# design 1

==> src/rtl/riscv_pkg.sv <==
// Shared RISC-V memory-side types: access width, sequencer FSM states and
// the width-to-byte-count helper.
package riscv_pkg;

  typedef enum logic [1:0] {
    MEM_B = 2'd0,
    MEM_H = 2'd1,
    MEM_W = 2'd2,
    MEM_D = 2'd3
  } mem_width_t;

  typedef enum logic [1:0] {
    IDLE    = 2'd0,
    ISSUE   = 2'd1,
    WAIT_RD = 2'd2,
    RESP    = 2'd3
  } mem_seq_state_t;

  function automatic logic [3:0] width_to_size(input mem_width_t w);
    logic [3:0] s;
    s = 4'd1;
    case (w)
      MEM_B:   s = 4'd1;
      MEM_H:   s = 4'd2;
      MEM_W:   s = 4'd4;
      MEM_D:   s = 4'd8;
      default: s = 4'd1;
    endcase
    return s;
  endfunction

endpackage

==> src/rtl/clarvi_lane_align.sv <==
// Maps access bytes onto beat lanes: byte enables and shifted write data for
// the current beat, and merge of returned read lanes into the accumulator.
module clarvi_lane_align #(
  parameter int BEAT_BYTES = 1
) (
  input  logic [2:0]              beat_index,
  input  logic [2:0]              lane_offset,
  input  logic [3:0]              access_size,
  input  logic [63:0]             wdata,
  input  logic [8*BEAT_BYTES-1:0] rdata,
  input  logic [63:0]             acc_in,
  output logic [BEAT_BYTES-1:0]   byte_enable,
  output logic [8*BEAT_BYTES-1:0] wbeat,
  output logic [63:0]             acc_out
);

  int k;

  always_comb begin
    byte_enable = '0;
    wbeat       = '0;
    acc_out     = acc_in;
    k           = 0;
    for (int j = 0; j < BEAT_BYTES; j++) begin
      // k is the access byte that lands in lane j of this beat
      k = int'(beat_index) * BEAT_BYTES + j - int'(lane_offset);
      if (k >= 0 && k < int'(access_size)) begin
        byte_enable[j]   = 1'b1;
        wbeat[j*8 +: 8]  = wdata[k*8 +: 8];
        acc_out[k*8 +: 8] = rdata[j*8 +: 8];
      end
    end
  end

endmodule

==> src/rtl/clarvi_mem_sequencer.sv <==
// Splits a 64-bit load/store request into memory beats and returns one response.
// Define MEM_SEQ_MISALIGNED_EN to allow accesses not aligned to their size.
module clarvi_mem_sequencer
  import riscv_pkg::*;
#(
  parameter int DATA_ADDR_WIDTH = 14,
  parameter int BEAT_BYTES      = 1
) (
  input  logic                       clock,
  input  logic                       reset_n,
  input  logic                       req_valid,
  output logic                       req_ready,
  input  logic                       req_write,
  input  logic                       req_unsigned,
  input  mem_width_t                 req_width,
  input  logic [63:0]                req_address,
  input  logic [63:0]                req_wdata,
  output logic [DATA_ADDR_WIDTH-1:0] mem_address,
  output logic [BEAT_BYTES-1:0]      mem_byte_enable,
  output logic                       mem_read_enable,
  output logic                       mem_write_enable,
  output logic [8*BEAT_BYTES-1:0]    mem_write_data,
  input  logic                       mem_wait,
  input  logic                       mem_read_valid,
  input  logic [8*BEAT_BYTES-1:0]    mem_read_data,
  output logic                       rsp_valid,
  output logic [63:0]                rsp_data,
  output logic                       rsp_error
);

  localparam int OFF_W = $clog2(BEAT_BYTES);
  localparam int TOP   = DATA_ADDR_WIDTH + OFF_W;

  function automatic logic [63:0] extend_load(input logic [63:0] v, input mem_width_t w,
                                              input logic uns);
    logic [63:0] r;
    r = v;
    case (w)
      MEM_B:   r = {{56{~uns & v[7]}},  v[7:0]};
      MEM_H:   r = {{48{~uns & v[15]}}, v[15:0]};
      MEM_W:   r = {{32{~uns & v[31]}}, v[31:0]};
      default: r = v;
    endcase
    return r;
  endfunction

  mem_seq_state_t             state_q, state_d;
  logic [2:0]                 beat_q, beat_d;
  logic                       err_q;
  logic [DATA_ADDR_WIDTH-1:0] base_q;
  logic [2:0]                 off_q;
  logic [3:0]                 size_q;
  logic [3:0]                 nbeats_q;
  logic                       write_q, unsigned_q;
  mem_width_t                 width_q;
  logic [63:0]                wdata_q, acc_q, acc_merged;
  logic [BEAT_BYTES-1:0]      be_lane;
  logic [8*BEAT_BYTES-1:0]    wbeat;

  logic [3:0]                 req_size, req_beats;
  logic [2:0]                 req_off;
  logic [DATA_ADDR_WIDTH-1:0] req_base;
  logic                       req_fault, req_misal, latch, acc_load, last_beat, issuing;

  // Request decode: beat base, lane offset, beat count and fault checks
  always_comb begin
    req_size  = width_to_size(req_width);
    req_off   = req_address[2:0] & 3'(BEAT_BYTES - 1);
    req_base  = req_address[TOP-1:OFF_W];
    req_beats = 4'((5'(req_off) + 5'(req_size) + 5'(BEAT_BYTES - 1)) >> OFF_W);
    req_fault = |(req_address >> TOP);
`ifdef MEM_SEQ_MISALIGNED_EN
    req_misal = 1'b0;
`else
    req_misal = |(req_address[2:0] & (req_size[2:0] - 3'd1));
`endif
  end

  assign last_beat = ({1'b0, beat_q} + 4'd1) == nbeats_q;

  always_comb begin
    state_d          = state_q;
    beat_d           = beat_q;
    req_ready        = 1'b0;
    mem_read_enable  = 1'b0;
    mem_write_enable = 1'b0;
    rsp_valid        = 1'b0;
    latch            = 1'b0;
    acc_load         = 1'b0;
    case (state_q)
      IDLE: begin
        req_ready = 1'b1;
        if (req_valid) begin
          latch   = 1'b1;
          beat_d  = 3'd0;
          state_d = (req_fault || req_misal) ? RESP : ISSUE;
        end
      end
      ISSUE: begin
        mem_write_enable = write_q;
        mem_read_enable  = ~write_q;
        if (!mem_wait) begin
          if (!write_q)       state_d = WAIT_RD;
          else if (last_beat) state_d = RESP;
          else                beat_d  = beat_q + 3'd1;
        end
      end
      WAIT_RD: begin
        if (mem_read_valid) begin
          acc_load = 1'b1;
          if (last_beat) begin
            state_d = RESP;
          end else begin
            beat_d  = beat_q + 3'd1;
            state_d = ISSUE;
          end
        end
      end
      RESP: begin
        rsp_valid = 1'b1;
        state_d   = IDLE;
      end
      default: state_d = IDLE;
    endcase
  end

  always_ff @(posedge clock or negedge reset_n) begin
    if (!reset_n) begin
      state_q <= IDLE;
      beat_q  <= 3'd0;
      err_q   <= 1'b0;
    end else begin
      state_q <= state_d;
      beat_q  <= beat_d;
      if (latch) err_q <= req_fault | req_misal;
    end
  end

  // Request fields and the read accumulator carry no reset; outputs are gated by state
  always_ff @(posedge clock) begin
    if (latch) begin
      base_q     <= req_base;
      off_q      <= req_off;
      size_q     <= req_size;
      nbeats_q   <= req_beats;
      write_q    <= req_write;
      unsigned_q <= req_unsigned;
      width_q    <= req_width;
      wdata_q    <= req_wdata;
      acc_q      <= '0;
    end else if (acc_load) begin
      acc_q <= acc_merged;
    end
  end

  clarvi_lane_align #(
    .BEAT_BYTES(BEAT_BYTES)
  ) u_lane_align (
    .beat_index (beat_q),
    .lane_offset(off_q),
    .access_size(size_q),
    .wdata      (wdata_q),
    .rdata      (mem_read_data),
    .acc_in     (acc_q),
    .byte_enable(be_lane),
    .wbeat      (wbeat),
    .acc_out    (acc_merged)
  );

  assign issuing         = (state_q == ISSUE);
  assign mem_address     = issuing ? base_q + DATA_ADDR_WIDTH'(beat_q) : '0;
  assign mem_byte_enable = issuing ? be_lane : '0;
  assign mem_write_data  = (issuing && write_q) ? wbeat : '0;
  assign rsp_error       = (state_q == RESP) && err_q;
  assign rsp_data        = ((state_q == RESP) && !err_q && !write_q)
                           ? extend_load(acc_q, width_q, unsigned_q) : 64'd0;

endmodule

==> config.mk <==
export PLATFORM = sky130hd
export DESIGN_NAME = clarvi_mem_sequencer
export DESIGN_NICKNAME = d
export VERILOG_FILES = /design/src/rtl/riscv_pkg.sv /design/src/rtl/clarvi_lane_align.sv /design/src/rtl/clarvi_mem_sequencer.sv
export SDC_FILE = /design/constraint.sdc
export NUM_CORES = 1
export LEC_CHECK = 0
export CAP_MARGIN = 30
export CORE_ASPECT_RATIO = 0.6
export CORE_UTILIZATION = 43
export CTS_BUF_LIST = sky130_fd_sc_hd__clkbuf_8
export DETAILED_ROUTE_END_ITERATION = 7
export GPL_TIMING_DRIVEN = 0
export PLACE_DENSITY = 0.85
export RECOVER_POWER = 50
export SLEW_MARGIN = 15
export SYNTH_ARGS = -nofsm -noshare
export SYNTH_HDL_FRONTEND = slang
export SYNTH_SLANG_ARGS = --single-unit
==> constraint.sdc <==
create_clock -name clock -period 4.2 [get_ports clock]
set_input_delay 0.84 -clock clock [delete_from_list [all_inputs] [get_ports clock]]
set_output_delay 0.84 -clock clock [all_outputs]
set_load 0.005 [all_outputs]
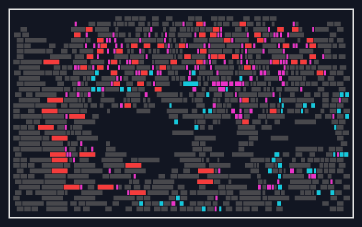
(design_1/gate_families.png)
Drawn at 2 px/um.
multiplexers -> red  # cells 68, where all over the die
NAND gates -> magenta  # cells 154
NOR gates -> cyan  # cells 48
Comb/total area: 30.15%
final std cells w/o fill: 1,172
Top cell excl fill/tap: clkdlybuf4s50_1

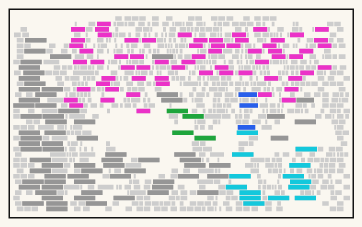
(design_1/registers.png)
Drawn at 2 px/um. Other sequential cells in the stronger grey, the rest of the logic in the fainter grey.
`nbeats_q` -> green  # placed flops 4, where middle
`acc_q` -> magenta  # placed flops 64
`beat_q` -> blue  # placed flops 3
`base_q` -> cyan  # placed flops 14, where bottom right
not coloured = 71
sequential cell area share: 38.36%
seq pwr: 1.99 mW
final core utilization: 63.34%
register area: 4016 sq um

==> results.json <==
{
  "status": "finished, final reports clean",
  "reg2reg_from": "beat_q[2]",
  "postCtsHoldBufs": 0,
  "crit_type": "reg -> out",
  "num-nonclk-inverters": 15,
  "simple_gate_share_pct": 15.46,
  "wl_per_cell_um": 18.81,
  "yosys-top-cells-count": "nand2_1, edfxtp_1, dfxtp_1",
  "design_area_sq_um": 10470,
  "warnings": 33,
  "cts_buffers": 17,
  "crit_fanout": 10,
  "clkbuf_count": 17,
  "p_int_mw": 3.139,
  "p_sw_mw": 1.782,
  "flops": 156,
  "drv_slew": 0,
  "worstPathArrival_ns": 3.15,
  "grt_pass1_vias": 6180,
  "final-clk-cell-share_pct": 3.525,
  "buffers": 278,
  "path_buffers": 4,
  "pg_clk_mw": 1.09,
  "area_dominant_class": "registers",
  "synth_top_area_share_pct": 34.95,
  "critical-path-top-delay-family": "buffers and inverters",
  "clock_skew_ns": 0.02266,
  "drt_pass1_iterations": 5,
  "powerDensity_nw_per_um2": 470.0,
  "ys_area_sq_um": 7388,
  "yosysMostFrequentCell": "nand2_1",
  "setup.worst_path.end": "mem_write_data[1]",
  "port_buffers": 236
}
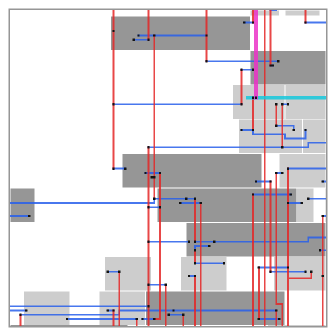
(design_1/zoom.png)
Region (73, 19) to (98, 44) um. Cells in grey, sequential cells in the stronger grey; small squares are vias.
met3 -> cyan
met4 -> magenta
met2 -> red
met1 -> blue
most frequent = edfxtp_1 (6), dlygate4sd3_1 (3), clkdlybuf4s50_1 (2)
cells with their middle in the window = 16
sequential cells in the window = 6
netlist names of flops here include = `wdata_q` (4), `nbeats_q` (2)

## routing by layer
metal  global-route usage [%]  vias up  part of all wire [%]
met2                    37.86      315                    43
li1                         -     2953                     -
met4                    5.931        4                   1.2
met5                        0        -                  0.12
met1                    34.52     2971                    44
met3                    8.598       28                    11
## cell usage in the layout, fill, tap and decap left out, types with 4 or more instances in the layout
cell type	Yosys	routed
clkdlybuf4s50_1	0	150
nand2_1	122	121
edfxtp_1	86	86
dlygate4sd3_1	0	86
dfxtp_1	64	64
a21oi_1	53	53
mux2i_1	52	52
o21a_1	33	33
clkbuf_1	28	24
o21ai_0	20	20
nand3_1	20	20
clkbuf_8	0	17
nor2b_1	16	16
mux4_2	16	16
inv_1	14	15
ha_1	16	15
nor4_1	14	14
and2_1	14	13
nor2_1	11	10
and3_1	10	10
o21ai_1	8	8
buf_2	9	7
xnor2_1	6	6
buf_4	0	5
clkinvlp_4	0	5
xor2_1	5	5
nand4_1	5	5
inv_6	0	5
or3_1	4	4
nor3_1	4	4
dfrtp_1	6	4

# design 2

==> design_2/gate_families.png <==
Drawn at 4 px/um.
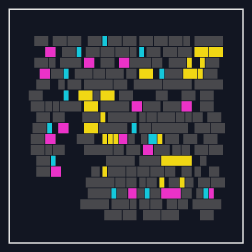
==> design_2/pins.png <==
Drawn at 8 px/um. Pins as bars across the die edge, other pins in grey.
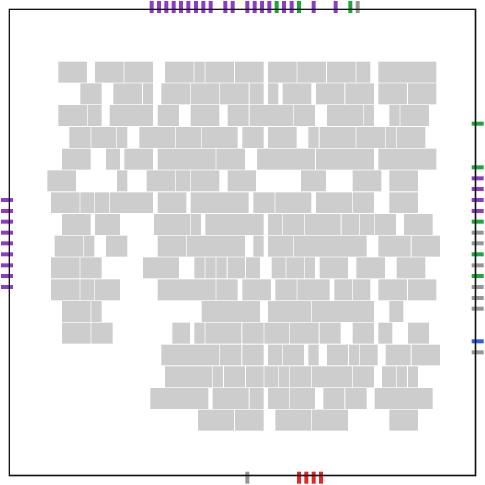
--- src/rtl/stream_mux_rr.sv ---
// stream_mux_rr: N-to-1 valid/ready stream mux with round-robin arbitration and a registered output stage.
// Optional macro STREAM_MUX_PKT_LOCK_EN adds in_last/out_last and holds the grant for a whole packet.
module stream_mux_rr #(
  parameter int DATA_WIDTH = 8,
  parameter int NUM_CH = 4,
  localparam int CH_W = $clog2(NUM_CH)
) (
  input  logic                         clk,
  input  logic                         rst,
  input  logic [NUM_CH*DATA_WIDTH-1:0] in_data,
  input  logic [NUM_CH-1:0]            in_valid,
  output logic [NUM_CH-1:0]            in_ready,
`ifdef STREAM_MUX_PKT_LOCK_EN
  input  logic [NUM_CH-1:0]            in_last,
  output logic                         out_last,
`endif
  output logic [DATA_WIDTH-1:0]        out_data,
  output logic [CH_W-1:0]              out_ch,
  output logic                         out_valid,
  input  logic                         out_ready
);
  logic load, found, xfer, last, rr_found;
  logic [CH_W-1:0] ptr, g, rr_g, cand;
  logic [DATA_WIDTH-1:0] sel_data;
  // Scan downward so the last hit is the nearest valid channel at or above ptr.
  always_comb begin
    rr_found = 1'b0;
    rr_g = '0;
    cand = '0;
    for (int k = NUM_CH - 1; k >= 0; k--) begin
      cand = CH_W'((int'(ptr) + k) % NUM_CH);
      if (in_valid[cand]) begin
        rr_found = 1'b1;
        rr_g = cand;
      end
    end
  end
`ifdef STREAM_MUX_PKT_LOCK_EN
  logic locked;
  logic [CH_W-1:0] lock_ch;
  assign g = locked ? lock_ch : rr_g;
  assign found = locked ? in_valid[lock_ch] : rr_found;
  assign last = in_last[g];
  always_ff @(posedge clk)
    if (rst) begin
      locked <= 1'b0;
      lock_ch <= '0;
      out_last <= 1'b0;
    end else if (xfer) begin
      locked <= !last;
      lock_ch <= g;
      out_last <= last;
    end
`else
  assign g = rr_g;
  assign found = rr_found;
  assign last = 1'b1;
`endif
  assign load = !out_valid | out_ready;
  assign xfer = load & found & !rst;
  assign in_ready = xfer ? {{(NUM_CH-1){1'b0}}, 1'b1} << g : '0;
  always_comb begin
    sel_data = '0;
    for (int k = 0; k < NUM_CH; k++)
      if (CH_W'(k) == g) sel_data = in_data[k*DATA_WIDTH +: DATA_WIDTH];
  end
  always_ff @(posedge clk)
    if (rst) begin
      out_valid <= 1'b0;
      out_data <= '0;
      out_ch <= '0;
      ptr <= '0;
    end else if (load) begin
      out_valid <= found;
      if (found) begin
        out_data <= sel_data;
        out_ch <= g;
        if (last) ptr <= (g == CH_W'(NUM_CH - 1)) ? '0 : g + 1'b1;
      end
    end
endmodule

--- config.mk ---
export PLATFORM = sky130hd
export DESIGN_NAME = stream_mux_rr
export DESIGN_NICKNAME = d
export VERILOG_FILES = /design/src/rtl/stream_mux_rr.sv
export SDC_FILE = /design/constraint.sdc
export NUM_CORES = 1
export LEC_CHECK = 0
export CAP_MARGIN = 25
export CORE_MARGIN = 4
export CORE_UTILIZATION = 40
export CTS_BUF_LIST = sky130_fd_sc_hd__clkbuf_2 sky130_fd_sc_hd__clkbuf_4 sky130_fd_sc_hd__clkbuf_8
export CTS_CLUSTER_SIZE = 14
export DETAILED_ROUTE_END_ITERATION = 16
export GPL_ROUTABILITY_DRIVEN = 0
export MAX_ROUTING_LAYER = met4
export PLACE_DENSITY = 0.82
export SYNTH_ARGS = -nofsm -noshare
export SYNTH_HDL_FRONTEND = slang
export SYNTH_SLANG_ARGS = --single-unit
--- constraint.sdc ---
create_clock -name clk -period 2.4 [get_ports clk]
set_input_delay 0.36 -clock clk [delete_from_list [all_inputs] [get_ports clk]]
set_output_delay 0.36 -clock clk [all_outputs]
set_load 0.01 [all_outputs]
==> results.json <==
{
  "num-nonclk-inverters": 13,
  "cts_buffers": 3,
  "dpl_cell_area_sq_um": 1615,
  "final-clk-cell-share_pct": 1.613,
  "dieArea_sq_um": 3374,
  "drt_pass1_iterations": 4,
  "setup_viol": 0,
  "drv_slew": 0,
  "cp.required_ns": 2.04,
  "diodes": 0,
  "async_reset_ff_share_pct": 0,
  "synthAdderAreaFrac_pct": 4.988,
  "critical-path-top-delay-family": "buffers and inverters",
  "crit_start": "in_valid[1]",
  "area_delta_synth_final_pct": 70.08,
  "design_area_sq_um": 1707,
  "grt_usage_pct": 20.33,
  "crit_fanout": 3,
  "grt_pass1_wl_um": 5133,
  "finalClockPeriodUsage_pct": 98.45,
  "final_nets": 224,
  "largest_area_cell": "dfxtp_1",
  "grt_pass1_vias": 1094,
  "powerDensity_nw_per_um2": 565.8,
  "status": "finished, final reports clean",
  "synth_top_area_share_pct": 25.94,
  "tightestPinTransition_ns": 0.3163,
  "ys_types": 28,
  "syn-cell-area_sq_um": 1003,
  "antenna_found_initial": 0,
  "r2r_cells": 11,
  "sh_seq_area_pct": 15.25,
  "vias": 1120,
  "r2r_end": "out_data[6]",
  "crit_type": "in -> out",
  "coreArea_sq_um": 2297,
  "reg2reg_from": "ptr[0]",
  "aoi_share_pct": 31.30,
  "finalPower_mw": 0.9656,
  "synth.area.top_cells": "dfxtp_1, a211oi_2, nor3_2, nand3b_1, a221oi_1",
  "warnings": 30,
  "slew_headroom_pct": 78.91,
  "cts.repair.resized": 14,
  "ys_warn_count": 0
}
## Picture notes: design_2/gate_families.png
inverters -> cyan  # cells 13
NAND gates -> magenta  # cells 14
NOR gates -> yellow  # cells 20
Top cell excl fill/tap: clkdlybuf4s50_1
final std cells w/o fill: 208
Comb/total area: 40.03%

## Picture notes: design_2/pins.png
`in_valid` -> red  # pins 4, direction input, edge bottom
`out_valid` -> blue  # pins 1, direction output, edge right
`in_data` -> purple  # pins 32, direction input, edge 19 top, 9 left, 4 right
`out_data` -> green  # pins 8, direction output, edge 5 right, 3 top
all pins by edge = 23 top, 17 right, 9 left, 5 bottom
Die Height: 58.09 um
die width: 58.09 um
Buffers on Ports: 53

==> synth_stat cells, drive strengths merged, types with 2 or more instances <==
cell	count
nand2b	3
a21o	2
nor3	8
dfxtp	13
and2	4
nand3b	10
ha	4
clkbuf	2
a221oi	8
o21ai	2
a211oi	9
a21oi	13
inv	13
nor2	11
buf	7
==> how the worst min path moves through the flow <==
stage,startpoint,cells after the start,slack (ns),end
3_5_place_dp,out_valid,2,0.49,out_valid
6_report,out_valid,2,0.50,out_valid
5_1_grt,out_valid,2,0.54,out_valid
3_3_place_gp,out_valid,2,0.47,out_valid
4_1_cts,out_valid,2,0.51,out_valid
2_1_floorplan,rst,1,0.48,ptr[0]
==> power by group <==
part	internal, mW	switching [mW]	leakage, nW	total, mW
clock	0.0620	0.0840	0.0177	0.146
sequential	0.251	0.0232	0.108	0.274
combinational	0.285	0.260	0.580	0.545
==> state kept, by name, indices dropped and copies added (netlist names) <==
register and flops:
out_ch 2, out_valid 1, out_data 8, ptr 2
==> per-layer routing <==
metal	track usage, %	vias to the layer above	part of all wire [%]
li1	-	545	-
met5	-	-	0
met4	7.616	0	1.9
met2	32.58	55	49
met1	24.67	512	41
met3	4.677	8	8.2

# design 3

==> design_3/zoom.png <==
Region (99, 55) to (124, 80) um. Cells in grey, sequential cells in the stronger grey; small squares are vias.
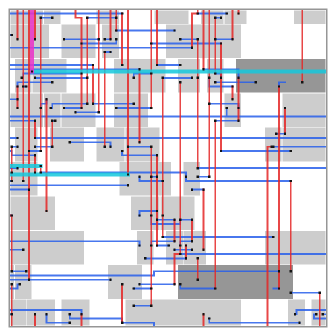
$ cat src/rtl/dot_round_ctrl.sv
// Fixed-point dot-product lane sequencer: accumulates VEC_LEN exact products,
// then rounds half-up and saturates back to Q(INT_BITS).(FRAC_BITS).
module dot_round_ctrl #(
  parameter int INT_BITS   = 7,
  parameter int FRAC_BITS  = 9,
  parameter int VEC_LEN    = 4,
  parameter int GUARD_BITS = 4,
  localparam int W         = INT_BITS + FRAC_BITS,
  localparam int ACC_W     = 2 * W + GUARD_BITS
) (
  input  logic         clk,
  input  logic         rst_n,
  input  logic         start,
  input  logic         in_valid,
  output logic         in_ready,
  input  logic [W-1:0] in_a,
  input  logic [W-1:0] in_b,
  output logic         out_valid,
  input  logic         out_ready,
  output logic [W-1:0] out_data,
  output logic         out_sat,
  output logic         busy,
  output logic [15:0]  sat_count
);

  localparam int CNT_W = $clog2(VEC_LEN + 1);
  localparam int RW    = ACC_W - FRAC_BITS + 1;

  localparam logic signed [RW-1:0] MAX_R = {{(RW-W+1){1'b0}}, {(W-1){1'b1}}};
  localparam logic signed [RW-1:0] MIN_R = {{(RW-W+1){1'b1}}, {(W-1){1'b0}}};
  localparam logic [W-1:0]         MAX_W = {1'b0, {(W-1){1'b1}}};
  localparam logic [W-1:0]         MIN_W = {1'b1, {(W-1){1'b0}}};

  typedef enum logic [1:0] {
    IDLE  = 2'd0,
    ACC   = 2'd1,
    ROUND = 2'd2,
    OUT   = 2'd3
  } state_t;

  state_t state, state_next;

  logic signed [ACC_W-1:0] acc;
  logic [CNT_W-1:0]        beat_cnt;
  logic signed [2*W-1:0]   prod;
  logic signed [RW-1:0]    r;
  logic                    last_beat;
  logic                    sat_hi, sat_lo;
  logic [W-1:0]            r_sat;
  logic                    unused_frac;

  assign prod      = $signed(in_a) * $signed(in_b);
  assign last_beat = (beat_cnt == CNT_W'(VEC_LEN - 1));

  // Floor-shift plus the half bit gives round-half-up; one extra MSB keeps the
  // +1 from wrapping at the most positive accumulator value.
  assign r = $signed({acc[ACC_W-1], acc[ACC_W-1:FRAC_BITS]})
           + $signed({{(RW-1){1'b0}}, acc[FRAC_BITS-1]});

  assign sat_hi      = (r > MAX_R);
  assign sat_lo      = (r < MIN_R);
  assign r_sat       = sat_hi ? MAX_W : (sat_lo ? MIN_W : r[W-1:0]);
  assign unused_frac = ^acc[FRAC_BITS-1:0];

  // Handshake outputs decode the state register only, so neither in_valid nor
  // out_ready can reach them combinationally.
  assign in_ready  = (state == ACC);
  assign out_valid = (state == OUT);
  assign busy      = (state != IDLE);

  always_ff @(posedge clk or negedge rst_n) begin
    if (!rst_n) state <= IDLE;
    else        state <= state_next;
  end

  // NOTE: next-state is assigned a default before the case so no path through
  // this block can hold its old value and infer a latch.
  always_comb begin
    state_next = state;
    case (state)
      IDLE:    if (start) state_next = ACC;
      ACC:     if (in_valid && last_beat) state_next = ROUND;
      ROUND:   state_next = OUT;
      OUT:     if (out_ready) state_next = IDLE;
      default: state_next = IDLE;
    endcase
  end

  // NOTE: sequential state uses non-blocking assignments so every register
  // samples pre-edge values regardless of statement order.
  always_ff @(posedge clk or negedge rst_n) begin
    if (!rst_n) begin
      acc       <= '0;
      beat_cnt  <= '0;
      out_data  <= '0;
      out_sat   <= 1'b0;
      sat_count <= '0;
    end else begin
      case (state)
        IDLE: begin
          if (start) begin
            acc      <= '0;
            beat_cnt <= '0;
          end
        end
        ACC: begin
          if (in_valid) begin
            acc      <= acc + ACC_W'(prod);
            beat_cnt <= beat_cnt + CNT_W'(1);
          end
        end
        ROUND: begin
          out_data <= r_sat;
          out_sat  <= sat_hi | sat_lo;
          if ((sat_hi | sat_lo) && (sat_count != 16'hFFFF))
            sat_count <= sat_count + 16'd1;
        end
        default: ;
      endcase
    end
  end

endmodule

$ cat config.mk
export PLATFORM = sky130hd
export DESIGN_NAME = dot_round_ctrl
export DESIGN_NICKNAME = d
export VERILOG_FILES = /design/src/rtl/dot_round_ctrl.sv
export SDC_FILE = /design/constraint.sdc
export NUM_CORES = 1
export LEC_CHECK = 0
export ABC_AREA = 1
export CELL_PAD_IN_SITES_DETAIL_PLACEMENT = 0
export CELL_PAD_IN_SITES_GLOBAL_PLACEMENT = 2
export CORE_MARGIN = 8
export CORE_UTILIZATION = 38
export DETAILED_ROUTE_END_ITERATION = 7
export PLACE_DENSITY_LB_ADDON = 0.1
export SYNTH_ARGS = -nofsm -noshare
export SYNTH_HDL_FRONTEND = slang
export SYNTH_SLANG_ARGS = --single-unit
$ cat constraint.sdc
create_clock -name clk -period 5.3 [get_ports clk]
set_input_delay 0.795 -clock clk [delete_from_list [all_inputs] [get_ports clk]]
set_output_delay 0.795 -clock clk [all_outputs]
set_load 0.02 [all_outputs]
==> results.json <==
{
  "status": "complete, but fails checks",
  "violations": "negative setup slack",
  "cts_buffer_depth": 2,
  "diodes": 0,
  "setup_viol": 25,
  "clock.fmax_ghz": 0.1762,
  "yosys-top-cells-count": "inv_1, nand2_1, fa_1",
  "route.detailed.drc": 0,
  "dieArea_sq_um": 50150,
  "fin_ws_ns": -0.3747,
  "path_clk_slew_ns": 0.07,
  "warnings": 34,
  "reg2reg_from": "acc[15]",
  "routed_via_density": 4.578
}
## Picture notes: design_3/zoom.png
met1 -> blue
met4 -> magenta
met2 -> red
met3 -> cyan
cells with their middle in the window = 39
sequential cells in the window = 2
most frequent = buf_4 (7), inv_1 (6), nand2_1 (5)
netlist names of flops here include = `acc` (2)

[critical path, stage by stage]
cell     delay [ns]
buf_8          0.10
buf_6          0.12
buf_12         0.12
nand2_4        0.05
inv_2          0.03
fa_1           0.51
inv_2          0.04
fa_2           0.46
fa_1           0.51
fa_1           0.53
inv_2          0.04
fa_1           0.56
inv_1          0.06
fa_1           0.51
inv_2          0.05
ha_4           0.33
nand2_4        0.09
o21ai_1        0.24
a21oi_2        0.11
o21ai_4        0.10
a21o_1         0.21
nand2_1        0.09
nand2_2        0.08
nand2_2        0.05
nand2_1        0.05
o21ai_1        0.06
[final cells by class]
type	instances	area, sq um	share of cell area (%)
Multi-Input combinational cell	1377	13740	60.23
Timing Repair Buffer	369	3920	17.19
Inverter	593	2240	9.820
Sequential cell	74	1852	8.119
Tap cell	585	732.0	3.209
Clock buffer	10	239.0	1.048
Clock inverter	6	87.58	0.3840
[kinds of logic (layout without fill, tap and decap cells)]
kind of cell | Yosys count | in the layout | synth area share (%)
xor+xnor | 33 | 33 | 1.759
buf+inv | 671 | 978 | 15.43
flops | 74 | 74 | 11.27
compound gates | 157 | 157 | 5.490
fa+ha+maj | 431 | 431 | 47.16
simple gates | 756 | 756 | 18.89

# design 4

==> design_4/gate_families.png <==
Drawn at 4 px/um.
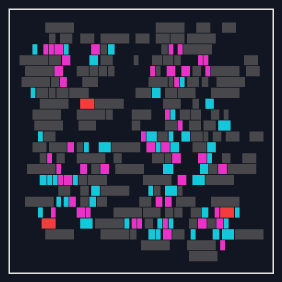
==> design_4/final_congestion.png <==
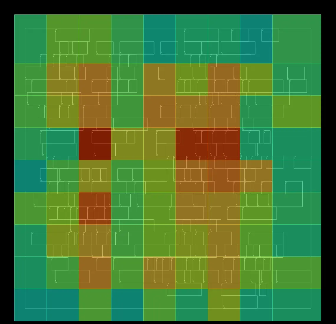
==> design_4/registers.png <==
Drawn at 4 px/um. Other sequential cells in the stronger grey, the rest of the logic in the fainter grey.
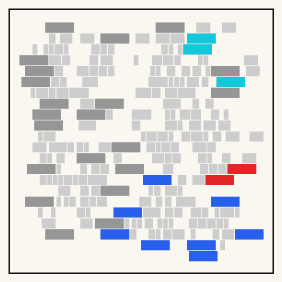
File: src/rtl/traffic_pkg.sv
// Shared light codes, fault codes, monitor state encoding and road status
// bundle for the traffic-light conflict monitor.
package traffic_pkg;

    localparam logic [1:0] RED     = 2'b00;
    localparam logic [1:0] YELLOW  = 2'b01;
    localparam logic [1:0] GREEN   = 2'b10;
    localparam logic [1:0] ILLEGAL = 2'b11;

    localparam logic [2:0] FC_NONE      = 3'd0;
    localparam logic [2:0] FC_CONFLICT  = 3'd1;
    localparam logic [2:0] FC_ENCODING  = 3'd2;
    localparam logic [2:0] FC_TRANSITION = 3'd3;
    localparam logic [2:0] FC_SHORT_YEL = 3'd4;
    localparam logic [2:0] FC_SHORT_RED = 3'd5;
    localparam logic [2:0] FC_STUCK     = 3'd6;

    localparam logic [1:0] MON_ARM   = 2'd0;
    localparam logic [1:0] MON_RUN   = 2'd1;
    localparam logic [1:0] MON_FAULT = 2'd2;

    typedef struct packed {
        logic bad_trans;
        logic short_yel;
        logic enter_green;
        logic is_red;
    } road_status_t;

    function automatic logic [7:0] sat_inc8(input logic [7:0] v);
        return (v == 8'hFF) ? v : v + 8'd1;
    endfunction

endpackage

File: src/rtl/road_tracker.sv
// Per-road history: previous sample, consecutive-yellow dwell counter and
// the transition checks that depend on them.
module road_tracker
    import traffic_pkg::*;
#(
    parameter int MIN_YELLOW = 3
) (
    input  logic         clock,
    input  logic         clear_n,
    input  logic [1:0]   light,
    output road_status_t status
);

    localparam logic [7:0] MIN_YEL8 = 8'(MIN_YELLOW);

    logic [1:0] prev;
    logic [7:0] yel_cnt;

    // yel_cnt counts consecutive YELLOW samples up to and including prev
    always_ff @(posedge clock) begin
        if (!clear_n) begin
            prev    <= RED;
            yel_cnt <= 8'd0;
        end else begin
            prev    <= light;
            yel_cnt <= (light == YELLOW) ? sat_inc8(yel_cnt) : 8'd0;
        end
    end

    always_comb begin
        status.bad_trans   = ((prev == GREEN)  && (light == RED))    ||
                             ((prev == YELLOW) && (light == GREEN))  ||
                             ((prev == RED)    && (light == YELLOW));
        status.short_yel   = (prev == YELLOW) && (light == RED) && (yel_cnt < MIN_YEL8);
        status.enter_green = (light == GREEN) && (prev != GREEN);
        status.is_red      = (light == RED);
    end

endmodule

File: src/rtl/conflict_monitor.sv
// Traffic-light conflict monitor: latches the first (lowest-code) fault and
// holds it until a safe acknowledge. Optional green-stuck check: CONFLICT_MONITOR_STUCK_EN.
module conflict_monitor
    import traffic_pkg::*;
#(
    parameter int MIN_YELLOW = 3,
    parameter int MIN_ALLRED = 2,
    parameter int MAX_GREEN  = 64
) (
    input  logic       clock,
    input  logic       clear_n,
    input  logic [1:0] hwy,
    input  logic [1:0] cntry,
    input  logic       fault_ack,
    output logic       fault,
    output logic [2:0] fault_code,
    output logic       armed
);

    localparam logic [7:0] MIN_AR8 = 8'(MIN_ALLRED);

    logic [1:0]   state;
    logic [7:0]   allred_cnt;
    road_status_t hwy_st;
    road_status_t cntry_st;
    logic         run;
    logic         both_red;
    logic         conflict;
    logic         bad_enc;
    logic         stuck;
    logic         ack_ok;
    logic [2:0]   code_next;

    road_tracker #(.MIN_YELLOW(MIN_YELLOW)) u_hwy (
        .clock   (clock),
        .clear_n (clear_n),
        .light   (hwy),
        .status  (hwy_st)
    );

    road_tracker #(.MIN_YELLOW(MIN_YELLOW)) u_cntry (
        .clock   (clock),
        .clear_n (clear_n),
        .light   (cntry),
        .status  (cntry_st)
    );

    assign run      = (state == MON_RUN);
    assign both_red = hwy_st.is_red && cntry_st.is_red;
    assign conflict = (hwy != RED) && (cntry != RED);
    assign bad_enc  = (hwy == ILLEGAL) || (cntry == ILLEGAL);
    // both RED already rules out an illegal code on either road
    assign ack_ok   = fault_ack && both_red;
    assign armed    = run;

`ifdef CONFLICT_MONITOR_STUCK_EN
    localparam int GW = $clog2(MAX_GREEN + 1);
    localparam logic [GW-1:0] MAX_G = GW'(MAX_GREEN);

    // consecutive cntry GREEN samples up to and including the previous one
    logic [GW-1:0] green_cnt;

    always_ff @(posedge clock) begin
        if (!clear_n)
            green_cnt <= '0;
        else if (cntry == GREEN)
            green_cnt <= (green_cnt == '1) ? green_cnt : green_cnt + GW'(1);
        else
            green_cnt <= '0;
    end

    assign stuck = run && (cntry == GREEN) && (green_cnt >= MAX_G);
`else
    assign stuck = 1'b0;
`endif

    always_comb begin
        code_next = FC_NONE;
        if (conflict)
            code_next = FC_CONFLICT;
        else if (bad_enc)
            code_next = FC_ENCODING;
        else if (run && (hwy_st.bad_trans || cntry_st.bad_trans))
            code_next = FC_TRANSITION;
        else if (run && (hwy_st.short_yel || cntry_st.short_yel))
            code_next = FC_SHORT_YEL;
        else if (run && (hwy_st.enter_green || cntry_st.enter_green) && (allred_cnt < MIN_AR8))
            code_next = FC_SHORT_RED;
        else if (stuck)
            code_next = FC_STUCK;
    end

    always_ff @(posedge clock) begin
        if (!clear_n) begin
            state      <= MON_ARM;
            fault      <= 1'b0;
            fault_code <= FC_NONE;
            allred_cnt <= MIN_AR8;
        end else begin
            allred_cnt <= both_red ? sat_inc8(allred_cnt) : 8'd0;
            case (state)
                MON_ARM, MON_RUN: begin
                    if (code_next != FC_NONE) begin
                        state      <= MON_FAULT;
                        fault      <= 1'b1;
                        fault_code <= code_next;
                    end else begin
                        state <= MON_RUN;
                    end
                end
                MON_FAULT: begin
                    if (ack_ok) begin
                        state      <= MON_ARM;
                        fault      <= 1'b0;
                        fault_code <= FC_NONE;
                    end
                end
                default: state <= MON_ARM;
            endcase
        end
    end

endmodule
File: config.mk
export PLATFORM = sky130hd
export DESIGN_NAME = conflict_monitor
export DESIGN_NICKNAME = d
export VERILOG_FILES = /design/src/rtl/traffic_pkg.sv /design/src/rtl/road_tracker.sv /design/src/rtl/conflict_monitor.sv
export SDC_FILE = /design/constraint.sdc
export NUM_CORES = 1
export LEC_CHECK = 0
export CORE_MARGIN = 2
export CORE_UTILIZATION = 45
export DETAILED_ROUTE_END_ITERATION = 8
export RECOVER_POWER = 25
export SETUP_SLACK_MARGIN = 0.3
export SKIP_LAST_GASP = 1
export SYNTH_ARGS = -nofsm -noshare
export SYNTH_HDL_FRONTEND = slang
export SYNTH_SLANG_ARGS = --single-unit
File: constraint.sdc
create_clock -name clock -period 4.39 [get_ports clock]
set_input_delay 0.878 -clock clock [delete_from_list [all_inputs] [get_ports clock]]
set_output_delay 0.878 -clock clock [all_outputs]
set_load 0.005 [all_outputs]
==> results.json <==
{
  "fp_nets": 215,
  "cts_buffer_depth": 2,
  "reg2reg_from": "allred_cnt[2]",
  "r2r_cells": 5,
  "grt_pass1_wl_um": 5961,
  "drive_above_1_share_pct": 4.128,
  "slew_headroom_pct": 55.65,
  "syn_inst": 205,
  "critPathSlowestCell": "dlygate4sd3_1",
  "status": "finished, final reports clean",
  "finalHoldViolCount": 0,
  "dpl.hpwl_um": 2559,
  "wl_per_cell_um": 12.94,
  "cp.required_ns": 4.57,
  "setup.worst_path.end": "state[1]",
  "path_clk_slew_ns": 0.07,
  "antenna_left": 0,
  "io_pins": 12
}
## Picture notes: design_4/gate_families.png
NAND gates -> magenta  # cells 46
NOR gates -> cyan  # cells 46
multiplexers -> red  # cells 3
Comb/total area: 51.33%
Top cell excl fill/tap: dfxtp_1
final std cells w/o fill: 266

## Picture notes: design_4/final_congestion.png
met2 Use GR: 28.70%
Global Route met1 Usage: 22.97%
met3 GRT Util: 4.281%
final core utilization: 52.87%

## Picture notes: design_4/registers.png
`fault_code` -> cyan  # placed flops 3
`u_hwy.yel_cnt` -> blue  # placed flops 8
`u_hwy.prev` -> red  # placed flops 2
not coloured = 21
seq pwr: 0.325 mW
sequential cell area share: 35.16%
register area: 680.7 sq um

-- area by class of cell --
type | instances | area (sq um)
multi-input combinational | 162 | 993.5
fill | 351 | 1725
tap | 48 | 60.06
inverter | 4 | 15.01
clock buffer | 7 | 76.32
sequential | 34 | 680.7
timing repair buffer | 11 | 110.1
-- cells in the mapped netlist, drive strengths merged (3+ instances only) --
library cell   n  area, sq um
dfxtp         34        680.7
nor2          24        90.09
nand2         22        82.58
nand4          9        56.30
a21oi          8        40.04
nand2b         8        50.05
nand3          7        35.03
and3           6        37.54
nor3           6        30.03
nor4b          6        52.55
o21ai          6        30.02
a31oi          5        31.28
clkbuf         5        18.77
xor2           5        43.79
and2           4        25.02
inv            4        15.01
nor2b          4        25.02
nor4           4        25.02
ha             3        37.54
mux2i          3        30.03
o21bai         3        22.52
or2            3        18.77
xnor2          3        26.28
-- where the power goes --
group	switching [mW]	leakage, nW	internal (mW)
clock network	0.104	0.0383	0.109
registers	0.00761	0.277	0.317
logic	0.0270	0.377	0.0273
-- registers in the layout, indices dropped and copies added (netlist names) --
signal,count
allred_cnt,8
fault,1
fault_code,3
state,2
u_cntry.prev,2
u_cntry.yel_cnt,8
u_hwy.prev,2
u_hwy.yel_cnt,8

# design 5

[config.mk]
export PLATFORM = sky130hd
export DESIGN_NAME = disp_scan_ctrl
export DESIGN_NICKNAME = d
export VERILOG_FILES = /design/src/rtl/disp_scan_ctrl.sv
export SDC_FILE = /design/constraint.sdc
export NUM_CORES = 1
export LEC_CHECK = 0
export CORE_UTILIZATION = 35
export DETAILED_ROUTE_END_ITERATION = 6
export HOLD_SLACK_MARGIN = 0.03
export PLACE_DENSITY = 0.58
export SLEW_MARGIN = 20
export SYNTH_ARGS = -nofsm -noshare
export SYNTH_HDL_FRONTEND = slang
export SYNTH_SLANG_ARGS = --single-unit
[constraint.sdc]
create_clock -name clk -period 3.2 [get_ports clk]
set_input_delay 0.64 -clock clk [delete_from_list [all_inputs] [get_ports clk]]
set_output_delay 0.64 -clock clk [all_outputs]
set_load 0.05 [all_outputs]
[src/rtl/disp_scan_ctrl.sv]
// disp_scan_ctrl: time-multiplexed scan controller for a 4-digit common-anode
// 7-segment display sharing one hex-to-segment decoder. Display data is
// double-buffered behind a request/acknowledge handshake and committed only
// when a frame starts at digit 0, so a frame never shows mixed data.
// Optional macro DISP_LEADING_ZERO_BLANK_EN: blank leading zero digits 3..1.
module disp_scan_ctrl #(
    parameter int DIV_BITS  = 16,
    parameter int GUARD_CYC = 4
) (
    input  logic        clk,
    input  logic        rst,
    input  logic        en,
    input  logic        upd_req,
    input  logic [15:0] hexs,
    input  logic [3:0]  points,
    input  logic [3:0]  les,
    output logic        upd_ack,
    output logic [3:0]  AN,
    output logic [3:0]  HEX,
    output logic        point,
    output logic        LE,
    output logic        frame_done
);

    // One counter serves both the digit slot and the guard interval, so it
    // must be wide enough for whichever of the two is longer.
    localparam int GB = (GUARD_CYC > 1) ? $clog2(GUARD_CYC) : 1;
    localparam int CW = (DIV_BITS > GB) ? DIV_BITS : GB;
    localparam logic [CW-1:0] SHOW_LAST  = CW'((64'd1 << DIV_BITS) - 64'd1);
    localparam logic [CW-1:0] GUARD_LAST = CW'((GUARD_CYC > 0) ? GUARD_CYC - 1 : 0);

    typedef enum logic [1:0] {
        IDLE  = 2'd0,
        SHOW  = 2'd1,
        GUARD = 2'd2
    } state_t;

    state_t        state_q, state_d;
    logic [1:0]    idx_q, idx_d;
    logic [CW-1:0] cnt_q, cnt_d;
    logic          pending_q, pending_d;
    logic [15:0]   stgHex_q, stgHex_d;
    logic [3:0]    stgPoint_q, stgPoint_d;
    logic [3:0]    stgLe_q, stgLe_d;
    logic [15:0]   actHex_q, actHex_d;
    logic [3:0]    actPoint_q, actPoint_d;
    logic [3:0]    actLe_q, actLe_d;
    logic          ack_q, ack_d;
    logic [3:0]    an_q, an_d;
    logic [3:0]    hex_q, hex_d;
    logic          point_q, point_d;
    logic          le_q, le_d;
    logic          frameDone_q, frameDone_d;
    logic          commit;
    logic          zeroBlank;

    // Outputs are computed from the next state and registered, so every
    // output lines up exactly with the state the controller is in.
    always_ff @(posedge clk or posedge rst) begin
        if (rst) begin
            state_q     <= IDLE;
            idx_q       <= 2'd0;
            cnt_q       <= '0;
            pending_q   <= 1'b0;
            stgHex_q    <= 16'h0000;
            stgPoint_q  <= 4'b0000;
            stgLe_q     <= 4'b1111;
            actHex_q    <= 16'h0000;
            actPoint_q  <= 4'b0000;
            actLe_q     <= 4'b1111;
            ack_q       <= 1'b0;
            an_q        <= 4'b1111;
            hex_q       <= 4'h0;
            point_q     <= 1'b0;
            le_q        <= 1'b1;
            frameDone_q <= 1'b0;
        end else begin
            state_q     <= state_d;
            idx_q       <= idx_d;
            cnt_q       <= cnt_d;
            pending_q   <= pending_d;
            stgHex_q    <= stgHex_d;
            stgPoint_q  <= stgPoint_d;
            stgLe_q     <= stgLe_d;
            actHex_q    <= actHex_d;
            actPoint_q  <= actPoint_d;
            actLe_q     <= actLe_d;
            ack_q       <= ack_d;
            an_q        <= an_d;
            hex_q       <= hex_d;
            point_q     <= point_d;
            le_q        <= le_d;
            frameDone_q <= frameDone_d;
        end
    end

    // Scan sequencing, the staging/commit handshake and the decoder drive.
    always_comb begin
        state_d     = state_q;
        idx_d       = idx_q;
        cnt_d       = cnt_q;
        pending_d   = pending_q;
        stgHex_d    = stgHex_q;
        stgPoint_d  = stgPoint_q;
        stgLe_d     = stgLe_q;
        actHex_d    = actHex_q;
        actPoint_d  = actPoint_q;
        actLe_d     = actLe_q;
        ack_d       = 1'b0;
        an_d        = 4'b1111;
        hex_d       = 4'h0;
        point_d     = 1'b0;
        le_d        = 1'b1;
        frameDone_d = 1'b0;
        commit      = 1'b0;
        zeroBlank   = 1'b0;

        case (state_q)
            IDLE: begin
                if (en) begin
                    state_d = SHOW;
                    idx_d   = 2'd0;
                    cnt_d   = '0;
                    commit  = 1'b1;
                end
            end
            SHOW: begin
                if (cnt_q == SHOW_LAST) begin
                    cnt_d = '0;
                    if (GUARD_CYC == 0) begin
                        idx_d   = idx_q + 2'd1;
                        commit  = (idx_q == 2'd3);
                        state_d = SHOW;
                    end else begin
                        state_d = GUARD;
                    end
                end else begin
                    cnt_d = cnt_q + CW'(1);
                end
            end
            GUARD: begin
                if (cnt_q == GUARD_LAST) begin
                    cnt_d   = '0;
                    idx_d   = idx_q + 2'd1;
                    commit  = (idx_q == 2'd3);
                    state_d = SHOW;
                end else begin
                    cnt_d = cnt_q + CW'(1);
                end
            end
            default: begin
                state_d = IDLE;
                idx_d   = 2'd0;
                cnt_d   = '0;
            end
        endcase

        if (!en) begin
            state_d = IDLE;
            idx_d   = 2'd0;
            cnt_d   = '0;
            commit  = 1'b0;
        end

        if (commit) begin
            if (upd_req) begin
                actHex_d   = hexs;
                actPoint_d = points;
                actLe_d    = les;
                ack_d      = 1'b1;
                pending_d  = 1'b0;
            end else if (pending_q) begin
                actHex_d   = stgHex_q;
                actPoint_d = stgPoint_q;
                actLe_d    = stgLe_q;
                ack_d      = 1'b1;
                pending_d  = 1'b0;
            end
        end else if (upd_req) begin
            stgHex_d   = hexs;
            stgPoint_d = points;
            stgLe_d    = les;
            pending_d  = 1'b1;
        end

`ifdef DISP_LEADING_ZERO_BLANK_EN
        case (idx_d)
            2'd3: zeroBlank = (actHex_d[15:12] == 4'h0) && !actPoint_d[3];
            2'd2: zeroBlank = (actHex_d[15:8] == 8'h00) && (actPoint_d[3:2] == 2'b00);
            2'd1: zeroBlank = (actHex_d[15:4] == 12'h000) && (actPoint_d[3:1] == 3'b000);
            default: zeroBlank = 1'b0;
        endcase
`else
        zeroBlank = 1'b0;
`endif

        if (state_d == SHOW) begin
            an_d        = ~(4'b0001 << idx_d);
            hex_d       = actHex_d[{idx_d, 2'b00} +: 4];
            point_d     = actPoint_d[idx_d];
            le_d        = actLe_d[idx_d] | zeroBlank;
            frameDone_d = (idx_d == 2'd3) && (cnt_d == SHOW_LAST);
        end
    end

    assign upd_ack    = ack_q;
    assign AN         = an_q;
    assign HEX        = hex_q;
    assign point      = point_q;
    assign LE         = le_q;
    assign frame_done = frameDone_q;

endmodule

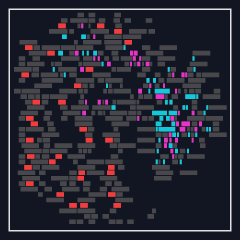
(design_5/gate_families.png)
Drawn at 2 px/um.
NOR gates -> cyan  # cells 49
multiplexers -> red  # cells 31
NAND gates -> magenta  # cells 43
Top cell excl fill/tap: dfrtp_1
Comb/total area: 37.97%
final std cells w/o fill: 537

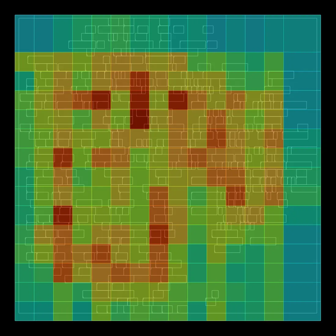
(design_5/final_congestion.png)
GRT Max-Usage Layer: met2
total global-route track usage: 18.13%
DR WL/cell: 17.98 um

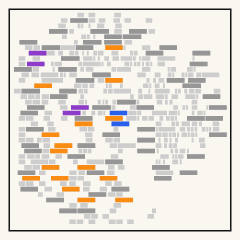
(design_5/registers.png)
Drawn at 2 px/um. Other sequential cells in the stronger grey, the rest of the logic in the fainter grey.
`actPoint_q` -> purple  # placed flops 4
`actHex_q` -> orange  # placed flops 16
`idx_q` -> blue  # placed flops 2
not coloured = 59
register area: 2043 sq um
sequential cell area share: 41.20%
final core utilization: 43.62%
seq pwr: 1.32 mW

==> results.json <==
{
  "status": "finished, final reports clean",
  "route.detailed.drc": 0,
  "clkSinkCount": 81,
  "slew_headroom_pct": 49.29,
  "grt.overflow.total": 0,
  "hold_ws_ns": 0.4820,
  "min_path_cells": 2,
  "crit_path_end_kind": "flip-flop",
  "yosys_cells": 351,
  "synth.area.top_cells": "dfrtp_1, dfstp_2, mux2_2, o32a_1, o221a_2",
  "crit_start": "cnt_q[0]",
  "antenna_found_initial": 0,
  "p_seq_share_pct": 43.9,
  "setup.worst_path.end": "frame_done",
  "diodes": 0,
  "pg_clk_mw": 1.09,
  "drt-total-wl_um": 9656,
  "syn_inst": 351,
  "cp.required_ns": 3.45,
  "crit_fanout": 8,
  "synth-edff-count": 0,
  "n_fill_cell": 1072,
  "synth_top_area_share_pct": 41.72,
  "area_delta_synth_final_pct": 21.60,
  "rows": 39,
  "finalPower_mw": 2.997,
  "cts.repair.resized": 0,
  "comb_area_sq_um": 1883,
  "cts_buffer_depth": 2
}
## worst min-delay path by stage
stage / start / to
global placement: actHex_q[11] / actHex_q[11]
floorplan: actHex_q[11] / actHex_q[11]
finish: actHex_q[11] / actHex_q[11]
global route: stgHex_q[12] / stgHex_q[12]
detailed placement: actHex_q[11] / actHex_q[11]
CTS: actHex_q[11] / actHex_q[11]
## metrics by stage
step	cells	worst slack, ns
2_1_floorplan	351	0.5014
6_report	537	0.5079
5_1_grt	537	0.3193
3_3_place_gp	521	0.4962
4_1_cts	537	0.5012
3_5_place_dp	521	0.4460
## worst max-delay path, cell delays in order, from the launching register on
cell and delay [ns]:
dfrtp_1 0.40, ha_1 0.36, nor4b_4 0.30, nand4_2 0.24, a21oi_2 0.26, nor3_1 0.10, nand2b_1 0.23, or3_1 0.41
nor4b_2 0.29
## area by class of cell
class | count | area share, %
Inverter | 9 | 0.7316
Timing Repair Buffer | 51 | 10.19
Tap cell | 143 | 3.607
Clock inverter | 6 | 1.488
Multi-Input combinational cell | 237 | 37.97
Sequential cell | 81 | 41.20
Clock buffer | 10 | 4.818
## routing by layer
metal,track usage (%),wire length (um)
met5,0,0
met4,4.952,123
met3,5.039,343
met1,23.34,4396
met2,29.78,4793

# design 6

==> design_6/zoom.png <==
Region (64, 33) to (89, 58) um. Cells in grey, sequential cells in the stronger grey; small squares are vias.
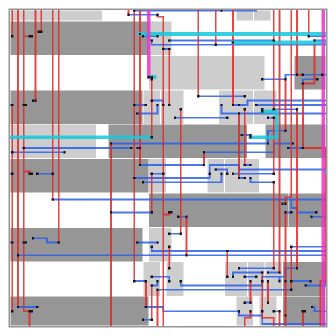
[config.mk]
export PLATFORM = sky130hd
export DESIGN_NAME = mmio_stream_out
export DESIGN_NICKNAME = d
export VERILOG_FILES = /design/src/rtl/mmio_pkg.sv /design/src/rtl/byte_fifo.sv /design/src/rtl/mmio_stream_out.sv
export SDC_FILE = /design/constraint.sdc
export NUM_CORES = 1
export LEC_CHECK = 0
export ABC_AREA = 1
export CAP_MARGIN = 20
export CORE_MARGIN = 2
export CORE_UTILIZATION = 32
export CTS_CLUSTER_DIAMETER = 50
export CTS_CLUSTER_SIZE = 12
export DETAILED_ROUTE_END_ITERATION = 12
export SLEW_MARGIN = 20
export SYNTH_ARGS = -nofsm -noshare
export SYNTH_HDL_FRONTEND = slang
export SYNTH_SLANG_ARGS = --single-unit
[constraint.sdc]
create_clock -name clock -period 2.89 [get_ports clock]
set_input_delay 0.578 -clock clock [delete_from_list [all_inputs] [get_ports clock]]
set_output_delay 0.578 -clock clock [all_outputs]
set_load 0.03 [all_outputs]
[src/rtl/mmio_pkg.sv]
// mmio_pkg
// Shared constants for the MMIO byte-stream output block: default register
// addresses and the bit layout of the status word.
package mmio_pkg;

  localparam logic [31:0] OUT_ADDR_DEFAULT  = 32'h0000_1000;
  localparam logic [31:0] STAT_ADDR_DEFAULT = 32'h0000_1004;

  localparam int EMPTY_BIT = 0;
  localparam int FULL_BIT  = 1;
  localparam int OVF_BIT   = 2;
  localparam int CNT_LSB   = 8;
  localparam int CNT_MSB   = 15;

endpackage

[src/rtl/byte_fifo.sv]
// byte_fifo
// Synchronous byte FIFO with power-of-two depth. A push while full is only
// accepted when a pop happens on the same edge. No bypass: a byte written into
// an empty FIFO becomes visible on dout the following cycle.
//
// Ports:
//   clock       rising-edge clock
//   reset       synchronous active-high reset (pointers and count)
//   push, din   write strobe and byte
//   pop         read strobe (ignored while empty)
//   dout        current head byte (don't-care while empty)
//   count       occupancy, 0..DEPTH
//   full, empty occupancy flags
module byte_fifo #(
  parameter int DEPTH = 16,
  localparam int AW = $clog2(DEPTH),
  localparam int CW = AW + 1
) (
  input  logic          clock,
  input  logic          reset,
  input  logic          push,
  input  logic          pop,
  input  logic [7:0]    din,
  output logic [7:0]    dout,
  output logic [CW-1:0] count,
  output logic          full,
  output logic          empty
);

  logic [7:0]    mem [DEPTH];
  logic [AW-1:0] wptr;
  logic [AW-1:0] rptr;
  logic          pop_ok;
  logic          push_ok;

  assign full    = (count == CW'(DEPTH));
  assign empty   = (count == '0);
  assign pop_ok  = pop && !empty;
  // A full FIFO still takes a byte when the head leaves on the same edge.
  assign push_ok = push && (!full || pop_ok);
  assign dout    = mem[rptr];

  always_ff @(posedge clock) begin
    if (reset) begin
      wptr  <= '0;
      rptr  <= '0;
      count <= '0;
    end else begin
      if (push_ok) wptr <= wptr + 1'b1;
      if (pop_ok)  rptr <= rptr + 1'b1;
      case ({push_ok, pop_ok})
        2'b10:   count <= count + 1'b1;
        2'b01:   count <= count - 1'b1;
        default: count <= count;
      endcase
    end
  end

  // Storage carries no reset; contents are meaningless until pushed.
  always_ff @(posedge clock) begin
    if (push_ok && !reset) mem[wptr] <= din;
  end

endmodule

[src/rtl/mmio_stream_out.sv]
// mmio_stream_out
// Sits between a single-cycle core and its data RAM. Two addresses are
// intercepted: OUT_ADDR pushes a byte into an output FIFO feeding a
// valid/ready byte stream, STAT_ADDR reads status and clears the sticky
// overflow flag. Every other access passes straight through to the RAM.
//
// Ports:
//   clock, reset                  rising-edge clock, synchronous active-high reset
//   writeram, ramaddress,
//   writeramdata, readramdata     core data-memory interface
//   ram_we, ram_addr, ram_wdata,
//   ram_rdata                     data RAM interface
//   out_valid, out_data,
//   out_ready                     byte stream output
module mmio_stream_out
  import mmio_pkg::*;
#(
  parameter int               WIDTH     = 32,
  parameter int               DEPTH     = 16,
  parameter logic [WIDTH-1:0] OUT_ADDR  = WIDTH'(OUT_ADDR_DEFAULT),
  parameter logic [WIDTH-1:0] STAT_ADDR = WIDTH'(STAT_ADDR_DEFAULT)
) (
  input  logic             clock,
  input  logic             reset,
  input  logic             writeram,
  input  logic [WIDTH-1:0] ramaddress,
  input  logic [WIDTH-1:0] writeramdata,
  output logic [WIDTH-1:0] readramdata,
  output logic             ram_we,
  output logic [WIDTH-1:0] ram_addr,
  output logic [WIDTH-1:0] ram_wdata,
  input  logic [WIDTH-1:0] ram_rdata,
  output logic             out_valid,
  output logic [7:0]       out_data,
  input  logic             out_ready
);

  localparam int CW = $clog2(DEPTH) + 1;

  logic          sel_out;
  logic          sel_stat;
  logic          sel_ram;
  logic          push;
  logic          pop;
  logic          ovf_clr;
  logic          ovf_set;
  logic          overflow;
  logic [CW-1:0] count;
  logic          full;
  logic          empty;
  logic [WIDTH-1:0] status;

  assign sel_out  = (ramaddress == OUT_ADDR);
  assign sel_stat = (ramaddress == STAT_ADDR);
  assign sel_ram  = !sel_out && !sel_stat;

  assign ram_addr  = ramaddress;
  assign ram_wdata = writeramdata;
  assign ram_we    = writeram && sel_ram;

  assign push    = writeram && sel_out;
  assign pop     = out_valid && out_ready;
  assign ovf_clr = writeram && sel_stat && writeramdata[0];
  assign ovf_set = push && full && !pop;

  byte_fifo #(.DEPTH(DEPTH)) u_fifo (
    .clock (clock),
    .reset (reset),
    .push  (push),
    .pop   (pop),
    .din   (writeramdata[7:0]),
    .dout  (out_data),
    .count (count),
    .full  (full),
    .empty (empty)
  );

  assign out_valid = !empty;

  // Set has priority so a drop in the same cycle as a clear is not lost.
  always_ff @(posedge clock) begin
    if (reset)        overflow <= 1'b0;
    else if (ovf_set) overflow <= 1'b1;
    else if (ovf_clr) overflow <= 1'b0;
  end

  always_comb begin
    status                   = '0;
    status[EMPTY_BIT]        = empty;
    status[FULL_BIT]         = full;
    status[OVF_BIT]          = overflow;
    status[CNT_MSB:CNT_LSB]  = 8'(count);
  end

  // Zero-latency load path: the core has no stall.
  always_comb begin
    if (sel_stat)     readramdata = status;
    else if (sel_out) readramdata = '0;
    else              readramdata = ram_rdata;
  end

endmodule

==> results.json <==
{
  "routed_via_density": 4.633,
  "n_fill_cell": 2105,
  "numSynthFlops": 146,
  "comb_area_sq_um": 2009,
  "pre_cts_ws_ns": -0.2876,
  "worstSetupStartpointType": "input port",
  "simple_gate_share_pct": 15.61,
  "lay_top_cells": "nor2_1, edfxtp_1, clkdlybuf4s50_1, o21ai_0, buf_4",
  "path_clk_slew_ns": 0.05,
  "status": "finished, final reports clean",
  "design_area_sq_um": 9423,
  "grt_usage_pct": 15.84,
  "grt.overflow.total": 0,
  "tightestPinTransition_ns": 0.4976,
  "crit_fanout": 11
}
About design_6/zoom.png:
met3 -> cyan
met2 -> red
met4 -> magenta
met1 -> blue
most frequent = nor2_1 (8), edfxtp_1 (7), o21ai_0 (4)
sequential cells in the window = 7
cells with their middle in the window = 25
netlist names of flops here include = `u_fifo.mem` (7)

==> worst min-delay path by stage <==
stage               slack [ns]      startpoint         to  cells after the start
floorplan                 0.44        overflow   overflow                      2
CTS                       0.47        overflow   overflow                      2
detailed placement        0.45        overflow   overflow                      2
global route              0.51  u_fifo.rptr[2]  flip-flop                      2
finish                    0.48        overflow   overflow                      2
global placement          0.46        overflow   overflow                      2
==> flip-flops by register name (all words and copies together) (netlist names), named ones only <==
signal	count
u_fifo.count	5
u_fifo.rptr	4
overflow	1
u_fifo.mem	128
u_fifo.wptr	4
==> cells by family after synthesis <==
logic type	after synthesis
AOI/OAI and AO/OA	131
DFF	146
and+or+nand+nor	254
xor gates and xnor gates	6
buffers and inverters	149
adders and majority gates	8
==> routing by layer <==
metal,vias up,GRT usage [%],routed length [um]
met5,-,0,0
met4,0,6.587,443
met3,21,4.335,1196
met2,190,27.13,9125
met1,2415,18.79,7372
li1,2591,-,-
==> where the power goes <==
group | switching [mW] | internal, mW | total, mW
Clock | 0.770 | 1.34 | 2.11
Combinational | 1.36 | 0.891 | 2.25
Sequential | 0.0933 | 2.36 | 2.45
Total | 2.22 | 4.59 | 6.81

# design 7

==> design_7/registers.png <==
Drawn at 3 px/um. Other sequential cells in the stronger grey, the rest of the logic in the fainter grey.
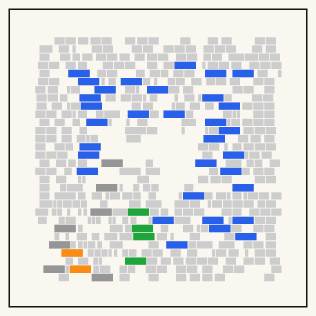
==> design_7/pins.png <==
Drawn at 4 px/um. Pins as bars across the die edge, other pins in grey.
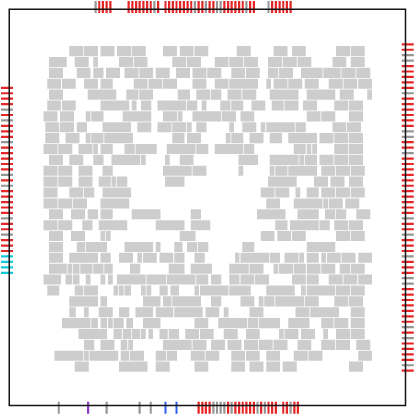
==> design_7/gate_families.png <==
Drawn at 3 px/um.
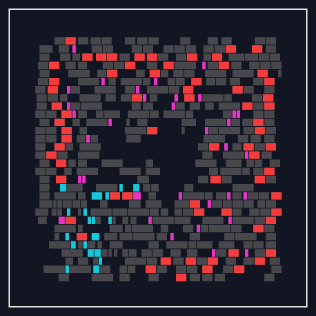
--- config.mk ---
export PLATFORM = sky130hd
export DESIGN_NAME = handshake_tx_arbiter
export DESIGN_NICKNAME = d
export VERILOG_FILES = /design/src/rtl/handshake_tx_arbiter.sv
export SDC_FILE = /design/constraint.sdc
export NUM_CORES = 1
export LEC_CHECK = 0
export ABC_AREA = 0
export CAP_MARGIN = 30
export CORE_MARGIN = 8
export CORE_UTILIZATION = 35
export DETAILED_ROUTE_END_ITERATION = 12
export PLACE_DENSITY_LB_ADDON = 0.25
export SKIP_LAST_GASP = 1
export SLEW_MARGIN = 20
export SYNTH_ARGS = -nofsm -noshare
export SYNTH_HDL_FRONTEND = slang
export SYNTH_SLANG_ARGS = --single-unit
--- constraint.sdc ---
create_clock -name tclk -period 1.9 [get_ports tclk]
set_input_delay 0.38 -clock tclk [delete_from_list [all_inputs] [get_ports tclk]]
set_output_delay 0.38 -clock tclk [all_outputs]
set_load 0.05 [all_outputs]
--- src/rtl/handshake_tx_arbiter.sv ---
`default_nettype none
// ============================================================================
//  Module   : handshake_tx_arbiter
//  Purpose  : Round-robin arbiter sharing one handshake_tclk transmitter among
//             NREQ requesters. Optional watchdog enabled by HSK_ARB_TIMEOUT_EN.
//  Revision : 1.0  initial release
// ============================================================================
module handshake_tx_arbiter #(
    parameter int NREQ        = 4,
    parameter int DW          = 32,
    parameter int TIMEOUT_CYC = 1024
) (
    input  logic                    tclk,
    input  logic                    reset_tclk,
    input  logic [NREQ-1:0]         req,
    input  logic [NREQ*DW-1:0]      req_data,
    output logic [NREQ-1:0]         req_ack,
    output logic                    data_avail,
    output logic [DW-1:0]           transmit_data,
    input  logic                    t_rdy,
    output logic                    busy,
    output logic [$clog2(NREQ)-1:0] owner,
    output logic                    timeout
);

    localparam int c_pw  = $clog2(NREQ);
    localparam int c_pw1 = c_pw + 1;

    localparam logic [1:0] c_st_idle  = 2'd0;
    localparam logic [1:0] c_st_offer = 2'd1;
    localparam logic [1:0] c_st_busy  = 2'd2;

    logic [1:0]      state_q, state_d;
    logic            data_avail_q, data_avail_d;
    logic [DW-1:0]   transmit_data_q, transmit_data_d;
    logic [NREQ-1:0] req_ack_q, req_ack_d;
    logic            busy_q, busy_d;
    logic [c_pw-1:0] owner_q, owner_d;
    logic [c_pw-1:0] ptr_q, ptr_d;
    logic            t_rdy_d1_q, t_rdy_d1_d;

    logic            w_rise, w_fall, w_found;
    logic [c_pw-1:0] w_winner, w_owner_next;
    logic [c_pw:0]   w_sum;
    logic [DW-1:0]   w_word;

    assign w_rise       = t_rdy & ~t_rdy_d1_q;
    assign w_fall       = ~t_rdy & t_rdy_d1_q;
    assign w_owner_next = (owner_q == c_pw'(NREQ - 1)) ? '0 : owner_q + c_pw'(1);
    assign t_rdy_d1_d   = t_rdy;

    // Scan ptr, ptr+1, ... modulo NREQ; first asserted request wins.
    always_comb begin
        w_found  = 1'b0;
        w_winner = '0;
        w_sum    = '0;
        for (int i = 0; i < NREQ; i++) begin
            w_sum = {1'b0, ptr_q} + c_pw1'(i);
            if (w_sum >= c_pw1'(NREQ)) begin
                w_sum = w_sum - c_pw1'(NREQ);
            end
            if (!w_found && req[w_sum[c_pw-1:0]]) begin
                w_found  = 1'b1;
                w_winner = w_sum[c_pw-1:0];
            end
        end
    end

    always_comb begin
        w_word = '0;
        for (int i = 0; i < NREQ; i++) begin
            if (w_winner == c_pw'(i)) begin
                w_word = req_data[i*DW +: DW];
            end
        end
    end

`ifdef HSK_ARB_TIMEOUT_EN
    localparam int c_cw = $clog2(TIMEOUT_CYC + 1);
    logic [c_cw-1:0] cnt_q, cnt_d;
    logic            timeout_q, timeout_d;
`endif

    always_comb begin
        state_d         = state_q;
        data_avail_d    = data_avail_q;
        transmit_data_d = transmit_data_q;
        owner_d         = owner_q;
        ptr_d           = ptr_q;
        req_ack_d       = '0;
`ifdef HSK_ARB_TIMEOUT_EN
        cnt_d           = cnt_q;
        timeout_d       = timeout_q;
`endif
        case (state_q)
            c_st_idle: begin
                data_avail_d = 1'b0;
                if (w_found) begin
                    state_d         = c_st_offer;
                    data_avail_d    = 1'b1;
                    transmit_data_d = w_word;
                    owner_d         = w_winner;
                end
            end
            c_st_offer: begin
                if (w_rise) begin
                    data_avail_d       = 1'b0;
                    req_ack_d[owner_q] = 1'b1;
                    state_d            = c_st_busy;
                end
            end
            c_st_busy: begin
                if (w_fall) begin
                    ptr_d   = w_owner_next;
                    state_d = c_st_idle;
                end
            end
            default: state_d = c_st_idle;
        endcase
`ifdef HSK_ARB_TIMEOUT_EN
        // Counter restarts on every state entry; expiry abandons the word unacknowledged.
        if ((state_q != c_st_idle) && (state_d == state_q)) begin
            if (cnt_q == c_cw'(TIMEOUT_CYC - 1)) begin
                data_avail_d = 1'b0;
                timeout_d    = 1'b1;
                ptr_d        = w_owner_next;
                state_d      = c_st_idle;
                cnt_d        = '0;
            end else begin
                cnt_d = cnt_q + c_cw'(1);
            end
        end else begin
            cnt_d = '0;
        end
`endif
        busy_d = (state_d != c_st_idle);
    end

    always_ff @(posedge tclk) begin
        if (reset_tclk) begin
            state_q         <= c_st_idle;
            data_avail_q    <= 1'b0;
            transmit_data_q <= '0;
            req_ack_q       <= '0;
            busy_q          <= 1'b0;
            owner_q         <= '0;
            ptr_q           <= '0;
            t_rdy_d1_q      <= 1'b0;
        end else begin
            state_q         <= state_d;
            data_avail_q    <= data_avail_d;
            transmit_data_q <= transmit_data_d;
            req_ack_q       <= req_ack_d;
            busy_q          <= busy_d;
            owner_q         <= owner_d;
            ptr_q           <= ptr_d;
            t_rdy_d1_q      <= t_rdy_d1_d;
        end
    end

`ifdef HSK_ARB_TIMEOUT_EN
    always_ff @(posedge tclk) begin
        if (reset_tclk) begin
            cnt_q     <= '0;
            timeout_q <= 1'b0;
        end else begin
            cnt_q     <= cnt_d;
            timeout_q <= timeout_d;
        end
    end
    assign timeout = timeout_q;
`else
    // Constant 0; the comparison keeps the watchdog parameter referenced in this build.
    assign timeout = (TIMEOUT_CYC < 0);
`endif

    assign data_avail    = data_avail_q;
    assign transmit_data = transmit_data_q;
    assign req_ack       = req_ack_q;
    assign busy          = busy_q;
    assign owner         = owner_q;

endmodule
`default_nettype wire

==> results.json <==
{
  "globalplace.congestion": 0.7886,
  "status": "finished, final reports clean",
  "ys_seq_share_pct": 37.66,
  "clkSinkCount": 45,
  "finalPower_mw": 2.911,
  "synth-edff-count": 0,
  "antenna_found_initial": 0,
  "grt_pass1_vias": 2608,
  "finalHoldViolCount": 0,
  "io_pins": 176,
  "wl_per_cell_um": 17.38,
  "crit_path_end_kind": "output port",
  "diodes": 0,
  "final_nets": 562,
  "ys_types": 27,
  "yosys-top-cells-count": "mux2i_1, dfxtp_1, nand2_1, o221ai_1, nor2_1",
  "synth_top_flop_cell": "dfxtp_1"
}
## Picture notes: design_7/registers.png
`req_ack` -> green  # placed flops 4, where bottom middle
`state_q` -> orange  # placed flops 2
`transmit_data` -> blue  # placed flops 32
seq pwr: 1.11 mW
register area: 900.9 sq um
sequential cell area share: 20.68%

## Picture notes: design_7/pins.png
`busy` -> purple  # pins 1, direction output, edge bottom
`owner` -> blue  # pins 2, direction output, edge bottom
`req` -> cyan  # pins 4, direction input, edge left
`req_data` -> red  # pins 128, direction input, edge 47 right, 38 top, 24 left, 19 bottom
all pins by edge = 61 right, 46 top, 35 left, 34 bottom
Buffers on Ports: 174
Die Height: 98.68 um
die width: 98.68 um

## Picture notes: design_7/gate_families.png
multiplexers -> red  # cells 68, where all over the die
NAND gates -> magenta  # cells 34
NOR gates -> cyan  # cells 19
final std cells w/o fill: 504
Comb/total area: 32.72%
Top cell excl fill/tap: clkdlybuf4s50_1

through the flow:
step                      instance area, sq um  cells  hold WS [ns]  setup TNS, ns  util, %
after floorplan                           2392    247        0.4594              0        -
after global placement                    4198    496        0.4416         -9.999    62.48
after detailed placement                  4198    496        0.4498         -12.72    62.48
after CTS                                 4285    504        0.4726       -0.01110    63.78
after global routing                      4355    504        0.4917              0    64.82
final                                     4355    504        0.4671              0    64.82
path summary, 6_finish.rpt:
check                         start                end  slack, ns  depth (start not counted)
setup / recovery  transmit_data[18]  transmit_data[18]       0.06                          1
hold / removal    transmit_data[14]  transmit_data[14]       0.47                          2
setup reg to reg           ptr_q[1]   transmit_data[1]       0.16                          7
hold reg to reg   transmit_data[14]  transmit_data[14]       0.47                          2
area by class of cell:
| type | instances | area share [%] |
|---|---|---|
| timing repair buffer | 188 | 41.94 |
| clock inverter | 1 | 0.1724 |
| clock buffer | 7 | 1.752 |
| sequential | 45 | 20.68 |
| inverter | 5 | 0.4309 |
| tap | 80 | 2.298 |
| multi-input combinational | 178 | 32.72 |
layer usage:
metal	wire [um]	global-route usage (%)	up-vias
met2	4372	29.57	110
li1	-	-	1262
met4	40	3.542	0
met5	0	0	-
met3	754	6.554	2
met1	3591	18.68	1148

# design 8

==> design_8/zoom.png <==
Region (25, 18) to (50, 43) um. Cells in grey, sequential cells in the stronger grey; small squares are vias.
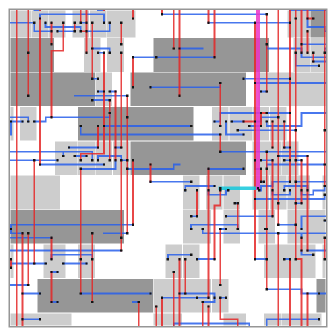
==> design_8/registers.png <==
Drawn at 3 px/um. Other sequential cells in the stronger grey, the rest of the logic in the fainter grey.
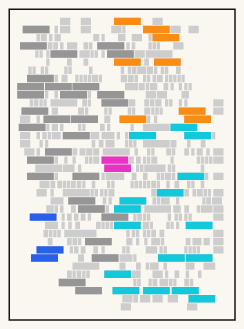
$ cat src/rtl/serial_sink_defs.sv
// rtl/serial_sink_defs.sv - shared link constants for the serial source/sink pair
`ifndef SERIAL_SINK_DEFS_SV
`define SERIAL_SINK_DEFS_SV
`define SIZE 8
`define NUM_NODES 4
`endif

$ cat src/rtl/serial_sink_pkg.sv
// rtl/serial_sink_pkg.sv - types and helpers shared by the serial sink and its receiver
package serial_sink_pkg;
`include "serial_sink_defs.sv"

  localparam int WORD_W = `SIZE;
  localparam int IDX_W  = (WORD_W > 1) ? $clog2(WORD_W) : 1;

  typedef enum logic [1:0] {
    ST_IDLE,
    ST_DATA,
    ST_DONE
  } rx_state_t;

  function automatic logic [15:0] sat_inc16(input logic [15:0] v);
    return (v == 16'hFFFF) ? v : v + 16'd1;
  endfunction

  function automatic logic [7:0] sat_inc8(input logic [7:0] v);
    return (v == 8'hFF) ? v : v + 8'd1;
  endfunction
endpackage

$ cat src/rtl/serial_sink_rx.sv
// rtl/serial_sink_rx.sv - frame receiver: start bit, WORD_W data bits LSB first, one judge cycle
module serial_sink_rx
  import serial_sink_pkg::*;
(
  input  logic              clk,
  input  logic              reset,
  input  logic              serial_in,
  output logic [WORD_W-1:0] word,
  output logic              word_strobe,
  output logic              active
);

  rx_state_t         state, state_nxt;
  logic [IDX_W-1:0]  idx;
  logic [WORD_W-1:0] shreg;

  always_ff @(posedge clk or posedge reset) begin
    if (reset) begin
      state <= ST_IDLE;
      idx   <= '0;
      shreg <= '0;
    end else begin
      state <= state_nxt;
      case (state)
        ST_IDLE: if (serial_in) idx <= '0;
        ST_DATA: begin
          shreg[idx] <= serial_in;
          idx        <= idx + IDX_W'(1);
        end
        default: ;
      endcase
    end
  end

  // The line is ignored while in DONE, so the gap bit after the data is never mistaken for a start.
  always_comb begin
    state_nxt   = state;
    word_strobe = 1'b0;
    case (state)
      ST_IDLE: if (serial_in) state_nxt = ST_DATA;
      ST_DATA: if (idx == IDX_W'(WORD_W - 1)) state_nxt = ST_DONE;
      ST_DONE: begin
        word_strobe = 1'b1;
        state_nxt   = ST_IDLE;
      end
      default: state_nxt = ST_IDLE;
    endcase
  end

  assign word   = shreg;
  assign active = (state != ST_IDLE);

endmodule

$ cat src/rtl/serial_sink.sv
// rtl/serial_sink.sv - addressed serial sink: receiver, receive FIFO, counters and backpressure
module serial_sink
  import serial_sink_pkg::*;
#(
  parameter int NODE_ID = 0,
  parameter int DEPTH   = 2
) (
  input  logic              clk,
  input  logic              reset,
  input  logic              serial_in,
  output logic              busy,
  output logic [WORD_W-1:0] data_out,
  output logic              valid,
  input  logic              ack,
  output logic [15:0]       rx_count,
  output logic [7:0]        err_count
);

  localparam int OCC_W = $clog2(DEPTH + 1);
  localparam int PTR_W = $clog2(DEPTH);

  logic [WORD_W-1:0] rx_word;
  logic              rx_strobe;
  logic              rx_active;

  logic [WORD_W-1:0] mem [DEPTH];
  logic [PTR_W-1:0]  wr_ptr, rd_ptr;
  logic [OCC_W-1:0]  occ;
  logic              full, push, pop;

  serial_sink_rx rx (
    .clk         (clk),
    .reset       (reset),
    .serial_in   (serial_in),
    .word        (rx_word),
    .word_strobe (rx_strobe),
    .active      (rx_active)
  );

  function automatic logic [PTR_W-1:0] ptr_inc(input logic [PTR_W-1:0] p);
    return (p == PTR_W'(DEPTH - 1)) ? '0 : p + PTR_W'(1);
  endfunction

  assign valid    = (occ != '0);
  assign full     = (occ == OCC_W'(DEPTH));
  assign pop      = valid && ack;
  // A pop in the judging cycle frees the slot, so a full FIFO still accepts.
  assign push     = rx_strobe && (rx_word == WORD_W'(NODE_ID)) && (!full || pop);
  assign data_out = valid ? mem[rd_ptr] : '0;

  always_ff @(posedge clk or posedge reset) begin
    if (reset) begin
      for (int i = 0; i < DEPTH; i++) mem[i] <= '0;
      wr_ptr    <= '0;
      rd_ptr    <= '0;
      occ       <= '0;
      busy      <= 1'b0;
      rx_count  <= '0;
      err_count <= '0;
    end else begin
      if (push) begin
        mem[wr_ptr] <= rx_word;
        wr_ptr      <= ptr_inc(wr_ptr);
      end
      if (pop) rd_ptr <= ptr_inc(rd_ptr);
      if (push && !pop) occ <= occ + OCC_W'(1);
      else if (pop && !push) occ <= occ - OCC_W'(1);

      if (push) rx_count <= sat_inc16(rx_count);
      if (rx_strobe && !push) err_count <= sat_inc8(err_count);

      // A frame in flight counts as a slot it may claim.
      busy <= ({1'b0, occ} + (OCC_W + 1)'(rx_active)) >= (OCC_W + 1)'(DEPTH);
    end
  end

endmodule
$ cat config.mk
export PLATFORM = sky130hd
export DESIGN_NAME = serial_sink
export DESIGN_NICKNAME = d
export VERILOG_FILES = /design/src/rtl/serial_sink_pkg.sv /design/src/rtl/serial_sink_rx.sv /design/src/rtl/serial_sink.sv
export VERILOG_INCLUDE_DIRS = /design/src /design/src/rtl
export SDC_FILE = /design/constraint.sdc
export NUM_CORES = 1
export LEC_CHECK = 0
export ABC_AREA = 1
export CORE_ASPECT_RATIO = 1.4
export CORE_MARGIN = 2
export CORE_UTILIZATION = 44
export CTS_BUF_LIST = sky130_fd_sc_hd__clkbuf_16
export CTS_CLUSTER_SIZE = 16
export DETAILED_ROUTE_END_ITERATION = 7
export MAX_ROUTING_LAYER = met4
export PLACE_DENSITY = 0.66
export SKIP_CTS_REPAIR_TIMING = 1
export SLEW_MARGIN = 20
export SYNTH_ARGS = -nofsm -noshare
export SYNTH_HDL_FRONTEND = slang
export SYNTH_SLANG_ARGS = --single-unit
$ cat constraint.sdc
create_clock -name clk -period 5.1 [get_ports clk]
set_input_delay 1.53 -clock clk [delete_from_list [all_inputs] [get_ports clk]]
set_output_delay 1.53 -clock clk [all_outputs]
set_load 0.02 [all_outputs]
==> results.json <==
{
  "p_seq_share_pct": 41.9,
  "fp_nets": 401,
  "drive_above_1_share_pct": 12.10,
  "initCoreUtil_pct": 44.75,
  "ys_types": 29,
  "insertion_delay_ns": 0.33,
  "wl_per_cell_um": 11.89,
  "htree_levels": 3,
  "clockPowerShare_pct": 38.8,
  "synth-edff-count": 0,
  "status": "finished, final reports clean",
  "die_y_um": 103.1,
  "finalClockPeriodUsage_pct": 68.05,
  "ys_top_logic_family": "simple AND/OR/NAND/NOR gates",
  "p_int_mw": 1.003,
  "yosys_cells": 392
}
## Picture notes: design_8/zoom.png
met3 -> cyan
met1 -> blue
met2 -> red
met4 -> magenta
netlist names of flops here include = `rx.word` (4), `rx_count` (3)
most frequent = nand2_1 (17), nor2_1 (8), dfrtp_1 (7)
cells with their middle in the window = 47
sequential cells in the window = 7

## Picture notes: design_8/registers.png
`rx.idx` -> blue  # placed flops 3
`occ` -> magenta  # placed flops 2
`err_count` -> orange  # placed flops 8
`rx_count` -> cyan  # placed flops 16
not coloured = 29
sequential cell area share: 38.25%
register area: 1451 sq um

state kept, by name, summed over array words and instances, names as in the netlist:
| signal | cells |
|---|---|
| mem | 16 |
| busy | 1 |
| rx.idx | 3 |
| rx_count | 16 |
| occ | 2 |
| rd_ptr | 1 |
| err_count | 8 |
| rx.word | 8 |
| wr_ptr | 1 |
| rx.state | 2 |
final cells by class:
class | count | area [sq um] | share of cell area, %
multi-input cells | 281 | 1398 | 36.83
repair buffers | 38 | 377.9 | 9.957
flip-flops and latches | 58 | 1451 | 38.25
inverters | 46 | 172.7 | 4.550
clock inverters | 6 | 51.30 | 1.352
clock buffers | 9 | 225.2 | 5.935
well taps | 95 | 118.9 | 3.132
layer usage:
metal / share of wire (%) / up-vias / routed length (um) / track usage (%)
li1: - / 1322 / - / -
met1: 45 / 1215 / 2866 / 22.79
met2: 50 / 50 / 3139 / 32.20
met3: 2.7 / 13 / 173 / 2.737
met4: 2.5 / 0 / 158 / 10.30
met5: 0 / - / 0 / -
critical path, cell delays in order, from the launching register on:
cell	delay [ns]
dfrtp_1	0.51
clkinv_1	0.34
nand2_1	0.13
a21oi_1	0.08
clkdlybuf4s50_1	0.56

# design 9

==> design_9/gate_families.png <==
Drawn at 3 px/um.
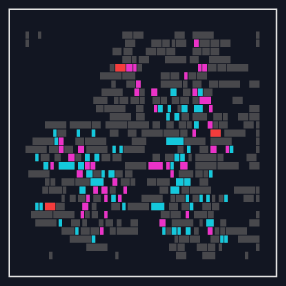
<file path="src/rtl/proc_run_ctrl_pkg.sv">
// Shared state encoding and widths for the program run controller.
package run_ctrl_pkg;

    localparam int CNT_W_DEF = 16;
    localparam int PIDX_W    = 4;

    typedef enum logic [2:0] {
        IDLE,
        START,
        ARM,
        RUN,
        REPORT,
        FINISH
    } run_state_t;

endpackage

</file>
<file path="src/rtl/proc_run_ctrl_sat_counter.sv">
// Up-counter with synchronous clear that sticks at all-ones instead of wrapping.
module sat_counter #(
    parameter int CNT_W = 16
) (
    input  logic             Clk,
    input  logic             Reset,
    input  logic             clr_i,
    input  logic             en_i,
    output logic [CNT_W-1:0] cnt_o
);

    logic [CNT_W-1:0] cnt_q, cnt_d;

    always_comb begin
        cnt_d = cnt_q;
        if (clr_i)
            cnt_d = '0;
        else if (en_i && (cnt_q != '1))
            cnt_d = cnt_q + CNT_W'(1);
    end

    always_ff @(posedge Clk) begin
        if (Reset) cnt_q <= '0;
        else       cnt_q <= cnt_d;
    end

    assign cnt_o = cnt_q;

endmodule

</file>
<file path="src/rtl/proc_run_ctrl.sv">
// Host-side Start/Ack sequencer: runs NUM_PROGS programs per Go and reports cycles per run.
// Optional MaxCycles tracking is built only when PROC_RUN_CTRL_MAXCYC_EN is defined.
module proc_run_ctrl
    import run_ctrl_pkg::*;
#(
    parameter int          NUM_PROGS    = 3,
    parameter int          START_CYCLES = 2,
    parameter int unsigned TIMEOUT      = 10000,
    parameter int          CNT_W        = CNT_W_DEF
) (
    input  logic              Clk,
    input  logic              Reset,
    input  logic              Go,
    output logic              DutStart,
    input  logic              DutAck,
    output logic              Busy,
    output logic [PIDX_W-1:0] ProgIdx,
    output logic              ResultValid,
    output logic [CNT_W-1:0]  CycleCount,
    output logic              Done,
    output logic              TimeoutErr,
    output logic [CNT_W-1:0]  MaxCycles
);

    // The count is inclusive of the current cycle, so the last legal cycle holds TIMEOUT-1.
    localparam logic [CNT_W-1:0]  TMO_LAST   = CNT_W'(TIMEOUT - 1);
    localparam logic [CNT_W-1:0]  START_LAST = CNT_W'(START_CYCLES - 1);
    localparam logic [PIDX_W-1:0] LAST_PROG  = PIDX_W'(NUM_PROGS - 1);

    run_state_t        state_q, state_d;
    logic [PIDX_W-1:0] prog_q, prog_d;
    logic              tmo_err_q, tmo_err_d;
    logic              dut_start_q, dut_start_d;
    logic [CNT_W-1:0]  cyc_cnt, pw_cnt;
    logic              tmo_hit;

    assign tmo_hit = (cyc_cnt >= TMO_LAST);

    always_comb begin
        state_d   = state_q;
        prog_d    = prog_q;
        tmo_err_d = tmo_err_q;
        case (state_q)
            IDLE: if (Go) begin
                state_d   = START;
                prog_d    = '0;
                tmo_err_d = 1'b0;
            end
            START: if (pw_cnt >= START_LAST) state_d = ARM;
            // A stale Ack left over from the previous halt must drop before RUN counts.
            ARM: begin
                if (!DutAck) state_d = RUN;
                else if (tmo_hit) begin
                    state_d   = IDLE;
                    tmo_err_d = 1'b1;
                end
            end
            RUN: begin
                if (DutAck) state_d = REPORT;
                else if (tmo_hit) begin
                    state_d   = IDLE;
                    tmo_err_d = 1'b1;
                end
            end
            REPORT: begin
                if (prog_q == LAST_PROG) state_d = FINISH;
                else begin
                    prog_d  = prog_q + PIDX_W'(1);
                    state_d = START;
                end
            end
            FINISH:  state_d = IDLE;
            default: state_d = IDLE;
        endcase
    end

    assign dut_start_d = (state_d == START);

    always_ff @(posedge Clk) begin
        if (Reset) begin
            state_q     <= IDLE;
            prog_q      <= '0;
            tmo_err_q   <= 1'b0;
            dut_start_q <= 1'b0;
        end else begin
            state_q     <= state_d;
            prog_q      <= prog_d;
            tmo_err_q   <= tmo_err_d;
            dut_start_q <= dut_start_d;
        end
    end

    // Cycle count runs ARM..RUN and then holds, so it doubles as the reported value.
    sat_counter #(.CNT_W(CNT_W)) u_cyc_cnt (
        .Clk   (Clk),
        .Reset (Reset),
        .clr_i ((state_d == ARM) && (state_q != ARM)),
        .en_i  ((state_q == ARM) || (state_q == RUN)),
        .cnt_o (cyc_cnt)
    );

    sat_counter #(.CNT_W(CNT_W)) u_pw_cnt (
        .Clk   (Clk),
        .Reset (Reset),
        .clr_i ((state_d == START) && (state_q != START)),
        .en_i  (state_q == START),
        .cnt_o (pw_cnt)
    );

    assign DutStart    = dut_start_q;
    assign Busy        = (state_q != IDLE);
    assign ProgIdx     = prog_q;
    assign ResultValid = (state_q == REPORT);
    assign CycleCount  = cyc_cnt;
    assign Done        = (state_q == FINISH);
    assign TimeoutErr  = tmo_err_q;

`ifdef PROC_RUN_CTRL_MAXCYC_EN
    logic [CNT_W-1:0] max_q, max_d;

    always_comb begin
        max_d = max_q;
        if ((state_q == IDLE) && Go)
            max_d = '0;
        else if ((state_q == REPORT) && (cyc_cnt > max_q))
            max_d = cyc_cnt;
    end

    always_ff @(posedge Clk) begin
        if (Reset) max_q <= '0;
        else       max_q <= max_d;
    end

    assign MaxCycles = max_q;
`else
    assign MaxCycles = '0;
`endif

endmodule

</file>
<file path="config.mk">
export PLATFORM = sky130hd
export DESIGN_NAME = proc_run_ctrl
export DESIGN_NICKNAME = d
export VERILOG_FILES = /design/src/rtl/proc_run_ctrl_pkg.sv /design/src/rtl/proc_run_ctrl_sat_counter.sv /design/src/rtl/proc_run_ctrl.sv
export SDC_FILE = /design/constraint.sdc
export NUM_CORES = 1
export LEC_CHECK = 0
export ABC_CLOCK_PERIOD_IN_PS = 2700
export CAP_MARGIN = 40
export CORE_MARGIN = 5
export CORE_UTILIZATION = 40
export DETAILED_ROUTE_END_ITERATION = 8
export SLEW_MARGIN = 5
export SYNTH_ARGS = -nofsm -noshare
export SYNTH_HDL_FRONTEND = slang
export SYNTH_SLANG_ARGS = --single-unit
export TNS_END_PERCENT = 30
</file>
<file path="constraint.sdc">
create_clock -name Clk -period 2.7 [get_ports Clk]
set_clock_uncertainty 0.2 [all_clocks]
set_input_delay 0.54 -clock Clk [delete_from_list [all_inputs] [get_ports Clk]]
set_output_delay 0.54 -clock Clk [all_outputs]
set_load 0.05 [all_outputs]
</file>
==> results.json <==
{
  "hp-class": "reg -> reg",
  "tritoncts": "yes",
  "grt.overflow.total": 0,
  "p_sw_mw": 0.7289,
  "wl_met2_um": 2495,
  "status": "finished, final reports clean",
  "syn-cell-area_sq_um": 2472,
  "r2r_cells": 7,
  "path_clk_slew_ns": 0.09,
  "drt_pass1_iterations": 4,
  "grt_pass1_vias": 1891,
  "largest_area_cell": "dfxtp_1",
  "area_delta_synth_final_pct": 15.28,
  "p_seq_share_pct": 39.2,
  "grt_usage_pct": 13.77,
  "yosysMostFrequentCell": "dfxtp_1",
  "aoi_share_pct": 15.49,
  "reg2reg_from": "u_cyc_cnt.cnt_o[0]",
  "path_buffers": 1,
  "critical_path_depth": 1,
  "syn_inst": 294,
  "grt_util_met2_pct": 22.20,
  "crit_path_end_kind": "output port",
  "placedCellCount": 391,
  "grt_max_degree": 19
}
About design_9/gate_families.png:
multiplexers -> red  # cells 3
NAND gates -> magenta  # cells 43
NOR gates -> cyan  # cells 56
final std cells w/o fill: 399
Comb/total area: 51.32%

[area by class of cell]
cell class                 instances  area (sq um)  area share [%]
timing repair buffer              38         347.8           12.20
clock inverter                     3         22.52          0.7902
clock buffer                       5         68.82           2.414
sequential                        41         820.8           28.80
inverter                           9         33.78           1.185
tap                               75         93.84           3.292
multi-input combinational        228          1463           51.32
[flip-flops by register name (all words and copies together) (netlist names)]
name	cells
u_cyc_cnt.cnt_o	16
DutStart	1
TimeoutErr	1
u_pw_cnt.cnt_o	16
ProgIdx	4
state_q	3
[worst min-delay path by stage]
stage                     cells after the start                 to         startpoint
after floorplan                               2  u_pw_cnt.cnt_o[8]  u_pw_cnt.cnt_o[8]
after global placement                        2         TimeoutErr         TimeoutErr
after detailed placement                      2         TimeoutErr         TimeoutErr
after CTS                                     2         TimeoutErr         TimeoutErr
after global routing                          2         ProgIdx[3]         ProgIdx[3]
final                                         2         TimeoutErr         TimeoutErr
[power groups by stage]
stage / combinational [mW] / sequential [mW] / clock, mW
floorplan: 0.549 / 0.706 / 0
CTS: 0.663 / 0.695 / 0.430
finish: 0.661 / 0.695 / 0.416
detailed placement: 0.659 / 0.708 / 0
global route: 0.720 / 0.702 / 0.457
global placement: 0.657 / 0.706 / 0

# design 10

==> design_10/pins.png <==
Drawn at 1.5 px/um. Pins as bars across the die edge, other pins in grey.
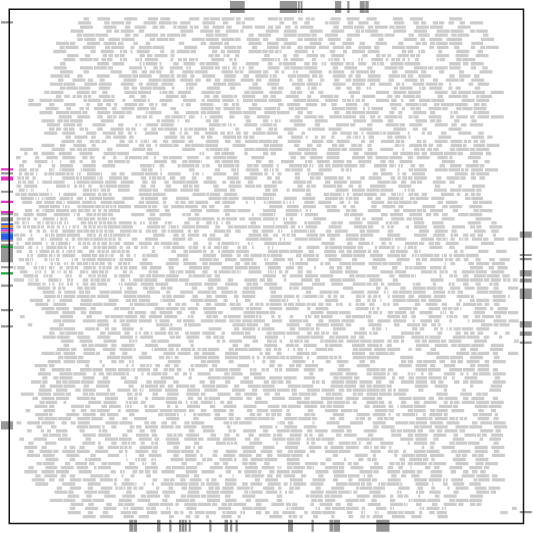
**src/rtl/regfile_scoreboard.sv**
```systemverilog
// Multi-read-port register file with per-register pending bits, writeback
// bypass to the read ports and an optional hardwired zero register.
module regfile_scoreboard #(
    parameter int unsigned DATA_W   = 32,
    parameter int unsigned ADDR_W   = 5,
    parameter int unsigned NUM_RD   = 2,
    parameter int unsigned ZERO_REG = 1,
    parameter int unsigned BYPASS   = 1
) (
    input  logic                     clk,
    input  logic                     rst_n,
    input  logic [NUM_RD*ADDR_W-1:0] rd_addr,
    output logic [NUM_RD*DATA_W-1:0] rd_data,
    output logic [NUM_RD-1:0]        rd_ready,
    input  logic                     wb_en,
    input  logic [ADDR_W-1:0]        wb_addr,
    input  logic [DATA_W-1:0]        wb_data,
    input  logic                     iss_en,
    input  logic [ADDR_W-1:0]        iss_addr,
    input  logic                     flush,
    output logic [ADDR_W:0]          busy_cnt
);

    localparam int unsigned DEPTH = 1 << ADDR_W;

    logic [DATA_W-1:0] regs_q [DEPTH];
    logic [DEPTH-1:0]  pend_q, pend_d;
    logic [ADDR_W:0]   busy_q, busy_d;
    logic              wb_eff, iss_eff;
    logic [ADDR_W-1:0] ra;
    logic              hit;

    // Writes and issues aimed at the hardwired zero register are dropped here.
    always_comb begin
        wb_eff  = wb_en;
        iss_eff = iss_en;
        if (ZERO_REG != 0 && wb_addr == '0) begin
            wb_eff = 1'b0;
        end
        if (ZERO_REG != 0 && iss_addr == '0) begin
            iss_eff = 1'b0;
        end
    end

    // Issue is applied after writeback so a same-register issue wins.
    always_comb begin
        pend_d = pend_q;
        if (wb_eff) begin
            pend_d[wb_addr] = 1'b0;
        end
        if (iss_eff) begin
            pend_d[iss_addr] = 1'b1;
        end
        if (flush) begin
            pend_d = '0;
        end
        busy_d = '0;
        for (int i = 0; i < int'(DEPTH); i++) begin
            busy_d = busy_d + {{ADDR_W{1'b0}}, pend_d[i]};
        end
    end

    always_ff @(posedge clk or negedge rst_n) begin
        if (!rst_n) begin
            pend_q <= '0;
            busy_q <= '0;
            for (int i = 0; i < int'(DEPTH); i++) begin
                regs_q[i] <= '0;
            end
        end else begin
            pend_q <= pend_d;
            busy_q <= busy_d;
            if (wb_eff) begin
                regs_q[wb_addr] <= wb_data;
            end
        end
    end

    assign busy_cnt = busy_q;

    always_comb begin
        rd_data  = '0;
        rd_ready = '0;
        ra       = '0;
        hit      = 1'b0;
        for (int i = 0; i < int'(NUM_RD); i++) begin
            ra  = rd_addr[i*ADDR_W +: ADDR_W];
            hit = (BYPASS != 0) && wb_en && (wb_addr == ra);
            if (ZERO_REG != 0 && ra == '0) begin
                rd_data[i*DATA_W +: DATA_W] = '0;
                rd_ready[i]                 = 1'b1;
            end else begin
                rd_data[i*DATA_W +: DATA_W] = hit ? wb_data : regs_q[ra];
                rd_ready[i]                 = !pend_q[ra] || hit;
            end
        end
    end

endmodule

```
**config.mk**
```make
export PLATFORM = sky130hd
export DESIGN_NAME = regfile_scoreboard
export DESIGN_NICKNAME = d
export VERILOG_FILES = /design/src/rtl/regfile_scoreboard.sv
export SDC_FILE = /design/constraint.sdc
export NUM_CORES = 2
export LEC_CHECK = 0
export CORE_MARGIN = 2
export CORE_UTILIZATION = 51
export CTS_CLUSTER_DIAMETER = 80
export CTS_CLUSTER_SIZE = 40
export DETAILED_ROUTE_END_ITERATION = 6
export PLACE_DENSITY_LB_ADDON = 0.08
export SLEW_MARGIN = 40
export SYNTH_ARGS = -nofsm -noshare
export SYNTH_HDL_FRONTEND = slang
export SYNTH_SLANG_ARGS = --single-unit
```
**constraint.sdc**
```tcl
create_clock -name clk -period 4.5 [get_ports clk]
set_input_delay 0.675 -clock clk [delete_from_list [all_inputs] [get_ports clk]]
set_output_delay 0.675 -clock clk [all_outputs]
set_load 0.03 [all_outputs]
```
==> results.json <==
{
  "async_reset_ff_share_pct": 100.0,
  "ys_warn_count": 0,
  "critPathSlowestCell": "fa_1",
  "p_seq_share_pct": 50.2,
  "comb_power_mw": 6.15,
  "yosysMostFrequentCell": "dfrtp_1",
  "ys_types": 77,
  "powerDensity_nw_per_um2": 382.1,
  "syn-cell-area_sq_um": 58210,
  "hold_ws_ns": 0.4086,
  "violations": "negative setup slack",
  "initCoreUtil_pct": 51.60,
  "min_period_ns": 4.975,
  "ys_area_sq_um": 58210,
  "grt_pass1_vias": 40140,
  "setup.worst_path.end": "busy_cnt[4]",
  "combinationalPowerShare_pct": 24.6,
  "drv_slew": 0,
  "cp.required_ns": 5.07,
  "max_stage_delay_ns": 0.57,
  "p_seq_mw": 12.5,
  "setup_viol": 5,
  "grt_usage_pct": 33.73,
  "finalClockPeriodUsage_pct": 110.5,
  "fp_nets": 4240,
  "critical-path-top-delay-family": "adder cells",
  "warnings": 39,
  "area_delta_synth_final_pct": 12.29,
  "r2r_end": "busy_cnt[4]",
  "rows": 123,
  "synth.area.top_cells": "dfrtp_1, mux2_2, mux4_2, mux2i_1, clkbuf_1",
  "lay_top_cells": "dfrtp_1, mux2_2, mux4_2, buf_4, mux2i_1",
  "p_sw_share_pct": 31.16,
  "hp-class": "reg -> reg",
  "clockPowerShare_pct": 25.1,
  "status": "complete, but fails checks",
  "critical_path_depth": 22,
  "wl_per_cell_um": 34.11,
  "final_cells": 5766,
  "slew_headroom_pct": 39.99,
  "syn_inst": 4152,
  "drt_pass1_iterations": 5,
  "yosys_cells": 4152,
  "fin_ws_ns": -0.4745,
  "hold_start": "regs_q[1015]"
}
Notes on design_10/pins.png above:
`iss_en` -> orange  # pins 1, direction input, edge left
`iss_addr` -> blue  # pins 5, direction input, edge left
`rd_ready` -> green  # pins 2, direction output, edge left
`busy_cnt` -> magenta  # pins 6, direction output, edge left
all pins by edge = 38 left, 35 bottom, 34 top, 22 right
Die Height: 341.8 um
die width: 341.8 um
Buffers on Ports: 128

## timing repair
item,in CTS,in global routing
setup endpoints to repair,6,37
resized,70,18
pin swaps,30,33
setup buffers,37,7
cloned,0,3
hold buffers,0,1
endpoints found under the hold margin,0,27
## area by class of cell
class	count	area (sq um)	share of cell area (%)
antenna	2	5.005	0.007657
clock buffer	51	1254	1.918
clock inverter	38	676.9	1.036
inverter	41	155.1	0.2374
multi-input combinational	2589	29570	45.24
sequential	1062	26580	40.66
tap	1500	1877	2.871
timing repair buffer	483	5246	8.027
## metal layers
layer	vias up	GRT usage (%)	wire length, um
met3	351	7.461	16990
met5	-	0	163
met4	13	10.57	7008
li1	16010	-	-
met2	1683	50.67	87960
met1	21410	49.08	84570
## registers in the layout, indices dropped and copies added (netlist names)
register	flops
regs_q	1024
pend_q	32
busy_cnt	6
## kinds of logic (layout without fill, tap and decap cells)
group / after synthesis / count (layout) / share of synthesized area (%)
mux: 1661 / 1661 / 39.50
flops: 1062 / 1062 / 45.66
compound gates: 523 / 523 / 6.219
buf+inv: 501 / 613 / 4.308
simple gates: 361 / 361 / 3.145
fa+ha+maj: 31 / 31 / 0.9759
xor+xnor: 13 / 13 / 0.1956
other cells: 0 / 2 / 0

# design 11

==> design_11/zoom.png <==
Region (15, 4) to (40, 29) um. Cells in grey, sequential cells in the stronger grey; small squares are vias.
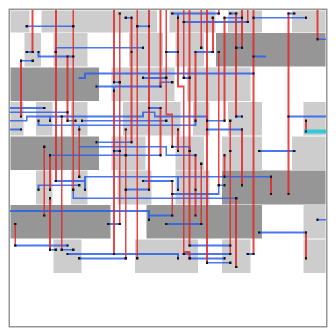
===== config.mk =====
export PLATFORM = sky130hd
export DESIGN_NAME = piso_serializer
export DESIGN_NICKNAME = d
export VERILOG_FILES = /design/src/rtl/piso_serializer.sv
export SDC_FILE = /design/constraint.sdc
export NUM_CORES = 1
export LEC_CHECK = 0
export CELL_PAD_IN_SITES_DETAIL_PLACEMENT = 1
export CELL_PAD_IN_SITES_GLOBAL_PLACEMENT = 1
export CORE_MARGIN = 8
export CORE_UTILIZATION = 29
export CTS_CLUSTER_DIAMETER = 100
export DETAILED_ROUTE_END_ITERATION = 12
export PLACE_DENSITY_LB_ADDON = 0.1
export SYNTH_ARGS = -nofsm -noshare
export SYNTH_HDL_FRONTEND = slang
export SYNTH_SLANG_ARGS = --single-unit
export TNS_END_PERCENT = 5

===== constraint.sdc =====
create_clock -name Clk -period 1.2 [get_ports Clk]
set_input_delay 0.12 -clock Clk [delete_from_list [all_inputs] [get_ports Clk]]
set_output_delay 0.12 -clock Clk [all_outputs]
set_load 0.05 [all_outputs]

===== src/rtl/piso_serializer.sv =====
// Parallel-in, serial-out transmitter with a valid/ready load port.
// A new word can be accepted on a word's last-bit cycle, so consecutive words go out with no gap.
`timescale 1ns/1ps
module piso_serializer #(
  parameter int   WIDTH      = 4,
  parameter bit   MSB_FIRST  = 1'b1,
  parameter logic IDLE_LEVEL = 1'b0
) (
  input  logic             Clk,
  input  logic             Rst_l,
  input  logic [WIDTH-1:0] Parallel_In,
  input  logic             Load_Valid,
  output logic             Load_Ready,
  output logic             Serial_Out,
  output logic             Serial_Valid,
  output logic             Frame_Start,
  output logic             Frame_Done,
  output logic             Busy
);

  localparam int            CW   = $clog2(WIDTH);
  localparam logic [CW-1:0] LAST = CW'(WIDTH-1);

  typedef enum logic {IDLE, SHIFT} state_t;

  state_t           state, state_next;
  logic [CW-1:0]    cnt, cnt_next;
  logic [WIDTH-1:0] sreg, sreg_next;
  logic             out_next, valid_next, start_next, done_next;
  logic             last_bit, accept;

  assign last_bit   = (state == SHIFT) && (cnt == LAST);
  // Ready is gated by reset so nothing can be accepted while the block is held in reset.
  assign Load_Ready = Rst_l && ((state == IDLE) || last_bit);
  assign accept     = Load_Valid && Load_Ready;

  // The shift register holds the word as loaded; Serial_Out is a separate
  // register so it can sit at IDLE_LEVEL between words.
  always_comb begin
    state_next = state;
    cnt_next   = cnt;
    sreg_next  = sreg;
    out_next   = IDLE_LEVEL;
    valid_next = 1'b0;
    start_next = 1'b0;
    done_next  = 1'b0;
    if (accept) begin
      state_next = SHIFT;
      cnt_next   = '0;
      sreg_next  = Parallel_In;
      out_next   = MSB_FIRST ? Parallel_In[WIDTH-1] : Parallel_In[0];
      valid_next = 1'b1;
      start_next = 1'b1;
    end else if (state == SHIFT && !last_bit) begin
      cnt_next   = cnt + CW'(1);
      sreg_next  = MSB_FIRST ? {sreg[WIDTH-2:0], 1'b0} : {1'b0, sreg[WIDTH-1:1]};
      out_next   = MSB_FIRST ? sreg[WIDTH-2] : sreg[1];
      valid_next = 1'b1;
      done_next  = (cnt_next == LAST);
    end else if (last_bit) begin
      state_next = IDLE;
      cnt_next   = '0;
      sreg_next  = '0;
    end
  end

  always_ff @(posedge Clk or negedge Rst_l) begin
    if (!Rst_l) begin
      state        <= IDLE;
      cnt          <= '0;
      sreg         <= '0;
      Serial_Out   <= IDLE_LEVEL;
      Serial_Valid <= 1'b0;
      Frame_Start  <= 1'b0;
      Frame_Done   <= 1'b0;
      Busy         <= 1'b0;
    end else begin
      state        <= state_next;
      cnt          <= cnt_next;
      sreg         <= sreg_next;
      Serial_Out   <= out_next;
      Serial_Valid <= valid_next;
      Frame_Start  <= start_next;
      Frame_Done   <= done_next;
      Busy         <= valid_next;
    end
  end

endmodule


==> results.json <==
{
  "setup_viol": 6,
  "dpl.hpwl_um": 915.6,
  "aoi_share_pct": 13.65,
  "drv_cap": 0,
  "tns_ns": -0.4234,
  "violations": "negative setup slack",
  "grt_pass1_wl_um": 1973,
  "max_stage_delay_ns": 0.41,
  "final_common_cell": "buf_4",
  "syn-cell-area_sq_um": 421.7,
  "largest_reg_flops": 3,
  "avgSynthCellArea_sq_um": 12.05,
  "synthMuxAreaShare_pct": 2.374,
  "crit_type": "reg -> out",
  "cts_buffers": 3,
  "final_cells": 76,
  "min_period_ns": 1.412,
  "largest_area_cell": "dfrtp_1",
  "htree_levels": 1,
  "vias": 369,
  "synth_top_flop_cell": "dfrtp_1",
  "antenna_left": 0,
  "die_w_um": 54.13,
  "fin_ws_ns": -0.2124,
  "cts_buffer_depth": 2,
  "grt_pass1_vias": 422,
  "max-vdd-ir-drop_v": 0.001112,
  "hold_ws_ns": 0.08136,
  "reg2reg_from": "cnt[0]",
  "yosys_cells": 35,
  "path_cells": "ha_4 -> nand2b_4 -> and2_4 -> buf_12",
  "status": "complete, but fails checks",
  "worstSetupStartpointType": "flip-flop",
  "placedCellCount": 69,
  "ys_area_sq_um": 421.7
}
About design_11/zoom.png:
met2 -> red
met3 -> cyan
met1 -> blue
cells with their middle in the window = 32
netlist names of flops here include = `cnt` (2)
most frequent = buf_4 (7), dfrtp_1 (6), nand2_1 (5)
sequential cells in the window = 6

layer usage:
layer | global-route usage, % | vias up | share of wire (%)
met1 | 8.491 | 179 | 34
met2 | 18.70 | 17 | 56
met4 | 4.918 | 0 | 0
met5 | 0 | - | 0
li1 | - | 173 | -
met3 | 4.959 | 0 | 10
how the worst max path moves through the flow:
stage,slack [ns],to
floorplan,0.02,sreg[0]
global placement,-0.11,sreg[0]
detailed placement,-0.16,Serial_Out
CTS,-0.23,Load_Ready
global route,-0.25,Load_Ready
finish,-0.21,Load_Ready
area by class of cell:
type | count | area (sq um) | area share [%]
Multi-Input combinational cell | 23 | 182.7 | 24.21
Timing Repair Buffer | 23 | 262.8 | 34.83
Sequential cell | 10 | 250.2 | 33.17
Clock buffer | 4 | 36.28 | 4.809
Inverter | 1 | 3.754 | 0.4975
Tap cell | 15 | 18.77 | 2.488
power by group:
group	internal (mW)	total, mW	switching (mW)
clock	0.184	0.305	0.121
sequential	0.469	0.610	0.141
combinational	0.658	1.22	0.559
total	1.31	2.13	0.821
what timing repair did:
| item | 4_1_cts | 5_1_grt |
|---|---|---|
| setup buffers | 2 | 1 |
| setup endpoints to repair | 5 | 7 |
| gates resized | 4 | 0 |
| pin swaps | 1 | 1 |

# design 12

==> design_12/pins.png <==
Drawn at 4 px/um. Pins as bars across the die edge, other pins in grey.
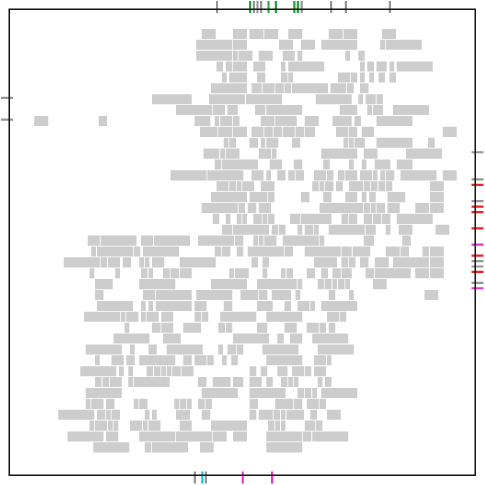
[config.mk]
export PLATFORM = sky130hd
export DESIGN_NAME = clock_core
export DESIGN_NICKNAME = d
export VERILOG_FILES = /design/src/rtl/clock_core.sv
export SDC_FILE = /design/constraint.sdc
export NUM_CORES = 1
export LEC_CHECK = 0
export CAP_MARGIN = 20
export CORE_MARGIN = 4
export CORE_UTILIZATION = 32
export DETAILED_ROUTE_END_ITERATION = 12
export GPL_TIMING_DRIVEN = 0
export HOLD_SLACK_MARGIN = 0.03
export MAX_ROUTING_LAYER = met4
export SKIP_LAST_GASP = 1
export SLEW_MARGIN = 20
export SYNTH_ARGS = -nofsm -noshare
export SYNTH_HDL_FRONTEND = slang
export SYNTH_SLANG_ARGS = --single-unit
[constraint.sdc]
create_clock -name mclk -period 3.2 [get_ports mclk]
set_clock_uncertainty 0.15 [all_clocks]
set_input_delay 0.32 -clock mclk [delete_from_list [all_inputs] [get_ports mclk]]
set_output_delay 0.32 -clock mclk [all_outputs]
set_load 0.005 [all_outputs]
[src/rtl/clock_core.sv]
// clock_core: timekeeping and mode-control stage for the seven-segment display
// controller. Divides mclk down to a one-second tick, keeps the time of day,
// holds an alarm time, and runs the button-driven mode state machine.
//
// Ports:
//   mclk, rst        system clock; asynchronous active-high reset
//   btn_mode         pulse: advance to the next mode (ignored in ALARM)
//   btn_up           pulse: increment the field selected by the mode
//   btn_ack          pulse: acknowledge an active alarm
//   alarm_en         level: enable alarm matching
//   nowH, nowM       current time of day (0..23, 0..59)
//   timerH, timerM   alarm time (0..23, 0..59)
//   master_status    mode code (RUN=0, SET_NOW_H=1, SET_NOW_M=2,
//                    SET_TIM_H=3, SET_TIM_M=4, ALARM=8)
//   sec_p            one-cycle pulse once per second
//   alarm            high while in ALARM
module clock_core #(
  parameter int unsigned CLK_HZ    = 50000000,
  parameter int unsigned ALARM_SEC = 60
) (
  input  logic       mclk,
  input  logic       rst,
  input  logic       btn_mode,
  input  logic       btn_up,
  input  logic       btn_ack,
  input  logic       alarm_en,
  output logic [4:0] nowH,
  output logic [5:0] nowM,
  output logic [4:0] timerH,
  output logic [5:0] timerM,
  output logic [3:0] master_status,
  output logic       sec_p,
  output logic       alarm
);

  localparam int unsigned PW = $clog2(CLK_HZ);
  localparam int unsigned AW = $clog2(ALARM_SEC + 1);
  localparam logic [PW-1:0] PRESC_MAX = PW'(CLK_HZ - 1);
  localparam logic [AW-1:0] ACNT_MAX  = AW'(ALARM_SEC);

  localparam logic [3:0] ST_RUN       = 4'd0;
  localparam logic [3:0] ST_SET_NOW_H = 4'd1;
  localparam logic [3:0] ST_SET_NOW_M = 4'd2;
  localparam logic [3:0] ST_SET_TIM_H = 4'd3;
  localparam logic [3:0] ST_SET_TIM_M = 4'd4;
  localparam logic [3:0] ST_ALARM     = 4'd8;

  logic [PW-1:0] presc_q, presc_d;
  logic          sec_p_q, sec_p_d;
  logic [5:0]    sec_q, sec_d;
  logic [5:0]    min_q, min_d;
  logic [4:0]    hour_q, hour_d;
  logic [4:0]    tim_h_q, tim_h_d;
  logic [5:0]    tim_m_q, tim_m_d;
  logic [3:0]    state_q, state_d;
  logic [AW-1:0] acnt_q, acnt_d;

  logic          tick;
  logic          advance;
  logic          match;
  logic [5:0]    adv_sec;
  logic [5:0]    adv_min;
  logic [4:0]    adv_hour;
  logic [AW-1:0] acnt_inc;

  always_comb begin
    tick     = (presc_q == PRESC_MAX);
    presc_d  = tick ? '0 : presc_q + 1'b1;
    sec_p_d  = tick;

    // Carry chain for one second of advance; only applied when time runs.
    adv_sec  = sec_q + 6'd1;
    adv_min  = min_q;
    adv_hour = hour_q;
    if (sec_q == 6'd59) begin
      adv_sec = '0;
      if (min_q == 6'd59) begin
        adv_min  = '0;
        adv_hour = (hour_q == 5'd23) ? '0 : hour_q + 5'd1;
      end else begin
        adv_min = min_q + 6'd1;
      end
    end

    advance = tick && (state_q != ST_SET_NOW_H) && (state_q != ST_SET_NOW_M);
    // Match is judged on the post-increment time, so sec==0 limits it to
    // one edge per minute and an acknowledged alarm cannot re-fire.
    match   = advance && alarm_en && (state_q == ST_RUN) && (adv_sec == 6'd0) &&
              (adv_min == tim_m_q) && (adv_hour == tim_h_q);

    sec_d    = advance ? adv_sec  : sec_q;
    min_d    = advance ? adv_min  : min_q;
    hour_d   = advance ? adv_hour : hour_q;
    tim_h_d  = tim_h_q;
    tim_m_d  = tim_m_q;
    state_d  = state_q;
    acnt_d   = acnt_q;
    acnt_inc = acnt_q + 1'b1;

    case (state_q)
      ST_RUN: begin
        if (btn_mode)   state_d = ST_SET_NOW_H;
        else if (match) state_d = ST_ALARM;
      end
      ST_SET_NOW_H: begin
        if (btn_mode)    state_d = ST_SET_NOW_M;
        else if (btn_up) hour_d  = (hour_q == 5'd23) ? '0 : hour_q + 5'd1;
      end
      ST_SET_NOW_M: begin
        if (btn_mode) begin
          state_d = ST_SET_TIM_H;
          sec_d   = '0;
        end else if (btn_up) begin
          min_d = (min_q == 6'd59) ? '0 : min_q + 6'd1;
        end
      end
      ST_SET_TIM_H: begin
        if (btn_mode)    state_d = ST_SET_TIM_M;
        else if (btn_up) tim_h_d = (tim_h_q == 5'd23) ? '0 : tim_h_q + 5'd1;
      end
      ST_SET_TIM_M: begin
        if (btn_mode)    state_d = ST_RUN;
        else if (btn_up) tim_m_d = (tim_m_q == 6'd59) ? '0 : tim_m_q + 6'd1;
      end
      ST_ALARM: begin
        if (tick) acnt_d = acnt_inc;
        // Ack and timeout on the same edge collapse into one exit.
        if (btn_ack || (tick && (acnt_inc == ACNT_MAX))) begin
          state_d = ST_RUN;
          acnt_d  = '0;
        end
      end
      default: state_d = ST_RUN;
    endcase
  end

  always_ff @(posedge mclk or posedge rst) begin
    if (rst) begin
      presc_q <= '0;
      sec_p_q <= 1'b0;
      sec_q   <= '0;
      min_q   <= '0;
      hour_q  <= '0;
      tim_h_q <= '0;
      tim_m_q <= '0;
      state_q <= ST_RUN;
      acnt_q  <= '0;
    end else begin
      presc_q <= presc_d;
      sec_p_q <= sec_p_d;
      sec_q   <= sec_d;
      min_q   <= min_d;
      hour_q  <= hour_d;
      tim_h_q <= tim_h_d;
      tim_m_q <= tim_m_d;
      state_q <= state_d;
      acnt_q  <= acnt_d;
    end
  end

  assign nowH          = hour_q;
  assign nowM          = min_q;
  assign timerH        = tim_h_q;
  assign timerM        = tim_m_q;
  assign master_status = state_q;
  assign sec_p         = sec_p_q;
  assign alarm         = (state_q == ST_ALARM);

endmodule

==> results.json <==
{
  "status": "finished, final reports clean",
  "crit_start": "sec_q[0]",
  "cp.required_ns": 3.32,
  "critical_path_depth": 9,
  "clockPowerShare_pct": 33.7,
  "ys_warn_count": 0,
  "powerDensity_nw_per_um2": 647.9,
  "grt_max_degree": 46,
  "coreArea_sq_um": 11420,
  "largest_area_cell": "dfrtp_1",
  "r2r_cells": 9,
  "fin_ws_ns": 0.3063,
  "syn_inst": 397,
  "postCtsSetupRepairBufs": 0,
  "postLayoutCoreUtil_pct": 40.24,
  "yosys_cells": 397,
  "initCoreUtil_pct": 32.77,
  "p_seq_share_pct": 36.7,
  "finalClockPeriodUsage_pct": 90.43,
  "path_clk_slew_ns": 0.05,
  "antenna_left": 0,
  "clkSinkCount": 65,
  "path_cells": "ha_1 -> nand4_2 -> or2_2 -> clkbuf_1 -> o31ai_2 -> xnor2_1 -> o2111ai_1 -> nor4_1 -> a21o_1",
  "worstSetupStartpointType": "flip-flop",
  "register_area_sq_um": 1627,
  "lay_top_cells": "dfrtp_1, nand2_1, clkdlybuf4s50_1, nor2_1, xnor2_1",
  "synth-edff-count": 0,
  "route.detailed.drc": 0,
  "globalplace.congestion": 0.8331,
  "met1_length_um": 3791,
  "wl_met2_um": 3740,
  "setup.worst_path.end": "master_status[3]",
  "max-vdd-ir-drop_v": 0.0002888,
  "drt_pass1_iterations": 4,
  "p_sw_share_pct": 31.08,
  "path_buffers": 1,
  "p_int_mw": 2.052,
  "fp_nets": 411,
  "reg2reg_from": "sec_q[0]",
  "ys_area_sq_um": 3742,
  "antenna_found_initial": 0,
  "combinationalPowerShare_pct": 29.6,
  "grt.overflow.total": 0,
  "grt_usage_pct": 13.30,
  "critPathSlowestCell": "dfrtp_1"
}
About design_12/pins.png:
`timerH` -> green  # pins 5, direction output, edge top
`nowM` -> red  # pins 6, direction output, edge right
`alarm` -> cyan  # pins 1, direction output, edge bottom
`master_status` -> magenta  # pins 4, direction output, edge 2 bottom, 2 right
Buffers on Ports: 33
die width: 116.1 um
Die Height: 116.1 um

## cells by family (layout without fill, tap and decap cells)
kind of cell | Yosys count | count (layout) | synth area share, %
adders and majority gates | 8 | 8 | 2.675
and+or+nand+nor | 166 | 166 | 24.41
muxes | 14 | 14 | 4.045
AOI/OAI and AO/OA | 77 | 77 | 13.11
buffers and inverters | 29 | 79 | 3.410
xor gates and xnor gates | 38 | 38 | 8.893
DFF | 65 | 65 | 43.46
## final cells by class
cell class	count	share of cell area, %
inverters	12	1.035
repair buffers	34	7.789
multi-input cells	303	43.38
flip-flops and latches	65	35.40
clock buffers	12	5.583
well taps	143	3.894
clock inverters	4	1.117
plain buffers	17	1.797
## power groups by stage
stage	clock network [mW]	registers (mW)	logic, mW
2_1_floorplan	0	1.08	0.535
3_3_place_gp	0	1.11	0.866
3_5_place_dp	0	1.11	0.876
4_1_cts	1.03	1.09	0.889
5_1_grt	1.06	1.12	0.988
6_report	1.00	1.09	0.881
## flip-flops by register name, indices dropped and copies added (netlist names)
name and flops:
nowM 6, master_status 4, timerM 6, sec_p 1
presc_q 26, sec_q 6, timerH 5, nowH 5
acnt_q 6

# design 13

==> design_13/pins.png <==
Drawn at 2 px/um. Pins as bars across the die edge, other pins in grey.
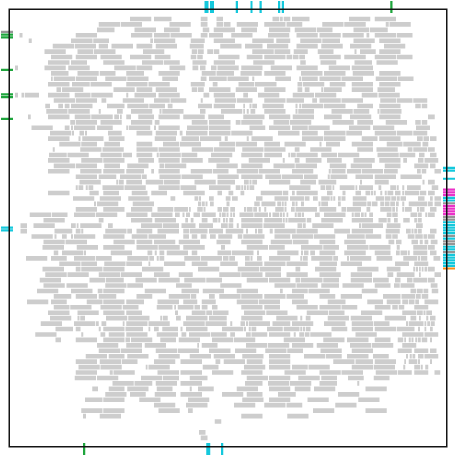
==> design_13/zoom.png <==
Region (96, 53) to (121, 78) um. Cells in grey, sequential cells in the stronger grey; small squares are vias.
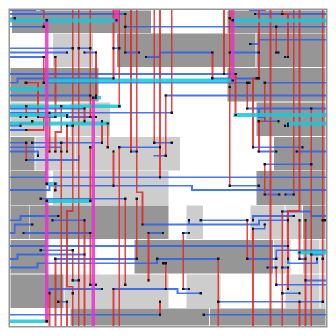
==> design_13/final_congestion.png <==
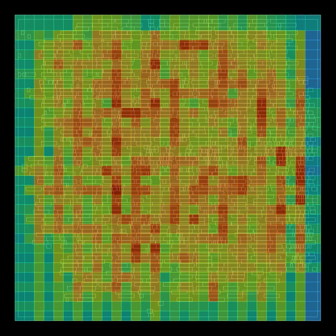
$ cat config.mk
export PLATFORM = sky130hd
export DESIGN_NAME = sound_feeder
export DESIGN_NICKNAME = d
export VERILOG_FILES = /design/src/rtl/sound_pkg.sv /design/src/rtl/sound_byte_fifo.sv /design/src/rtl/sound_feeder.sv
export SDC_FILE = /design/constraint.sdc
export NUM_CORES = 1
export LEC_CHECK = 0
export ABC_AREA = 0
export CORE_MARGIN = 2
export CORE_UTILIZATION = 49
export CTS_CLUSTER_SIZE = 30
export DETAILED_ROUTE_END_ITERATION = 16
export HOLD_SLACK_MARGIN = 0.02
export PLACE_DENSITY = 0.66
export SLEW_MARGIN = 30
export SYNTH_ARGS = -nofsm -noshare
export SYNTH_HDL_FRONTEND = slang
export SYNTH_HIERARCHICAL = 1
export SYNTH_SLANG_ARGS = --single-unit
export TNS_END_PERCENT = 1
$ cat constraint.sdc
create_clock -name clk -period 3.6 [get_ports clk]
set_input_delay 0.9 -clock clk [delete_from_list [all_inputs] [get_ports clk]]
set_output_delay 0.9 -clock clk [all_outputs]
set_load 0.01 [all_outputs]
$ cat src/rtl/sound_pkg.sv
// Shared constants and types for the sound feeder slice.
package sound_pkg;

   localparam int SAMPLE_W         = 8;
   localparam int SLOTS            = 4;
   localparam int WORD_W           = SAMPLE_W * SLOTS;
   localparam int FRAME_CYCLES_DEF = 1024;

   // Four midscale (silent) samples.
   localparam logic [WORD_W-1:0] MIDSCALE_WORD = 32'h80808080;

   typedef enum logic {
      IDLE = 1'b0,
      PLAY = 1'b1
   } feeder_state_t;

endpackage : sound_pkg

$ cat src/rtl/sound_byte_fifo.sv
// Byte FIFO with a single-byte push port and a four-byte pop port.
// The oldest byte appears in the top byte of pop_data. A pop only takes
// effect when at least four bytes were held before this cycle's push, so a
// byte written this cycle is never part of the word popped this cycle.
module sound_byte_fifo
   import sound_pkg::*;
#(
   parameter int DEPTH = 64
) (
   input  logic                     clk,
   input  logic                     rst,
   input  logic                     push,
   input  logic [SAMPLE_W-1:0]      push_data,
   output logic                     push_ready,
   input  logic                     pop,
   output logic [WORD_W-1:0]        pop_data,
   output logic [$clog2(DEPTH):0]   count
);

   localparam int PTR_W = $clog2(DEPTH);
   localparam int CNT_W = PTR_W + 1;
   localparam logic [CNT_W-1:0] FULL_LVL = CNT_W'(DEPTH);
   localparam logic [CNT_W-1:0] SLOT_LVL = CNT_W'(SLOTS);

   logic [SAMPLE_W-1:0] mem_reg [DEPTH];
   logic [PTR_W-1:0]    wr_ptr_reg;
   logic [PTR_W-1:0]    rd_ptr_reg;
   logic [CNT_W-1:0]    count_reg;
   logic [CNT_W-1:0]    count_next;
   logic                push_ok;
   logic                pop_ok;

   assign push_ready = (count_reg < FULL_LVL);
   assign push_ok    = push && push_ready;
   assign pop_ok     = pop && (count_reg >= SLOT_LVL);
   assign count      = count_reg;

   // Gather the four oldest bytes; pointers wrap naturally at DEPTH.
   generate
      for (genvar gi = 0; gi < SLOTS; gi++) begin : g_rd
         logic [PTR_W-1:0] rd_idx;
         assign rd_idx = rd_ptr_reg + PTR_W'(gi);
         assign pop_data[(SLOTS-1-gi)*SAMPLE_W +: SAMPLE_W] = mem_reg[rd_idx];
      end
   endgenerate

   // Byte count after this cycle's push and pop.
   always_comb begin
      count_next = count_reg;
      if (push_ok) count_next = count_next + CNT_W'(1);
      if (pop_ok)  count_next = count_next - SLOT_LVL;
   end

   // Storage array; contents need no reset since the count gates reads.
   always_ff @(posedge clk) begin
      if (push_ok) mem_reg[wr_ptr_reg] <= push_data;
   end

   // Pointer and count bookkeeping.
   always_ff @(posedge clk) begin
      if (rst) begin
         wr_ptr_reg <= '0;
         rd_ptr_reg <= '0;
         count_reg  <= '0;
      end else begin
         if (push_ok) wr_ptr_reg <= wr_ptr_reg + PTR_W'(1);
         if (pop_ok)  rd_ptr_reg <= rd_ptr_reg + PTR_W'(SLOTS);
         count_reg <= count_next;
      end
   end

endmodule : sound_byte_fifo

$ cat src/rtl/sound_feeder.sv
// Sound feeder: buffers 8-bit samples and hands the PWM player one packed
// 4-sample word per frame, phase-locked to the player's frame counter.
// Optional macro SOUND_FEEDER_REPEAT_EN: on underrun, repeat the previous
// word instead of loading midscale silence.
module sound_feeder
   import sound_pkg::*;
#(
   parameter int DEPTH        = 64,
   parameter int PREFILL      = 16,
   parameter int FRAME_CYCLES = FRAME_CYCLES_DEF
) (
   input  logic                     clk,
   input  logic                     rst,
   input  logic                     enable,
   input  logic                     s_valid,
   output logic                     s_ready,
   input  logic [SAMPLE_W-1:0]      s_data,
   input  logic                     underrun_clr,
   output logic [WORD_W-1:0]        data_o,
   output logic                     aud_en_o,
   output logic                     frame_start_o,
   output logic                     underrun_o,
   output logic [$clog2(DEPTH):0]   level_o
);

   localparam int LVL_W = $clog2(DEPTH) + 1;
   localparam int FC_W  = $clog2(FRAME_CYCLES);
   localparam logic [FC_W-1:0]  FC_LAST     = FC_W'(FRAME_CYCLES - 1);
   localparam logic [LVL_W-1:0] PREFILL_LVL = LVL_W'(PREFILL);
   localparam logic [LVL_W-1:0] SLOT_LVL    = LVL_W'(SLOTS);

   feeder_state_t     state_reg;
   logic [FC_W-1:0]   frame_cnt_reg;
   logic [WORD_W-1:0] data_reg;
   logic              aud_en_reg;
   logic              frame_start_reg;
   logic              underrun_reg;

   logic [LVL_W-1:0]  level;
   logic [WORD_W-1:0] pop_word;
   logic              start_ok;
   logic              boundary;
   logic              have_word;
   logic              pop;

   // Decisions use the registered count, i.e. the level before this cycle's push.
   assign have_word = (level >= SLOT_LVL);
   assign start_ok  = (state_reg == IDLE) && enable && (level >= PREFILL_LVL);
   assign boundary  = (state_reg == PLAY) && (frame_cnt_reg == FC_LAST);
   assign pop       = start_ok || (enable && boundary && have_word);

   sound_byte_fifo #(
      .DEPTH(DEPTH)
   ) u_fifo (
      .clk        (clk),
      .rst        (rst),
      .push       (s_valid),
      .push_data  (s_data),
      .push_ready (s_ready),
      .pop        (pop),
      .pop_data   (pop_word),
      .count      (level)
   );

   assign data_o        = data_reg;
   assign aud_en_o      = aud_en_reg;
   assign frame_start_o = frame_start_reg;
   assign underrun_o    = underrun_reg;
   assign level_o       = level;

   // Playback FSM: start on prefill, reload a word every frame, stop on enable drop.
   always_ff @(posedge clk) begin
      if (rst) begin
         state_reg       <= IDLE;
         frame_cnt_reg   <= '0;
         data_reg        <= MIDSCALE_WORD;
         aud_en_reg      <= 1'b0;
         frame_start_reg <= 1'b0;
         underrun_reg    <= 1'b0;
      end else begin
         frame_start_reg <= 1'b0;
         // A set later in this block overrides the clear.
         if (underrun_clr) underrun_reg <= 1'b0;

         case (state_reg)
            IDLE: begin
               frame_cnt_reg <= '0;
               aud_en_reg    <= 1'b0;
               if (start_ok) begin
                  // Player counter is at 0 on this edge, so both run in lockstep.
                  data_reg        <= pop_word;
                  aud_en_reg      <= 1'b1;
                  frame_start_reg <= 1'b1;
                  state_reg       <= PLAY;
               end
            end
            PLAY: begin
               if (!enable) begin
                  aud_en_reg    <= 1'b0;
                  frame_cnt_reg <= '0;
                  data_reg      <= MIDSCALE_WORD;
                  state_reg     <= IDLE;
               end else begin
                  frame_cnt_reg <= frame_cnt_reg + FC_W'(1);
                  if (boundary) begin
                     frame_cnt_reg   <= '0;
                     frame_start_reg <= 1'b1;
                     if (have_word) begin
                        data_reg <= pop_word;
                     end else begin
                        // Keep aud_en high so the player stays aligned.
`ifdef SOUND_FEEDER_REPEAT_EN
                        data_reg <= data_reg;
`else
                        data_reg <= MIDSCALE_WORD;
`endif
                        underrun_reg <= 1'b1;
                     end
                  end
               end
            end
            default: state_reg <= IDLE;
         endcase
      end
   end

endmodule : sound_feeder

==> results.json <==
{
  "syn-cell-area_sq_um": 22440,
  "syn_inst": 1099,
  "cts.repair.resized": 0,
  "status": "finished, final reports clean",
  "final_cells": 1895,
  "cellLeakagePower_nw": 8.124,
  "cts_buffers": 57,
  "r2r_cells": 5,
  "cts_buffer_depth": 3,
  "rows": 78,
  "area_delta_synth_final_pct": 16.43,
  "drv_slew": 0,
  "path_cells": "clkdlybuf4s50_1",
  "critPathSlowestCell": "clkdlybuf4s50_1",
  "tritoncts": "yes",
  "numSynthFlops": 579,
  "postCtsSetupRepairBufs": 0,
  "reg2reg_from": "u_fifo/rd_ptr_reg[2]",
  "antenna_found_initial": 1,
  "path_buffers": 1,
  "design_area_sq_um": 26130,
  "crit_path_end_kind": "output port",
  "pre_cts_ws_ns": 0.4182,
  "worstPathArrival_ns": 1.77,
  "setup_viol": 0,
  "insertion_delay_ns": 0.61,
  "clockPowerShare_pct": 44.3,
  "first_iter_violations": 1319,
  "grt_pass1_vias": 11090,
  "wl_per_cell_um": 25.76,
  "grt_max_degree": 65,
  "warnings": 26,
  "globalplace.congestion": 0.7640
}
Notes on design_13/pins.png above:
`level_o` -> magenta  # pins 7, direction output, edge right
`aud_en_o` -> orange  # pins 1, direction output, edge right
`data_o` -> cyan  # pins 32, direction output, edge 18 right, 9 top, 3 bottom, 2 left
`s_data` -> green  # pins 8, direction input, edge 6 left, 1 bottom, 1 top
Buffers on Ports: 55
die width: 218.0 um
Die Height: 218.0 um

Notes on design_13/zoom.png above:
met2 -> red
met3 -> cyan
met4 -> magenta
met1 -> blue
netlist names of flops here include = `u_fifo/mem_reg` (11), `data_o` (1)
most frequent = edfxtp_1 (11), nor2_1 (4), buf_4 (3)
sequential cells in the window = 12
cells with their middle in the window = 26

Notes on design_13/final_congestion.png above:
met3 GRT Util: 4.421%
total global-route track usage: 20.98%
GRT Max-Usage Layer: met2
final core utilization: 57.70%

==> layout make-up <==
| class | count | share of cell area (%) |
|---|---|---|
| Timing Repair Buffer | 155 | 5.096 |
| Tap cell | 600 | 2.873 |
| Clock inverter | 33 | 1.317 |
| Multi-Input combinational cell | 446 | 20.59 |
| Sequential cell | 579 | 64.03 |
| Clock buffer | 74 | 5.982 |
| Antenna cell | 1 | 0.009578 |
| Inverter | 7 | 0.1006 |
==> power groups by stage <==
stage	Combinational (mW)	Clock [mW]	Sequential [mW]
after global placement	0.241	0	7.47
after detailed placement	0.248	0	7.47
final	0.245	6.02	7.33
after CTS	0.248	6.13	7.33
after floorplan	0.0770	0	7.47
after global routing	0.266	6.39	7.33
==> cell families (layout without fill, tap and decap cells) <==
group | count (synthesis) | in the layout | share of synthesized area (%)
compound gates | 47 | 47 | 1.678
xor+xnor | 20 | 20 | 0.7806
fa+ha+maj | 5 | 5 | 0.2788
buf+inv | 74 | 269 | 1.628
flops | 579 | 579 | 74.50
mux | 165 | 165 | 16.28
other cells | 0 | 1 | 0
simple gates | 209 | 209 | 4.857

# design 14

==> design_14/pins.png <==
Drawn at 8 px/um. Pins as bars across the die edge, other pins in grey.
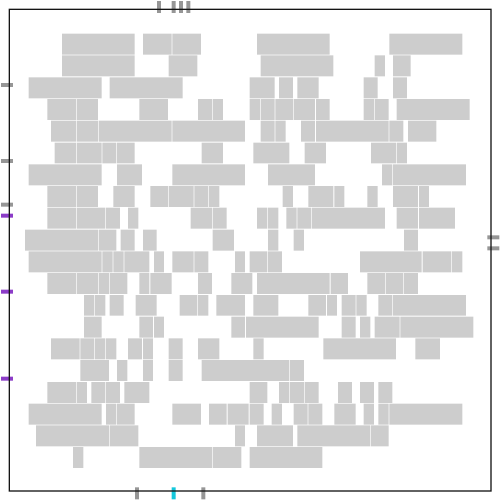
===== src/rtl/traffic_xing_if.sv =====
// Signal bundle between the intersection controller and its driver/lamp side.
// The controller takes the slave modport; the driving side takes master.
`timescale 1ns/1ps
interface traffic_xing_if;
  logic       on;
  logic       ped_req;
  logic       ns_red;
  logic       ns_yellow;
  logic       ns_green;
  logic       ew_red;
  logic       ew_yellow;
  logic       ew_green;
  logic       walk;
  logic       ped_pending;
  logic [2:0] state_out;

  modport master (
    output on, ped_req,
    input  ns_red, ns_yellow, ns_green, ew_red, ew_yellow, ew_green,
           walk, ped_pending, state_out
  );

  modport slave (
    input  on, ped_req,
    output ns_red, ns_yellow, ns_green, ew_red, ew_yellow, ew_green,
           walk, ped_pending, state_out
  );
endinterface


===== src/rtl/traffic_xing_ctrl.sv =====
// Two-approach intersection controller with pedestrian walk phase, all-red
// clearance and flashing-yellow standby. Lamps are registered from next state.
`timescale 1ns/1ps
module traffic_xing_ctrl #(
  parameter int CNT_W        = 8,
  parameter int GREEN_TICKS  = 8,
  parameter int YELLOW_TICKS = 3,
  parameter int ALLRED_TICKS = 2,
  parameter int WALK_TICKS   = 5,
  parameter int FLASH_TICKS  = 4
) (
  input  logic          clk,
  input  logic          reset,
  traffic_xing_if.slave xif
);

  typedef enum logic [2:0] {
    OFF       = 3'd0,
    ALLRED_A  = 3'd1,
    NS_GREEN  = 3'd2,
    NS_YELLOW = 3'd3,
    ALLRED_B  = 3'd4,
    EW_GREEN  = 3'd5,
    EW_YELLOW = 3'd6,
    WALK      = 3'd7
  } state_t;

  state_t           state_reg, state_next;
  logic [CNT_W-1:0] timer_reg, timer_next;
  logic [CNT_W-1:0] flash_cnt_reg, flash_cnt_next;
  logic             flash_reg, flash_next;
  logic             ped_reg, ped_next;
  // {ns_red, ns_yellow, ns_green, ew_red, ew_yellow, ew_green, walk}
  logic [6:0]       lamps_reg, lamps_next;

  function automatic logic [CNT_W-1:0] phase_len(input state_t s);
    case (s)
      ALLRED_A, ALLRED_B:   phase_len = CNT_W'(ALLRED_TICKS - 1);
      NS_GREEN, EW_GREEN:   phase_len = CNT_W'(GREEN_TICKS - 1);
      NS_YELLOW, EW_YELLOW: phase_len = CNT_W'(YELLOW_TICKS - 1);
      WALK:                 phase_len = CNT_W'(WALK_TICKS - 1);
      default:              phase_len = '0;
    endcase
  endfunction

  always_comb begin
    state_next     = state_reg;
    timer_next     = timer_reg;
    flash_next     = flash_reg;
    flash_cnt_next = flash_cnt_reg;
    ped_next       = ped_reg;

    if (!xif.on) begin
      state_next = OFF;
      if (state_reg != OFF) begin
        timer_next     = '0;
        flash_next     = 1'b0;
        flash_cnt_next = '0;
      end else if (flash_cnt_reg == CNT_W'(FLASH_TICKS - 1)) begin
        flash_next     = ~flash_reg;
        flash_cnt_next = '0;
      end else begin
        flash_cnt_next = flash_cnt_reg + 1'b1;
      end
    end else if (state_reg == OFF) begin
      state_next = ALLRED_A;
      timer_next = phase_len(ALLRED_A);
    end else if (timer_reg == '0) begin
      case (state_reg)
        ALLRED_A:  state_next = NS_GREEN;
        NS_GREEN:  state_next = NS_YELLOW;
        NS_YELLOW: state_next = ALLRED_B;
        ALLRED_B:  state_next = EW_GREEN;
        EW_GREEN:  state_next = EW_YELLOW;
        EW_YELLOW: state_next = ped_reg ? WALK : ALLRED_A;
        default:   state_next = ALLRED_A;
      endcase
      timer_next = phase_len(state_next);
    end else begin
      timer_next = timer_reg - 1'b1;
    end

    if (xif.ped_req && xif.on && state_reg != OFF && state_reg != WALK)
      ped_next = 1'b1;
    // A request arriving on the same edge as WALK/OFF entry is absorbed.
    if ((state_next == WALK && state_reg != WALK) || state_next == OFF)
      ped_next = 1'b0;

    lamps_next = '0;
    case (state_next)
      OFF:                lamps_next = {1'b0, flash_next, 2'b00, flash_next, 2'b00};
      ALLRED_A, ALLRED_B: lamps_next = 7'b100_100_0;
      NS_GREEN:           lamps_next = 7'b001_100_0;
      NS_YELLOW:          lamps_next = 7'b010_100_0;
      EW_GREEN:           lamps_next = 7'b100_001_0;
      EW_YELLOW:          lamps_next = 7'b100_010_0;
      WALK:               lamps_next = 7'b100_100_1;
      default:            lamps_next = '0;
    endcase
  end

  always_ff @(posedge clk or posedge reset) begin
    if (reset) begin
      state_reg     <= OFF;
      timer_reg     <= '0;
      flash_cnt_reg <= '0;
      flash_reg     <= 1'b0;
      ped_reg       <= 1'b0;
      lamps_reg     <= '0;
    end else begin
      state_reg     <= state_next;
      timer_reg     <= timer_next;
      flash_cnt_reg <= flash_cnt_next;
      flash_reg     <= flash_next;
      ped_reg       <= ped_next;
      lamps_reg     <= lamps_next;
    end
  end

  assign xif.ns_red      = lamps_reg[6];
  assign xif.ns_yellow   = lamps_reg[5];
  assign xif.ns_green    = lamps_reg[4];
  assign xif.ew_red      = lamps_reg[3];
  assign xif.ew_yellow   = lamps_reg[2];
  assign xif.ew_green    = lamps_reg[1];
  assign xif.walk        = lamps_reg[0];
  assign xif.ped_pending = ped_reg;
  assign xif.state_out   = state_reg;

endmodule


===== src/flat_wrapper.sv =====
// flat-port wrapper written by rule: the top's interface ports become plain ports
module traffic_xing_ctrl_flat 
#(
  parameter int CNT_W        = 8,
  parameter int GREEN_TICKS  = 8,
  parameter int YELLOW_TICKS = 3,
  parameter int ALLRED_TICKS = 2,
  parameter int WALK_TICKS   = 5,
  parameter int FLASH_TICKS  = 4
)
  (clk, reset, xif_on, xif_ped_req, xif_ns_red, xif_ns_yellow, xif_ns_green, xif_ew_red, xif_ew_yellow, xif_ew_green, xif_walk, xif_ped_pending, xif_state_out);
  traffic_xing_if xif_i ();
  input  logic clk;
  input  logic reset;
  input wire logic [$bits(xif_i.on)-1:0] xif_on;
  input wire logic [$bits(xif_i.ped_req)-1:0] xif_ped_req;
  output wire logic [$bits(xif_i.ns_red)-1:0] xif_ns_red;
  output wire logic [$bits(xif_i.ns_yellow)-1:0] xif_ns_yellow;
  output wire logic [$bits(xif_i.ns_green)-1:0] xif_ns_green;
  output wire logic [$bits(xif_i.ew_red)-1:0] xif_ew_red;
  output wire logic [$bits(xif_i.ew_yellow)-1:0] xif_ew_yellow;
  output wire logic [$bits(xif_i.ew_green)-1:0] xif_ew_green;
  output wire logic [$bits(xif_i.walk)-1:0] xif_walk;
  output wire logic [$bits(xif_i.ped_pending)-1:0] xif_ped_pending;
  output wire logic [$bits(xif_i.state_out)-1:0] xif_state_out;
  assign xif_i.on = xif_on;
  assign xif_i.ped_req = xif_ped_req;
  assign xif_ns_red = xif_i.ns_red;
  assign xif_ns_yellow = xif_i.ns_yellow;
  assign xif_ns_green = xif_i.ns_green;
  assign xif_ew_red = xif_i.ew_red;
  assign xif_ew_yellow = xif_i.ew_yellow;
  assign xif_ew_green = xif_i.ew_green;
  assign xif_walk = xif_i.walk;
  assign xif_ped_pending = xif_i.ped_pending;
  assign xif_state_out = xif_i.state_out;
  traffic_xing_ctrl #(.CNT_W(CNT_W), .GREEN_TICKS(GREEN_TICKS), .YELLOW_TICKS(YELLOW_TICKS), .ALLRED_TICKS(ALLRED_TICKS), .WALK_TICKS(WALK_TICKS), .FLASH_TICKS(FLASH_TICKS)) u_core (.clk(clk), .reset(reset), .xif(xif_i));
endmodule

===== config.mk =====
export PLATFORM = sky130hd
export DESIGN_NAME = traffic_xing_ctrl_flat
export DESIGN_NICKNAME = d
export VERILOG_FILES = /design/src/rtl/traffic_xing_if.sv /design/src/rtl/traffic_xing_ctrl.sv /design/src/flat_wrapper.sv
export SDC_FILE = /design/constraint.sdc
export NUM_CORES = 1
export LEC_CHECK = 0
export CELL_PAD_IN_SITES_DETAIL_PLACEMENT = 0
export CELL_PAD_IN_SITES_GLOBAL_PLACEMENT = 1
export CORE_MARGIN = 1.5
export CORE_UTILIZATION = 48
export CTS_BUF_LIST = sky130_fd_sc_hd__clkbuf_4 sky130_fd_sc_hd__clkbuf_8
export CTS_CLUSTER_SIZE = 10
export DETAILED_ROUTE_END_ITERATION = 8
export GPL_TIMING_DRIVEN = 0
export PLACE_DENSITY = 0.84
export SYNTH_ARGS = -nofsm -noshare
export SYNTH_HDL_FRONTEND = slang
export SYNTH_SLANG_ARGS = --single-unit

===== constraint.sdc =====
create_clock -name clk -period 3.4 [get_ports clk]
set_clock_uncertainty 0.1 [all_clocks]
set_input_delay 0.51 -clock clk [delete_from_list [all_inputs] [get_ports clk]]
set_output_delay 0.51 -clock clk [all_outputs]
set_load 0.02 [all_outputs]

==> results.json <==
{
  "hold_start": "u_core.timer_reg[6]",
  "syn-cell-area_sq_um": 1561,
  "insertion_delay_ns": 0.33,
  "postCtsSetupRepairBufs": 0,
  "simple_gate_share_pct": 21.79,
  "fin_ws_ns": 0.9815,
  "placedCellCount": 231,
  "final_common_cell": "dfrtp_1",
  "final_nets": 198,
  "tns_ns": 0,
  "drv_cap": 0,
  "coreArea_sq_um": 3078,
  "initCoreUtil_pct": 50.73,
  "use_met3_pct": 2.814,
  "dpl.hpwl_um": 2456,
  "warnings": 26,
  "wl_met2_um": 1667,
  "async_reset_ff_share_pct": 100.0,
  "synthMuxAreaShare_pct": 0.6410,
  "postCtsHoldBufs": 0,
  "cts_buffers": 3,
  "grt_max_degree": 29,
  "routed_via_density": 5.719,
  "grt.overflow.total": 0,
  "drt_pass1_iterations": 4,
  "cts.repair.resized": 0,
  "clock.fmax_ghz": 0.4135,
  "status": "finished, final reports clean",
  "clkSinkCount": 28,
  "grt_pass1_wl_um": 6016,
  "setup_viol": 0,
  "dieArea_sq_um": 3604,
  "io_pins": 15,
  "path_buffers": 2,
  "cellLeakagePower_nw": 0.7483,
  "synth-xor-area-share_pct": 4.487,
  "max_stage_delay_ns": 0.67,
  "path_cells": "inv_1 -> ha_1 -> nor3b_1 -> and2_1 -> buf_4 -> o21ai_1 -> a221o_1",
  "hold_end": "u_core.timer_reg[6]",
  "pre_cts_ws_ns": 1.029
}
Notes on design_14/pins.png above:
`xif_ped_req` -> cyan  # pins 1, direction input, edge bottom
`xif_state_out` -> purple  # pins 3, direction output, edge left
all pins by edge = 6 left, 4 top, 3 bottom, 2 right
Buffers on Ports: 13
Die Height: 60.04 um
die width: 60.04 um

## power breakdown
group | switching [mW] | leakage, nW | internal (mW)
logic | 0.392 | 0.346 | 0.270
registers | 0.0863 | 0.374 | 0.411
clock network | 0.0990 | 0.0279 | 0.119
total | 0.577 | 0.748 | 0.800
## synth_stat cells (2+ instances only)
cell	number
dfrtp_1	28
nand2_1	21
a21oi_1	12
nand3_1	10
o21ai_1	9
clkbuf_1	8
inv_1	8
nor2_1	8
xnor2_1	6
nor3_1	5
o21ai_0	5
nor2b_1	4
o22ai_1	4
a211oi_1	3
a22o_1	3
nor3b_1	3
a21boi_1	2
a31oi_1	2
buf_2	2
ha_1	2
nand4_1	2
o31ai_1	2
or3_1	2
or4_1	2
xor2_1	2
## layout make-up
class | count | area [sq um] | area share [%]
plain buffers | 12 | 51.30 | 2.851
repair buffers | 13 | 130.1 | 7.232
inverters | 8 | 30.03 | 1.669
clock inverters | 1 | 30.03 | 1.669
clock buffers | 3 | 22.52 | 1.252
flip-flops and latches | 28 | 700.7 | 38.94
multi-input cells | 126 | 779.5 | 43.32
well taps | 44 | 55.05 | 3.060

# design 15

==> design_15/final_congestion.png <==
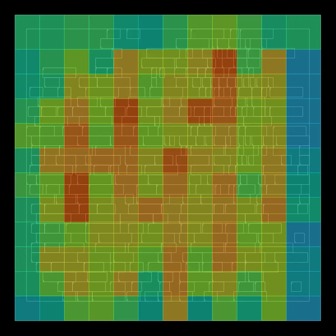
### src/rtl/seg7_scan_ctrl.sv
// seg7_scan_ctrl: time-multiplexed common-anode 7-seg scanner with dead-time and frame-synchronous double buffer.
// Latency: every output registered, reflecting the previous cycle's cnt/idx; optional SEG7_BLINK_EN adds per-digit blink.
// Backpressure: none; load is a fire-and-forget strobe, last write before a frame boundary wins.
module seg7_scan_ctrl #(
    parameter int DIGITS   = 4,
    parameter int SCAN_DIV = 50000,
    parameter int DEAD_CYC = 16
`ifdef SEG7_BLINK_EN
    ,
    parameter int BLINK_FRAMES = 64
`endif
) (
    input  logic                  clk,
    input  logic                  rst_n,
    input  logic                  enable,
    input  logic                  load,
    input  logic [4*DIGITS-1:0]   data_in,
    input  logic [DIGITS-1:0]     dp_in,
    input  logic [DIGITS-1:0]     blank_in,
`ifdef SEG7_BLINK_EN
    input  logic [DIGITS-1:0]     blink_in,
`endif
    output logic [3:0]            hex,
    output logic                  le,
    output logic                  point,
    output logic [DIGITS-1:0]     an,
    output logic                  frame_done,
    output logic                  pending
);

    localparam int CNT_W = (SCAN_DIV > 1) ? $clog2(SCAN_DIV) : 1;
    localparam int IDX_W = (DIGITS > 1) ? $clog2(DIGITS) : 1;
    localparam logic [CNT_W-1:0] CNT_LAST = CNT_W'(SCAN_DIV - 1);
    localparam logic [CNT_W-1:0] CNT_DEAD = CNT_W'(DEAD_CYC);
    localparam logic [IDX_W-1:0] IDX_LAST = IDX_W'(DIGITS - 1);

    typedef enum logic {S_DEAD, S_DRIVE} state_e;

    typedef struct packed {
        logic [DIGITS-1:0][3:0] data;
        logic [DIGITS-1:0]      dp;
        logic [DIGITS-1:0]      blank;
`ifdef SEG7_BLINK_EN
        logic [DIGITS-1:0]      blink;
`endif
    } disp_t;

    logic [CNT_W-1:0]  cnt_q, cnt_d;
    logic [IDX_W-1:0]  idx_q, idx_d;
    state_e            state_q, state_d;
    disp_t             stage_q, stage_d;
    disp_t             shadow_q, shadow_d;
    logic              pending_q, pending_d;
    logic [3:0]        hex_q, hex_d;
    logic              le_q, le_d;
    logic              point_q, point_d;
    logic [DIGITS-1:0] an_q, an_d;
    logic              fd_q, fd_d;
    logic              last_cyc;
    logic              commit;

    assign last_cyc = enable && (cnt_q == CNT_LAST) && (idx_q == IDX_LAST);
    // With the scan stopped there is no tearing to avoid, so commit immediately.
    assign commit   = pending_q && (!enable || last_cyc);

    always_comb begin
        cnt_d = '0;
        idx_d = '0;
        if (enable) begin
            if (cnt_q == CNT_LAST) begin
                idx_d = (idx_q == IDX_LAST) ? '0 : idx_q + 1'b1;
            end else begin
                cnt_d = cnt_q + 1'b1;
                idx_d = idx_q;
            end
        end
    end

    always_comb begin
        stage_d   = stage_q;
        shadow_d  = shadow_q;
        pending_d = pending_q && !commit;
        if (commit) begin
            shadow_d = stage_q;
        end
        if (load) begin
            stage_d.data  = data_in;
            stage_d.dp    = dp_in;
            stage_d.blank = blank_in;
`ifdef SEG7_BLINK_EN
            stage_d.blink = blink_in;
`endif
            pending_d     = 1'b1;
        end
    end

`ifdef SEG7_BLINK_EN
    localparam int BF_W = (BLINK_FRAMES > 1) ? $clog2(BLINK_FRAMES) : 1;
    localparam logic [BF_W-1:0] BF_LAST = BF_W'(BLINK_FRAMES - 1);

    logic [BF_W-1:0] bcnt_q, bcnt_d;
    logic            phase_q, phase_d;

    always_comb begin
        bcnt_d  = bcnt_q;
        phase_d = phase_q;
        if (!enable) begin
            bcnt_d  = '0;
            phase_d = 1'b1;
        end else if (last_cyc) begin
            if (bcnt_q == BF_LAST) begin
                bcnt_d  = '0;
                phase_d = !phase_q;
            end else begin
                bcnt_d = bcnt_q + 1'b1;
            end
        end
    end

    always_ff @(posedge clk or negedge rst_n) begin
        if (!rst_n) begin
            bcnt_q  <= '0;
            phase_q <= 1'b1;
        end else begin
            bcnt_q  <= bcnt_d;
            phase_q <= phase_d;
        end
    end
`endif

    // State mirrors the slot phase of cnt_q, so it is derived from the next count.
    always_ff @(posedge clk or negedge rst_n) begin
        if (!rst_n) begin
            state_q <= S_DEAD;
        end else begin
            state_q <= state_d;
        end
    end

    always_comb begin
        state_d = (cnt_d >= CNT_DEAD) ? S_DRIVE : S_DEAD;
    end

    always_comb begin
        hex_d   = hex_q;
        le_d    = 1'b1;
        point_d = 1'b0;
        an_d    = '1;
        fd_d    = last_cyc;
        if (enable && state_q == S_DRIVE) begin
            an_d[idx_q] = 1'b0;
            hex_d       = shadow_q.data[idx_q];
            le_d        = shadow_q.blank[idx_q];
            point_d     = shadow_q.dp[idx_q] & ~shadow_q.blank[idx_q];
`ifdef SEG7_BLINK_EN
            if (!phase_q && shadow_q.blink[idx_q]) begin
                le_d    = 1'b1;
                point_d = 1'b0;
            end
`endif
        end
    end

    always_ff @(posedge clk or negedge rst_n) begin
        if (!rst_n) begin
            cnt_q          <= '0;
            idx_q          <= '0;
            stage_q        <= '0;
            stage_q.blank  <= '1;
            shadow_q       <= '0;
            shadow_q.blank <= '1;
            pending_q      <= 1'b0;
            hex_q          <= 4'h0;
            le_q           <= 1'b1;
            point_q        <= 1'b0;
            an_q           <= '1;
            fd_q           <= 1'b0;
        end else begin
            cnt_q     <= cnt_d;
            idx_q     <= idx_d;
            stage_q   <= stage_d;
            shadow_q  <= shadow_d;
            pending_q <= pending_d;
            hex_q     <= hex_d;
            le_q      <= le_d;
            point_q   <= point_d;
            an_q      <= an_d;
            fd_q      <= fd_d;
        end
    end

    assign hex        = hex_q;
    assign le         = le_q;
    assign point      = point_q;
    assign an         = an_q;
    assign frame_done = fd_q;
    assign pending    = pending_q;

endmodule

### config.mk
export PLATFORM = sky130hd
export DESIGN_NAME = seg7_scan_ctrl
export DESIGN_NICKNAME = d
export VERILOG_FILES = /design/src/rtl/seg7_scan_ctrl.sv
export SDC_FILE = /design/constraint.sdc
export NUM_CORES = 1
export LEC_CHECK = 0
export CAP_MARGIN = 20
export CORE_MARGIN = 3
export CORE_UTILIZATION = 56
export DETAILED_ROUTE_END_ITERATION = 8
export PLACE_DENSITY = 0.8
export SLEW_MARGIN = 20
export SYNTH_ARGS = -nofsm -noshare
export SYNTH_HDL_FRONTEND = slang
export SYNTH_SLANG_ARGS = --single-unit
### constraint.sdc
create_clock -name clk -period 3.05 [get_ports clk]
set_input_delay 0.7625 -clock clk [delete_from_list [all_inputs] [get_ports clk]]
set_output_delay 0.7625 -clock clk [all_outputs]
set_load 0.1 [all_outputs]
==> results.json <==
{
  "status": "finished, final reports clean",
  "ys_warn_count": 0,
  "lay_top_cells": "dfrtp_1, mux2_2, clkdlybuf4s50_1, nor2_1, mux2_4",
  "combinationalPowerShare_pct": 12.0,
  "vias": 2046,
  "yosys-top-cells-count": "dfrtp_1, mux2_2, nor2_1",
  "dieArea_sq_um": 7311,
  "grt_usage_pct": 17.80,
  "drt_pass1_iterations": 4,
  "final_common_cell": "dfrtp_1",
  "ys_seq_share_pct": 56.31,
  "p_sw_share_pct": 23.44,
  "ys_types": 40,
  "ys_area_sq_um": 3540,
  "crit_fanout": 7,
  "critPathSlowestCell": "or4_1",
  "async_reset_ff_share_pct": 100.0,
  "top_power_group": "sequential cells",
  "register_area_sq_um": 1993,
  "worstSetupStartpointType": "flip-flop",
  "tightestPinTransition_ns": 1.057,
  "p_int_mw": 1.737,
  "clkbuf_count": 12,
  "insertion_delay_ns": 0.34,
  "avgSynthCellArea_sq_um": 14.05,
  "postCtsHoldBufs": 0,
  "met1_usage_pct": 24.51,
  "grt_pass1_vias": 2112,
  "synth-edff-count": 0,
  "antenna_left": 0,
  "postCtsSetupRepairBufs": 0,
  "tritoncts": "yes"
}
About design_15/final_congestion.png:
met3 GRT Util: 3.650%
met2 Use GR: 28.04%
GRT Max-Usage Layer: met2

## final timing paths
| path | from | to | slack (ns) | depth (start not counted) |
|---|---|---|---|---|
| setup / recovery | cnt_q[0] | state_q | 0.46 | 7 |
| hold / removal | stage_q[23] | shadow_q[23] | 0.50 | 1 |
| setup reg to reg | cnt_q[0] | state_q | 0.46 | 7 |
| hold reg to reg | stage_q[23] | shadow_q[23] | 0.50 | 1 |
| max in group asynchronous | rst_n | stage_q[19] | 1.87 | 1 |
| min in group asynchronous | rst_n | shadow_q[10] | 0.57 | 1 |
## registers in the layout, summed over array words and instances, names as in the netlist
signal	count
idx_q	2
state_q	1
frame_done	1
hex	4
shadow_q	24
cnt_q	16
an	4
stage_q	24
point	1
pending	1
le	1
## metrics by stage
stage                     cell area, sq um  total power, mW  hold slack, ns
after floorplan                       3540            1.415          0.4541
after global placement                3941            1.499          0.4759
after detailed placement              3941            1.512          0.4810
after CTS                             4141            2.293          0.5041
after global routing                  4141            2.374          0.5153
final                                 4141            2.268          0.4970
## worst reg2reg max path: stages, from the launching register on
cell,delay [ns]
dfrtp_1,0.40
ha_1,0.24
nand3_1,0.33
nor4_1,0.43
xnor2_1,0.19
o2111ai_1,0.17
o21ba_1,0.21
or4_1,0.49

# design 16

==> design_16/zoom.png <==
Region (68, 36) to (93, 61) um. Cells in grey, sequential cells in the stronger grey; small squares are vias.
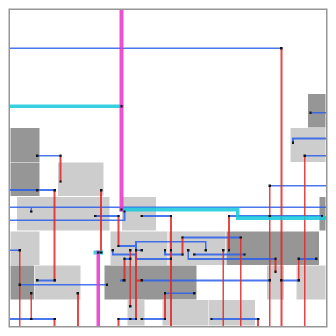
==> design_16/final_congestion.png <==
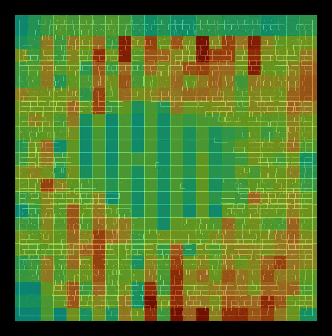
==> design_16/registers.png <==
Drawn at 1.5 px/um. Other sequential cells in the stronger grey, the rest of the logic in the fainter grey.
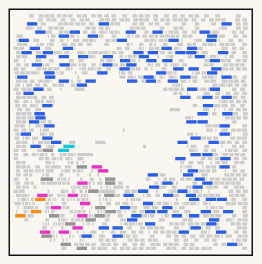
===== config.mk =====
export PLATFORM = sky130hd
export DESIGN_NAME = ant_pair_write_sched
export DESIGN_NICKNAME = d
export VERILOG_FILES = /design/src/rtl/ant_pair_write_sched.sv
export SDC_FILE = /design/constraint.sdc
export NUM_CORES = 1
export LEC_CHECK = 0
export CAP_MARGIN = 20
export CORE_AREA = 2 2 159 161
export CTS_BUF_LIST = sky130_fd_sc_hd__clkbuf_2
export CTS_CLUSTER_SIZE = 14
export DETAILED_ROUTE_END_ITERATION = 7
export DIE_AREA = 0 0 161 163
export PLACE_DENSITY = 0.68
export SYNTH_ARGS = -nofsm -noshare
export SYNTH_HDL_FRONTEND = slang
export SYNTH_SLANG_ARGS = --single-unit

===== constraint.sdc =====
create_clock -name i_clk -period 3.2 [get_ports i_clk]
set_clock_uncertainty 0.15 [all_clocks]
set_input_delay 0.64 -clock i_clk [delete_from_list [all_inputs] [get_ports i_clk]]
set_output_delay 0.64 -clock i_clk [all_outputs]
set_load 0.01 [all_outputs]

===== src/rtl/ant_pair_write_sched.sv =====
// Write-side scheduler for the dual-bank antenna buffer: grants one requester per even/odd symbol pair.
// Optional ANT_PAIR_SCHED_ERR_CNT_EN adds o_err_cnt, a saturating count of length errors.
module ant_pair_write_sched #(
  parameter int ANT         = 4,
  parameter int NREQ        = 2,
  parameter int WADDR_WIDTH = 11,
  parameter int RE_NUM      = 1584,
  parameter int CREDITS     = 2
) (
  input  logic                              i_clk,
  input  logic                              i_reset,
  input  logic [NREQ-1:0]                   i_s_valid,
  input  logic [NREQ-1:0][ANT*32-1:0]       i_s_data,
  input  logic [NREQ-1:0]                   i_s_last,
  output logic [NREQ-1:0]                   o_s_ready,
  output logic [WADDR_WIDTH-1:0]            o_iq_addr,
  output logic [ANT*32-1:0]                 o_iq_data,
  output logic                              o_iq_vld,
  output logic                              o_iq_last,
  input  logic                              i_rd_eop,
  output logic [NREQ-1:0]                   o_grant,
  output logic [2:0]                        o_credit,
  output logic                              o_len_err
`ifdef ANT_PAIR_SCHED_ERR_CNT_EN
  ,
  output logic [15:0]                       o_err_cnt
`endif
);

  localparam int                     OW        = $clog2(NREQ);
  localparam logic [WADDR_WIDTH-1:0] LAST_ADDR = WADDR_WIDTH'(RE_NUM - 1);
  localparam logic [2:0]             CRED_MAX  = 3'(CREDITS);

  typedef enum logic [1:0] {IDLE, EVEN, ODD, DRAIN} state_t;

  state_t                 r_state, w_state_nxt;
  logic                   r_drain_odd, w_drain_odd_nxt;
  logic [OW-1:0]          r_owner, w_owner_nxt;
  logic [WADDR_WIDTH-1:0] r_cnt, w_cnt_nxt;
  logic [2:0]             r_credit, w_credit_nxt;
  logic [3:0]             w_credit_sum;
  logic [OW-1:0]          w_idx, w_pick;
  logic                   w_found, w_grant_fire;
  logic                   w_beat, w_sel_last, w_at_end;
  logic                   w_write, w_wr_last, w_wr_err;

  logic                   r_iq_vld, r_iq_last, r_len_err;
  logic [WADDR_WIDTH-1:0] r_iq_addr;
  logic [ANT*32-1:0]      r_iq_data;

  always_comb begin
    w_state_nxt     = r_state;
    w_drain_odd_nxt = r_drain_odd;
    w_owner_nxt     = r_owner;
    w_cnt_nxt       = r_cnt;
    w_grant_fire    = 1'b0;
    w_write         = 1'b0;
    w_wr_last       = 1'b0;
    w_wr_err        = 1'b0;
    w_found         = 1'b0;
    w_pick          = r_owner;
    w_idx           = r_owner;
    w_beat          = (r_state != IDLE) && i_s_valid[r_owner];
    w_sel_last      = i_s_last[r_owner];
    w_at_end        = (r_cnt == LAST_ADDR);

    // Round-robin search starting one past the last owner.
    for (int i = 0; i < NREQ; i++) begin
      w_idx = (w_idx == OW'(NREQ - 1)) ? '0 : w_idx + 1'b1;
      if (!w_found && i_s_valid[w_idx]) begin
        w_found = 1'b1;
        w_pick  = w_idx;
      end
    end

    case (r_state)
      IDLE: begin
        w_grant_fire = w_found && ((r_credit != 3'd0) || i_rd_eop);
        if (w_grant_fire) begin
          w_owner_nxt = w_pick;
          w_cnt_nxt   = '0;
          w_state_nxt = EVEN;
        end
      end
      EVEN, ODD: begin
        if (w_beat) begin
          w_write   = 1'b1;
          w_wr_last = w_at_end | w_sel_last;
          w_wr_err  = w_at_end ^ w_sel_last;
          w_cnt_nxt = w_wr_last ? '0 : r_cnt + 1'b1;
          if (w_sel_last) begin
            w_state_nxt = (r_state == EVEN) ? ODD : IDLE;
          end else if (w_at_end) begin
            w_state_nxt     = DRAIN;
            w_drain_odd_nxt = (r_state == ODD);
          end
        end
      end
      DRAIN: begin
        if (w_beat && w_sel_last) w_state_nxt = r_drain_odd ? IDLE : ODD;
      end
      default: w_state_nxt = IDLE;
    endcase

    // A credit returned in the same cycle as a grant is usable by that grant.
    w_credit_sum = {1'b0, r_credit} + {3'b000, i_rd_eop} - {3'b000, w_grant_fire};
    w_credit_nxt = (w_credit_sum > {1'b0, CRED_MAX}) ? CRED_MAX : w_credit_sum[2:0];
  end

  // Owner resets to the last index so the first search after reset starts at requester 0.
  always_ff @(posedge i_clk) begin
    if (i_reset) begin
      r_state     <= IDLE;
      r_drain_odd <= 1'b0;
      r_owner     <= OW'(NREQ - 1);
      r_cnt       <= '0;
      r_credit    <= CRED_MAX;
      r_iq_vld    <= 1'b0;
      r_iq_last   <= 1'b0;
      r_len_err   <= 1'b0;
      r_iq_addr   <= '0;
      r_iq_data   <= '0;
    end else begin
      r_state     <= w_state_nxt;
      r_drain_odd <= w_drain_odd_nxt;
      r_owner     <= w_owner_nxt;
      r_cnt       <= w_cnt_nxt;
      r_credit    <= w_credit_nxt;
      r_iq_vld    <= w_write;
      r_iq_last   <= w_wr_last;
      r_len_err   <= w_wr_err;
      if (w_write) begin
        r_iq_addr <= r_cnt;
        r_iq_data <= i_s_data[r_owner];
      end
    end
  end

  assign o_grant   = (r_state != IDLE) ? (NREQ'(1) << r_owner) : '0;
  assign o_s_ready = o_grant;
  assign o_credit  = r_credit;
  assign o_iq_vld  = r_iq_vld;
  assign o_iq_last = r_iq_last;
  assign o_iq_addr = r_iq_addr;
  assign o_iq_data = r_iq_data;
  assign o_len_err = r_len_err;

`ifdef ANT_PAIR_SCHED_ERR_CNT_EN
  logic [15:0] r_err_cnt;

  always_ff @(posedge i_clk) begin
    if (i_reset) begin
      r_err_cnt <= '0;
    end else if (r_len_err && (r_err_cnt != 16'hFFFF)) begin
      r_err_cnt <= r_err_cnt + 1'b1;
    end
  end

  assign o_err_cnt = r_err_cnt;
`endif

endmodule


==> results.json <==
{
  "r2r_cells": 10,
  "ys_area_sq_um": 7985,
  "io_pins": 412,
  "status": "finished, final reports clean",
  "clockPowerShare_pct": 16.4,
  "crit_fanout": 8,
  "clkbuf_count": 18,
  "finalPower_mw": 7.024,
  "grt_pass1_vias": 6908,
  "async_reset_ff_share_pct": 0,
  "crit_type": "reg -> out",
  "hold_end": "o_iq_addr[1]",
  "min_period_ns": 2.877,
  "placedCellCount": 1470,
  "path_clk_slew_ns": 0.27,
  "drt_pass1_iterations": 5,
  "tightestPinTransition_ns": 1.018
}
About design_16/zoom.png:
met4 -> magenta
met3 -> cyan
met2 -> red
met1 -> blue
sequential cells in the window = 2
netlist names of flops here include = `o_iq_data` (2)
cells with their middle in the window = 14
most frequent = clkdlybuf4s50_1 (6)

About design_16/final_congestion.png:
final core utilization: 50.82%
Global Route met1 Usage: 21.50%
met2 Use GR: 32.01%
met3 GRT Util: 5.984%

About design_16/registers.png:
`r_cnt` -> magenta  # placed flops 11, where bottom left
`o_credit` -> orange  # placed flops 3
`o_iq_data` -> blue  # placed flops 128, where all over the die
`r_state` -> cyan  # placed flops 2
register area: 3209 sq um
seq pwr: 2.53 mW
sequential cell area share: 25.60%

==> cells in the mapped netlist, drive strengths merged (8+ instances only) <==
| cell | number | share of area (%) |
|---|---|---|
| ha | 10 | 1.6 |
| nor2 | 140 | 6.6 |
| buf | 46 | 4.5 |
| nand3 | 8 | 0.50 |
| mux2i | 138 | 17 |
| nand2 | 28 | 1.3 |
| o21ai | 11 | 0.69 |
| a211oi | 132 | 19 |
| inv | 10 | 0.47 |
| o211ai | 9 | 0.85 |
| clkbuf | 27 | 1.3 |
| a21oi | 20 | 1.3 |
| dfxtp | 160 | 40 |
==> worst max-delay path by stage <==
stage,start,to,cells after the start
floorplan,i_rd_eop,o_credit[0],10
global placement,i_rd_eop,o_credit[0],11
detailed placement,i_rd_eop,o_credit[0],11
CTS,r_state[0],o_grant[1],5
global route,r_state[0],o_grant[1],5
finish,r_state[0],o_grant[1],5
==> per-layer routing <==
metal	vias up	share of wire (%)
met2	254	49
met3	30	7.9
met1	3232	41
li1	3568	-
met4	0	2.3
met5	-	0
==> what timing repair did <==
item / CTS / global route
resized: 6 / 0
setup endpoints to repair: 4 / 0
hold endpoints to repair: 6 / 0
hold buffers: 1 / 0

# design 17

==> design_17/gate_families.png <==
Drawn at 4 px/um.
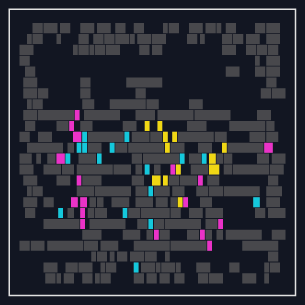
==> design_17/registers.png <==
Drawn at 4 px/um. Other sequential cells in the stronger grey, the rest of the logic in the fainter grey.
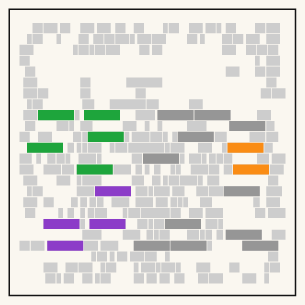
==> design_17/final_congestion.png <==
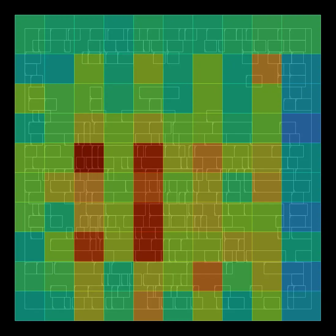
===== config.mk =====
export PLATFORM = sky130hd
export DESIGN_NAME = hist_win_ctrl
export DESIGN_NICKNAME = d
export VERILOG_FILES = /design/src/rtl/hist_win_ctrl.sv
export SDC_FILE = /design/constraint.sdc
export NUM_CORES = 1
export LEC_CHECK = 0
export CAP_MARGIN = 20
export CORE_MARGIN = 2
export CORE_UTILIZATION = 37
export CTS_CLUSTER_SIZE = 10
export DETAILED_ROUTE_END_ITERATION = 12
export GPL_TIMING_DRIVEN = 0
export PLACE_DENSITY = 0.82
export SETUP_SLACK_MARGIN = 0.05
export SLEW_MARGIN = 20
export SYNTH_ARGS = -nofsm -noshare
export SYNTH_HDL_FRONTEND = slang
export SYNTH_SLANG_ARGS = --single-unit

===== constraint.sdc =====
create_clock -name clk -period 2.05 [get_ports clk]
set_input_delay 0.41 -clock clk [delete_from_list [all_inputs] [get_ports clk]]
set_output_delay 0.41 -clock clk [all_outputs]
set_load 0.05 [all_outputs]

===== src/rtl/hist_win_ctrl.sv =====
// hist_win_ctrl: runs an external dp_mem as a circular sample history
// and replays the newest win_len samples oldest-first as a valid/last stream.
//
// Ports:
//   clk, aclr            clock, async active-low reset
//   sample_in/_valid     incoming sample, written at the head every valid cycle
//   win_req, win_len     replay request (sampled in IDLE) and window length
//   win_busy, win_err    replay in progress / one-cycle reject pulse
//   win_data/_valid/_last replay stream (win_data is mem_data_out)
//   win_sum/_valid       signed window total (HIST_WIN_SUM_EN), else 0
//   mem_*                dp_mem write port, read port and read data
//
// Optional feature macro: HIST_WIN_SUM_EN (window accumulator).
module hist_win_ctrl #(
    parameter int MEM_DEPTH      = 16,
    parameter int LOG2_MEM_DEPTH = 4,
    parameter int DATA_WIDTH     = 16
) (
    input  logic                                 clk,
    input  logic                                 aclr,
    input  logic [DATA_WIDTH-1:0]                sample_in,
    input  logic                                 sample_valid,
    input  logic                                 win_req,
    input  logic [LOG2_MEM_DEPTH-1:0]            win_len,
    output logic                                 win_busy,
    output logic                                 win_err,
    output logic [DATA_WIDTH-1:0]                win_data,
    output logic                                 win_valid,
    output logic                                 win_last,
    output logic [DATA_WIDTH+LOG2_MEM_DEPTH-1:0] win_sum,
    output logic                                 win_sum_valid,
    output logic                                 mem_w_en,
    output logic [LOG2_MEM_DEPTH-1:0]            mem_w_addr,
    output logic [DATA_WIDTH-1:0]                mem_data_in,
    output logic                                 mem_r_en,
    output logic [LOG2_MEM_DEPTH-1:0]            mem_r_addr,
    input  logic [DATA_WIDTH-1:0]                mem_data_out
);

    localparam int AW = LOG2_MEM_DEPTH;
    localparam int FW = LOG2_MEM_DEPTH + 1;
    localparam int SW = DATA_WIDTH + LOG2_MEM_DEPTH;

    localparam logic [AW-1:0] LAST_ADDR = AW'(MEM_DEPTH - 1);
    localparam logic [FW-1:0] DEPTH_F   = FW'(MEM_DEPTH);

    typedef enum logic [1:0] {
        IDLE  = 2'd0,
        READ  = 2'd1,
        DRAIN = 2'd2
    } state_e;

    state_e          state_q, state_d;
    logic [AW-1:0]   wptr_q, wptr_d;
    logic [FW-1:0]   fill_q, fill_d;
    logic [AW-1:0]   raddr_q, raddr_d;
    logic [AW-1:0]   cnt_q, cnt_d;
    logic            valid_q, last_q, err_q;

    logic            req_idle, len_ok, accept, reject;
    logic            read_last;
    logic [FW-1:0]   len_f, wptr_f;
    logic [AW-1:0]   start_addr;

    // Write path: pass-through, held off while reset is asserted.
    assign mem_w_en    = sample_valid & aclr;
    assign mem_w_addr  = wptr_q;
    assign mem_data_in = sample_in;

    assign win_data  = mem_data_out;
    assign win_valid = valid_q;
    assign win_last  = last_q;
    assign win_err   = err_q;

    // Request qualification uses pre-write wptr/fill, so a sample written
    // in the accept cycle is not part of the window.
    assign len_f    = {1'b0, win_len};
    assign wptr_f   = {1'b0, wptr_q};
    assign req_idle = (state_q == IDLE) && win_req;
    assign len_ok   = (win_len != '0) && (len_f <= DEPTH_F - 1'b1)
                      && (len_f <= fill_q);
    assign accept   = req_idle && len_ok;
    assign reject   = req_idle && !len_ok;

    // (wptr - win_len) mod MEM_DEPTH without relying on power-of-2 wrap.
    always_comb begin
        if (wptr_f >= len_f) begin
            start_addr = AW'(wptr_f - len_f);
        end else begin
            start_addr = AW'(wptr_f + DEPTH_F - len_f);
        end
    end

    // FSM state register
    always_ff @(posedge clk or negedge aclr) begin
        if (!aclr) begin
            state_q <= IDLE;
        end else begin
            state_q <= state_d;
        end
    end

    // FSM next state
    always_comb begin
        state_d = state_q;
        unique case (state_q)
            IDLE:    if (accept) state_d = READ;
            READ:    if (cnt_q == AW'(1)) state_d = DRAIN;
            DRAIN:   state_d = IDLE;
            default: state_d = IDLE;
        endcase
    end

    // FSM outputs
    always_comb begin
        win_busy   = (state_q != IDLE);
        mem_r_en   = (state_q == READ);
        mem_r_addr = raddr_q;
        read_last  = (state_q == READ) && (cnt_q == AW'(1));
    end

    // Pointer / counter next state
    always_comb begin
        wptr_d  = wptr_q;
        fill_d  = fill_q;
        raddr_d = raddr_q;
        cnt_d   = cnt_q;
        if (sample_valid) begin
            wptr_d = (wptr_q == LAST_ADDR) ? '0 : wptr_q + 1'b1;
            if (fill_q != DEPTH_F) begin
                fill_d = fill_q + 1'b1;
            end
        end
        if (accept) begin
            raddr_d = start_addr;
            cnt_d   = win_len;
        end else if (state_q == READ) begin
            raddr_d = (raddr_q == LAST_ADDR) ? '0 : raddr_q + 1'b1;
            cnt_d   = cnt_q - 1'b1;
        end
    end

    always_ff @(posedge clk or negedge aclr) begin
        if (!aclr) begin
            wptr_q  <= '0;
            fill_q  <= '0;
            raddr_q <= '0;
            cnt_q   <= '0;
            valid_q <= 1'b0;
            last_q  <= 1'b0;
            err_q   <= 1'b0;
        end else begin
            wptr_q  <= wptr_d;
            fill_q  <= fill_d;
            raddr_q <= raddr_d;
            cnt_q   <= cnt_d;
            valid_q <= mem_r_en;
            last_q  <= read_last;
            err_q   <= reject;
        end
    end

`ifdef HIST_WIN_SUM_EN
    logic signed [SW-1:0] acc_q, acc_d;
    logic signed [SW-1:0] sum_q, sum_d;
    logic                 sum_vld_q;
    logic signed [SW-1:0] data_ext;

    assign data_ext = {{AW{mem_data_out[DATA_WIDTH-1]}}, mem_data_out};

    always_comb begin
        acc_d = acc_q;
        sum_d = sum_q;
        if (accept) begin
            acc_d = '0;
        end else if (valid_q) begin
            acc_d = acc_q + data_ext;
        end
        // Total includes the last sample, which is on win_data right now.
        if (last_q) begin
            sum_d = acc_q + data_ext;
        end
    end

    always_ff @(posedge clk or negedge aclr) begin
        if (!aclr) begin
            acc_q     <= '0;
            sum_q     <= '0;
            sum_vld_q <= 1'b0;
        end else begin
            acc_q     <= acc_d;
            sum_q     <= sum_d;
            sum_vld_q <= last_q;
        end
    end

    assign win_sum       = sum_q;
    assign win_sum_valid = sum_vld_q;
`else
    assign win_sum       = '0;
    assign win_sum_valid = 1'b0;
`endif

endmodule


==> results.json <==
{
  "synth-edff-count": 0,
  "clkbuf_count": 4,
  "pre_cts_ws_ns": -1.018,
  "drv_slew": 0,
  "coreArea_sq_um": 4354,
  "crit_start": "mem_w_addr[3]",
  "design_area_sq_um": 2465,
  "rows": 24,
  "async_reset_ff_share_pct": 100.0,
  "grt_pass1_vias": 1272,
  "ys_warn_count": 0,
  "synthMuxAreaShare_pct": 0,
  "crit_fanout": 5,
  "route.detailed.drc": 0,
  "placedCellCount": 306,
  "ys_seq_share_pct": 32.98,
  "critical-path-top-delay-family": "buffers and inverters",
  "drt_pass1_iterations": 6,
  "status": "finished, final reports clean",
  "drive_above_1_share_pct": 27.86,
  "io_pins": 107,
  "synthAdderAreaFrac_pct": 10.94,
  "diodes": 0,
  "wl_met3_um": 290,
  "critPathSlowestCell": "clkdlybuf4s50_1",
  "grt_pass1_wl_um": 5540,
  "port_buffers": 52,
  "initCoreUtil_pct": 38.33,
  "path_cells": "clkdlybuf4s50_1",
  "dpl.hpwl_um": 2752,
  "combinationalPowerShare_pct": 64.4,
  "max-vdd-ir-drop_v": 0.0006568,
  "grt_max_degree": 24,
  "setup_viol": 0,
  "clock.fmax_ghz": 0.5104,
  "yosys_cells": 182,
  "worstSetupStartpointType": "flip-flop",
  "syn_inst": 182,
  "final-clk-cell-share_pct": 2.234,
  "lay_top_cells": "buf_4, clkdlybuf4s50_1, dfrtp_1, conb_1, inv_1",
  "synth-xor-area-share_pct": 6.297,
  "warnings": 29,
  "ys_area_sq_um": 1669,
  "comb_area_sq_um": 773.2,
  "simple_gate_share_pct": 10.87
}
About design_17/gate_families.png:
inverters -> cyan  # cells 16
NOR gates -> yellow  # cells 12, where middle
NAND gates -> magenta  # cells 17
Comb/total area: 31.37%
Top cell excl fill/tap: buf_4
final std cells w/o fill: 314

About design_17/registers.png:
`state_q` -> orange  # placed flops 2
`mem_w_addr` -> purple  # placed flops 4, where bottom left
`fill_q` -> green  # placed flops 5
not coloured = 11
seq pwr: 0.848 mW
final core utilization: 56.61%
register area: 550.5 sq um
sequential cell area share: 22.34%

About design_17/final_congestion.png:
total global-route track usage: 13.57%
Global Route met1 Usage: 16.43%
met3 GRT Util: 4.274%
DR WL/cell: 11.03 um
GRT Max-Usage Layer: met2

## registers in the layout (all words and copies together), names as in the netlist
register and count:
win_last 1, state_q 2, cnt_q 4, mem_r_addr 4, win_valid 1, mem_w_addr 4, win_err 1, fill_q 5
## path summary, 6_finish.rpt
kind	end	slack, ns	cells past startpoint
max in group asynchronous	mem_w_addr[2]	1.80	1
min reg2reg	fill_q[4]	0.52	1
min	win_valid	0.02	1
min in group clk	mem_w_addr[1]	0.51	3
max reg2reg	mem_r_addr[1]	0.12	7
max	mem_w_addr[3]	0.09	1
## timing repair
item | in CTS | in global routing
setup buffers | 1 | 3
pin swaps | 2 | 3
endpoints found under the setup margin | 12 | 11
resized | 20 | 5
## power by group through the flow
| stage | Clock (mW) | Combinational, mW | Sequential, mW |
|---|---|---|---|
| final | 0.315 | 2.10 | 0.848 |
| after global routing | 0.348 | 2.30 | 0.883 |
| after CTS | 0.330 | 2.02 | 0.854 |
| after detailed placement | 0 | 1.98 | 0.864 |
| after global placement | 0 | 1.93 | 0.847 |
| after floorplan | 0 | 1.16 | 1.14 |

# design 18

### src/rtl/afifo_pkg.sv
// Definitions shared by both sides of the async FIFO.
// Contents: skid-buffer state encoding and the Gray-code conversion helpers.
package afifo_pkg;

    localparam int GRAY_MAXW = 32;

    typedef enum logic [1:0] {
        SKID_EMPTY = 2'd0,
        SKID_ONE   = 2'd1,
        SKID_TWO   = 2'd2
    } skid_state_t;

    function automatic logic [GRAY_MAXW-1:0] bin2gray(input logic [GRAY_MAXW-1:0] b);
        return b ^ (b >> 1);
    endfunction

    // Used by the read-side synchronizer path.
    function automatic logic [GRAY_MAXW-1:0] gray2bin(input logic [GRAY_MAXW-1:0] g);
        logic [GRAY_MAXW-1:0] b;
        b[GRAY_MAXW-1] = g[GRAY_MAXW-1];
        for (int i = GRAY_MAXW-2; i >= 0; i--) begin
            b[i] = b[i+1] ^ g[i];
        end
        return b;
    endfunction

endpackage

### src/rtl/skid_buf2.sv
// Two-entry skid buffer with head/tail registers; the head is always the older word.
// in_ready and out_valid decode from the state register only, so no ready/valid combinational loops.
//   state      | meaning
//   SKID_EMPTY | no words held
//   SKID_ONE   | head valid
//   SKID_TWO   | head and tail valid, upstream stalled
module skid_buf2
    import afifo_pkg::*;
#(
    parameter int DWIDTH = 8
) (
    input  logic              wclk,
    input  logic              reset_L,
    input  logic              in_valid,
    input  logic [DWIDTH-1:0] in_data,
    output logic              in_ready,
    output logic              out_valid,
    output logic [DWIDTH-1:0] out_data,
    input  logic              out_ready
);

    skid_state_t       r_state;
    skid_state_t       w_state_nxt;
    logic [DWIDTH-1:0] r_head;
    logic [DWIDTH-1:0] r_tail;
    logic              w_accept;
    logic              w_pop;
    logic              w_head_from_in;
    logic              w_head_from_tail;
    logic              w_tail_from_in;

    always_ff @(posedge wclk or negedge reset_L) begin
        if (!reset_L) begin
            r_state <= SKID_EMPTY;
        end else begin
            r_state <= w_state_nxt;
        end
    end

    always_ff @(posedge wclk or negedge reset_L) begin
        if (!reset_L) begin
            r_head <= '0;
            r_tail <= '0;
        end else begin
            if (w_head_from_in) begin
                r_head <= in_data;
            end else if (w_head_from_tail) begin
                r_head <= r_tail;
            end
            if (w_tail_from_in) begin
                r_tail <= in_data;
            end
        end
    end

    always_comb begin
        in_ready         = (r_state != SKID_TWO);
        out_valid        = (r_state != SKID_EMPTY);
        w_accept         = in_valid && in_ready;
        w_pop            = out_valid && out_ready;
        w_state_nxt      = r_state;
        w_head_from_in   = 1'b0;
        w_head_from_tail = 1'b0;
        w_tail_from_in   = 1'b0;
        case (r_state)
            SKID_EMPTY: begin
                if (w_accept) begin
                    w_head_from_in = 1'b1;
                    w_state_nxt    = SKID_ONE;
                end
            end
            SKID_ONE: begin
                if (w_accept && w_pop) begin
                    w_head_from_in = 1'b1;
                end else if (w_accept) begin
                    w_tail_from_in = 1'b1;
                    w_state_nxt    = SKID_TWO;
                end else if (w_pop) begin
                    w_state_nxt    = SKID_EMPTY;
                end
            end
            SKID_TWO: begin
                if (w_pop) begin
                    w_head_from_tail = 1'b1;
                    w_state_nxt      = SKID_ONE;
                end
            end
            default: w_state_nxt = SKID_EMPTY;
        endcase
    end

    assign out_data = r_head;

endmodule

### src/rtl/wr_ingress.sv
// Write-side ingress of the async FIFO: skid-buffers producer words into the write controller,
// drives the RAM write port, and registers the Gray write pointer for the read-side synchronizer.
module wr_ingress
    import afifo_pkg::*;
#(
    parameter int PTRWIDTH = 4,
    parameter int DWIDTH   = 8
) (
    input  logic                wclk,
    input  logic                reset_L,
    input  logic                in_valid,
    input  logic [DWIDTH-1:0]   in_data,
    output logic                in_ready,
    output logic                push,
    input  logic                full,
    input  logic [PTRWIDTH:0]   wrptr_bin,
    output logic                wen,
    output logic [PTRWIDTH-1:0] waddr,
    output logic [DWIDTH-1:0]   wdata,
    output logic [PTRWIDTH:0]   wrptr_gray
);

    logic              w_out_ready;
    logic              w_push;
    logic [DWIDTH-1:0] w_head;
    logic [PTRWIDTH:0] r_wrptr_gray;

    assign w_out_ready = !full;

    skid_buf2 #(
        .DWIDTH (DWIDTH)
    ) u_skid (
        .wclk      (wclk),
        .reset_L   (reset_L),
        .in_valid  (in_valid),
        .in_data   (in_data),
        .in_ready  (in_ready),
        .out_valid (w_push),
        .out_data  (w_head),
        .out_ready (w_out_ready)
    );

    // Registered so the synchronizer only ever sees single-bit transitions.
    always_ff @(posedge wclk or negedge reset_L) begin
        if (!reset_L) begin
            r_wrptr_gray <= '0;
        end else begin
            r_wrptr_gray <= (PTRWIDTH+1)'(bin2gray(GRAY_MAXW'(wrptr_bin)));
        end
    end

    assign push       = w_push;
    assign wen        = w_push && !full;
    assign waddr      = wrptr_bin[PTRWIDTH-1:0];
    assign wdata      = w_head;
    assign wrptr_gray = r_wrptr_gray;

endmodule

### config.mk
export PLATFORM = sky130hd
export DESIGN_NAME = wr_ingress
export DESIGN_NICKNAME = d
export VERILOG_FILES = /design/src/rtl/afifo_pkg.sv /design/src/rtl/skid_buf2.sv /design/src/rtl/wr_ingress.sv
export SDC_FILE = /design/constraint.sdc
export NUM_CORES = 1
export LEC_CHECK = 0
export ABC_CLOCK_PERIOD_IN_PS = 3300
export CORE_ASPECT_RATIO = 2
export CORE_UTILIZATION = 38
export CTS_CLUSTER_DIAMETER = 200
export DETAILED_ROUTE_END_ITERATION = 6
export HOLD_SLACK_MARGIN = 0.02
export PLACE_DENSITY = 0.73
export SYNTH_ARGS = -nofsm -noshare
export SYNTH_HDL_FRONTEND = slang
export SYNTH_SLANG_ARGS = --single-unit
### constraint.sdc
create_clock -name wclk -period 3.3 [get_ports wclk]
set_input_delay 0.66 -clock wclk [delete_from_list [all_inputs] [get_ports wclk]]
set_output_delay 0.66 -clock wclk [all_outputs]
set_load 0.02 [all_outputs]
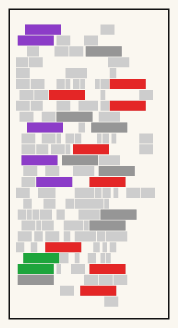
(design_18/registers.png)
Drawn at 4 px/um. Other sequential cells in the stronger grey, the rest of the logic in the fainter grey.
`u_skid.r_state` -> green  # placed flops 2
`u_skid.out_data` -> red  # placed flops 8
`wrptr_gray` -> purple  # placed flops 5
not coloured = 8
register area: 575.6 sq um
sequential cell area share: 39.79%
final core utilization: 55.58%
seq pwr: 0.406 mW

==> results.json <==
{
  "synth_top_area_share_pct": 53.86,
  "setup_viol": 0,
  "htree_levels": 1,
  "crit_type": "in -> out",
  "dpl.hpwl_um": 1641,
  "min_period_ns": 2.661,
  "p_int_mw": 0.6209,
  "cts_buffers": 3,
  "synthAdderAreaFrac_pct": 0,
  "fin_ws_ns": 0.6389,
  "final_common_cell": "clkdlybuf4s50_1",
  "status": "finished, final reports clean",
  "grt_pass1_vias": 810,
  "final_cells": 151,
  "drt_pass1_iterations": 4,
  "async_reset_ff_share_pct": 100.0,
  "synth.area.top_cells": "dfrtp_1, mux2_4, nand2_1, a31oi_1, nor3_1",
  "slew_headroom_pct": 32.33,
  "insertion_delay_ns": 0.26,
  "ys_types": 23
}
## area by class of cell
| class | instances | share of cell area (%) |
|---|---|---|
| Inverter | 1 | 0.2595 |
| Clock buffer | 3 | 2.855 |
| Multi-Input combinational cell | 59 | 29.41 |
| Clock inverter | 1 | 0.3460 |
| Tap cell | 28 | 2.422 |
| Sequential cell | 23 | 39.79 |
| Timing Repair Buffer | 36 | 24.91 |
## stage by stage
stage	power, mW	hold WS [ns]
global placement	0.7222	0.4932
finish	0.8987	0.5189
detailed placement	0.7330	0.4965
floorplan	0.6019	0.3644
CTS	0.9096	0.5231
global route	0.9464	0.5374
## metal layers
metal / track usage (%) / up-vias / share of wire, % / wire length [um]
li1: - / 372 / - / -
met1: 22.05 / 370 / 41 / 900
met2: 27.38 / 34 / 52 / 1135
met3: 3.179 / 4 / 6.0 / 132
met4: 5.172 / 0 / 0.96 / 21
met5: 0 / - / 0 / 0
## registers in the layout, indices dropped and copies added (netlist names)
signal,count
u_skid.out_data,8
wrptr_gray,5
u_skid.r_state,2
u_skid.r_tail,8
## worst max-delay path, delay by kind of cell
kind | cells | cell delay, ns
buffers and inverters | 3 | 1.20
AND/OR/NAND/NOR | 1 | 0.13

# design 19

==> design_19/gate_families.png <==
Drawn at 3 px/um.
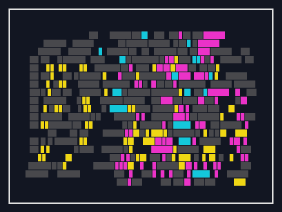
==> design_19/registers.png <==
Drawn at 3 px/um. Other sequential cells in the stronger grey, the rest of the logic in the fainter grey.
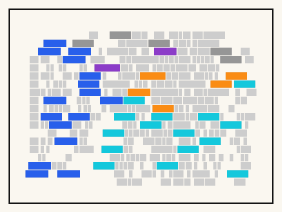
==> config.mk <==
export PLATFORM = sky130hd
export DESIGN_NAME = onn_scan_loader
export DESIGN_NICKNAME = d
export VERILOG_FILES = /design/src/rtl/onn_scan_loader.sv
export SDC_FILE = /design/constraint.sdc
export NUM_CORES = 1
export LEC_CHECK = 0
export ABC_AREA = 1
export CAP_MARGIN = 10
export CORE_ASPECT_RATIO = 0.7
export CORE_MARGIN = 5
export CORE_UTILIZATION = 45
export DETAILED_ROUTE_END_ITERATION = 10
export PLACE_DENSITY = 0.75
export SETUP_SLACK_MARGIN = 0.1
export SYNTH_ARGS = -nofsm -noshare
export SYNTH_HDL_FRONTEND = slang
export SYNTH_SLANG_ARGS = --single-unit
==> constraint.sdc <==
create_clock -name clk -period 1.28 [get_ports clk]
set_input_delay 0.128 -clock clk [delete_from_list [all_inputs] [get_ports clk]]
set_output_delay 0.128 -clock clk [all_outputs]
set_load 0.005 [all_outputs]
==> src/rtl/onn_scan_loader.sv <==
// ---------------------------------------------------------------------------
// onn_scan_loader
//
// Scan-path master for the oscillator network's serial initialisation chain.
// On a start request it latches an N-neuron initial-phase vector and
// serialises it MSB first into the head of the daisy-chained neuron scan
// path. While doing so it captures the bits returning from the chain tail,
// which are the chain's previous contents. After the last shift it issues a
// one-cycle load strobe so every neuron adopts its new phase, and then a
// one-cycle done pulse.
//
// Chain picture: neuron 0 sits nearest ser_out, and every neuron shifts from
// its LSB toward its MSB. The whole chain therefore behaves like one L-bit
// left-shifting register whose MSB feeds ser_in. This design needs L >= 2.
//
// Ports:
//   clk       in   system clock, rising edge
//   re        in   synchronous active-low reset
//   start     in   load request, sampled only in IDLE
//   phase_in  in   initial phases, neuron k owns [k*PHASE_W +: PHASE_W]
//   ser_in    in   serial return from the last neuron
//   ser_out   out  serial data to the first neuron
//   shift_en  out  scan shift enable to all neurons
//   load      out  one-cycle strobe: neurons adopt scanned value
//   busy      out  high whenever not in IDLE
//   done      out  one-cycle completion pulse
//   phase_rd  out  previous chain contents, same layout as phase_in
// ---------------------------------------------------------------------------
module onn_scan_loader #(
   parameter int N_NEURONS = 4,
   parameter int PHASE_W   = 4
) (
   input  logic                           clk,
   input  logic                           re,
   input  logic                           start,
   input  logic [N_NEURONS*PHASE_W-1:0]   phase_in,
   input  logic                           ser_in,
   output logic                           ser_out,
   output logic                           shift_en,
   output logic                           load,
   output logic                           busy,
   output logic                           done,
   output logic [N_NEURONS*PHASE_W-1:0]   phase_rd
);

   localparam int L     = N_NEURONS * PHASE_W;
   localparam int CNT_W = $clog2(L + 1);
   localparam logic [CNT_W-1:0] LAST_SHIFT = CNT_W'(L - 1);

   typedef enum logic [1:0] {
      IDLE  = 2'd0,
      SHIFT = 2'd1,
      LOAD  = 2'd2,
      DONE  = 2'd3
   } state_t;

   state_t           state_q, state_d;
   logic [CNT_W-1:0] cnt_q, cnt_d;
   logic [L-1:0]     tx_q, tx_d;
   logic [L-1:0]     rd_q, rd_d;
   logic             ser_out_q, ser_out_d;
   logic             shift_en_q, shift_en_d;
   logic             load_q, load_d;
   logic             busy_q, busy_d;
   logic             done_q, done_d;

   // State and every output live in registers so that nothing reaches the
   // ports combinationally. A low re at a clock edge drops everything back
   // to IDLE with all outputs, the counter, the transmit word and the
   // captured word cleared, which also suppresses any pending load strobe.
   always_ff @(posedge clk) begin
      if (!re) begin
         state_q    <= IDLE;
         cnt_q      <= '0;
         tx_q       <= '0;
         rd_q       <= '0;
         ser_out_q  <= 1'b0;
         shift_en_q <= 1'b0;
         load_q     <= 1'b0;
         busy_q     <= 1'b0;
         done_q     <= 1'b0;
      end else begin
         state_q    <= state_d;
         cnt_q      <= cnt_d;
         tx_q       <= tx_d;
         rd_q       <= rd_d;
         ser_out_q  <= ser_out_d;
         shift_en_q <= shift_en_d;
         load_q     <= load_d;
         busy_q     <= busy_d;
         done_q     <= done_d;
      end
   end

   // Next-state and next-output logic. Because outputs are registered, the
   // value computed here is what the neurons see during the following cycle.
   // Accepting start therefore already presents the first (MSB) bit with
   // shift_en high, so the neurons take it at the very next edge. Each shift
   // edge moves the transmit word up by one and presents its new MSB, while
   // the returning tail bit enters the capture word from the bottom. When
   // the counter shows the final shift, the shift enable drops and the load
   // strobe is raised instead.
   always_comb begin
      state_d    = state_q;
      cnt_d      = cnt_q;
      tx_d       = tx_q;
      rd_d       = rd_q;
      ser_out_d  = 1'b0;
      shift_en_d = 1'b0;
      load_d     = 1'b0;
      busy_d     = 1'b1;
      done_d     = 1'b0;

      unique case (state_q)
         IDLE: begin
            busy_d = 1'b0;
            if (start) begin
               state_d    = SHIFT;
               cnt_d      = '0;
               tx_d       = phase_in;
               ser_out_d  = phase_in[L-1];
               shift_en_d = 1'b1;
               busy_d     = 1'b1;
            end
         end
         SHIFT: begin
            rd_d  = {rd_q[L-2:0], ser_in};
            cnt_d = cnt_q + CNT_W'(1);
            tx_d  = tx_q << 1;
            if (cnt_q == LAST_SHIFT) begin
               state_d = LOAD;
               load_d  = 1'b1;
            end else begin
               ser_out_d  = tx_d[L-1];
               shift_en_d = 1'b1;
            end
         end
         LOAD: begin
            state_d = DONE;
            done_d  = 1'b1;
         end
         DONE: begin
            state_d = IDLE;
            busy_d  = 1'b0;
         end
         default: begin
            state_d = IDLE;
            busy_d  = 1'b0;
         end
      endcase
   end

   assign ser_out  = ser_out_q;
   assign shift_en = shift_en_q;
   assign load     = load_q;
   assign busy     = busy_q;
   assign done     = done_q;
   assign phase_rd = rd_q;

endmodule

==> results.json <==
{
  "status": "complete, but fails checks",
  "violations": "negative setup slack",
  "dieArea_sq_um": 5606,
  "p_sw_share_pct": 41.97,
  "cellLeakagePower_nw": 1.274,
  "drv_cap": 0,
  "syn-cell-area_sq_um": 1886,
  "busiest_layer": "met2",
  "postCtsHoldBufs": 0,
  "syn_inst": 254,
  "hold_start": "phase_in[15]",
  "critPathSlowestCell": "dfxtp_4",
  "use_met3_pct": 5.905,
  "slew_headroom_pct": 79.46,
  "setup_viol": 1,
  "grt_max_degree": 24,
  "met1_length_um": 2307,
  "cts_buffers": 5,
  "first_iter_violations": 97,
  "wl_met2_um": 2027,
  "lay_top_cells": "nor2_1, nand2_1, dfxtp_1, dlygate4sd2_1, clkdlybuf4s50_1",
  "crit_path_end_kind": "flip-flop",
  "finalClockPeriodUsage_pct": 100.3,
  "synth_top_flop_cell": "dfxtp_1",
  "met1_usage_pct": 24.71,
  "wl_per_cell_um": 13.06,
  "min_path_cells": 3,
  "htree_levels": 2,
  "critical-path-top-delay-family": "adder cells",
  "synth_top_area_share_pct": 45.65,
  "dpl.hpwl_um": 2862,
  "crit_fanout": 2,
  "crit_start": "cnt_q[1]",
  "grt_pass1_vias": 1707,
  "fin_ws_ns": -0.003508,
  "initCoreUtil_pct": 47.21,
  "wl_met3_um": 361,
  "path_clk_slew_ns": 0.08,
  "path_cells": "ha_4 -> and3_4 -> ha_4 -> nor2_1 -> nand2_2 -> a21oi_2",
  "setup.worst_path.end": "cnt_q[4]",
  "drv_slew": 0,
  "largest_area_cell": "dfxtp_1",
  "warnings": 32
}
## Picture notes: design_19/gate_families.png
inverters -> cyan  # cells 15
NOR gates -> yellow  # cells 68
NAND gates -> magenta  # cells 73
Comb/total area: 39.68%
final std cells w/o fill: 364
Top cell excl fill/tap: nor2_1

## Picture notes: design_19/registers.png
`state_q` -> purple  # placed flops 2
`cnt_q` -> orange  # placed flops 5
`tx_q` -> cyan  # placed flops 15
`phase_rd` -> blue  # placed flops 16
seq pwr: 2.20 mW
sequential cell area share: 31.73%
final core utilization: 69.80%

per-stage QoR:
stage	hold slack [ns]	cell area (sq um)	TNS, ns
2_1_floorplan	0.2433	1957	0
3_3_place_gp	0.4537	2371	-0.01283
3_5_place_dp	0.4667	2371	-0.1095
4_1_cts	0.4079	2691	0
5_1_grt	0.4289	2788	-0.4850
6_report	0.4087	2788	-0.003508
kinds of logic (layout without fill, tap and decap cells):
group / count (synthesis) / count (layout) / synth area share (%)
and+or+nand+nor: 140 / 142 / 31.45
adders and majority gates: 6 / 6 / 3.981
DFF: 43 / 43 / 45.65
buffers and inverters: 24 / 80 / 7.631
AOI/OAI and AO/OA: 41 / 41 / 11.28
cell type report:
class	instances	share of cell area, %
Multi-Input combinational cell	189	39.68
Sequential cell	43	31.73
Timing Repair Buffer	57	19.03
Inverter	12	2.873
Clock buffer	6	2.603
Tap cell	52	2.334
Timing Repair inverter	3	1.302
Clock inverter	2	0.4488
state kept, by name, indices dropped and copies added (netlist names):
| signal | flops |
|---|---|
| ser_out | 1 |
| busy | 1 |
| done | 1 |
| cnt_q | 5 |
| load | 1 |
| phase_rd | 16 |
| tx_q | 15 |
| state_q | 2 |
| shift_en | 1 |

# design 20

==> design_20/zoom.png <==
Region (20, 7) to (45, 32) um. Cells in grey, sequential cells in the stronger grey; small squares are vias.
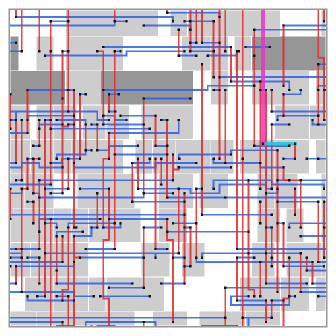
==> src/rtl/note_sequencer_if.sv <==
// ---------------------------------------------------------------------------
// note_sequencer_if
//   Bundles the control pulses, the synchronous note-ROM port and the tone
//   generator outputs of note_sequencer. clk and reset stay plain ports on
//   the design itself.
//
//   Signals
//     tick      controller -> seq  one-cycle beat pulse
//     start     controller -> seq  one-cycle pulse, begin song at address 0
//     stop      controller -> seq  one-cycle pulse, abort playback
//     pause     controller -> seq  level, hold current note and silence it
//     rom_data  ROM -> seq         {tone, dur}, valid one cycle after rom_addr
//     rom_addr  seq -> ROM         note ROM address
//     tone_div  seq -> tone gen    half-period divisor (0 = rest)
//     tone_en   seq -> tone gen    tone generator enable
//     busy      seq -> controller  high whenever the sequencer is not idle
//     done      seq -> controller  one-cycle pulse at the end of a song
//
//   Modports
//     master : the controller / ROM / tone-generator side
//     slave  : the sequencer itself
// ---------------------------------------------------------------------------
interface note_sequencer_if #(
  parameter int ADDR_W = 6,
  parameter int TONE_W = 16,
  parameter int DUR_W  = 4
) ();

  logic                    tick;
  logic                    start;
  logic                    stop;
  logic                    pause;
  logic [ADDR_W-1:0]       rom_addr;
  logic [TONE_W+DUR_W-1:0] rom_data;
  logic [TONE_W-1:0]       tone_div;
  logic                    tone_en;
  logic                    busy;
  logic                    done;

  modport master (
    output tick, start, stop, pause, rom_data,
    input  rom_addr, tone_div, tone_en, busy, done
  );

  modport slave (
    input  tick, start, stop, pause, rom_data,
    output rom_addr, tone_div, tone_en, busy, done
  );

endinterface

==> src/rtl/note_sequencer.sv <==
// ---------------------------------------------------------------------------
// note_sequencer
//   Walks a synchronous note ROM of {tone, dur} entries and drives a tone
//   generator. Each note is held for dur beat ticks; an entry with dur == 0
//   marks the end of the song. With LOOP = 1 the song restarts at address 0
//   instead of finishing.
//
//   Ports
//     clk        system clock, all logic on posedge
//     reset      synchronous active-high reset
//     bus        note_sequencer_if.slave (pulses, ROM port, tone outputs)
//     dbg_state  current FSM state (0 IDLE, 1 FETCH, 2 LOAD, 3 PLAY)
//
//   Control protocol: start, stop and tick are single-cycle pulses sampled
//   on the rising clock edge; there is no back-pressure. start is honoured
//   only in IDLE, stop only outside IDLE, and stop beats start when both are
//   high. pause is a level: beat ticks arriving while it is high are lost,
//   not remembered. busy and done are registered and change on the same edge
//   as the state they describe.
// ---------------------------------------------------------------------------
module note_sequencer #(
  parameter int ADDR_W = 6,
  parameter int TONE_W = 16,
  parameter int DUR_W  = 4,
  parameter int LOOP   = 0
) (
  input  logic                clk,
  input  logic                reset,
  note_sequencer_if.slave     bus,
  output logic [1:0]          dbg_state
);

  typedef enum logic [1:0] {
    ST_IDLE  = 2'd0,
    ST_FETCH = 2'd1,
    ST_LOAD  = 2'd2,
    ST_PLAY  = 2'd3
  } state_e;

  state_e              state_q, state_d;
  logic [ADDR_W-1:0]   rom_addr_q, rom_addr_d;
  logic [TONE_W-1:0]   tone_div_q, tone_div_d;
  logic [DUR_W-1:0]    dur_cnt_q, dur_cnt_d;
  logic                tone_en_q, tone_en_d;
  logic                busy_q, busy_d;
  logic                done_q, done_d;

  logic [TONE_W-1:0]   rom_tone;
  logic [DUR_W-1:0]    rom_dur;
  logic                beat;

  assign rom_tone = bus.rom_data[TONE_W+DUR_W-1:DUR_W];
  assign rom_dur  = bus.rom_data[DUR_W-1:0];

  // Only unpaused ticks advance a note; paused ticks are simply dropped.
  assign beat = bus.tick & ~bus.pause;

  always_comb begin
    state_d    = state_q;
    rom_addr_d = rom_addr_q;
    tone_div_d = tone_div_q;
    dur_cnt_d  = dur_cnt_q;
    done_d     = 1'b0;

    unique case (state_q)
      ST_IDLE: begin
        if (bus.start && !bus.stop) begin
          rom_addr_d = '0;
          state_d    = ST_FETCH;
        end
      end

      // rom_addr is stable for this cycle; the synchronous ROM answers in LOAD.
      ST_FETCH: begin
        state_d = ST_LOAD;
      end

      ST_LOAD: begin
        if (rom_dur == '0) begin
          rom_addr_d = '0;
          if (LOOP != 0) begin
            state_d = ST_FETCH;
          end else begin
            done_d  = 1'b1;
            state_d = ST_IDLE;
          end
        end else begin
          tone_div_d = rom_tone;
          dur_cnt_d  = rom_dur;
          state_d    = ST_PLAY;
        end
      end

      ST_PLAY: begin
        if (beat) begin
          dur_cnt_d = dur_cnt_q - DUR_W'(1);
          if (dur_cnt_q == DUR_W'(1)) begin
            // Address arithmetic wraps naturally at 2^ADDR_W.
            rom_addr_d = rom_addr_q + ADDR_W'(1);
            state_d    = ST_FETCH;
          end
        end
      end

      default: begin
        state_d = ST_IDLE;
      end
    endcase

    // stop overrides whatever the state logic above decided.
    if (bus.stop && (state_q != ST_IDLE)) begin
      state_d    = ST_IDLE;
      rom_addr_d = '0;
      done_d     = 1'b0;
    end

    // Registered status derived from the next state so it lines up with it.
    busy_d    = (state_d != ST_IDLE);
    tone_en_d = (state_d == ST_PLAY) && !bus.pause && (tone_div_d != '0);
  end

  always_ff @(posedge clk) begin
    if (reset) begin
      state_q    <= ST_IDLE;
      rom_addr_q <= '0;
      tone_div_q <= '0;
      dur_cnt_q  <= '0;
      tone_en_q  <= 1'b0;
      busy_q     <= 1'b0;
      done_q     <= 1'b0;
    end else begin
      state_q    <= state_d;
      rom_addr_q <= rom_addr_d;
      tone_div_q <= tone_div_d;
      dur_cnt_q  <= dur_cnt_d;
      tone_en_q  <= tone_en_d;
      busy_q     <= busy_d;
      done_q     <= done_d;
    end
  end

  assign bus.rom_addr = rom_addr_q;
  assign bus.tone_div = tone_div_q;
  assign bus.tone_en  = tone_en_q;
  assign bus.busy     = busy_q;
  assign bus.done     = done_q;
  assign dbg_state    = state_q;

endmodule

==> src/flat_wrapper.sv <==
// flat-port wrapper written by rule: the top's interface ports become plain ports
module note_sequencer_flat 
#(
  parameter int ADDR_W = 6,
  parameter int TONE_W = 16,
  parameter int DUR_W  = 4,
  parameter int LOOP   = 0
)
  (clk, reset, dbg_state, bus_tick, bus_start, bus_stop, bus_pause, bus_rom_data, bus_rom_addr, bus_tone_div, bus_tone_en, bus_busy, bus_done);
  note_sequencer_if #(.ADDR_W(ADDR_W), .TONE_W(TONE_W), .DUR_W(DUR_W)) bus_i ();
  input  logic clk;
  input  logic reset;
  output logic [1:0] dbg_state;
  input wire logic [$bits(bus_i.tick)-1:0] bus_tick;
  input wire logic [$bits(bus_i.start)-1:0] bus_start;
  input wire logic [$bits(bus_i.stop)-1:0] bus_stop;
  input wire logic [$bits(bus_i.pause)-1:0] bus_pause;
  input wire logic [$bits(bus_i.rom_data)-1:0] bus_rom_data;
  output wire logic [$bits(bus_i.rom_addr)-1:0] bus_rom_addr;
  output wire logic [$bits(bus_i.tone_div)-1:0] bus_tone_div;
  output wire logic [$bits(bus_i.tone_en)-1:0] bus_tone_en;
  output wire logic [$bits(bus_i.busy)-1:0] bus_busy;
  output wire logic [$bits(bus_i.done)-1:0] bus_done;
  assign bus_i.tick = bus_tick;
  assign bus_i.start = bus_start;
  assign bus_i.stop = bus_stop;
  assign bus_i.pause = bus_pause;
  assign bus_i.rom_data = bus_rom_data;
  assign bus_rom_addr = bus_i.rom_addr;
  assign bus_tone_div = bus_i.tone_div;
  assign bus_tone_en = bus_i.tone_en;
  assign bus_busy = bus_i.busy;
  assign bus_done = bus_i.done;
  note_sequencer #(.ADDR_W(ADDR_W), .TONE_W(TONE_W), .DUR_W(DUR_W), .LOOP(LOOP)) u_core (.clk(clk), .reset(reset), .bus(bus_i), .dbg_state(dbg_state));
endmodule
==> config.mk <==
export PLATFORM = sky130hd
export DESIGN_NAME = note_sequencer_flat
export DESIGN_NICKNAME = d
export VERILOG_FILES = /design/src/rtl/note_sequencer_if.sv /design/src/rtl/note_sequencer.sv /design/src/flat_wrapper.sv
export SDC_FILE = /design/constraint.sdc
export NUM_CORES = 1
export LEC_CHECK = 0
export ABC_CLOCK_PERIOD_IN_PS = 1790
export CAP_MARGIN = 30
export CORE_MARGIN = 2
export CORE_UTILIZATION = 40
export CTS_CLUSTER_DIAMETER = 80
export DETAILED_ROUTE_END_ITERATION = 10
export GPL_ROUTABILITY_DRIVEN = 0
export PLACE_DENSITY_LB_ADDON = 0.2
export SLEW_MARGIN = 30
export SYNTH_ARGS = -nofsm -noshare
export SYNTH_HDL_FRONTEND = slang
export SYNTH_SLANG_ARGS = --single-unit
export TNS_END_PERCENT = 20
==> constraint.sdc <==
create_clock -name clk -period 1.79 [get_ports clk]
set_input_delay 0.358 -clock clk [delete_from_list [all_inputs] [get_ports clk]]
set_output_delay 0.358 -clock clk [all_outputs]
set_load 0.02 [all_outputs]
==> results.json <==
{
  "status": "finished, final reports clean",
  "cts-root-buf": "clkbuf_4",
  "diodes": 0,
  "drt-total-wl_um": 3917,
  "initCoreUtil_pct": 42.56,
  "critPathSlowestCell": "or4_1",
  "setup_viol": 0,
  "yosysMostFrequentCell": "nand2_1",
  "lay_top_cells": "clkdlybuf4s50_1, nand2_1, dfxtp_1, a21oi_1, buf_4",
  "grt_pass1_vias": 1442,
  "warnings": 27,
  "combinationalPowerShare_pct": 14.9,
  "postCtsSetupRepairBufs": 0,
  "die_w_um": 64.29,
  "fp_nets": 215,
  "p_sw_share_pct": 23.70,
  "tightestPinTransition_ns": 0.4895,
  "slew_headroom_pct": 67.02,
  "cts_buffers": 5,
  "path_clk_slew_ns": 0.10,
  "grt_usage_pct": 19.71,
  "pg_clk_mw": 0.574,
  "crit_path_end_kind": "flip-flop",
  "cts.repair.resized": 3,
  "postCtsHoldBufs": 0,
  "grt_pass1_wl_um": 6375,
  "comb_power_mw": 0.225,
  "rows": 21,
  "cts_buffer_depth": 2,
  "powerDensity_nw_per_um2": 652.0,
  "htree_levels": 2,
  "first_iter_violations": 89,
  "max_stage_delay_ns": 0.51,
  "met1_length_um": 1712,
  "crit_fanout": 6
}
Notes on design_20/zoom.png above:
met3 -> cyan
met2 -> red
met4 -> magenta
met1 -> blue
netlist names of flops here include = `u_core.dur_cnt_q` (2), `u_core.dbg_state` (1)
most frequent = buf_4 (7), nor2_1 (6), nand2_1 (6)
cells with their middle in the window = 58
sequential cells in the window = 3

## flip-flops by register name, summed over array words and instances, names as in the netlist
signal,count
u_core.dur_cnt_q,4
u_core.bus.busy,1
u_core.bus.done,1
u_core.bus.tone_div,16
u_core.bus.rom_addr,6
u_core.dbg_state,2
u_core.bus.tone_en,1
## kinds of logic (layout without fill, tap and decap cells)
group | after synthesis | in the layout | share of synthesized area (%)
buf+inv | 14 | 87 | 3.958
fa+ha+maj | 3 | 3 | 2.582
simple gates | 90 | 90 | 31.58
compound gates | 46 | 46 | 17.73
flops | 31 | 31 | 42.69
mux | 2 | 2 | 1.463
## worst paths after layout
check	from	slack [ns]	endpoint	cells after the start
min	u_core.bus.tone_div[7]	0.48	u_core.bus.tone_div[7]	2
min reg2reg	u_core.bus.tone_div[7]	0.48	u_core.bus.tone_div[7]	2
max reg2reg	u_core.dur_cnt_q[1]	0.14	u_core.bus.rom_addr[3]	6
max	bus_rom_data[1]	0.06	u_core.bus.rom_addr[3]	5
## layout make-up
type,instances,area (sq um)
Multi-Input combinational cell,141,827.0
Fill cell,288,1097
Sequential cell,31,621.8
Clock buffer,6,51.30
Inverter,6,22.52
Timing Repair Buffer,73,703.2
Tap cell,46,57.56
Clock inverter,2,35.03

# design 21

==> design_21/registers.png <==
Drawn at 1.5 px/um. Other sequential cells in the stronger grey, the rest of the logic in the fainter grey.
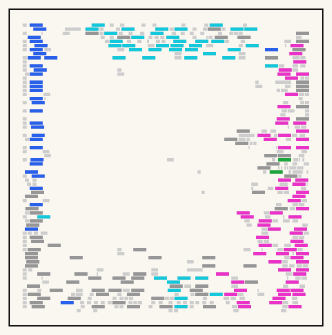
==> design_21/pins.png <==
Drawn at 2 px/um. Pins as bars across the die edge, other pins in grey.
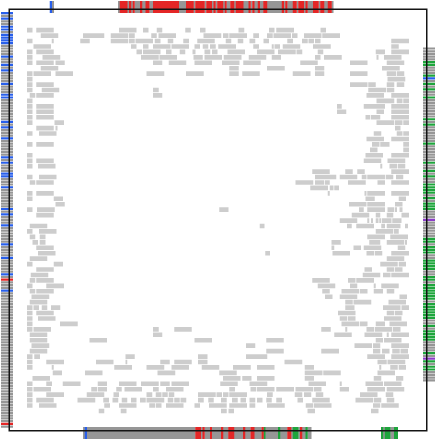
==> design_21/gate_families.png <==
Drawn at 1.5 px/um.
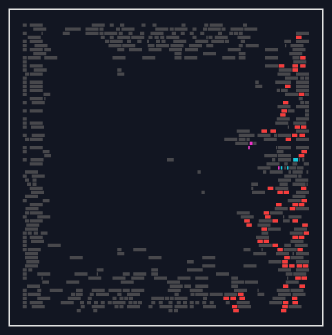
<file path="src/rtl/rtl_pkg.sv">
// Shared RTL types: ALU op packet and BMU arbiter tag.
// Imported by the BMU arbiter and its round-robin sub-module.
package rtl_pkg;

    localparam int RTL_ALU_PKT_W = 42;
    localparam int BMU_ARB_MAX_REQ = 4;
    localparam int BMU_ARB_ID_W = 2;

    typedef logic [RTL_ALU_PKT_W-1:0] rtl_alu_pkt_t;

    typedef struct packed {
        logic                    valid;
        logic [BMU_ARB_ID_W-1:0] id;
    } bmu_tag_t;

endpackage

</file>
<file path="src/rtl/bmu_rr_arbiter.sv">
// Combinational round-robin grant with a registered priority pointer.
// Ports: clk, rst (async high), req[N], advance (grant taken), grant[N] one-hot.
module bmu_rr_arbiter
    import rtl_pkg::*;
#(
    parameter int N = 2
) (
    input  logic         clk,
    input  logic         rst,
    input  logic [N-1:0] req,
    input  logic         advance,
    output logic [N-1:0] grant
);

    logic [BMU_ARB_ID_W-1:0] ptr;
    logic [BMU_ARB_ID_W-1:0] ptr_nxt;
    logic                    found;
    int                      idx;

    // Scan from the pointer upward with wrap; the first requester wins and
    // the pointer moves just past it.
    always_comb begin
        grant   = '0;
        ptr_nxt = ptr;
        found   = 1'b0;
        idx     = 0;
        for (int k = 0; k < N; k++) begin
            idx = int'(ptr) + k;
            if (idx >= N) begin
                idx = idx - N;
            end
            if (!found && req[idx]) begin
                found      = 1'b1;
                grant[idx] = 1'b1;
                ptr_nxt    = (idx == N - 1) ? '0 : BMU_ARB_ID_W'(idx + 1);
            end
        end
    end

    always_ff @(posedge clk or posedge rst) begin
        if (rst) begin
            ptr <= '0;
        end else if (advance) begin
            ptr <= ptr_nxt;
        end
    end

endmodule

</file>
<file path="src/rtl/bmu_arbiter.sv">
// Shares one BMU between NUM_REQ issue ports: round-robin grant, registered
// BMU issue bus, tag pipeline over the BMU latency, one response slot each.
// Ports: reqValid/reqReady/reqAp/reqA/reqB/reqCsrRen/reqCsrRdata (issue),
// rspValid/rspReady/rspResult/rspError (response), bmu* (BMU side).
module bmu_arbiter
    import rtl_pkg::*;
#(
    parameter int NUM_REQ     = 2,
    parameter int BMU_LATENCY = 1,
    parameter int ALU_PKT_W   = RTL_ALU_PKT_W
) (
    input  logic                              clk,
    input  logic                              rst,
    input  logic [NUM_REQ-1:0]                reqValid,
    output logic [NUM_REQ-1:0]                reqReady,
    input  logic [NUM_REQ-1:0][ALU_PKT_W-1:0] reqAp,
    input  logic [NUM_REQ-1:0][31:0]          reqA,
    input  logic [NUM_REQ-1:0][31:0]          reqB,
    input  logic [NUM_REQ-1:0]                reqCsrRen,
    input  logic [NUM_REQ-1:0][31:0]          reqCsrRdata,
    output logic [NUM_REQ-1:0]                rspValid,
    input  logic [NUM_REQ-1:0]                rspReady,
    output logic [NUM_REQ-1:0][31:0]          rspResult,
    output logic [NUM_REQ-1:0]                rspError,
    output logic                              bmuValidIn,
    output logic [ALU_PKT_W-1:0]              bmuAp,
    output logic [31:0]                       bmuAIn,
    output logic [31:0]                       bmuBIn,
    output logic                              bmuCsrRenIn,
    output logic [31:0]                       bmuCsrRdataIn,
    output logic                              bmuScanMode,
    input  logic [31:0]                       bmuResultFf,
    input  logic                              bmuError
);

    logic [NUM_REQ-1:0]      inflight;
    logic [NUM_REQ-1:0]      rsp_full;
    logic [NUM_REQ-1:0]      eligible;
    logic [NUM_REQ-1:0]      arb_req;
    logic [NUM_REQ-1:0]      grant;
    logic                    any_grant;
    logic [BMU_ARB_ID_W-1:0] grant_id;
    logic [ALU_PKT_W-1:0]    sel_ap;
    logic [31:0]             sel_a;
    logic [31:0]             sel_b;
    logic                    sel_ren;
    logic [31:0]             sel_rdata;
    bmu_tag_t                tag_q [0:BMU_LATENCY];
    bmu_tag_t                tag_out;

    // One op outstanding per requester: in flight or parked in its slot.
    assign eligible  = reqValid & ~inflight & ~rsp_full;
    // Reset is asynchronous, so the combinational grant is masked as well.
    assign arb_req   = rst ? '0 : eligible;
    assign any_grant = |grant;
    assign reqReady  = grant;
    assign rspValid  = rsp_full;
    assign tag_out   = tag_q[BMU_LATENCY];
    assign bmuScanMode = 1'b0;

    bmu_rr_arbiter #(
        .N(NUM_REQ)
    ) u_rr (
        .clk    (clk),
        .rst    (rst),
        .req    (arb_req),
        .advance(any_grant),
        .grant  (grant)
    );

    // Selected fields stay zero without a grant, which keeps the issue bus
    // quiet on idle cycles.
    always_comb begin
        grant_id  = '0;
        sel_ap    = '0;
        sel_a     = '0;
        sel_b     = '0;
        sel_ren   = 1'b0;
        sel_rdata = '0;
        for (int i = 0; i < NUM_REQ; i++) begin
            if (grant[i]) begin
                grant_id  = BMU_ARB_ID_W'(i);
                sel_ap    = reqAp[i];
                sel_a     = reqA[i];
                sel_b     = reqB[i];
                sel_ren   = reqCsrRen[i];
                sel_rdata = reqCsrRdata[i];
            end
        end
    end

    always_ff @(posedge clk or posedge rst) begin
        if (rst) begin
            bmuValidIn    <= 1'b0;
            bmuAp         <= '0;
            bmuAIn        <= '0;
            bmuBIn        <= '0;
            bmuCsrRenIn   <= 1'b0;
            bmuCsrRdataIn <= '0;
        end else begin
            bmuValidIn    <= any_grant;
            bmuAp         <= sel_ap;
            bmuAIn        <= sel_a;
            bmuBIn        <= sel_b;
            bmuCsrRenIn   <= sel_ren;
            bmuCsrRdataIn <= sel_rdata;
        end
    end

    // Stage 0 lines up with bmuValidIn; the last stage lines up with the
    // BMU result for the same op.
    always_ff @(posedge clk or posedge rst) begin
        if (rst) begin
            for (int k = 0; k <= BMU_LATENCY; k++) begin
                tag_q[k] <= '0;
            end
        end else begin
            tag_q[0] <= '{valid: any_grant, id: grant_id};
            for (int k = 1; k <= BMU_LATENCY; k++) begin
                tag_q[k] <= tag_q[k-1];
            end
        end
    end

    always_ff @(posedge clk or posedge rst) begin
        if (rst) begin
            inflight  <= '0;
            rsp_full  <= '0;
            rspResult <= '0;
            rspError  <= '0;
        end else begin
            for (int i = 0; i < NUM_REQ; i++) begin
                if (rsp_full[i] && rspReady[i]) begin
                    rsp_full[i] <= 1'b0;
                end
                if (grant[i]) begin
                    inflight[i] <= 1'b1;
                end
                // The slot is empty here: its owner cannot issue while full.
                if (tag_out.valid && tag_out.id == BMU_ARB_ID_W'(i)) begin
                    rsp_full[i]  <= 1'b1;
                    inflight[i]  <= 1'b0;
                    rspResult[i] <= bmuResultFf;
                    rspError[i]  <= bmuError;
                end
            end
        end
    end

endmodule

</file>
<file path="config.mk">
export PLATFORM = sky130hd
export DESIGN_NAME = bmu_arbiter
export DESIGN_NICKNAME = d
export VERILOG_FILES = /design/src/rtl/rtl_pkg.sv /design/src/rtl/bmu_rr_arbiter.sv /design/src/rtl/bmu_arbiter.sv
export SDC_FILE = /design/constraint.sdc
export NUM_CORES = 1
export LEC_CHECK = 0
export CAP_MARGIN = 15
export CORE_AREA = 8 8 200 202
export CTS_BUF_LIST = sky130_fd_sc_hd__clkbuf_8
export CTS_CLUSTER_DIAMETER = 50
export DETAILED_ROUTE_END_ITERATION = 8
export DIE_AREA = 0 0 208 210
export DONT_BUFFER_PORTS = 1
export MAX_ROUTING_LAYER = met4
export PLACE_DENSITY = 0.45
export SYNTH_ARGS = -nofsm -noshare
export SYNTH_HDL_FRONTEND = slang
export SYNTH_SLANG_ARGS = --single-unit
export TNS_END_PERCENT = 50
</file>
<file path="constraint.sdc">
create_clock -name clk -period 20.6 [get_ports clk]
set_input_delay 3.09 -clock clk [delete_from_list [all_inputs] [get_ports clk]]
set_output_delay 3.09 -clock clk [all_outputs]
set_load 0.01 [all_outputs]
</file>
==> results.json <==
{
  "hp-class": "reg -> reg",
  "vias": 4491,
  "clockPowerShare_pct": 32.8,
  "tritoncts": "yes",
  "area_dominant_class": "registers",
  "yosys_cells": 480,
  "path_cells": "or4b_1 -> o21ba_4",
  "antenna_left": 0,
  "drv_cap": 0,
  "pre_cts_ws_ns": 13.06,
  "clock.fmax_ghz": 0.1327,
  "worstSetupStartpointType": "input port",
  "ys_warn_count": 0,
  "cp.required_ns": 17.51,
  "insertion_delay_ns": 0.55,
  "design_area_sq_um": 8950,
  "crit_start": "rst",
  "final_nets": 804,
  "cellLeakagePower_nw": 4.112,
  "route.detailed.drc": 0,
  "tap_cells": 474,
  "crit_path_end_kind": "output port",
  "p_seq_share_pct": 53.8,
  "coreArea_sq_um": 36960,
  "rows": 71,
  "min_path_cells": 0,
  "p_sw_mw": 0.3857,
  "placedCellCount": 922,
  "combinationalPowerShare_pct": 13.4,
  "io_pins": 528,
  "htree_levels": 2,
  "drt_pass1_iterations": 4,
  "lay_top_cells": "dfrtp_1, a22o_1, mux2_2, clkbuf_8, inv_1",
  "r2r_cells": 4,
  "status": "finished, final reports clean",
  "routed_via_density": 4.550,
  "grt.overflow.total": 0,
  "grt_max_degree": 105
}
Notes on design_21/registers.png above:
`bmuBIn` -> blue  # placed flops 32
`bmuAp` -> cyan  # placed flops 42
`rspResult` -> magenta  # placed flops 64, where a column on the right
`u_rr.ptr` -> green  # placed flops 2
not coloured = 75
final core utilization: 24.22%
register area: 5380 sq um
seq pwr: 0.678 mW
sequential cell area share: 60.11%

Notes on design_21/pins.png above:
`reqAp` -> red  # pins 84, direction input, edge 66 top, 16 bottom, 2 left
`bmuBIn` -> blue  # pins 32, direction output, edge 29 left, 1 bottom, 1 right, 1 top
`rspResult` -> green  # pins 64, direction output, edge 52 right, 12 bottom
`rspReady` -> purple  # pins 2, direction input, edge right
die width: 208 um
Die Height: 210 um

Notes on design_21/gate_families.png above:
multiplexers -> red  # cells 66, where a column on the right
NOR gates -> cyan  # cells 3
NAND gates -> magenta  # cells 3
final std cells w/o fill: 987
Comb/total area: 23.46%
Top cell excl fill/tap: dfrtp_1

## kinds of logic after synthesis
kind of cell           after synthesis  synth area share (%)
DFF                                215                 69.64
and+or+nand+nor                      9                0.7937
muxes                               66                 9.619
other                                1               0.04854
AOI/OAI and AO/OA                  147                 16.53
buffers and inverters               42                 3.368
## synth_stat cells, drive strengths merged
| master | number |
|---|---|
| dfrtp | 215 |
| a22o | 139 |
| mux2 | 66 |
| buf | 31 |
| clkbuf | 8 |
| inv | 3 |
| o21ai | 3 |
| nand2 | 2 |
| nor2 | 2 |
| o21a | 2 |
| or4b | 2 |
| a211oi | 1 |
| a21o | 1 |
| and2 | 1 |
| conb | 1 |
| nand2b | 1 |
| nor4bb | 1 |
| o21ba | 1 |
## sequential cells by signal, summed over array words and instances (netlist names)
register,flops
tag_q,2
inflight,2
tag_out,2
rspResult,64
bmuCsrRenIn,1
rspValid,2
bmuAIn,32
rspError,2
bmuAp,42
bmuCsrRdataIn,32
bmuBIn,32
u_rr.ptr,2
## routing by layer
metal	wire (um)	up-vias	track usage (%)	share of wire [%]
met1	8801	2254	11.59	34
met3	3227	40	6.060	13
met4	646	0	4.258	2.5
met5	0	-	-	0
met2	13000	380	18.94	51
li1	-	1817	-	-

# design 22

File: src/rtl/lsu_stage.sv
// Load/store stage: aligns store lanes, extracts/extends load data, and stalls the core
// across a request/grant/rvalid data-memory handshake. Optional trap: MISALIGN_TRAP_EN.
module lsu_stage #(
  parameter int unsigned ADDR_W = 32
) (
  input  logic              clk,
  input  logic              rst,
  input  logic              mem_en,
  input  logic              mem_we,
  input  logic [2:0]        func_3,
  input  logic [ADDR_W-1:0] addr,
  input  logic [31:0]       wdata,
  output logic              stall,
  output logic [31:0]       load_data,
  output logic              load_valid,
  output logic              dmem_req,
  output logic              dmem_we,
  output logic [ADDR_W-1:0] dmem_addr,
  output logic [31:0]       dmem_wdata,
  output logic [3:0]        dmem_wmask,
  input  logic              dmem_gnt,
  input  logic              dmem_rvalid,
  input  logic [31:0]       dmem_rdata
`ifdef MISALIGN_TRAP_EN
  ,
  output logic              misaligned
`endif
);

  localparam logic [1:0] S_IDLE = 2'd0;
  localparam logic [1:0] S_REQ  = 2'd1;
  localparam logic [1:0] S_WAIT = 2'd2;
  localparam logic [1:0] S_DONE = 2'd3;

  logic [1:0]        state_q, state_d;
  logic [2:0]        func_q, func_d;
  logic [1:0]        off_q, off_d;
  logic              req_q, req_d;
  logic              we_q, we_d;
  logic [ADDR_W-1:0] daddr_q, daddr_d;
  logic [31:0]       dwdata_q, dwdata_d;
  logic [3:0]        wmask_q, wmask_d;
  logic [31:0]       ldata_q, ldata_d;
  logic              lvalid_q, lvalid_d;
  logic              mis_q, mis_d;

  logic              illegal_c;
  logic [3:0]        lane_mask_c;
  logic [31:0]       lane_data_c;

  // Byte/half/word extraction with sign or zero extension
  function automatic logic [31:0] extract(input logic [2:0] f, input logic [1:0] off,
                                          input logic [31:0] d);
    logic [7:0]  b;
    logic [15:0] h;
    case (off)
      2'd0:    b = d[7:0];
      2'd1:    b = d[15:8];
      2'd2:    b = d[23:16];
      default: b = d[31:24];
    endcase
    h = off[1] ? d[31:16] : d[15:0];
    case (f)
      3'b000:  extract = {{24{b[7]}}, b};
      3'b100:  extract = {24'd0, b};
      3'b001:  extract = {{16{h[15]}}, h};
      3'b101:  extract = {16'd0, h};
      default: extract = d;
    endcase
  endfunction

  assign illegal_c = (func_3 == 3'b011) || (func_3[2:1] == 2'b11) || (mem_we && func_3[2]);

`ifdef MISALIGN_TRAP_EN
  logic misalign_c;
  assign misalign_c = ((func_3[1:0] == 2'b01) && addr[0]) ||
                      ((func_3[1:0] == 2'b10) && (addr[1:0] != 2'b00));
  assign misaligned = mis_q;
`endif

  // Store lane alignment; loads never write
  always_comb begin
    lane_mask_c = 4'b0000;
    lane_data_c = 32'd0;
    if (mem_we) begin
      case (func_3[1:0])
        2'b00: begin
          case (addr[1:0])
            2'd0:    lane_mask_c = 4'b0001;
            2'd1:    lane_mask_c = 4'b0010;
            2'd2:    lane_mask_c = 4'b0100;
            default: lane_mask_c = 4'b1000;
          endcase
          lane_data_c = {4{wdata[7:0]}};
        end
        2'b01: begin
          lane_mask_c = addr[1] ? 4'b1100 : 4'b0011;
          lane_data_c = {2{wdata[15:0]}};
        end
        default: begin
          lane_mask_c = 4'b1111;
          lane_data_c = wdata;
        end
      endcase
    end
  end

  assign stall = ((state_q == S_IDLE) && mem_en) || (state_q == S_REQ) || (state_q == S_WAIT);

  // Next-state and registered-output logic
  always_comb begin
    state_d  = state_q;
    func_d   = func_q;
    off_d    = off_q;
    req_d    = req_q;
    we_d     = we_q;
    daddr_d  = daddr_q;
    dwdata_d = dwdata_q;
    wmask_d  = wmask_q;
    ldata_d  = ldata_q;
    lvalid_d = 1'b0;
    mis_d    = 1'b0;
    case (state_q)
      S_IDLE: begin
        if (mem_en) begin
          if (illegal_c) begin
            state_d  = S_DONE;
            ldata_d  = 32'd0;
            lvalid_d = !mem_we;
          end
`ifdef MISALIGN_TRAP_EN
          else if (misalign_c) begin
            state_d = S_DONE;
            mis_d   = 1'b1;
          end
`endif
          else begin
            state_d  = S_REQ;
            req_d    = 1'b1;
            func_d   = func_3;
            off_d    = addr[1:0];
            we_d     = mem_we;
            daddr_d  = {addr[ADDR_W-1:2], 2'b00};
            dwdata_d = lane_data_c;
            wmask_d  = lane_mask_c;
          end
        end
      end
      S_REQ: begin
        if (dmem_gnt) begin
          req_d   = 1'b0;
          state_d = we_q ? S_DONE : S_WAIT;
        end
      end
      S_WAIT: begin
        if (dmem_rvalid) begin
          ldata_d  = extract(func_q, off_q, dmem_rdata);
          lvalid_d = 1'b1;
          state_d  = S_DONE;
        end
      end
      default: state_d = S_IDLE;
    endcase
  end

  always_ff @(posedge clk) begin
    if (rst) begin
      state_q  <= S_IDLE;
      func_q   <= 3'd0;
      off_q    <= 2'd0;
      req_q    <= 1'b0;
      we_q     <= 1'b0;
      daddr_q  <= '0;
      dwdata_q <= 32'd0;
      wmask_q  <= 4'd0;
      ldata_q  <= 32'd0;
      lvalid_q <= 1'b0;
      mis_q    <= 1'b0;
    end else begin
      state_q  <= state_d;
      func_q   <= func_d;
      off_q    <= off_d;
      req_q    <= req_d;
      we_q     <= we_d;
      daddr_q  <= daddr_d;
      dwdata_q <= dwdata_d;
      wmask_q  <= wmask_d;
      ldata_q  <= ldata_d;
      lvalid_q <= lvalid_d;
      mis_q    <= mis_d;
    end
  end

  assign dmem_req   = req_q;
  assign dmem_we    = we_q;
  assign dmem_addr  = daddr_q;
  assign dmem_wdata = dwdata_q;
  assign dmem_wmask = wmask_q;
  assign load_data  = ldata_q;
  assign load_valid = lvalid_q;

endmodule

File: config.mk
export PLATFORM = sky130hd
export DESIGN_NAME = lsu_stage
export DESIGN_NICKNAME = d
export VERILOG_FILES = /design/src/rtl/lsu_stage.sv
export SDC_FILE = /design/constraint.sdc
export NUM_CORES = 1
export LEC_CHECK = 0
export ABC_AREA = 1
export CAP_MARGIN = 25
export CORE_UTILIZATION = 43
export DETAILED_ROUTE_END_ITERATION = 16
export PLACE_DENSITY = 0.85
export SYNTH_ARGS = -nofsm -noshare
export SYNTH_HDL_FRONTEND = slang
export SYNTH_SLANG_ARGS = --single-unit
File: constraint.sdc
create_clock -name clk -period 2.2 [get_ports clk]
set_input_delay 0.33 -clock clk [delete_from_list [all_inputs] [get_ports clk]]
set_output_delay 0.33 -clock clk [all_outputs]
set_load 0.05 [all_outputs]
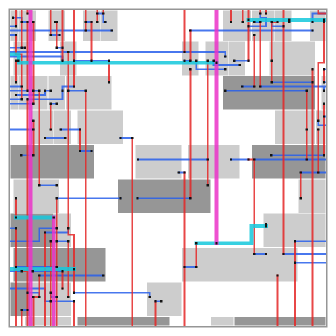
(design_22/zoom.png)
Region (43, 21) to (68, 46) um. Cells in grey, sequential cells in the stronger grey; small squares are vias.
met4 -> magenta
met2 -> red
met3 -> cyan
met1 -> blue
netlist names of flops here include = `load_data` (3)
cells with their middle in the window = 38
most frequent = inv_1 (6), nor2_1 (6), clkdlybuf4s50_1 (6)
sequential cells in the window = 5

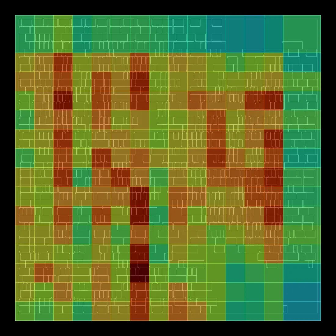
(design_22/final_congestion.png)
met2 Use GR: 44.06%
DR WL/cell: 14.22 um
Global Route met1 Usage: 31.86%
met3 GRT Util: 7.525%

power breakdown:
part	total, mW	switching (mW)	internal (mW)
Combinational	2.73	1.77	0.960
Sequential	2.30	0.135	2.16
Clock	1.54	0.760	0.780
path summary, 6_finish.rpt:
check | startpoint | end | slack [ns]
setup reg to reg | state_q[0] | dmem_wdata[6] | 0.39
hold / removal | dmem_req | dmem_req | 0.44
hold reg to reg | dmem_req | dmem_req | 0.44
setup / recovery | state_q[0] | stall | 0.25
worst max-delay path, delay by kind of cell, from the launching register on:
| kind | cells | cell delay [ns] |
|---|---|---|
| buf+inv | 2 | 0.27 |
| flops | 1 | 0.40 |
| fa+ha+maj | 1 | 0.27 |
| simple gates | 2 | 0.33 |
cell families (layout without fill, tap and decap cells):
family,Yosys count,after routing
and+or+nand+nor,433,433
AOI/OAI and AO/OA,140,140
DFF,108,108
buffers and inverters,72,267
adders and majority gates,4,4
other,1,2
per-layer routing:
metal  global-route usage [%]  routed length [um]
met1                    31.86                6420
met2                    44.06                7245
met3                    7.525                1645
met4                    7.331                 294
met5                        0                   0
==> results.json <==
{
  "antenna_found_initial": 0,
  "synth.area.top_cells": "dfxtp_1, nand2_1, nor2_1, a21oi_1, o21ai_0",
  "synth_top_flop_cell": "dfxtp_1",
  "initCoreUtil_pct": 44.01,
  "syn_inst": 758,
  "ys_warn_count": 0,
  "routed_via_density": 5.096,
  "ys_top_logic_family": "simple AND/OR/NAND/NOR gates",
  "tightestPinTransition_ns": 0.7578,
  "setup_viol": 0,
  "tns_ns": 0,
  "slew_headroom_pct": 49.48,
  "yosys_cells": 758,
  "status": "finished, final reports clean",
  "lay_top_cells": "nand2_1, clkdlybuf4s50_1, nor2_1, dfxtp_1, a21oi_1",
  "design_area_sq_um": 7495,
  "area_delta_synth_final_pct": 49.15,
  "port_buffers": 206,
  "postCtsHoldBufs": 0,
  "antenna_left": 0,
  "diodes": 0,
  "final_nets": 1059,
  "worstPathArrival_ns": 1.62,
  "coreArea_sq_um": 11420,
  "n_fill_cell": 1042,
  "critPathSlowestCell": "dfxtp_1",
  "cp.required_ns": 1.87,
  "ys_area_sq_um": 5025,
  "async_reset_ff_share_pct": 0,
  "sh_comb_area_pct": 33.84,
  "simple_gate_share_pct": 34.39,
  "max_stage_delay_ns": 0.40,
  "clock.fmax_ghz": 0.5132,
  "route.detailed.drc": 0,
  "grt_pass1_vias": 5201
}

# design 23

**config.mk**
```make
export PLATFORM = sky130hd
export DESIGN_NAME = hazard_seq_ctrl_flat
export DESIGN_NICKNAME = d
export VERILOG_FILES = /design/src/rtl/hazard_seq_ctrl_if.sv /design/src/rtl/hazard_seq_ctrl.sv /design/src/flat_wrapper.sv
export SDC_FILE = /design/constraint.sdc
export NUM_CORES = 1
export LEC_CHECK = 0
export CORE_ASPECT_RATIO = 1.75
export CORE_MARGIN = 5
export CORE_UTILIZATION = 48
export DETAILED_ROUTE_END_ITERATION = 12
export PLACE_DENSITY = 0.84
export SYNTH_ARGS = -nofsm -noshare
export SYNTH_HDL_FRONTEND = slang
export SYNTH_SLANG_ARGS = --single-unit
```
**constraint.sdc**
```tcl
create_clock -name clk -period 2.1 [get_ports clk]
set_input_delay 0.525 -clock clk [delete_from_list [all_inputs] [get_ports clk]]
set_output_delay 0.525 -clock clk [all_outputs]
set_load 0.01 [all_outputs]
```
**src/rtl/hazard_seq_ctrl_if.sv**
```systemverilog
// Decode-side hazard inputs and pipeline-register control outputs of hazard_seq_ctrl.
// The controller takes the slave modport; the core/datapath side takes master.
interface hazard_seq_ctrl_if;
    logic [4:0] id_rs1;
    logic [4:0] id_rs2;
    logic       id_uses_rs1;
    logic       id_uses_rs2;
    logic       id_halt;
    logic       ex_memr;
    logic [4:0] ex_rd;
    logic       ex_redirect;
    logic       pc_write;
    logic       if_id_write;
    logic       if_id_flush;
    logic       id_ex_write;
    logic       id_ex_flush;
    logic       load_stall;
    logic       halted;
    logic [1:0] state;

    modport master (
        output id_rs1, id_rs2, id_uses_rs1, id_uses_rs2, id_halt,
               ex_memr, ex_rd, ex_redirect,
        input  pc_write, if_id_write, if_id_flush, id_ex_write, id_ex_flush,
               load_stall, halted, state
    );

    modport slave (
        input  id_rs1, id_rs2, id_uses_rs1, id_uses_rs2, id_halt,
               ex_memr, ex_rd, ex_redirect,
        output pc_write, if_id_write, if_id_flush, id_ex_write, id_ex_flush,
               load_stall, halted, state
    );
endinterface

```
**src/rtl/hazard_seq_ctrl.sv**
```systemverilog
// Pipeline hazard/sequencing controller: load-use stall, redirect flush, warm-up and halt drain.
// Optional HAZARD_PERF_CNT_EN adds stall_cycles/flush_cycles perf counters.
//
// state | meaning
// INIT  | post-reset bubbles, fetch held off for INIT_CYCLES
// RUN   | normal operation with redirect / load-use / halt handling
// DRAIN | halt instruction in flight, bubbles for DRAIN_CYCLES
// HALT  | pipeline frozen until reset
module hazard_seq_ctrl #(
    parameter int INIT_CYCLES  = 2,
    parameter int DRAIN_CYCLES = 3,
    parameter int CNT_W        = 32
) (
    input  logic                 clk,
    input  logic                 reset,
`ifdef HAZARD_PERF_CNT_EN
    output logic [CNT_W-1:0]     stall_cycles,
    output logic [CNT_W-1:0]     flush_cycles,
`endif
    hazard_seq_ctrl_if.slave     hz
);
    localparam int TW = 16;

    typedef enum logic [1:0] {
        INIT  = 2'd0,
        RUN   = 2'd1,
        DRAIN = 2'd2,
        HALT  = 2'd3
    } state_t;

    state_t          cur_st, next_st;
    logic [TW-1:0]   init_cnt, drain_cnt;
    logic            load_use;
    logic            pc_write, if_id_write, if_id_flush, id_ex_write, id_ex_flush;
    logic            load_stall, halted;

    assign load_use = hz.ex_memr && (hz.ex_rd != 5'd0) &&
                      ((hz.id_uses_rs1 && (hz.id_rs1 == hz.ex_rd)) ||
                       (hz.id_uses_rs2 && (hz.id_rs2 == hz.ex_rd)));

    always_ff @(posedge clk or posedge reset) begin
        if (reset) begin
            cur_st    <= INIT;
            init_cnt  <= '0;
            drain_cnt <= '0;
        end else begin
            cur_st    <= next_st;
            init_cnt  <= (cur_st == INIT)  ? init_cnt + 1'b1  : '0;
            // Leaving RUN via halt always lands with drain_cnt already cleared.
            drain_cnt <= (cur_st == DRAIN) ? drain_cnt + 1'b1 : '0;
        end
    end

    always_comb begin
        next_st     = cur_st;
        pc_write    = 1'b0;
        if_id_write = 1'b0;
        if_id_flush = 1'b0;
        id_ex_write = 1'b0;
        id_ex_flush = 1'b0;
        load_stall  = 1'b0;
        halted      = 1'b0;
        case (cur_st)
            INIT: begin
                if_id_write = 1'b1;
                if_id_flush = 1'b1;
                id_ex_write = 1'b1;
                id_ex_flush = 1'b1;
                if (init_cnt == TW'(INIT_CYCLES - 1))
                    next_st = RUN;
            end
            RUN: begin
                if (hz.ex_redirect) begin
                    pc_write    = 1'b1;
                    if_id_write = 1'b1;
                    if_id_flush = 1'b1;
                    id_ex_write = 1'b1;
                    id_ex_flush = 1'b1;
                end else if (load_use) begin
                    id_ex_write = 1'b1;
                    id_ex_flush = 1'b1;
                    load_stall  = 1'b1;
                end else if (hz.id_halt) begin
                    if_id_write = 1'b1;
                    if_id_flush = 1'b1;
                    id_ex_write = 1'b1;
                    next_st     = DRAIN;
                end else begin
                    pc_write    = 1'b1;
                    if_id_write = 1'b1;
                    id_ex_write = 1'b1;
                end
            end
            DRAIN: begin
                if_id_write = 1'b1;
                if_id_flush = 1'b1;
                id_ex_write = 1'b1;
                id_ex_flush = 1'b1;
                if (drain_cnt == TW'(DRAIN_CYCLES - 1))
                    next_st = HALT;
            end
            default: begin
                halted = 1'b1;
            end
        endcase
    end

    assign hz.pc_write    = pc_write;
    assign hz.if_id_write = if_id_write;
    assign hz.if_id_flush = if_id_flush;
    assign hz.id_ex_write = id_ex_write;
    assign hz.id_ex_flush = id_ex_flush;
    assign hz.load_stall  = load_stall;
    assign hz.halted      = halted;
    assign hz.state       = cur_st;

`ifdef HAZARD_PERF_CNT_EN
    always_ff @(posedge clk or posedge reset) begin
        if (reset) begin
            stall_cycles <= '0;
            flush_cycles <= '0;
        end else begin
            if (load_stall)
                stall_cycles <= stall_cycles + 1'b1;
            if ((cur_st == RUN) && hz.ex_redirect)
                flush_cycles <= flush_cycles + 1'b1;
        end
    end
`endif
endmodule

```
**src/flat_wrapper.sv**
```systemverilog
// flat-port wrapper written by rule: the top's interface ports become plain ports
module hazard_seq_ctrl_flat 
#(
    parameter int INIT_CYCLES  = 2,
    parameter int DRAIN_CYCLES = 3,
    parameter int CNT_W        = 32
)
  (clk, reset, hz_id_rs1, hz_id_rs2, hz_id_uses_rs1, hz_id_uses_rs2, hz_id_halt, hz_ex_memr, hz_ex_rd, hz_ex_redirect, hz_pc_write, hz_if_id_write, hz_if_id_flush, hz_id_ex_write, hz_id_ex_flush, hz_load_stall, hz_halted, hz_state);
  hazard_seq_ctrl_if hz_i ();
  input  logic clk;
  input  logic reset;
  input wire logic [$bits(hz_i.id_rs1)-1:0] hz_id_rs1;
  input wire logic [$bits(hz_i.id_rs2)-1:0] hz_id_rs2;
  input wire logic [$bits(hz_i.id_uses_rs1)-1:0] hz_id_uses_rs1;
  input wire logic [$bits(hz_i.id_uses_rs2)-1:0] hz_id_uses_rs2;
  input wire logic [$bits(hz_i.id_halt)-1:0] hz_id_halt;
  input wire logic [$bits(hz_i.ex_memr)-1:0] hz_ex_memr;
  input wire logic [$bits(hz_i.ex_rd)-1:0] hz_ex_rd;
  input wire logic [$bits(hz_i.ex_redirect)-1:0] hz_ex_redirect;
  output wire logic [$bits(hz_i.pc_write)-1:0] hz_pc_write;
  output wire logic [$bits(hz_i.if_id_write)-1:0] hz_if_id_write;
  output wire logic [$bits(hz_i.if_id_flush)-1:0] hz_if_id_flush;
  output wire logic [$bits(hz_i.id_ex_write)-1:0] hz_id_ex_write;
  output wire logic [$bits(hz_i.id_ex_flush)-1:0] hz_id_ex_flush;
  output wire logic [$bits(hz_i.load_stall)-1:0] hz_load_stall;
  output wire logic [$bits(hz_i.halted)-1:0] hz_halted;
  output wire logic [$bits(hz_i.state)-1:0] hz_state;
  assign hz_i.id_rs1 = hz_id_rs1;
  assign hz_i.id_rs2 = hz_id_rs2;
  assign hz_i.id_uses_rs1 = hz_id_uses_rs1;
  assign hz_i.id_uses_rs2 = hz_id_uses_rs2;
  assign hz_i.id_halt = hz_id_halt;
  assign hz_i.ex_memr = hz_ex_memr;
  assign hz_i.ex_rd = hz_ex_rd;
  assign hz_i.ex_redirect = hz_ex_redirect;
  assign hz_pc_write = hz_i.pc_write;
  assign hz_if_id_write = hz_i.if_id_write;
  assign hz_if_id_flush = hz_i.if_id_flush;
  assign hz_id_ex_write = hz_i.id_ex_write;
  assign hz_id_ex_flush = hz_i.id_ex_flush;
  assign hz_load_stall = hz_i.load_stall;
  assign hz_halted = hz_i.halted;
  assign hz_state = hz_i.state;
  hazard_seq_ctrl #(.INIT_CYCLES(INIT_CYCLES), .DRAIN_CYCLES(DRAIN_CYCLES), .CNT_W(CNT_W)) u_core (.clk(clk), .reset(reset), .hz(hz_i));
endmodule
```
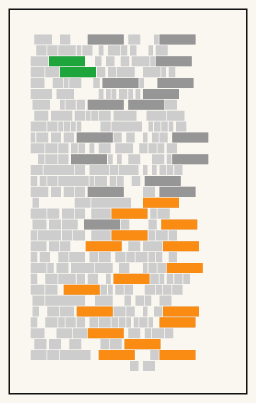
(design_23/registers.png)
Drawn at 4 px/um. Other sequential cells in the stronger grey, the rest of the logic in the fainter grey.
`u_core.drain_cnt` -> orange  # placed flops 16
`u_core.hz.state` -> green  # placed flops 2
not coloured = 16
sequential cell area share: 30.70%
seq pwr: 0.739 mW
final core utilization: 67.41%
register area: 850.8 sq um

==> results.json <==
{
  "synth_top_flop_cell": "dfrtp_1",
  "drt-total-wl_um": 5150,
  "design_area_sq_um": 2771,
  "area_delta_synth_final_pct": 37.32,
  "status": "complete, but fails checks",
  "tns_ns": -1.844,
  "tritoncts": "yes",
  "antenna_found_initial": 0,
  "violations": "negative setup slack",
  "routed_via_density": 5.481,
  "clkSinkCount": 34,
  "first_iter_violations": 39,
  "fin_ws_ns": -0.4278,
  "globalplace.congestion": 0.7827,
  "setup_viol": 5,
  "r2r_end": "u_core.hz.state[1]"
}
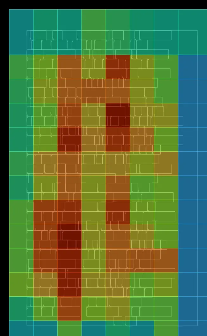
(design_23/final_congestion.png)
Global Route met1 Usage: 17.51%
total global-route track usage: 17.62%
DR WL/cell: 15.99 um
met3 GRT Util: 3.624%

[worst max-delay path: stages]
cell	delay (ns)
buf_6	0.10
or4_4	0.54
o21ai_2	0.17
buf_4	0.16
buf_4	0.13
o31ai_4	0.06
a21oi_1	0.16
buf_2	0.15
[layer usage]
metal,GRT usage (%),vias up,part of all wire (%)
li1,-,846,-
met1,17.51,848,34
met2,34.78,61,59
met3,3.624,10,4.4
met4,5.671,0,2.6
met5,0,-,0
[report_power, final]
group / switching (mW) / leakage [nW] / internal (mW)
clock network: 0.229 / 0.0482 / 0.264
registers: 0.0397 / 0.468 / 0.700
logic: 0.536 / 0.733 / 0.541
[cells by family after synthesis]
| family | Yosys count | share of synthesized area [%] |
|---|---|---|
| AND-OR/OR-AND | 28 | 9.424 |
| adder cells (fa/ha/maj) | 10 | 6.200 |
| AND/OR/NAND/NOR | 87 | 24.36 |
| flip-flops | 34 | 42.16 |
| buffers and inverters | 17 | 3.162 |
| XOR/XNOR | 31 | 13.45 |
| multiplexers | 2 | 1.240 |
[cell type report]
cell class,instances,area (sq um)
timing repair buffer,60,489.2
tap,49,61.31
inverter,13,48.80
sequential,34,850.8
multi-input combinational,158,1230
clock inverter,1,5.005
clock buffer,7,86.33
fill,331,1340

# design 24

==> design_24/registers.png <==
Drawn at 2 px/um. Other sequential cells in the stronger grey, the rest of the logic in the fainter grey.
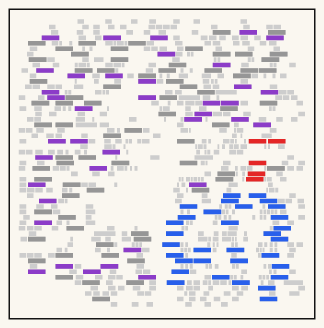
<file path="src/rtl/rf_pkg.sv">
// rf_pkg: shared widths and types for the register-file writeback slice.
//   ADW  : register address width (NREG = 2**ADW registers)
//   DPW  : data width
//   wb_entry_t : one buffered producer result (valid, destination, data)
//   wb_src_e   : writeback source identifiers; the value doubles as the
//                request/grant bit index used by rf_wb_arb
package rf_pkg;

  localparam int ADW  = 5;
  localparam int DPW  = 32;
  localparam int NREG = 2 ** ADW;

  typedef struct packed {
    logic           vld;
    logic [ADW-1:0] rd;
    logic [DPW-1:0] data;
  } wb_entry_t;

  typedef enum logic {
    SRC_LSU = 1'b0,
    SRC_ALU = 1'b1
  } wb_src_e;

endpackage

</file>
<file path="src/rtl/rf_wb_arb.sv">
// rf_wb_arb: two-way round-robin arbiter for the writeback port.
// Ports:
//   clk, arst_n : clock, asynchronous active-low reset
//   req[1:0]    : request per source (bit 0 = LSU, bit 1 = ALU)
//   grant[1:0]  : one-hot grant, combinational on req and the pointer
// The pointer names the source that wins the next contention and only moves
// when both sources request; a lone requester is granted without touching it.
module rf_wb_arb
  import rf_pkg::*;
(
  input  logic       clk,
  input  logic       arst_n,
  input  logic [1:0] req,
  output logic [1:0] grant
);

  wb_src_e ptr_q;
  wb_src_e ptr_d;

  always_comb begin
    grant = 2'b00;
    ptr_d = ptr_q;
    case (req)
      2'b01: grant = 2'b01;
      2'b10: grant = 2'b10;
      2'b11: begin
        grant = (ptr_q == SRC_ALU) ? 2'b10 : 2'b01;
        ptr_d = (ptr_q == SRC_ALU) ? SRC_LSU : SRC_ALU;
      end
      default: ;
    endcase
  end

  always_ff @(posedge clk or negedge arst_n) begin
    if (!arst_n) ptr_q <= SRC_LSU;
    else         ptr_q <= ptr_d;
  end

endmodule

</file>
<file path="src/rtl/rf_wb_ctrl.sv">
// rf_wb_ctrl: writeback controller and pending-write scoreboard owning the
// register-file write port (addr_3 / we_3 / wd_3).
// Widths come from rf_pkg (ADW, DPW, NREG).
// Ports:
//   clk, arst_n                 : clock, asynchronous active-low reset
//   alu_vld/alu_rdy/alu_rd/alu_data : ALU result handshake
//   lsu_vld/lsu_rdy/lsu_rd/lsu_data : load result handshake
//   sb_set_vld, sb_set_addr     : issue stage marks a destination pending
//   rf_we, rf_waddr, rf_wdata   : registered register-file write port
//   pending[NREG-1:0]           : registered scoreboard bitmap
// Optional build macro RF_WB_BYPASS_EN adds byp_addr_1/2 inputs and
// byp_hit_1/2, byp_data_1/2 outputs that forward the write stage to readers
// during the cycle reg_file suppresses its reads.
module rf_wb_ctrl
  import rf_pkg::*;
(
  input  logic            clk,
  input  logic            arst_n,
  input  logic            alu_vld,
  output logic            alu_rdy,
  input  logic [ADW-1:0]  alu_rd,
  input  logic [DPW-1:0]  alu_data,
  input  logic            lsu_vld,
  output logic            lsu_rdy,
  input  logic [ADW-1:0]  lsu_rd,
  input  logic [DPW-1:0]  lsu_data,
  input  logic            sb_set_vld,
  input  logic [ADW-1:0]  sb_set_addr,
  output logic            rf_we,
  output logic [ADW-1:0]  rf_waddr,
  output logic [DPW-1:0]  rf_wdata,
  output logic [NREG-1:0] pending
`ifdef RF_WB_BYPASS_EN
  ,
  input  logic [ADW-1:0]  byp_addr_1,
  input  logic [ADW-1:0]  byp_addr_2,
  output logic            byp_hit_1,
  output logic            byp_hit_2,
  output logic [DPW-1:0]  byp_data_1,
  output logic [DPW-1:0]  byp_data_2
`endif
);

  wb_entry_t      hold_alu;
  wb_entry_t      hold_lsu;
  logic [1:0]     req;
  logic [1:0]     grant;
  logic           any_grant;
  logic [ADW-1:0] win_rd;
  logic [DPW-1:0] win_data;
  logic [NREG-1:0] pending_d;

  // Bit positions follow wb_src_e: bit 0 = LSU, bit 1 = ALU.
  assign req = {hold_alu.vld, hold_lsu.vld};

  rf_wb_arb u_arb (
    .clk    (clk),
    .arst_n (arst_n),
    .req    (req),
    .grant  (grant)
  );

  // A granted hold drains this edge, so it can take a new result in the same cycle.
  assign alu_rdy = ~hold_alu.vld | grant[1];
  assign lsu_rdy = ~hold_lsu.vld | grant[0];

  always_ff @(posedge clk or negedge arst_n) begin
    if (!arst_n) begin
      hold_alu <= '0;
    end else if (alu_vld && alu_rdy) begin
      hold_alu <= '{vld: 1'b1, rd: alu_rd, data: alu_data};
    end else if (grant[1]) begin
      hold_alu.vld <= 1'b0;
    end
  end

  always_ff @(posedge clk or negedge arst_n) begin
    if (!arst_n) begin
      hold_lsu <= '0;
    end else if (lsu_vld && lsu_rdy) begin
      hold_lsu <= '{vld: 1'b1, rd: lsu_rd, data: lsu_data};
    end else if (grant[0]) begin
      hold_lsu.vld <= 1'b0;
    end
  end

  assign any_grant = |grant;
  assign win_rd    = grant[1] ? hold_alu.rd   : hold_lsu.rd;
  assign win_data  = grant[1] ? hold_alu.data : hold_lsu.data;

  // x0 results are consumed by the grant but never reach the port; addr/data
  // keep their previous values in that case.
  always_ff @(posedge clk or negedge arst_n) begin
    if (!arst_n) begin
      rf_we    <= 1'b0;
      rf_waddr <= '0;
      rf_wdata <= '0;
    end else if (any_grant && (win_rd != '0)) begin
      rf_we    <= 1'b1;
      rf_waddr <= win_rd;
      rf_wdata <= win_data;
    end else begin
      rf_we    <= 1'b0;
    end
  end

  // Set is applied after clear so a newly issued producer to the register
  // being written keeps it pending.
  always_comb begin
    pending_d = pending;
    if (rf_we) pending_d[rf_waddr] = 1'b0;
    if (sb_set_vld && (sb_set_addr != '0)) pending_d[sb_set_addr] = 1'b1;
  end

  always_ff @(posedge clk or negedge arst_n) begin
    if (!arst_n) pending <= '0;
    else         pending <= pending_d;
  end

`ifdef RF_WB_BYPASS_EN
  assign byp_hit_1  = rf_we && (rf_waddr == byp_addr_1) && (byp_addr_1 != '0);
  assign byp_hit_2  = rf_we && (rf_waddr == byp_addr_2) && (byp_addr_2 != '0);
  assign byp_data_1 = rf_wdata;
  assign byp_data_2 = rf_wdata;
`endif

endmodule

</file>
<file path="config.mk">
export PLATFORM = sky130hd
export DESIGN_NAME = rf_wb_ctrl
export DESIGN_NICKNAME = d
export VERILOG_FILES = /design/src/rtl/rf_pkg.sv /design/src/rtl/rf_wb_arb.sv /design/src/rtl/rf_wb_ctrl.sv
export SDC_FILE = /design/constraint.sdc
export NUM_CORES = 1
export LEC_CHECK = 0
export ABC_CLOCK_PERIOD_IN_PS = 4500
export CORE_AREA = 4 4 148 150
export CTS_BUF_LIST = sky130_fd_sc_hd__clkbuf_8
export CTS_CLUSTER_DIAMETER = 60
export CTS_CLUSTER_SIZE = 16
export DETAILED_ROUTE_END_ITERATION = 8
export DIE_AREA = 0 0 152 154
export GPL_TIMING_DRIVEN = 0
export PLACE_DENSITY_LB_ADDON = 0.1
export SKIP_LAST_GASP = 1
export SLEW_MARGIN = 15
export SYNTH_ARGS = -nofsm -noshare
export SYNTH_HDL_FRONTEND = slang
export SYNTH_SLANG_ARGS = --single-unit
export TNS_END_PERCENT = 50
</file>
<file path="constraint.sdc">
create_clock -name clk -period 4.5 [get_ports clk]
set_input_delay 0.9 -clock clk [delete_from_list [all_inputs] [get_ports clk]]
set_output_delay 0.9 -clock clk [all_outputs]
set_load 0.02 [all_outputs]
</file>
==> results.json <==
{
  "fp_nets": 561,
  "r2r_cells": 6,
  "n_fill_cell": 1996,
  "setup.worst_path.end": "alu_rdy",
  "tap_cells": 275,
  "drv_cap": 0,
  "hp-class": "in -> async",
  "async_reset_ff_share_pct": 100.0,
  "p_sw_share_pct": 35.91,
  "r2r_end": "rf_wdata[12]",
  "grt_max_degree": 88,
  "critPathSlowestCell": "clkdlybuf4s50_1",
  "clkSinkCount": 147,
  "flops": 147,
  "sh_comb_area_pct": 26.96,
  "setup_viol": 0,
  "cp.required_ns": 3.60,
  "synth.area.top_cells": "dfrtp_1, mux2_2, o21ai_0, mux2i_1, o21ai_2",
  "critical-path-top-delay-family": "buffers and inverters",
  "dpl.hpwl_um": 12100,
  "critical_path_depth": 4,
  "path_buffers": 2,
  "largest_area_cell": "dfrtp_1",
  "first_iter_violations": 155,
  "reg2reg_from": "hold_lsu[34]",
  "synth_top_area_share_pct": 60.21,
  "routed_via_density": 4.774,
  "ys_warn_count": 0,
  "syn-cell-area_sq_um": 6110,
  "grt.overflow.total": 0,
  "synth-edff-count": 0,
  "status": "finished, final reports clean"
}
## Picture notes: design_24/registers.png
`pending` -> blue  # placed flops 32
`hold_lsu` -> purple  # placed flops 38, where all over the die
`rf_waddr` -> red  # placed flops 5, where right middle
not coloured = 72
seq pwr: 2.11 mW
sequential cell area share: 43.29%
final core utilization: 41.07%
register area: 3679 sq um

==> state kept, by name, summed over array words and instances, names as in the netlist <==
name,flops
hold_alu,38
hold_lsu,38
pending,32
rf_waddr,5
rf_wdata,32
rf_we,1
u_arb.ptr_q,1
==> cell families after synthesis <==
group | share of synthesized area [%]
AND-OR/OR-AND | 13.02
AND/OR/NAND/NOR | 4.936
flip-flops | 60.21
buffers and inverters | 2.293
multiplexers | 19.54
==> per-layer routing <==
| metal | wire (um) | part of all wire [%] | track usage, % |
|---|---|---|---|
| met4 | 305 | 1.8 | 4.966 |
| met3 | 948 | 5.6 | 4.672 |
| met5 | 0 | 0 | 0 |
| met1 | 7189 | 42 | 18.19 |
| met2 | 8534 | 50 | 24.28 |
==> power by group through the flow <==
stage                     clock network, mW  logic [mW]  registers (mW)
after floorplan                           0       0.849            2.45
after global placement                    0        2.22            2.13
after detailed placement                  0        2.27            2.15
after CTS                              1.22        2.27            2.12
after global routing                   1.28        2.41            2.18
final                                  1.17        2.23            2.11

# design 25

==> design_25/zoom.png <==
Region (209, 121) to (234, 146) um. Cells in grey, sequential cells in the stronger grey; small squares are vias.
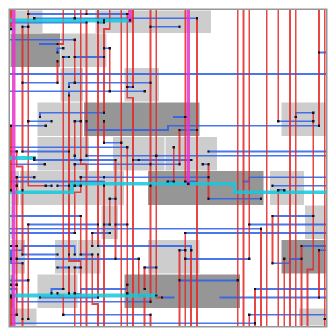
==> design_25/final_congestion.png <==
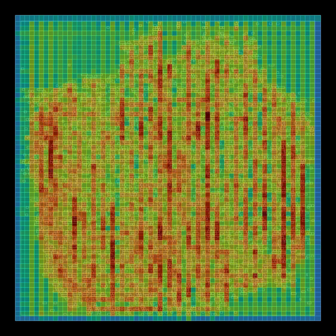
==> design_25/cell_classes.png <==
Drawn at 1 px/um.
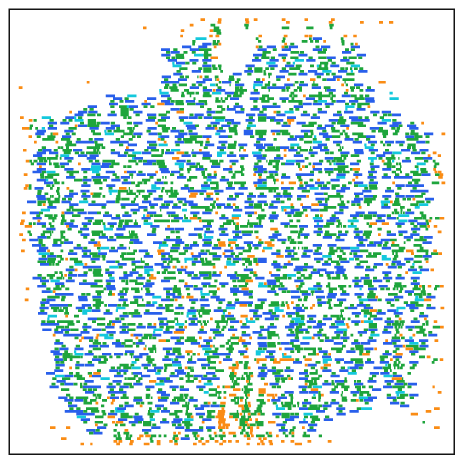
`config.mk`:
```
export PLATFORM = sky130hd
export DESIGN_NAME = reg_file_32x32
export DESIGN_NICKNAME = d
export VERILOG_FILES = /design/src/rtl/reg_file_32x32.sv
export SDC_FILE = /design/constraint.sdc
export NUM_CORES = 2
export LEC_CHECK = 0
export CAP_MARGIN = 15
export CORE_MARGIN = 8
export CORE_UTILIZATION = 30
export DETAILED_ROUTE_END_ITERATION = 10
export PLACE_DENSITY_LB_ADDON = 0.12
export REMOVE_ABC_BUFFERS = 1
export SYNTH_ARGS = -nofsm -noshare
export SYNTH_HDL_FRONTEND = slang
export SYNTH_SLANG_ARGS = --single-unit
```
`constraint.sdc`:
```
create_clock -name Clk -period 6.9 [get_ports Clk]
set_input_delay 2.07 -clock Clk [delete_from_list [all_inputs] [get_ports Clk]]
set_output_delay 2.07 -clock Clk [all_outputs]
set_load 0.005 [all_outputs]
```
`src/rtl/reg_file_32x32.sv`:
```
// 32 x WIDTH register file: r0 reads as zero, two combinational read ports, one write port.
// BYPASS selects whether a same-cycle write is forwarded to the read ports.
module reg_file_32x32 #(
    parameter int WIDTH  = 32,
    parameter int BYPASS = 1
) (
    input  logic             Clk,
    input  logic             Clrn,
    input  logic             We,
    input  logic [4:0]       Wn,
    input  logic [WIDTH-1:0] D,
    input  logic [4:0]       Rna,
    input  logic [4:0]       Rnb,
    output logic [WIDTH-1:0] Qa,
    output logic [WIDTH-1:0] Qb
);

    logic [WIDTH-1:0] r_regs [1:31];
    logic [31:0]      w_strobe;
    logic [WIDTH-1:0] w_rd [0:31];

    // One-hot write decode; bit 0 can never be set, so r0 is never a write target.
    always_comb begin
        w_strobe = '0;
        if (We && (Wn != 5'd0)) begin
            w_strobe = 32'd1 << Wn;
        end
    end

    always_ff @(posedge Clk or negedge Clrn) begin
        if (!Clrn) begin
            for (int i = 1; i < 32; i++) begin
                r_regs[i] <= '0;
            end
        end else begin
            for (int i = 1; i < 32; i++) begin
                if (w_strobe[i]) begin
                    r_regs[i] <= D;
                end
            end
        end
    end

    assign w_rd[0] = '0;
    genvar g;
    generate
        for (g = 1; g < 32; g++) begin : g_rd
            assign w_rd[g] = r_regs[g];
        end
    endgenerate

    // Reads are forced to zero while reset is held, including the forwarded value.
    always_comb begin
        Qa = '0;
        Qb = '0;
        if (Clrn) begin
            if ((BYPASS != 0) && w_strobe[Rna]) begin
                Qa = D;
            end else begin
                Qa = w_rd[Rna];
            end
            if ((BYPASS != 0) && w_strobe[Rnb]) begin
                Qb = D;
            end else begin
                Qb = w_rd[Rnb];
            end
        end
    end

endmodule

```
==> results.json <==
{
  "dpl.hpwl_um": 131100,
  "largest_reg_flops": 992,
  "max-vdd-ir-drop_v": 0.0002105,
  "largest_area_cell": "dfrtp_1",
  "final-clk-cell-share_pct": 5.879,
  "cp.required_ns": 4.83,
  "crit_top_cell": "buf_4",
  "initCoreUtil_pct": 30.08,
  "avgSynthCellArea_sq_um": 14.12,
  "reg2reg_from": "r_regs[471]",
  "numSynthFlops": 992,
  "tns_ns": 0,
  "port_buffers": 113,
  "cts_buffer_depth": 3,
  "insertion_delay_ns": 0.73,
  "globalplace.congestion": 0.7769,
  "dieArea_sq_um": 196700,
  "clkbuf_count": 176,
  "drv_cap": 0,
  "pg_clk_mw": 6.26,
  "p_int_mw": 12.87,
  "tightestPinTransition_ns": 1.129,
  "die_w_um": 443.5,
  "ys_warn_count": 0,
  "n_fill_cell": 17590,
  "ys_top_logic_family": "multiplexers",
  "synthMuxAreaShare_pct": 41.21,
  "worstPathArrival_ns": 4.77,
  "dpl_cell_area_sq_um": 60710,
  "async_reset_ff_share_pct": 100.0,
  "synth-edff-count": 0,
  "diodes": 1,
  "grt_pass1_vias": 38850,
  "status": "finished, final reports clean",
  "finalPower_mw": 17.88,
  "first_iter_violations": 2169,
  "area_dominant_class": "multi-input combinational cells",
  "ys_types": 58,
  "drt_pass1_iterations": 5,
  "finalClockPeriodUsage_pct": 99.08
}
## Picture notes: design_25/zoom.png
met4 -> magenta
met2 -> red
met1 -> blue
met3 -> cyan
netlist names of flops here include = `r_regs` (3)
most frequent = mux2_2 (7), dfrtp_1 (3)
sequential cells in the window = 3
cells with their middle in the window = 21

## Picture notes: design_25/final_congestion.png
total global-route track usage: 20.76%
final core utilization: 35.48%
met3 GRT Util: 2.356%
Global Route met1 Usage: 27.36%
DR WL/cell: 32.11 um

## Picture notes: design_25/cell_classes.png
flip-flops -> blue  # cells 992, share of their area 40%
all other logic -> green  # cells 2,446, share of their area 46%
clock drivers and dummy loads -> cyan  # cells 208, share of their area 6.2%
other buffers and delay cells -> orange  # cells 453, share of their area 7.5%
Core ar.: 182,300 sq um
design area: 64,680 sq um
sequential cell area share: 38.38%
Site Rows: 157

## metal layers
metal,wire (um),vias to the layer above,track usage [%]
li1,-,15410,-
met1,90730,19930,27.36
met2,103800,738,35.99
met3,6743,267,2.356
met4,6974,0,6.137
met5,0,-,0
## worst max-delay path by stage
stage	from	endpoint	slack, ns	depth (start not counted)
after detailed placement	Wn[3]	Qb[20]	-0.32	9
after global routing	Wn[4]	Qb[5]	-0.01	10
after CTS	Wn[4]	Qb[13]	0.02	10
after floorplan	Rnb[1]	Qb[21]	-0.10	5
final	Wn[4]	Qb[20]	0.06	10
after global placement	Wn[3]	Qb[16]	-0.28	9
## layout by cell type (no fill, tap or decap), types with 51 or more instances in the layout
cell	n
a211oi_1	108
a21oi_1	96
a22oi_1	51
buf_12	72
buf_4	265
clkbuf_16	121
clkdlybuf4s50_1	93
dfrtp_1	992
mux2_1	67
mux2_2	1009
mux2i_1	203
mux4_2	375
nand2_1	57
nor2b_1	54
## through the flow
step           hold WS (ns)  worst slack [ns]
3_3_place_gp         0.4797           -0.2768
2_1_floorplan        0.4698           -0.1042
4_1_cts              0.5042           0.02030
6_report             0.5016           0.06352
3_5_place_dp         0.4915           -0.3196
5_1_grt              0.5192          -0.01315

# design 26

===== src/rtl/instr_store.sv =====
// rtl/instr_store.sv - per-node program memory with serial loader and zero-latency fetch port
module instr_store #(
  parameter int                 DEPTH    = 16,
  parameter int                 INSTR_W  = 18,
  parameter int                 AW       = 8,
  parameter logic [INSTR_W-1:0] NOP_WORD = '0
) (
  input  logic               clk,
  input  logic               rst_n,
  input  logic               load_start,
  input  logic               load_valid,
  input  logic [INSTR_W-1:0] load_data,
  input  logic               load_last,
  output logic               load_ready,
  output logic               load_err,
  input  logic [AW-1:0]      Addr_instr,
  output logic [INSTR_W-1:0] instr,
  output logic               at_last,
  output logic               oor,
  output logic               hlt_en,
  output logic [AW:0]        prog_len
);

  localparam int          PW       = (DEPTH > 1) ? $clog2(DEPTH) : 1;
  localparam logic [AW:0] DEPTH_L  = (AW+1)'(DEPTH);
  localparam logic [AW:0] LAST_IDX = (AW+1)'(DEPTH - 1);
  localparam logic [AW:0] ONE      = (AW+1)'(1);

  typedef enum logic [1:0] {S_EMPTY, S_LOAD, S_RUN} state_t;

  state_t             r_state;
  logic [AW:0]        r_wr_ptr;
  logic [AW:0]        r_prog_len;
  logic               r_load_err;
  logic [INSTR_W-1:0] r_mem [DEPTH];

  logic               w_xfer;
  logic               w_run;
  logic               w_in_range;
  logic [AW:0]        w_addr;

  assign load_ready = (r_state == S_LOAD) && (r_wr_ptr < DEPTH_L);
  // load_start wins over a same-cycle transfer, so the word is never written
  assign w_xfer     = load_ready && load_valid && !load_start;
  assign load_err   = r_load_err;
  assign prog_len   = r_prog_len;
  assign hlt_en     = (r_state != S_RUN);

  always_ff @(posedge clk) begin
    if (w_xfer) r_mem[r_wr_ptr[PW-1:0]] <= load_data;
  end

  always_ff @(posedge clk or negedge rst_n) begin
    if (!rst_n) begin
      r_state    <= S_EMPTY;
      r_wr_ptr   <= '0;
      r_prog_len <= '0;
      r_load_err <= 1'b0;
    end else if (load_start) begin
      r_state    <= S_LOAD;
      r_wr_ptr   <= '0;
      r_prog_len <= '0;
      r_load_err <= 1'b0;
    end else if (w_xfer) begin
      r_wr_ptr <= r_wr_ptr + ONE;
      if (load_last) begin
        r_state    <= S_RUN;
        r_prog_len <= r_wr_ptr + ONE;
      end else if (r_wr_ptr == LAST_IDX) begin
        r_state    <= S_RUN;
        r_prog_len <= DEPTH_L;
        r_load_err <= 1'b1;
      end
    end
  end

  // prog_len never exceeds DEPTH, so the range check also keeps reads inside memory
  assign w_run      = (r_state == S_RUN);
  assign w_addr     = {1'b0, Addr_instr};
  assign w_in_range = (w_addr < r_prog_len);
  assign instr      = (w_run && w_in_range) ? r_mem[Addr_instr[PW-1:0]] : NOP_WORD;
  assign at_last    = w_run && (w_addr == r_prog_len - ONE);
  assign oor        = w_run && !w_in_range;

endmodule


===== config.mk =====
export PLATFORM = sky130hd
export DESIGN_NAME = instr_store
export DESIGN_NICKNAME = d
export VERILOG_FILES = /design/src/rtl/instr_store.sv
export SDC_FILE = /design/constraint.sdc
export NUM_CORES = 1
export LEC_CHECK = 0
export ABC_AREA = 1
export CORE_MARGIN = 2
export CORE_UTILIZATION = 40
export DETAILED_ROUTE_END_ITERATION = 6
export GPL_ROUTABILITY_DRIVEN = 0
export PLACE_DENSITY_LB_ADDON = 0.12
export SLEW_MARGIN = 20
export SYNTH_ARGS = -nofsm -noshare
export SYNTH_HDL_FRONTEND = slang
export SYNTH_SLANG_ARGS = --single-unit

===== constraint.sdc =====
create_clock -name clk -period 6.35 [get_ports clk]
set_input_delay 0.635 -clock clk [delete_from_list [all_inputs] [get_ports clk]]
set_output_delay 0.635 -clock clk [all_outputs]
set_load 0.02 [all_outputs]

==> results.json <==
{
  "status": "finished, final reports clean",
  "port_buffers": 62,
  "synthMuxAreaShare_pct": 0,
  "synth_top_area_share_pct": 66.17,
  "cts_buffers": 34,
  "fin_ws_ns": 2.163,
  "met1_length_um": 15080,
  "r2r_end": "r_mem[2][0]",
  "cp.required_ns": 5.71,
  "max_stage_delay_ns": 0.86,
  "p_int_mw": 3.427,
  "min_period_ns": 4.187,
  "path_buffers": 3,
  "finalClockPeriodUsage_pct": 65.94,
  "critical-path-top-delay-family": "buffers and inverters",
  "grt.overflow.total": 0,
  "drv_slew": 0,
  "antenna_left": 0,
  "clock_skew_ns": 0.01409,
  "worstPathArrival_ns": 3.55,
  "tns_ns": 0,
  "wl_per_cell_um": 19.86,
  "lay_top_cells": "nand2_1, edfxtp_1, nand3_1, clkdlybuf4s50_1, inv_1",
  "clock.fmax_ghz": 0.2388,
  "ys_area_sq_um": 13070
}
-- power by group through the flow --
stage	sequential, mW	clock, mW	combinational [mW]
floorplan	2.29	0	0.181
global placement	2.29	0	0.303
detailed placement	2.29	0	0.303
CTS	2.25	1.90	0.304
global route	2.25	1.99	0.338
finish	2.25	1.87	0.299
-- cell type report --
class | instances | area [sq um] | share of cell area [%]
Clock inverter | 18 | 113.9 | 0.7516
Clock buffer | 42 | 943.4 | 6.227
Sequential cell | 309 | 9174 | 60.56
Timing Repair Buffer | 85 | 775.7 | 5.121
Multi-Input combinational cell | 747 | 3382 | 22.32
Inverter | 54 | 207.7 | 1.371
Tap cell | 442 | 553.0 | 3.650
-- Yosys cell counts, drive strengths merged --
| master | n |
|---|---|
| edfxtp | 288 |
| ha | 13 |
| nand3 | 264 |
| o21ai | 13 |
| a21oi | 2 |
| xnor2 | 1 |
| buf | 48 |
| a21o | 1 |
| nand4 | 1 |
| dfrtp | 21 |
| xor2 | 6 |
| and2 | 1 |
| clkinv | 1 |
| nand3b | 2 |
| nor2 | 63 |
| nor3 | 2 |
| nand2 | 378 |
| inv | 53 |
| clkbuf | 10 |
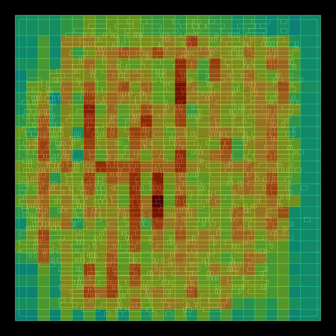
(design_26/final_congestion.png)
Global Route met1 Usage: 27.75%
met2 Use GR: 34.01%
total global-route track usage: 20.30%
final core utilization: 46.80%

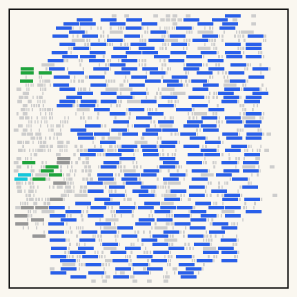
(design_26/registers.png)
Drawn at 1.5 px/um. Other sequential cells in the stronger grey, the rest of the logic in the fainter grey.
`prog_len` -> green  # placed flops 9
`r_mem` -> blue  # placed flops 288
`r_state` -> cyan  # placed flops 2
not coloured = 10
seq pwr: 2.25 mW
register area: 9174 sq um
sequential cell area share: 60.56%



## Gallery

Logic cells by family.
Plate I
Drawn at 4 px/um.
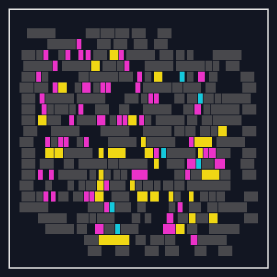
Plate II
Drawn at 2 px/um.
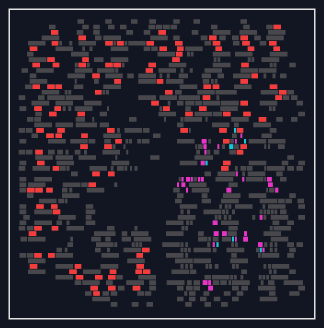
Plate III
Drawn at 4 px/um.
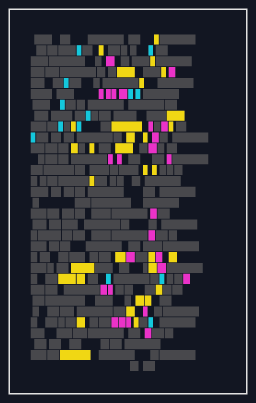
Plate IV
Drawn at 4 px/um.
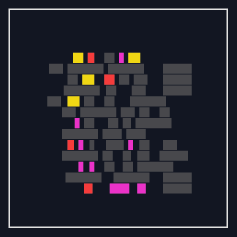
Plate V
Drawn at 2 px/um.
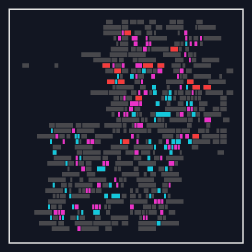
Plate VI
Drawn at 4 px/um.
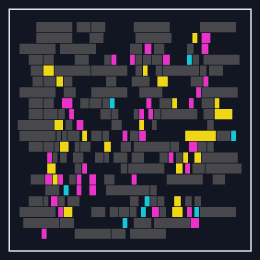
design 20: Plate I
design 12: Plate V
design 11: Plate IV
design 24: Plate II
design 14: Plate VI
design 23: Plate III
- smallest die: Plate IV
- fewest cells: Plate IV

Key to Plate I:
NOR gates -> yellow  # cells 29
NAND gates -> magenta  # cells 52
inverters -> cyan  # cells 6


==> layout pictures side by side <==
Register map, names as in the netlist.
panel A
Drawn at 1 px/um. Other sequential cells in the stronger grey, the rest of the logic in the fainter grey.
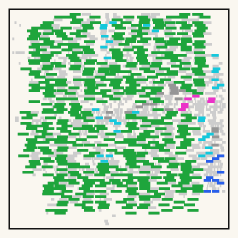
panel B
Drawn at 4 px/um. Other sequential cells in the stronger grey, the rest of the logic in the fainter grey.
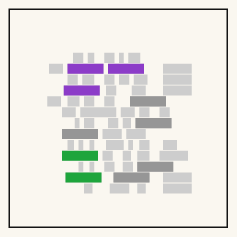
panel C
Drawn at 1 px/um. Other cells in grey.
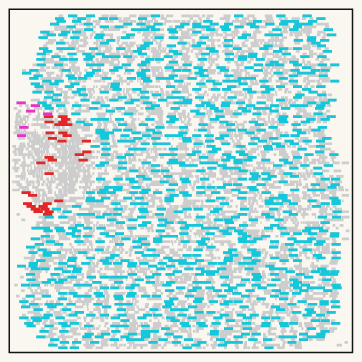
panel D
Drawn at 3 px/um. Other sequential cells in the stronger grey, the rest of the logic in the fainter grey.
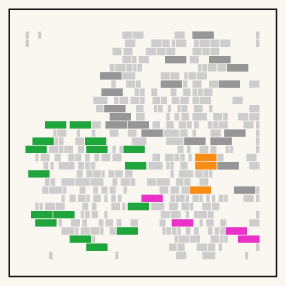
panel E
Drawn at 4 px/um. Other sequential cells in the stronger grey, the rest of the logic in the fainter grey.
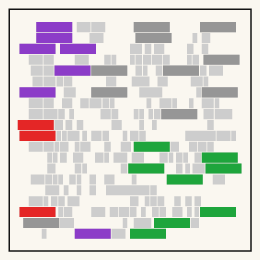
panel F
Drawn at 4 px/um. Other sequential cells in the stronger grey, the rest of the logic in the fainter grey.
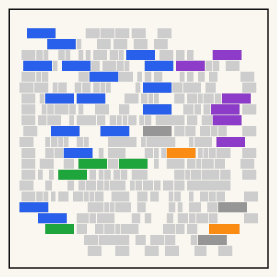
panel D -> design 9
panel F -> design 20
panel E -> design 14
panel A -> design 13
panel C -> design 10
panel B -> design 11
The one with the most cells is panel C.
The one with the fewest cells is panel B.

Key to panel E:
`u_core.timer_reg` -> green  # placed flops 8
`u_core.xif.state_out` -> red  # placed flops 3
`u_core.lamps_reg` -> purple  # placed flops 7
not coloured = 10

Power figures rest on the tool's default switching activity, not on a simulated workload.
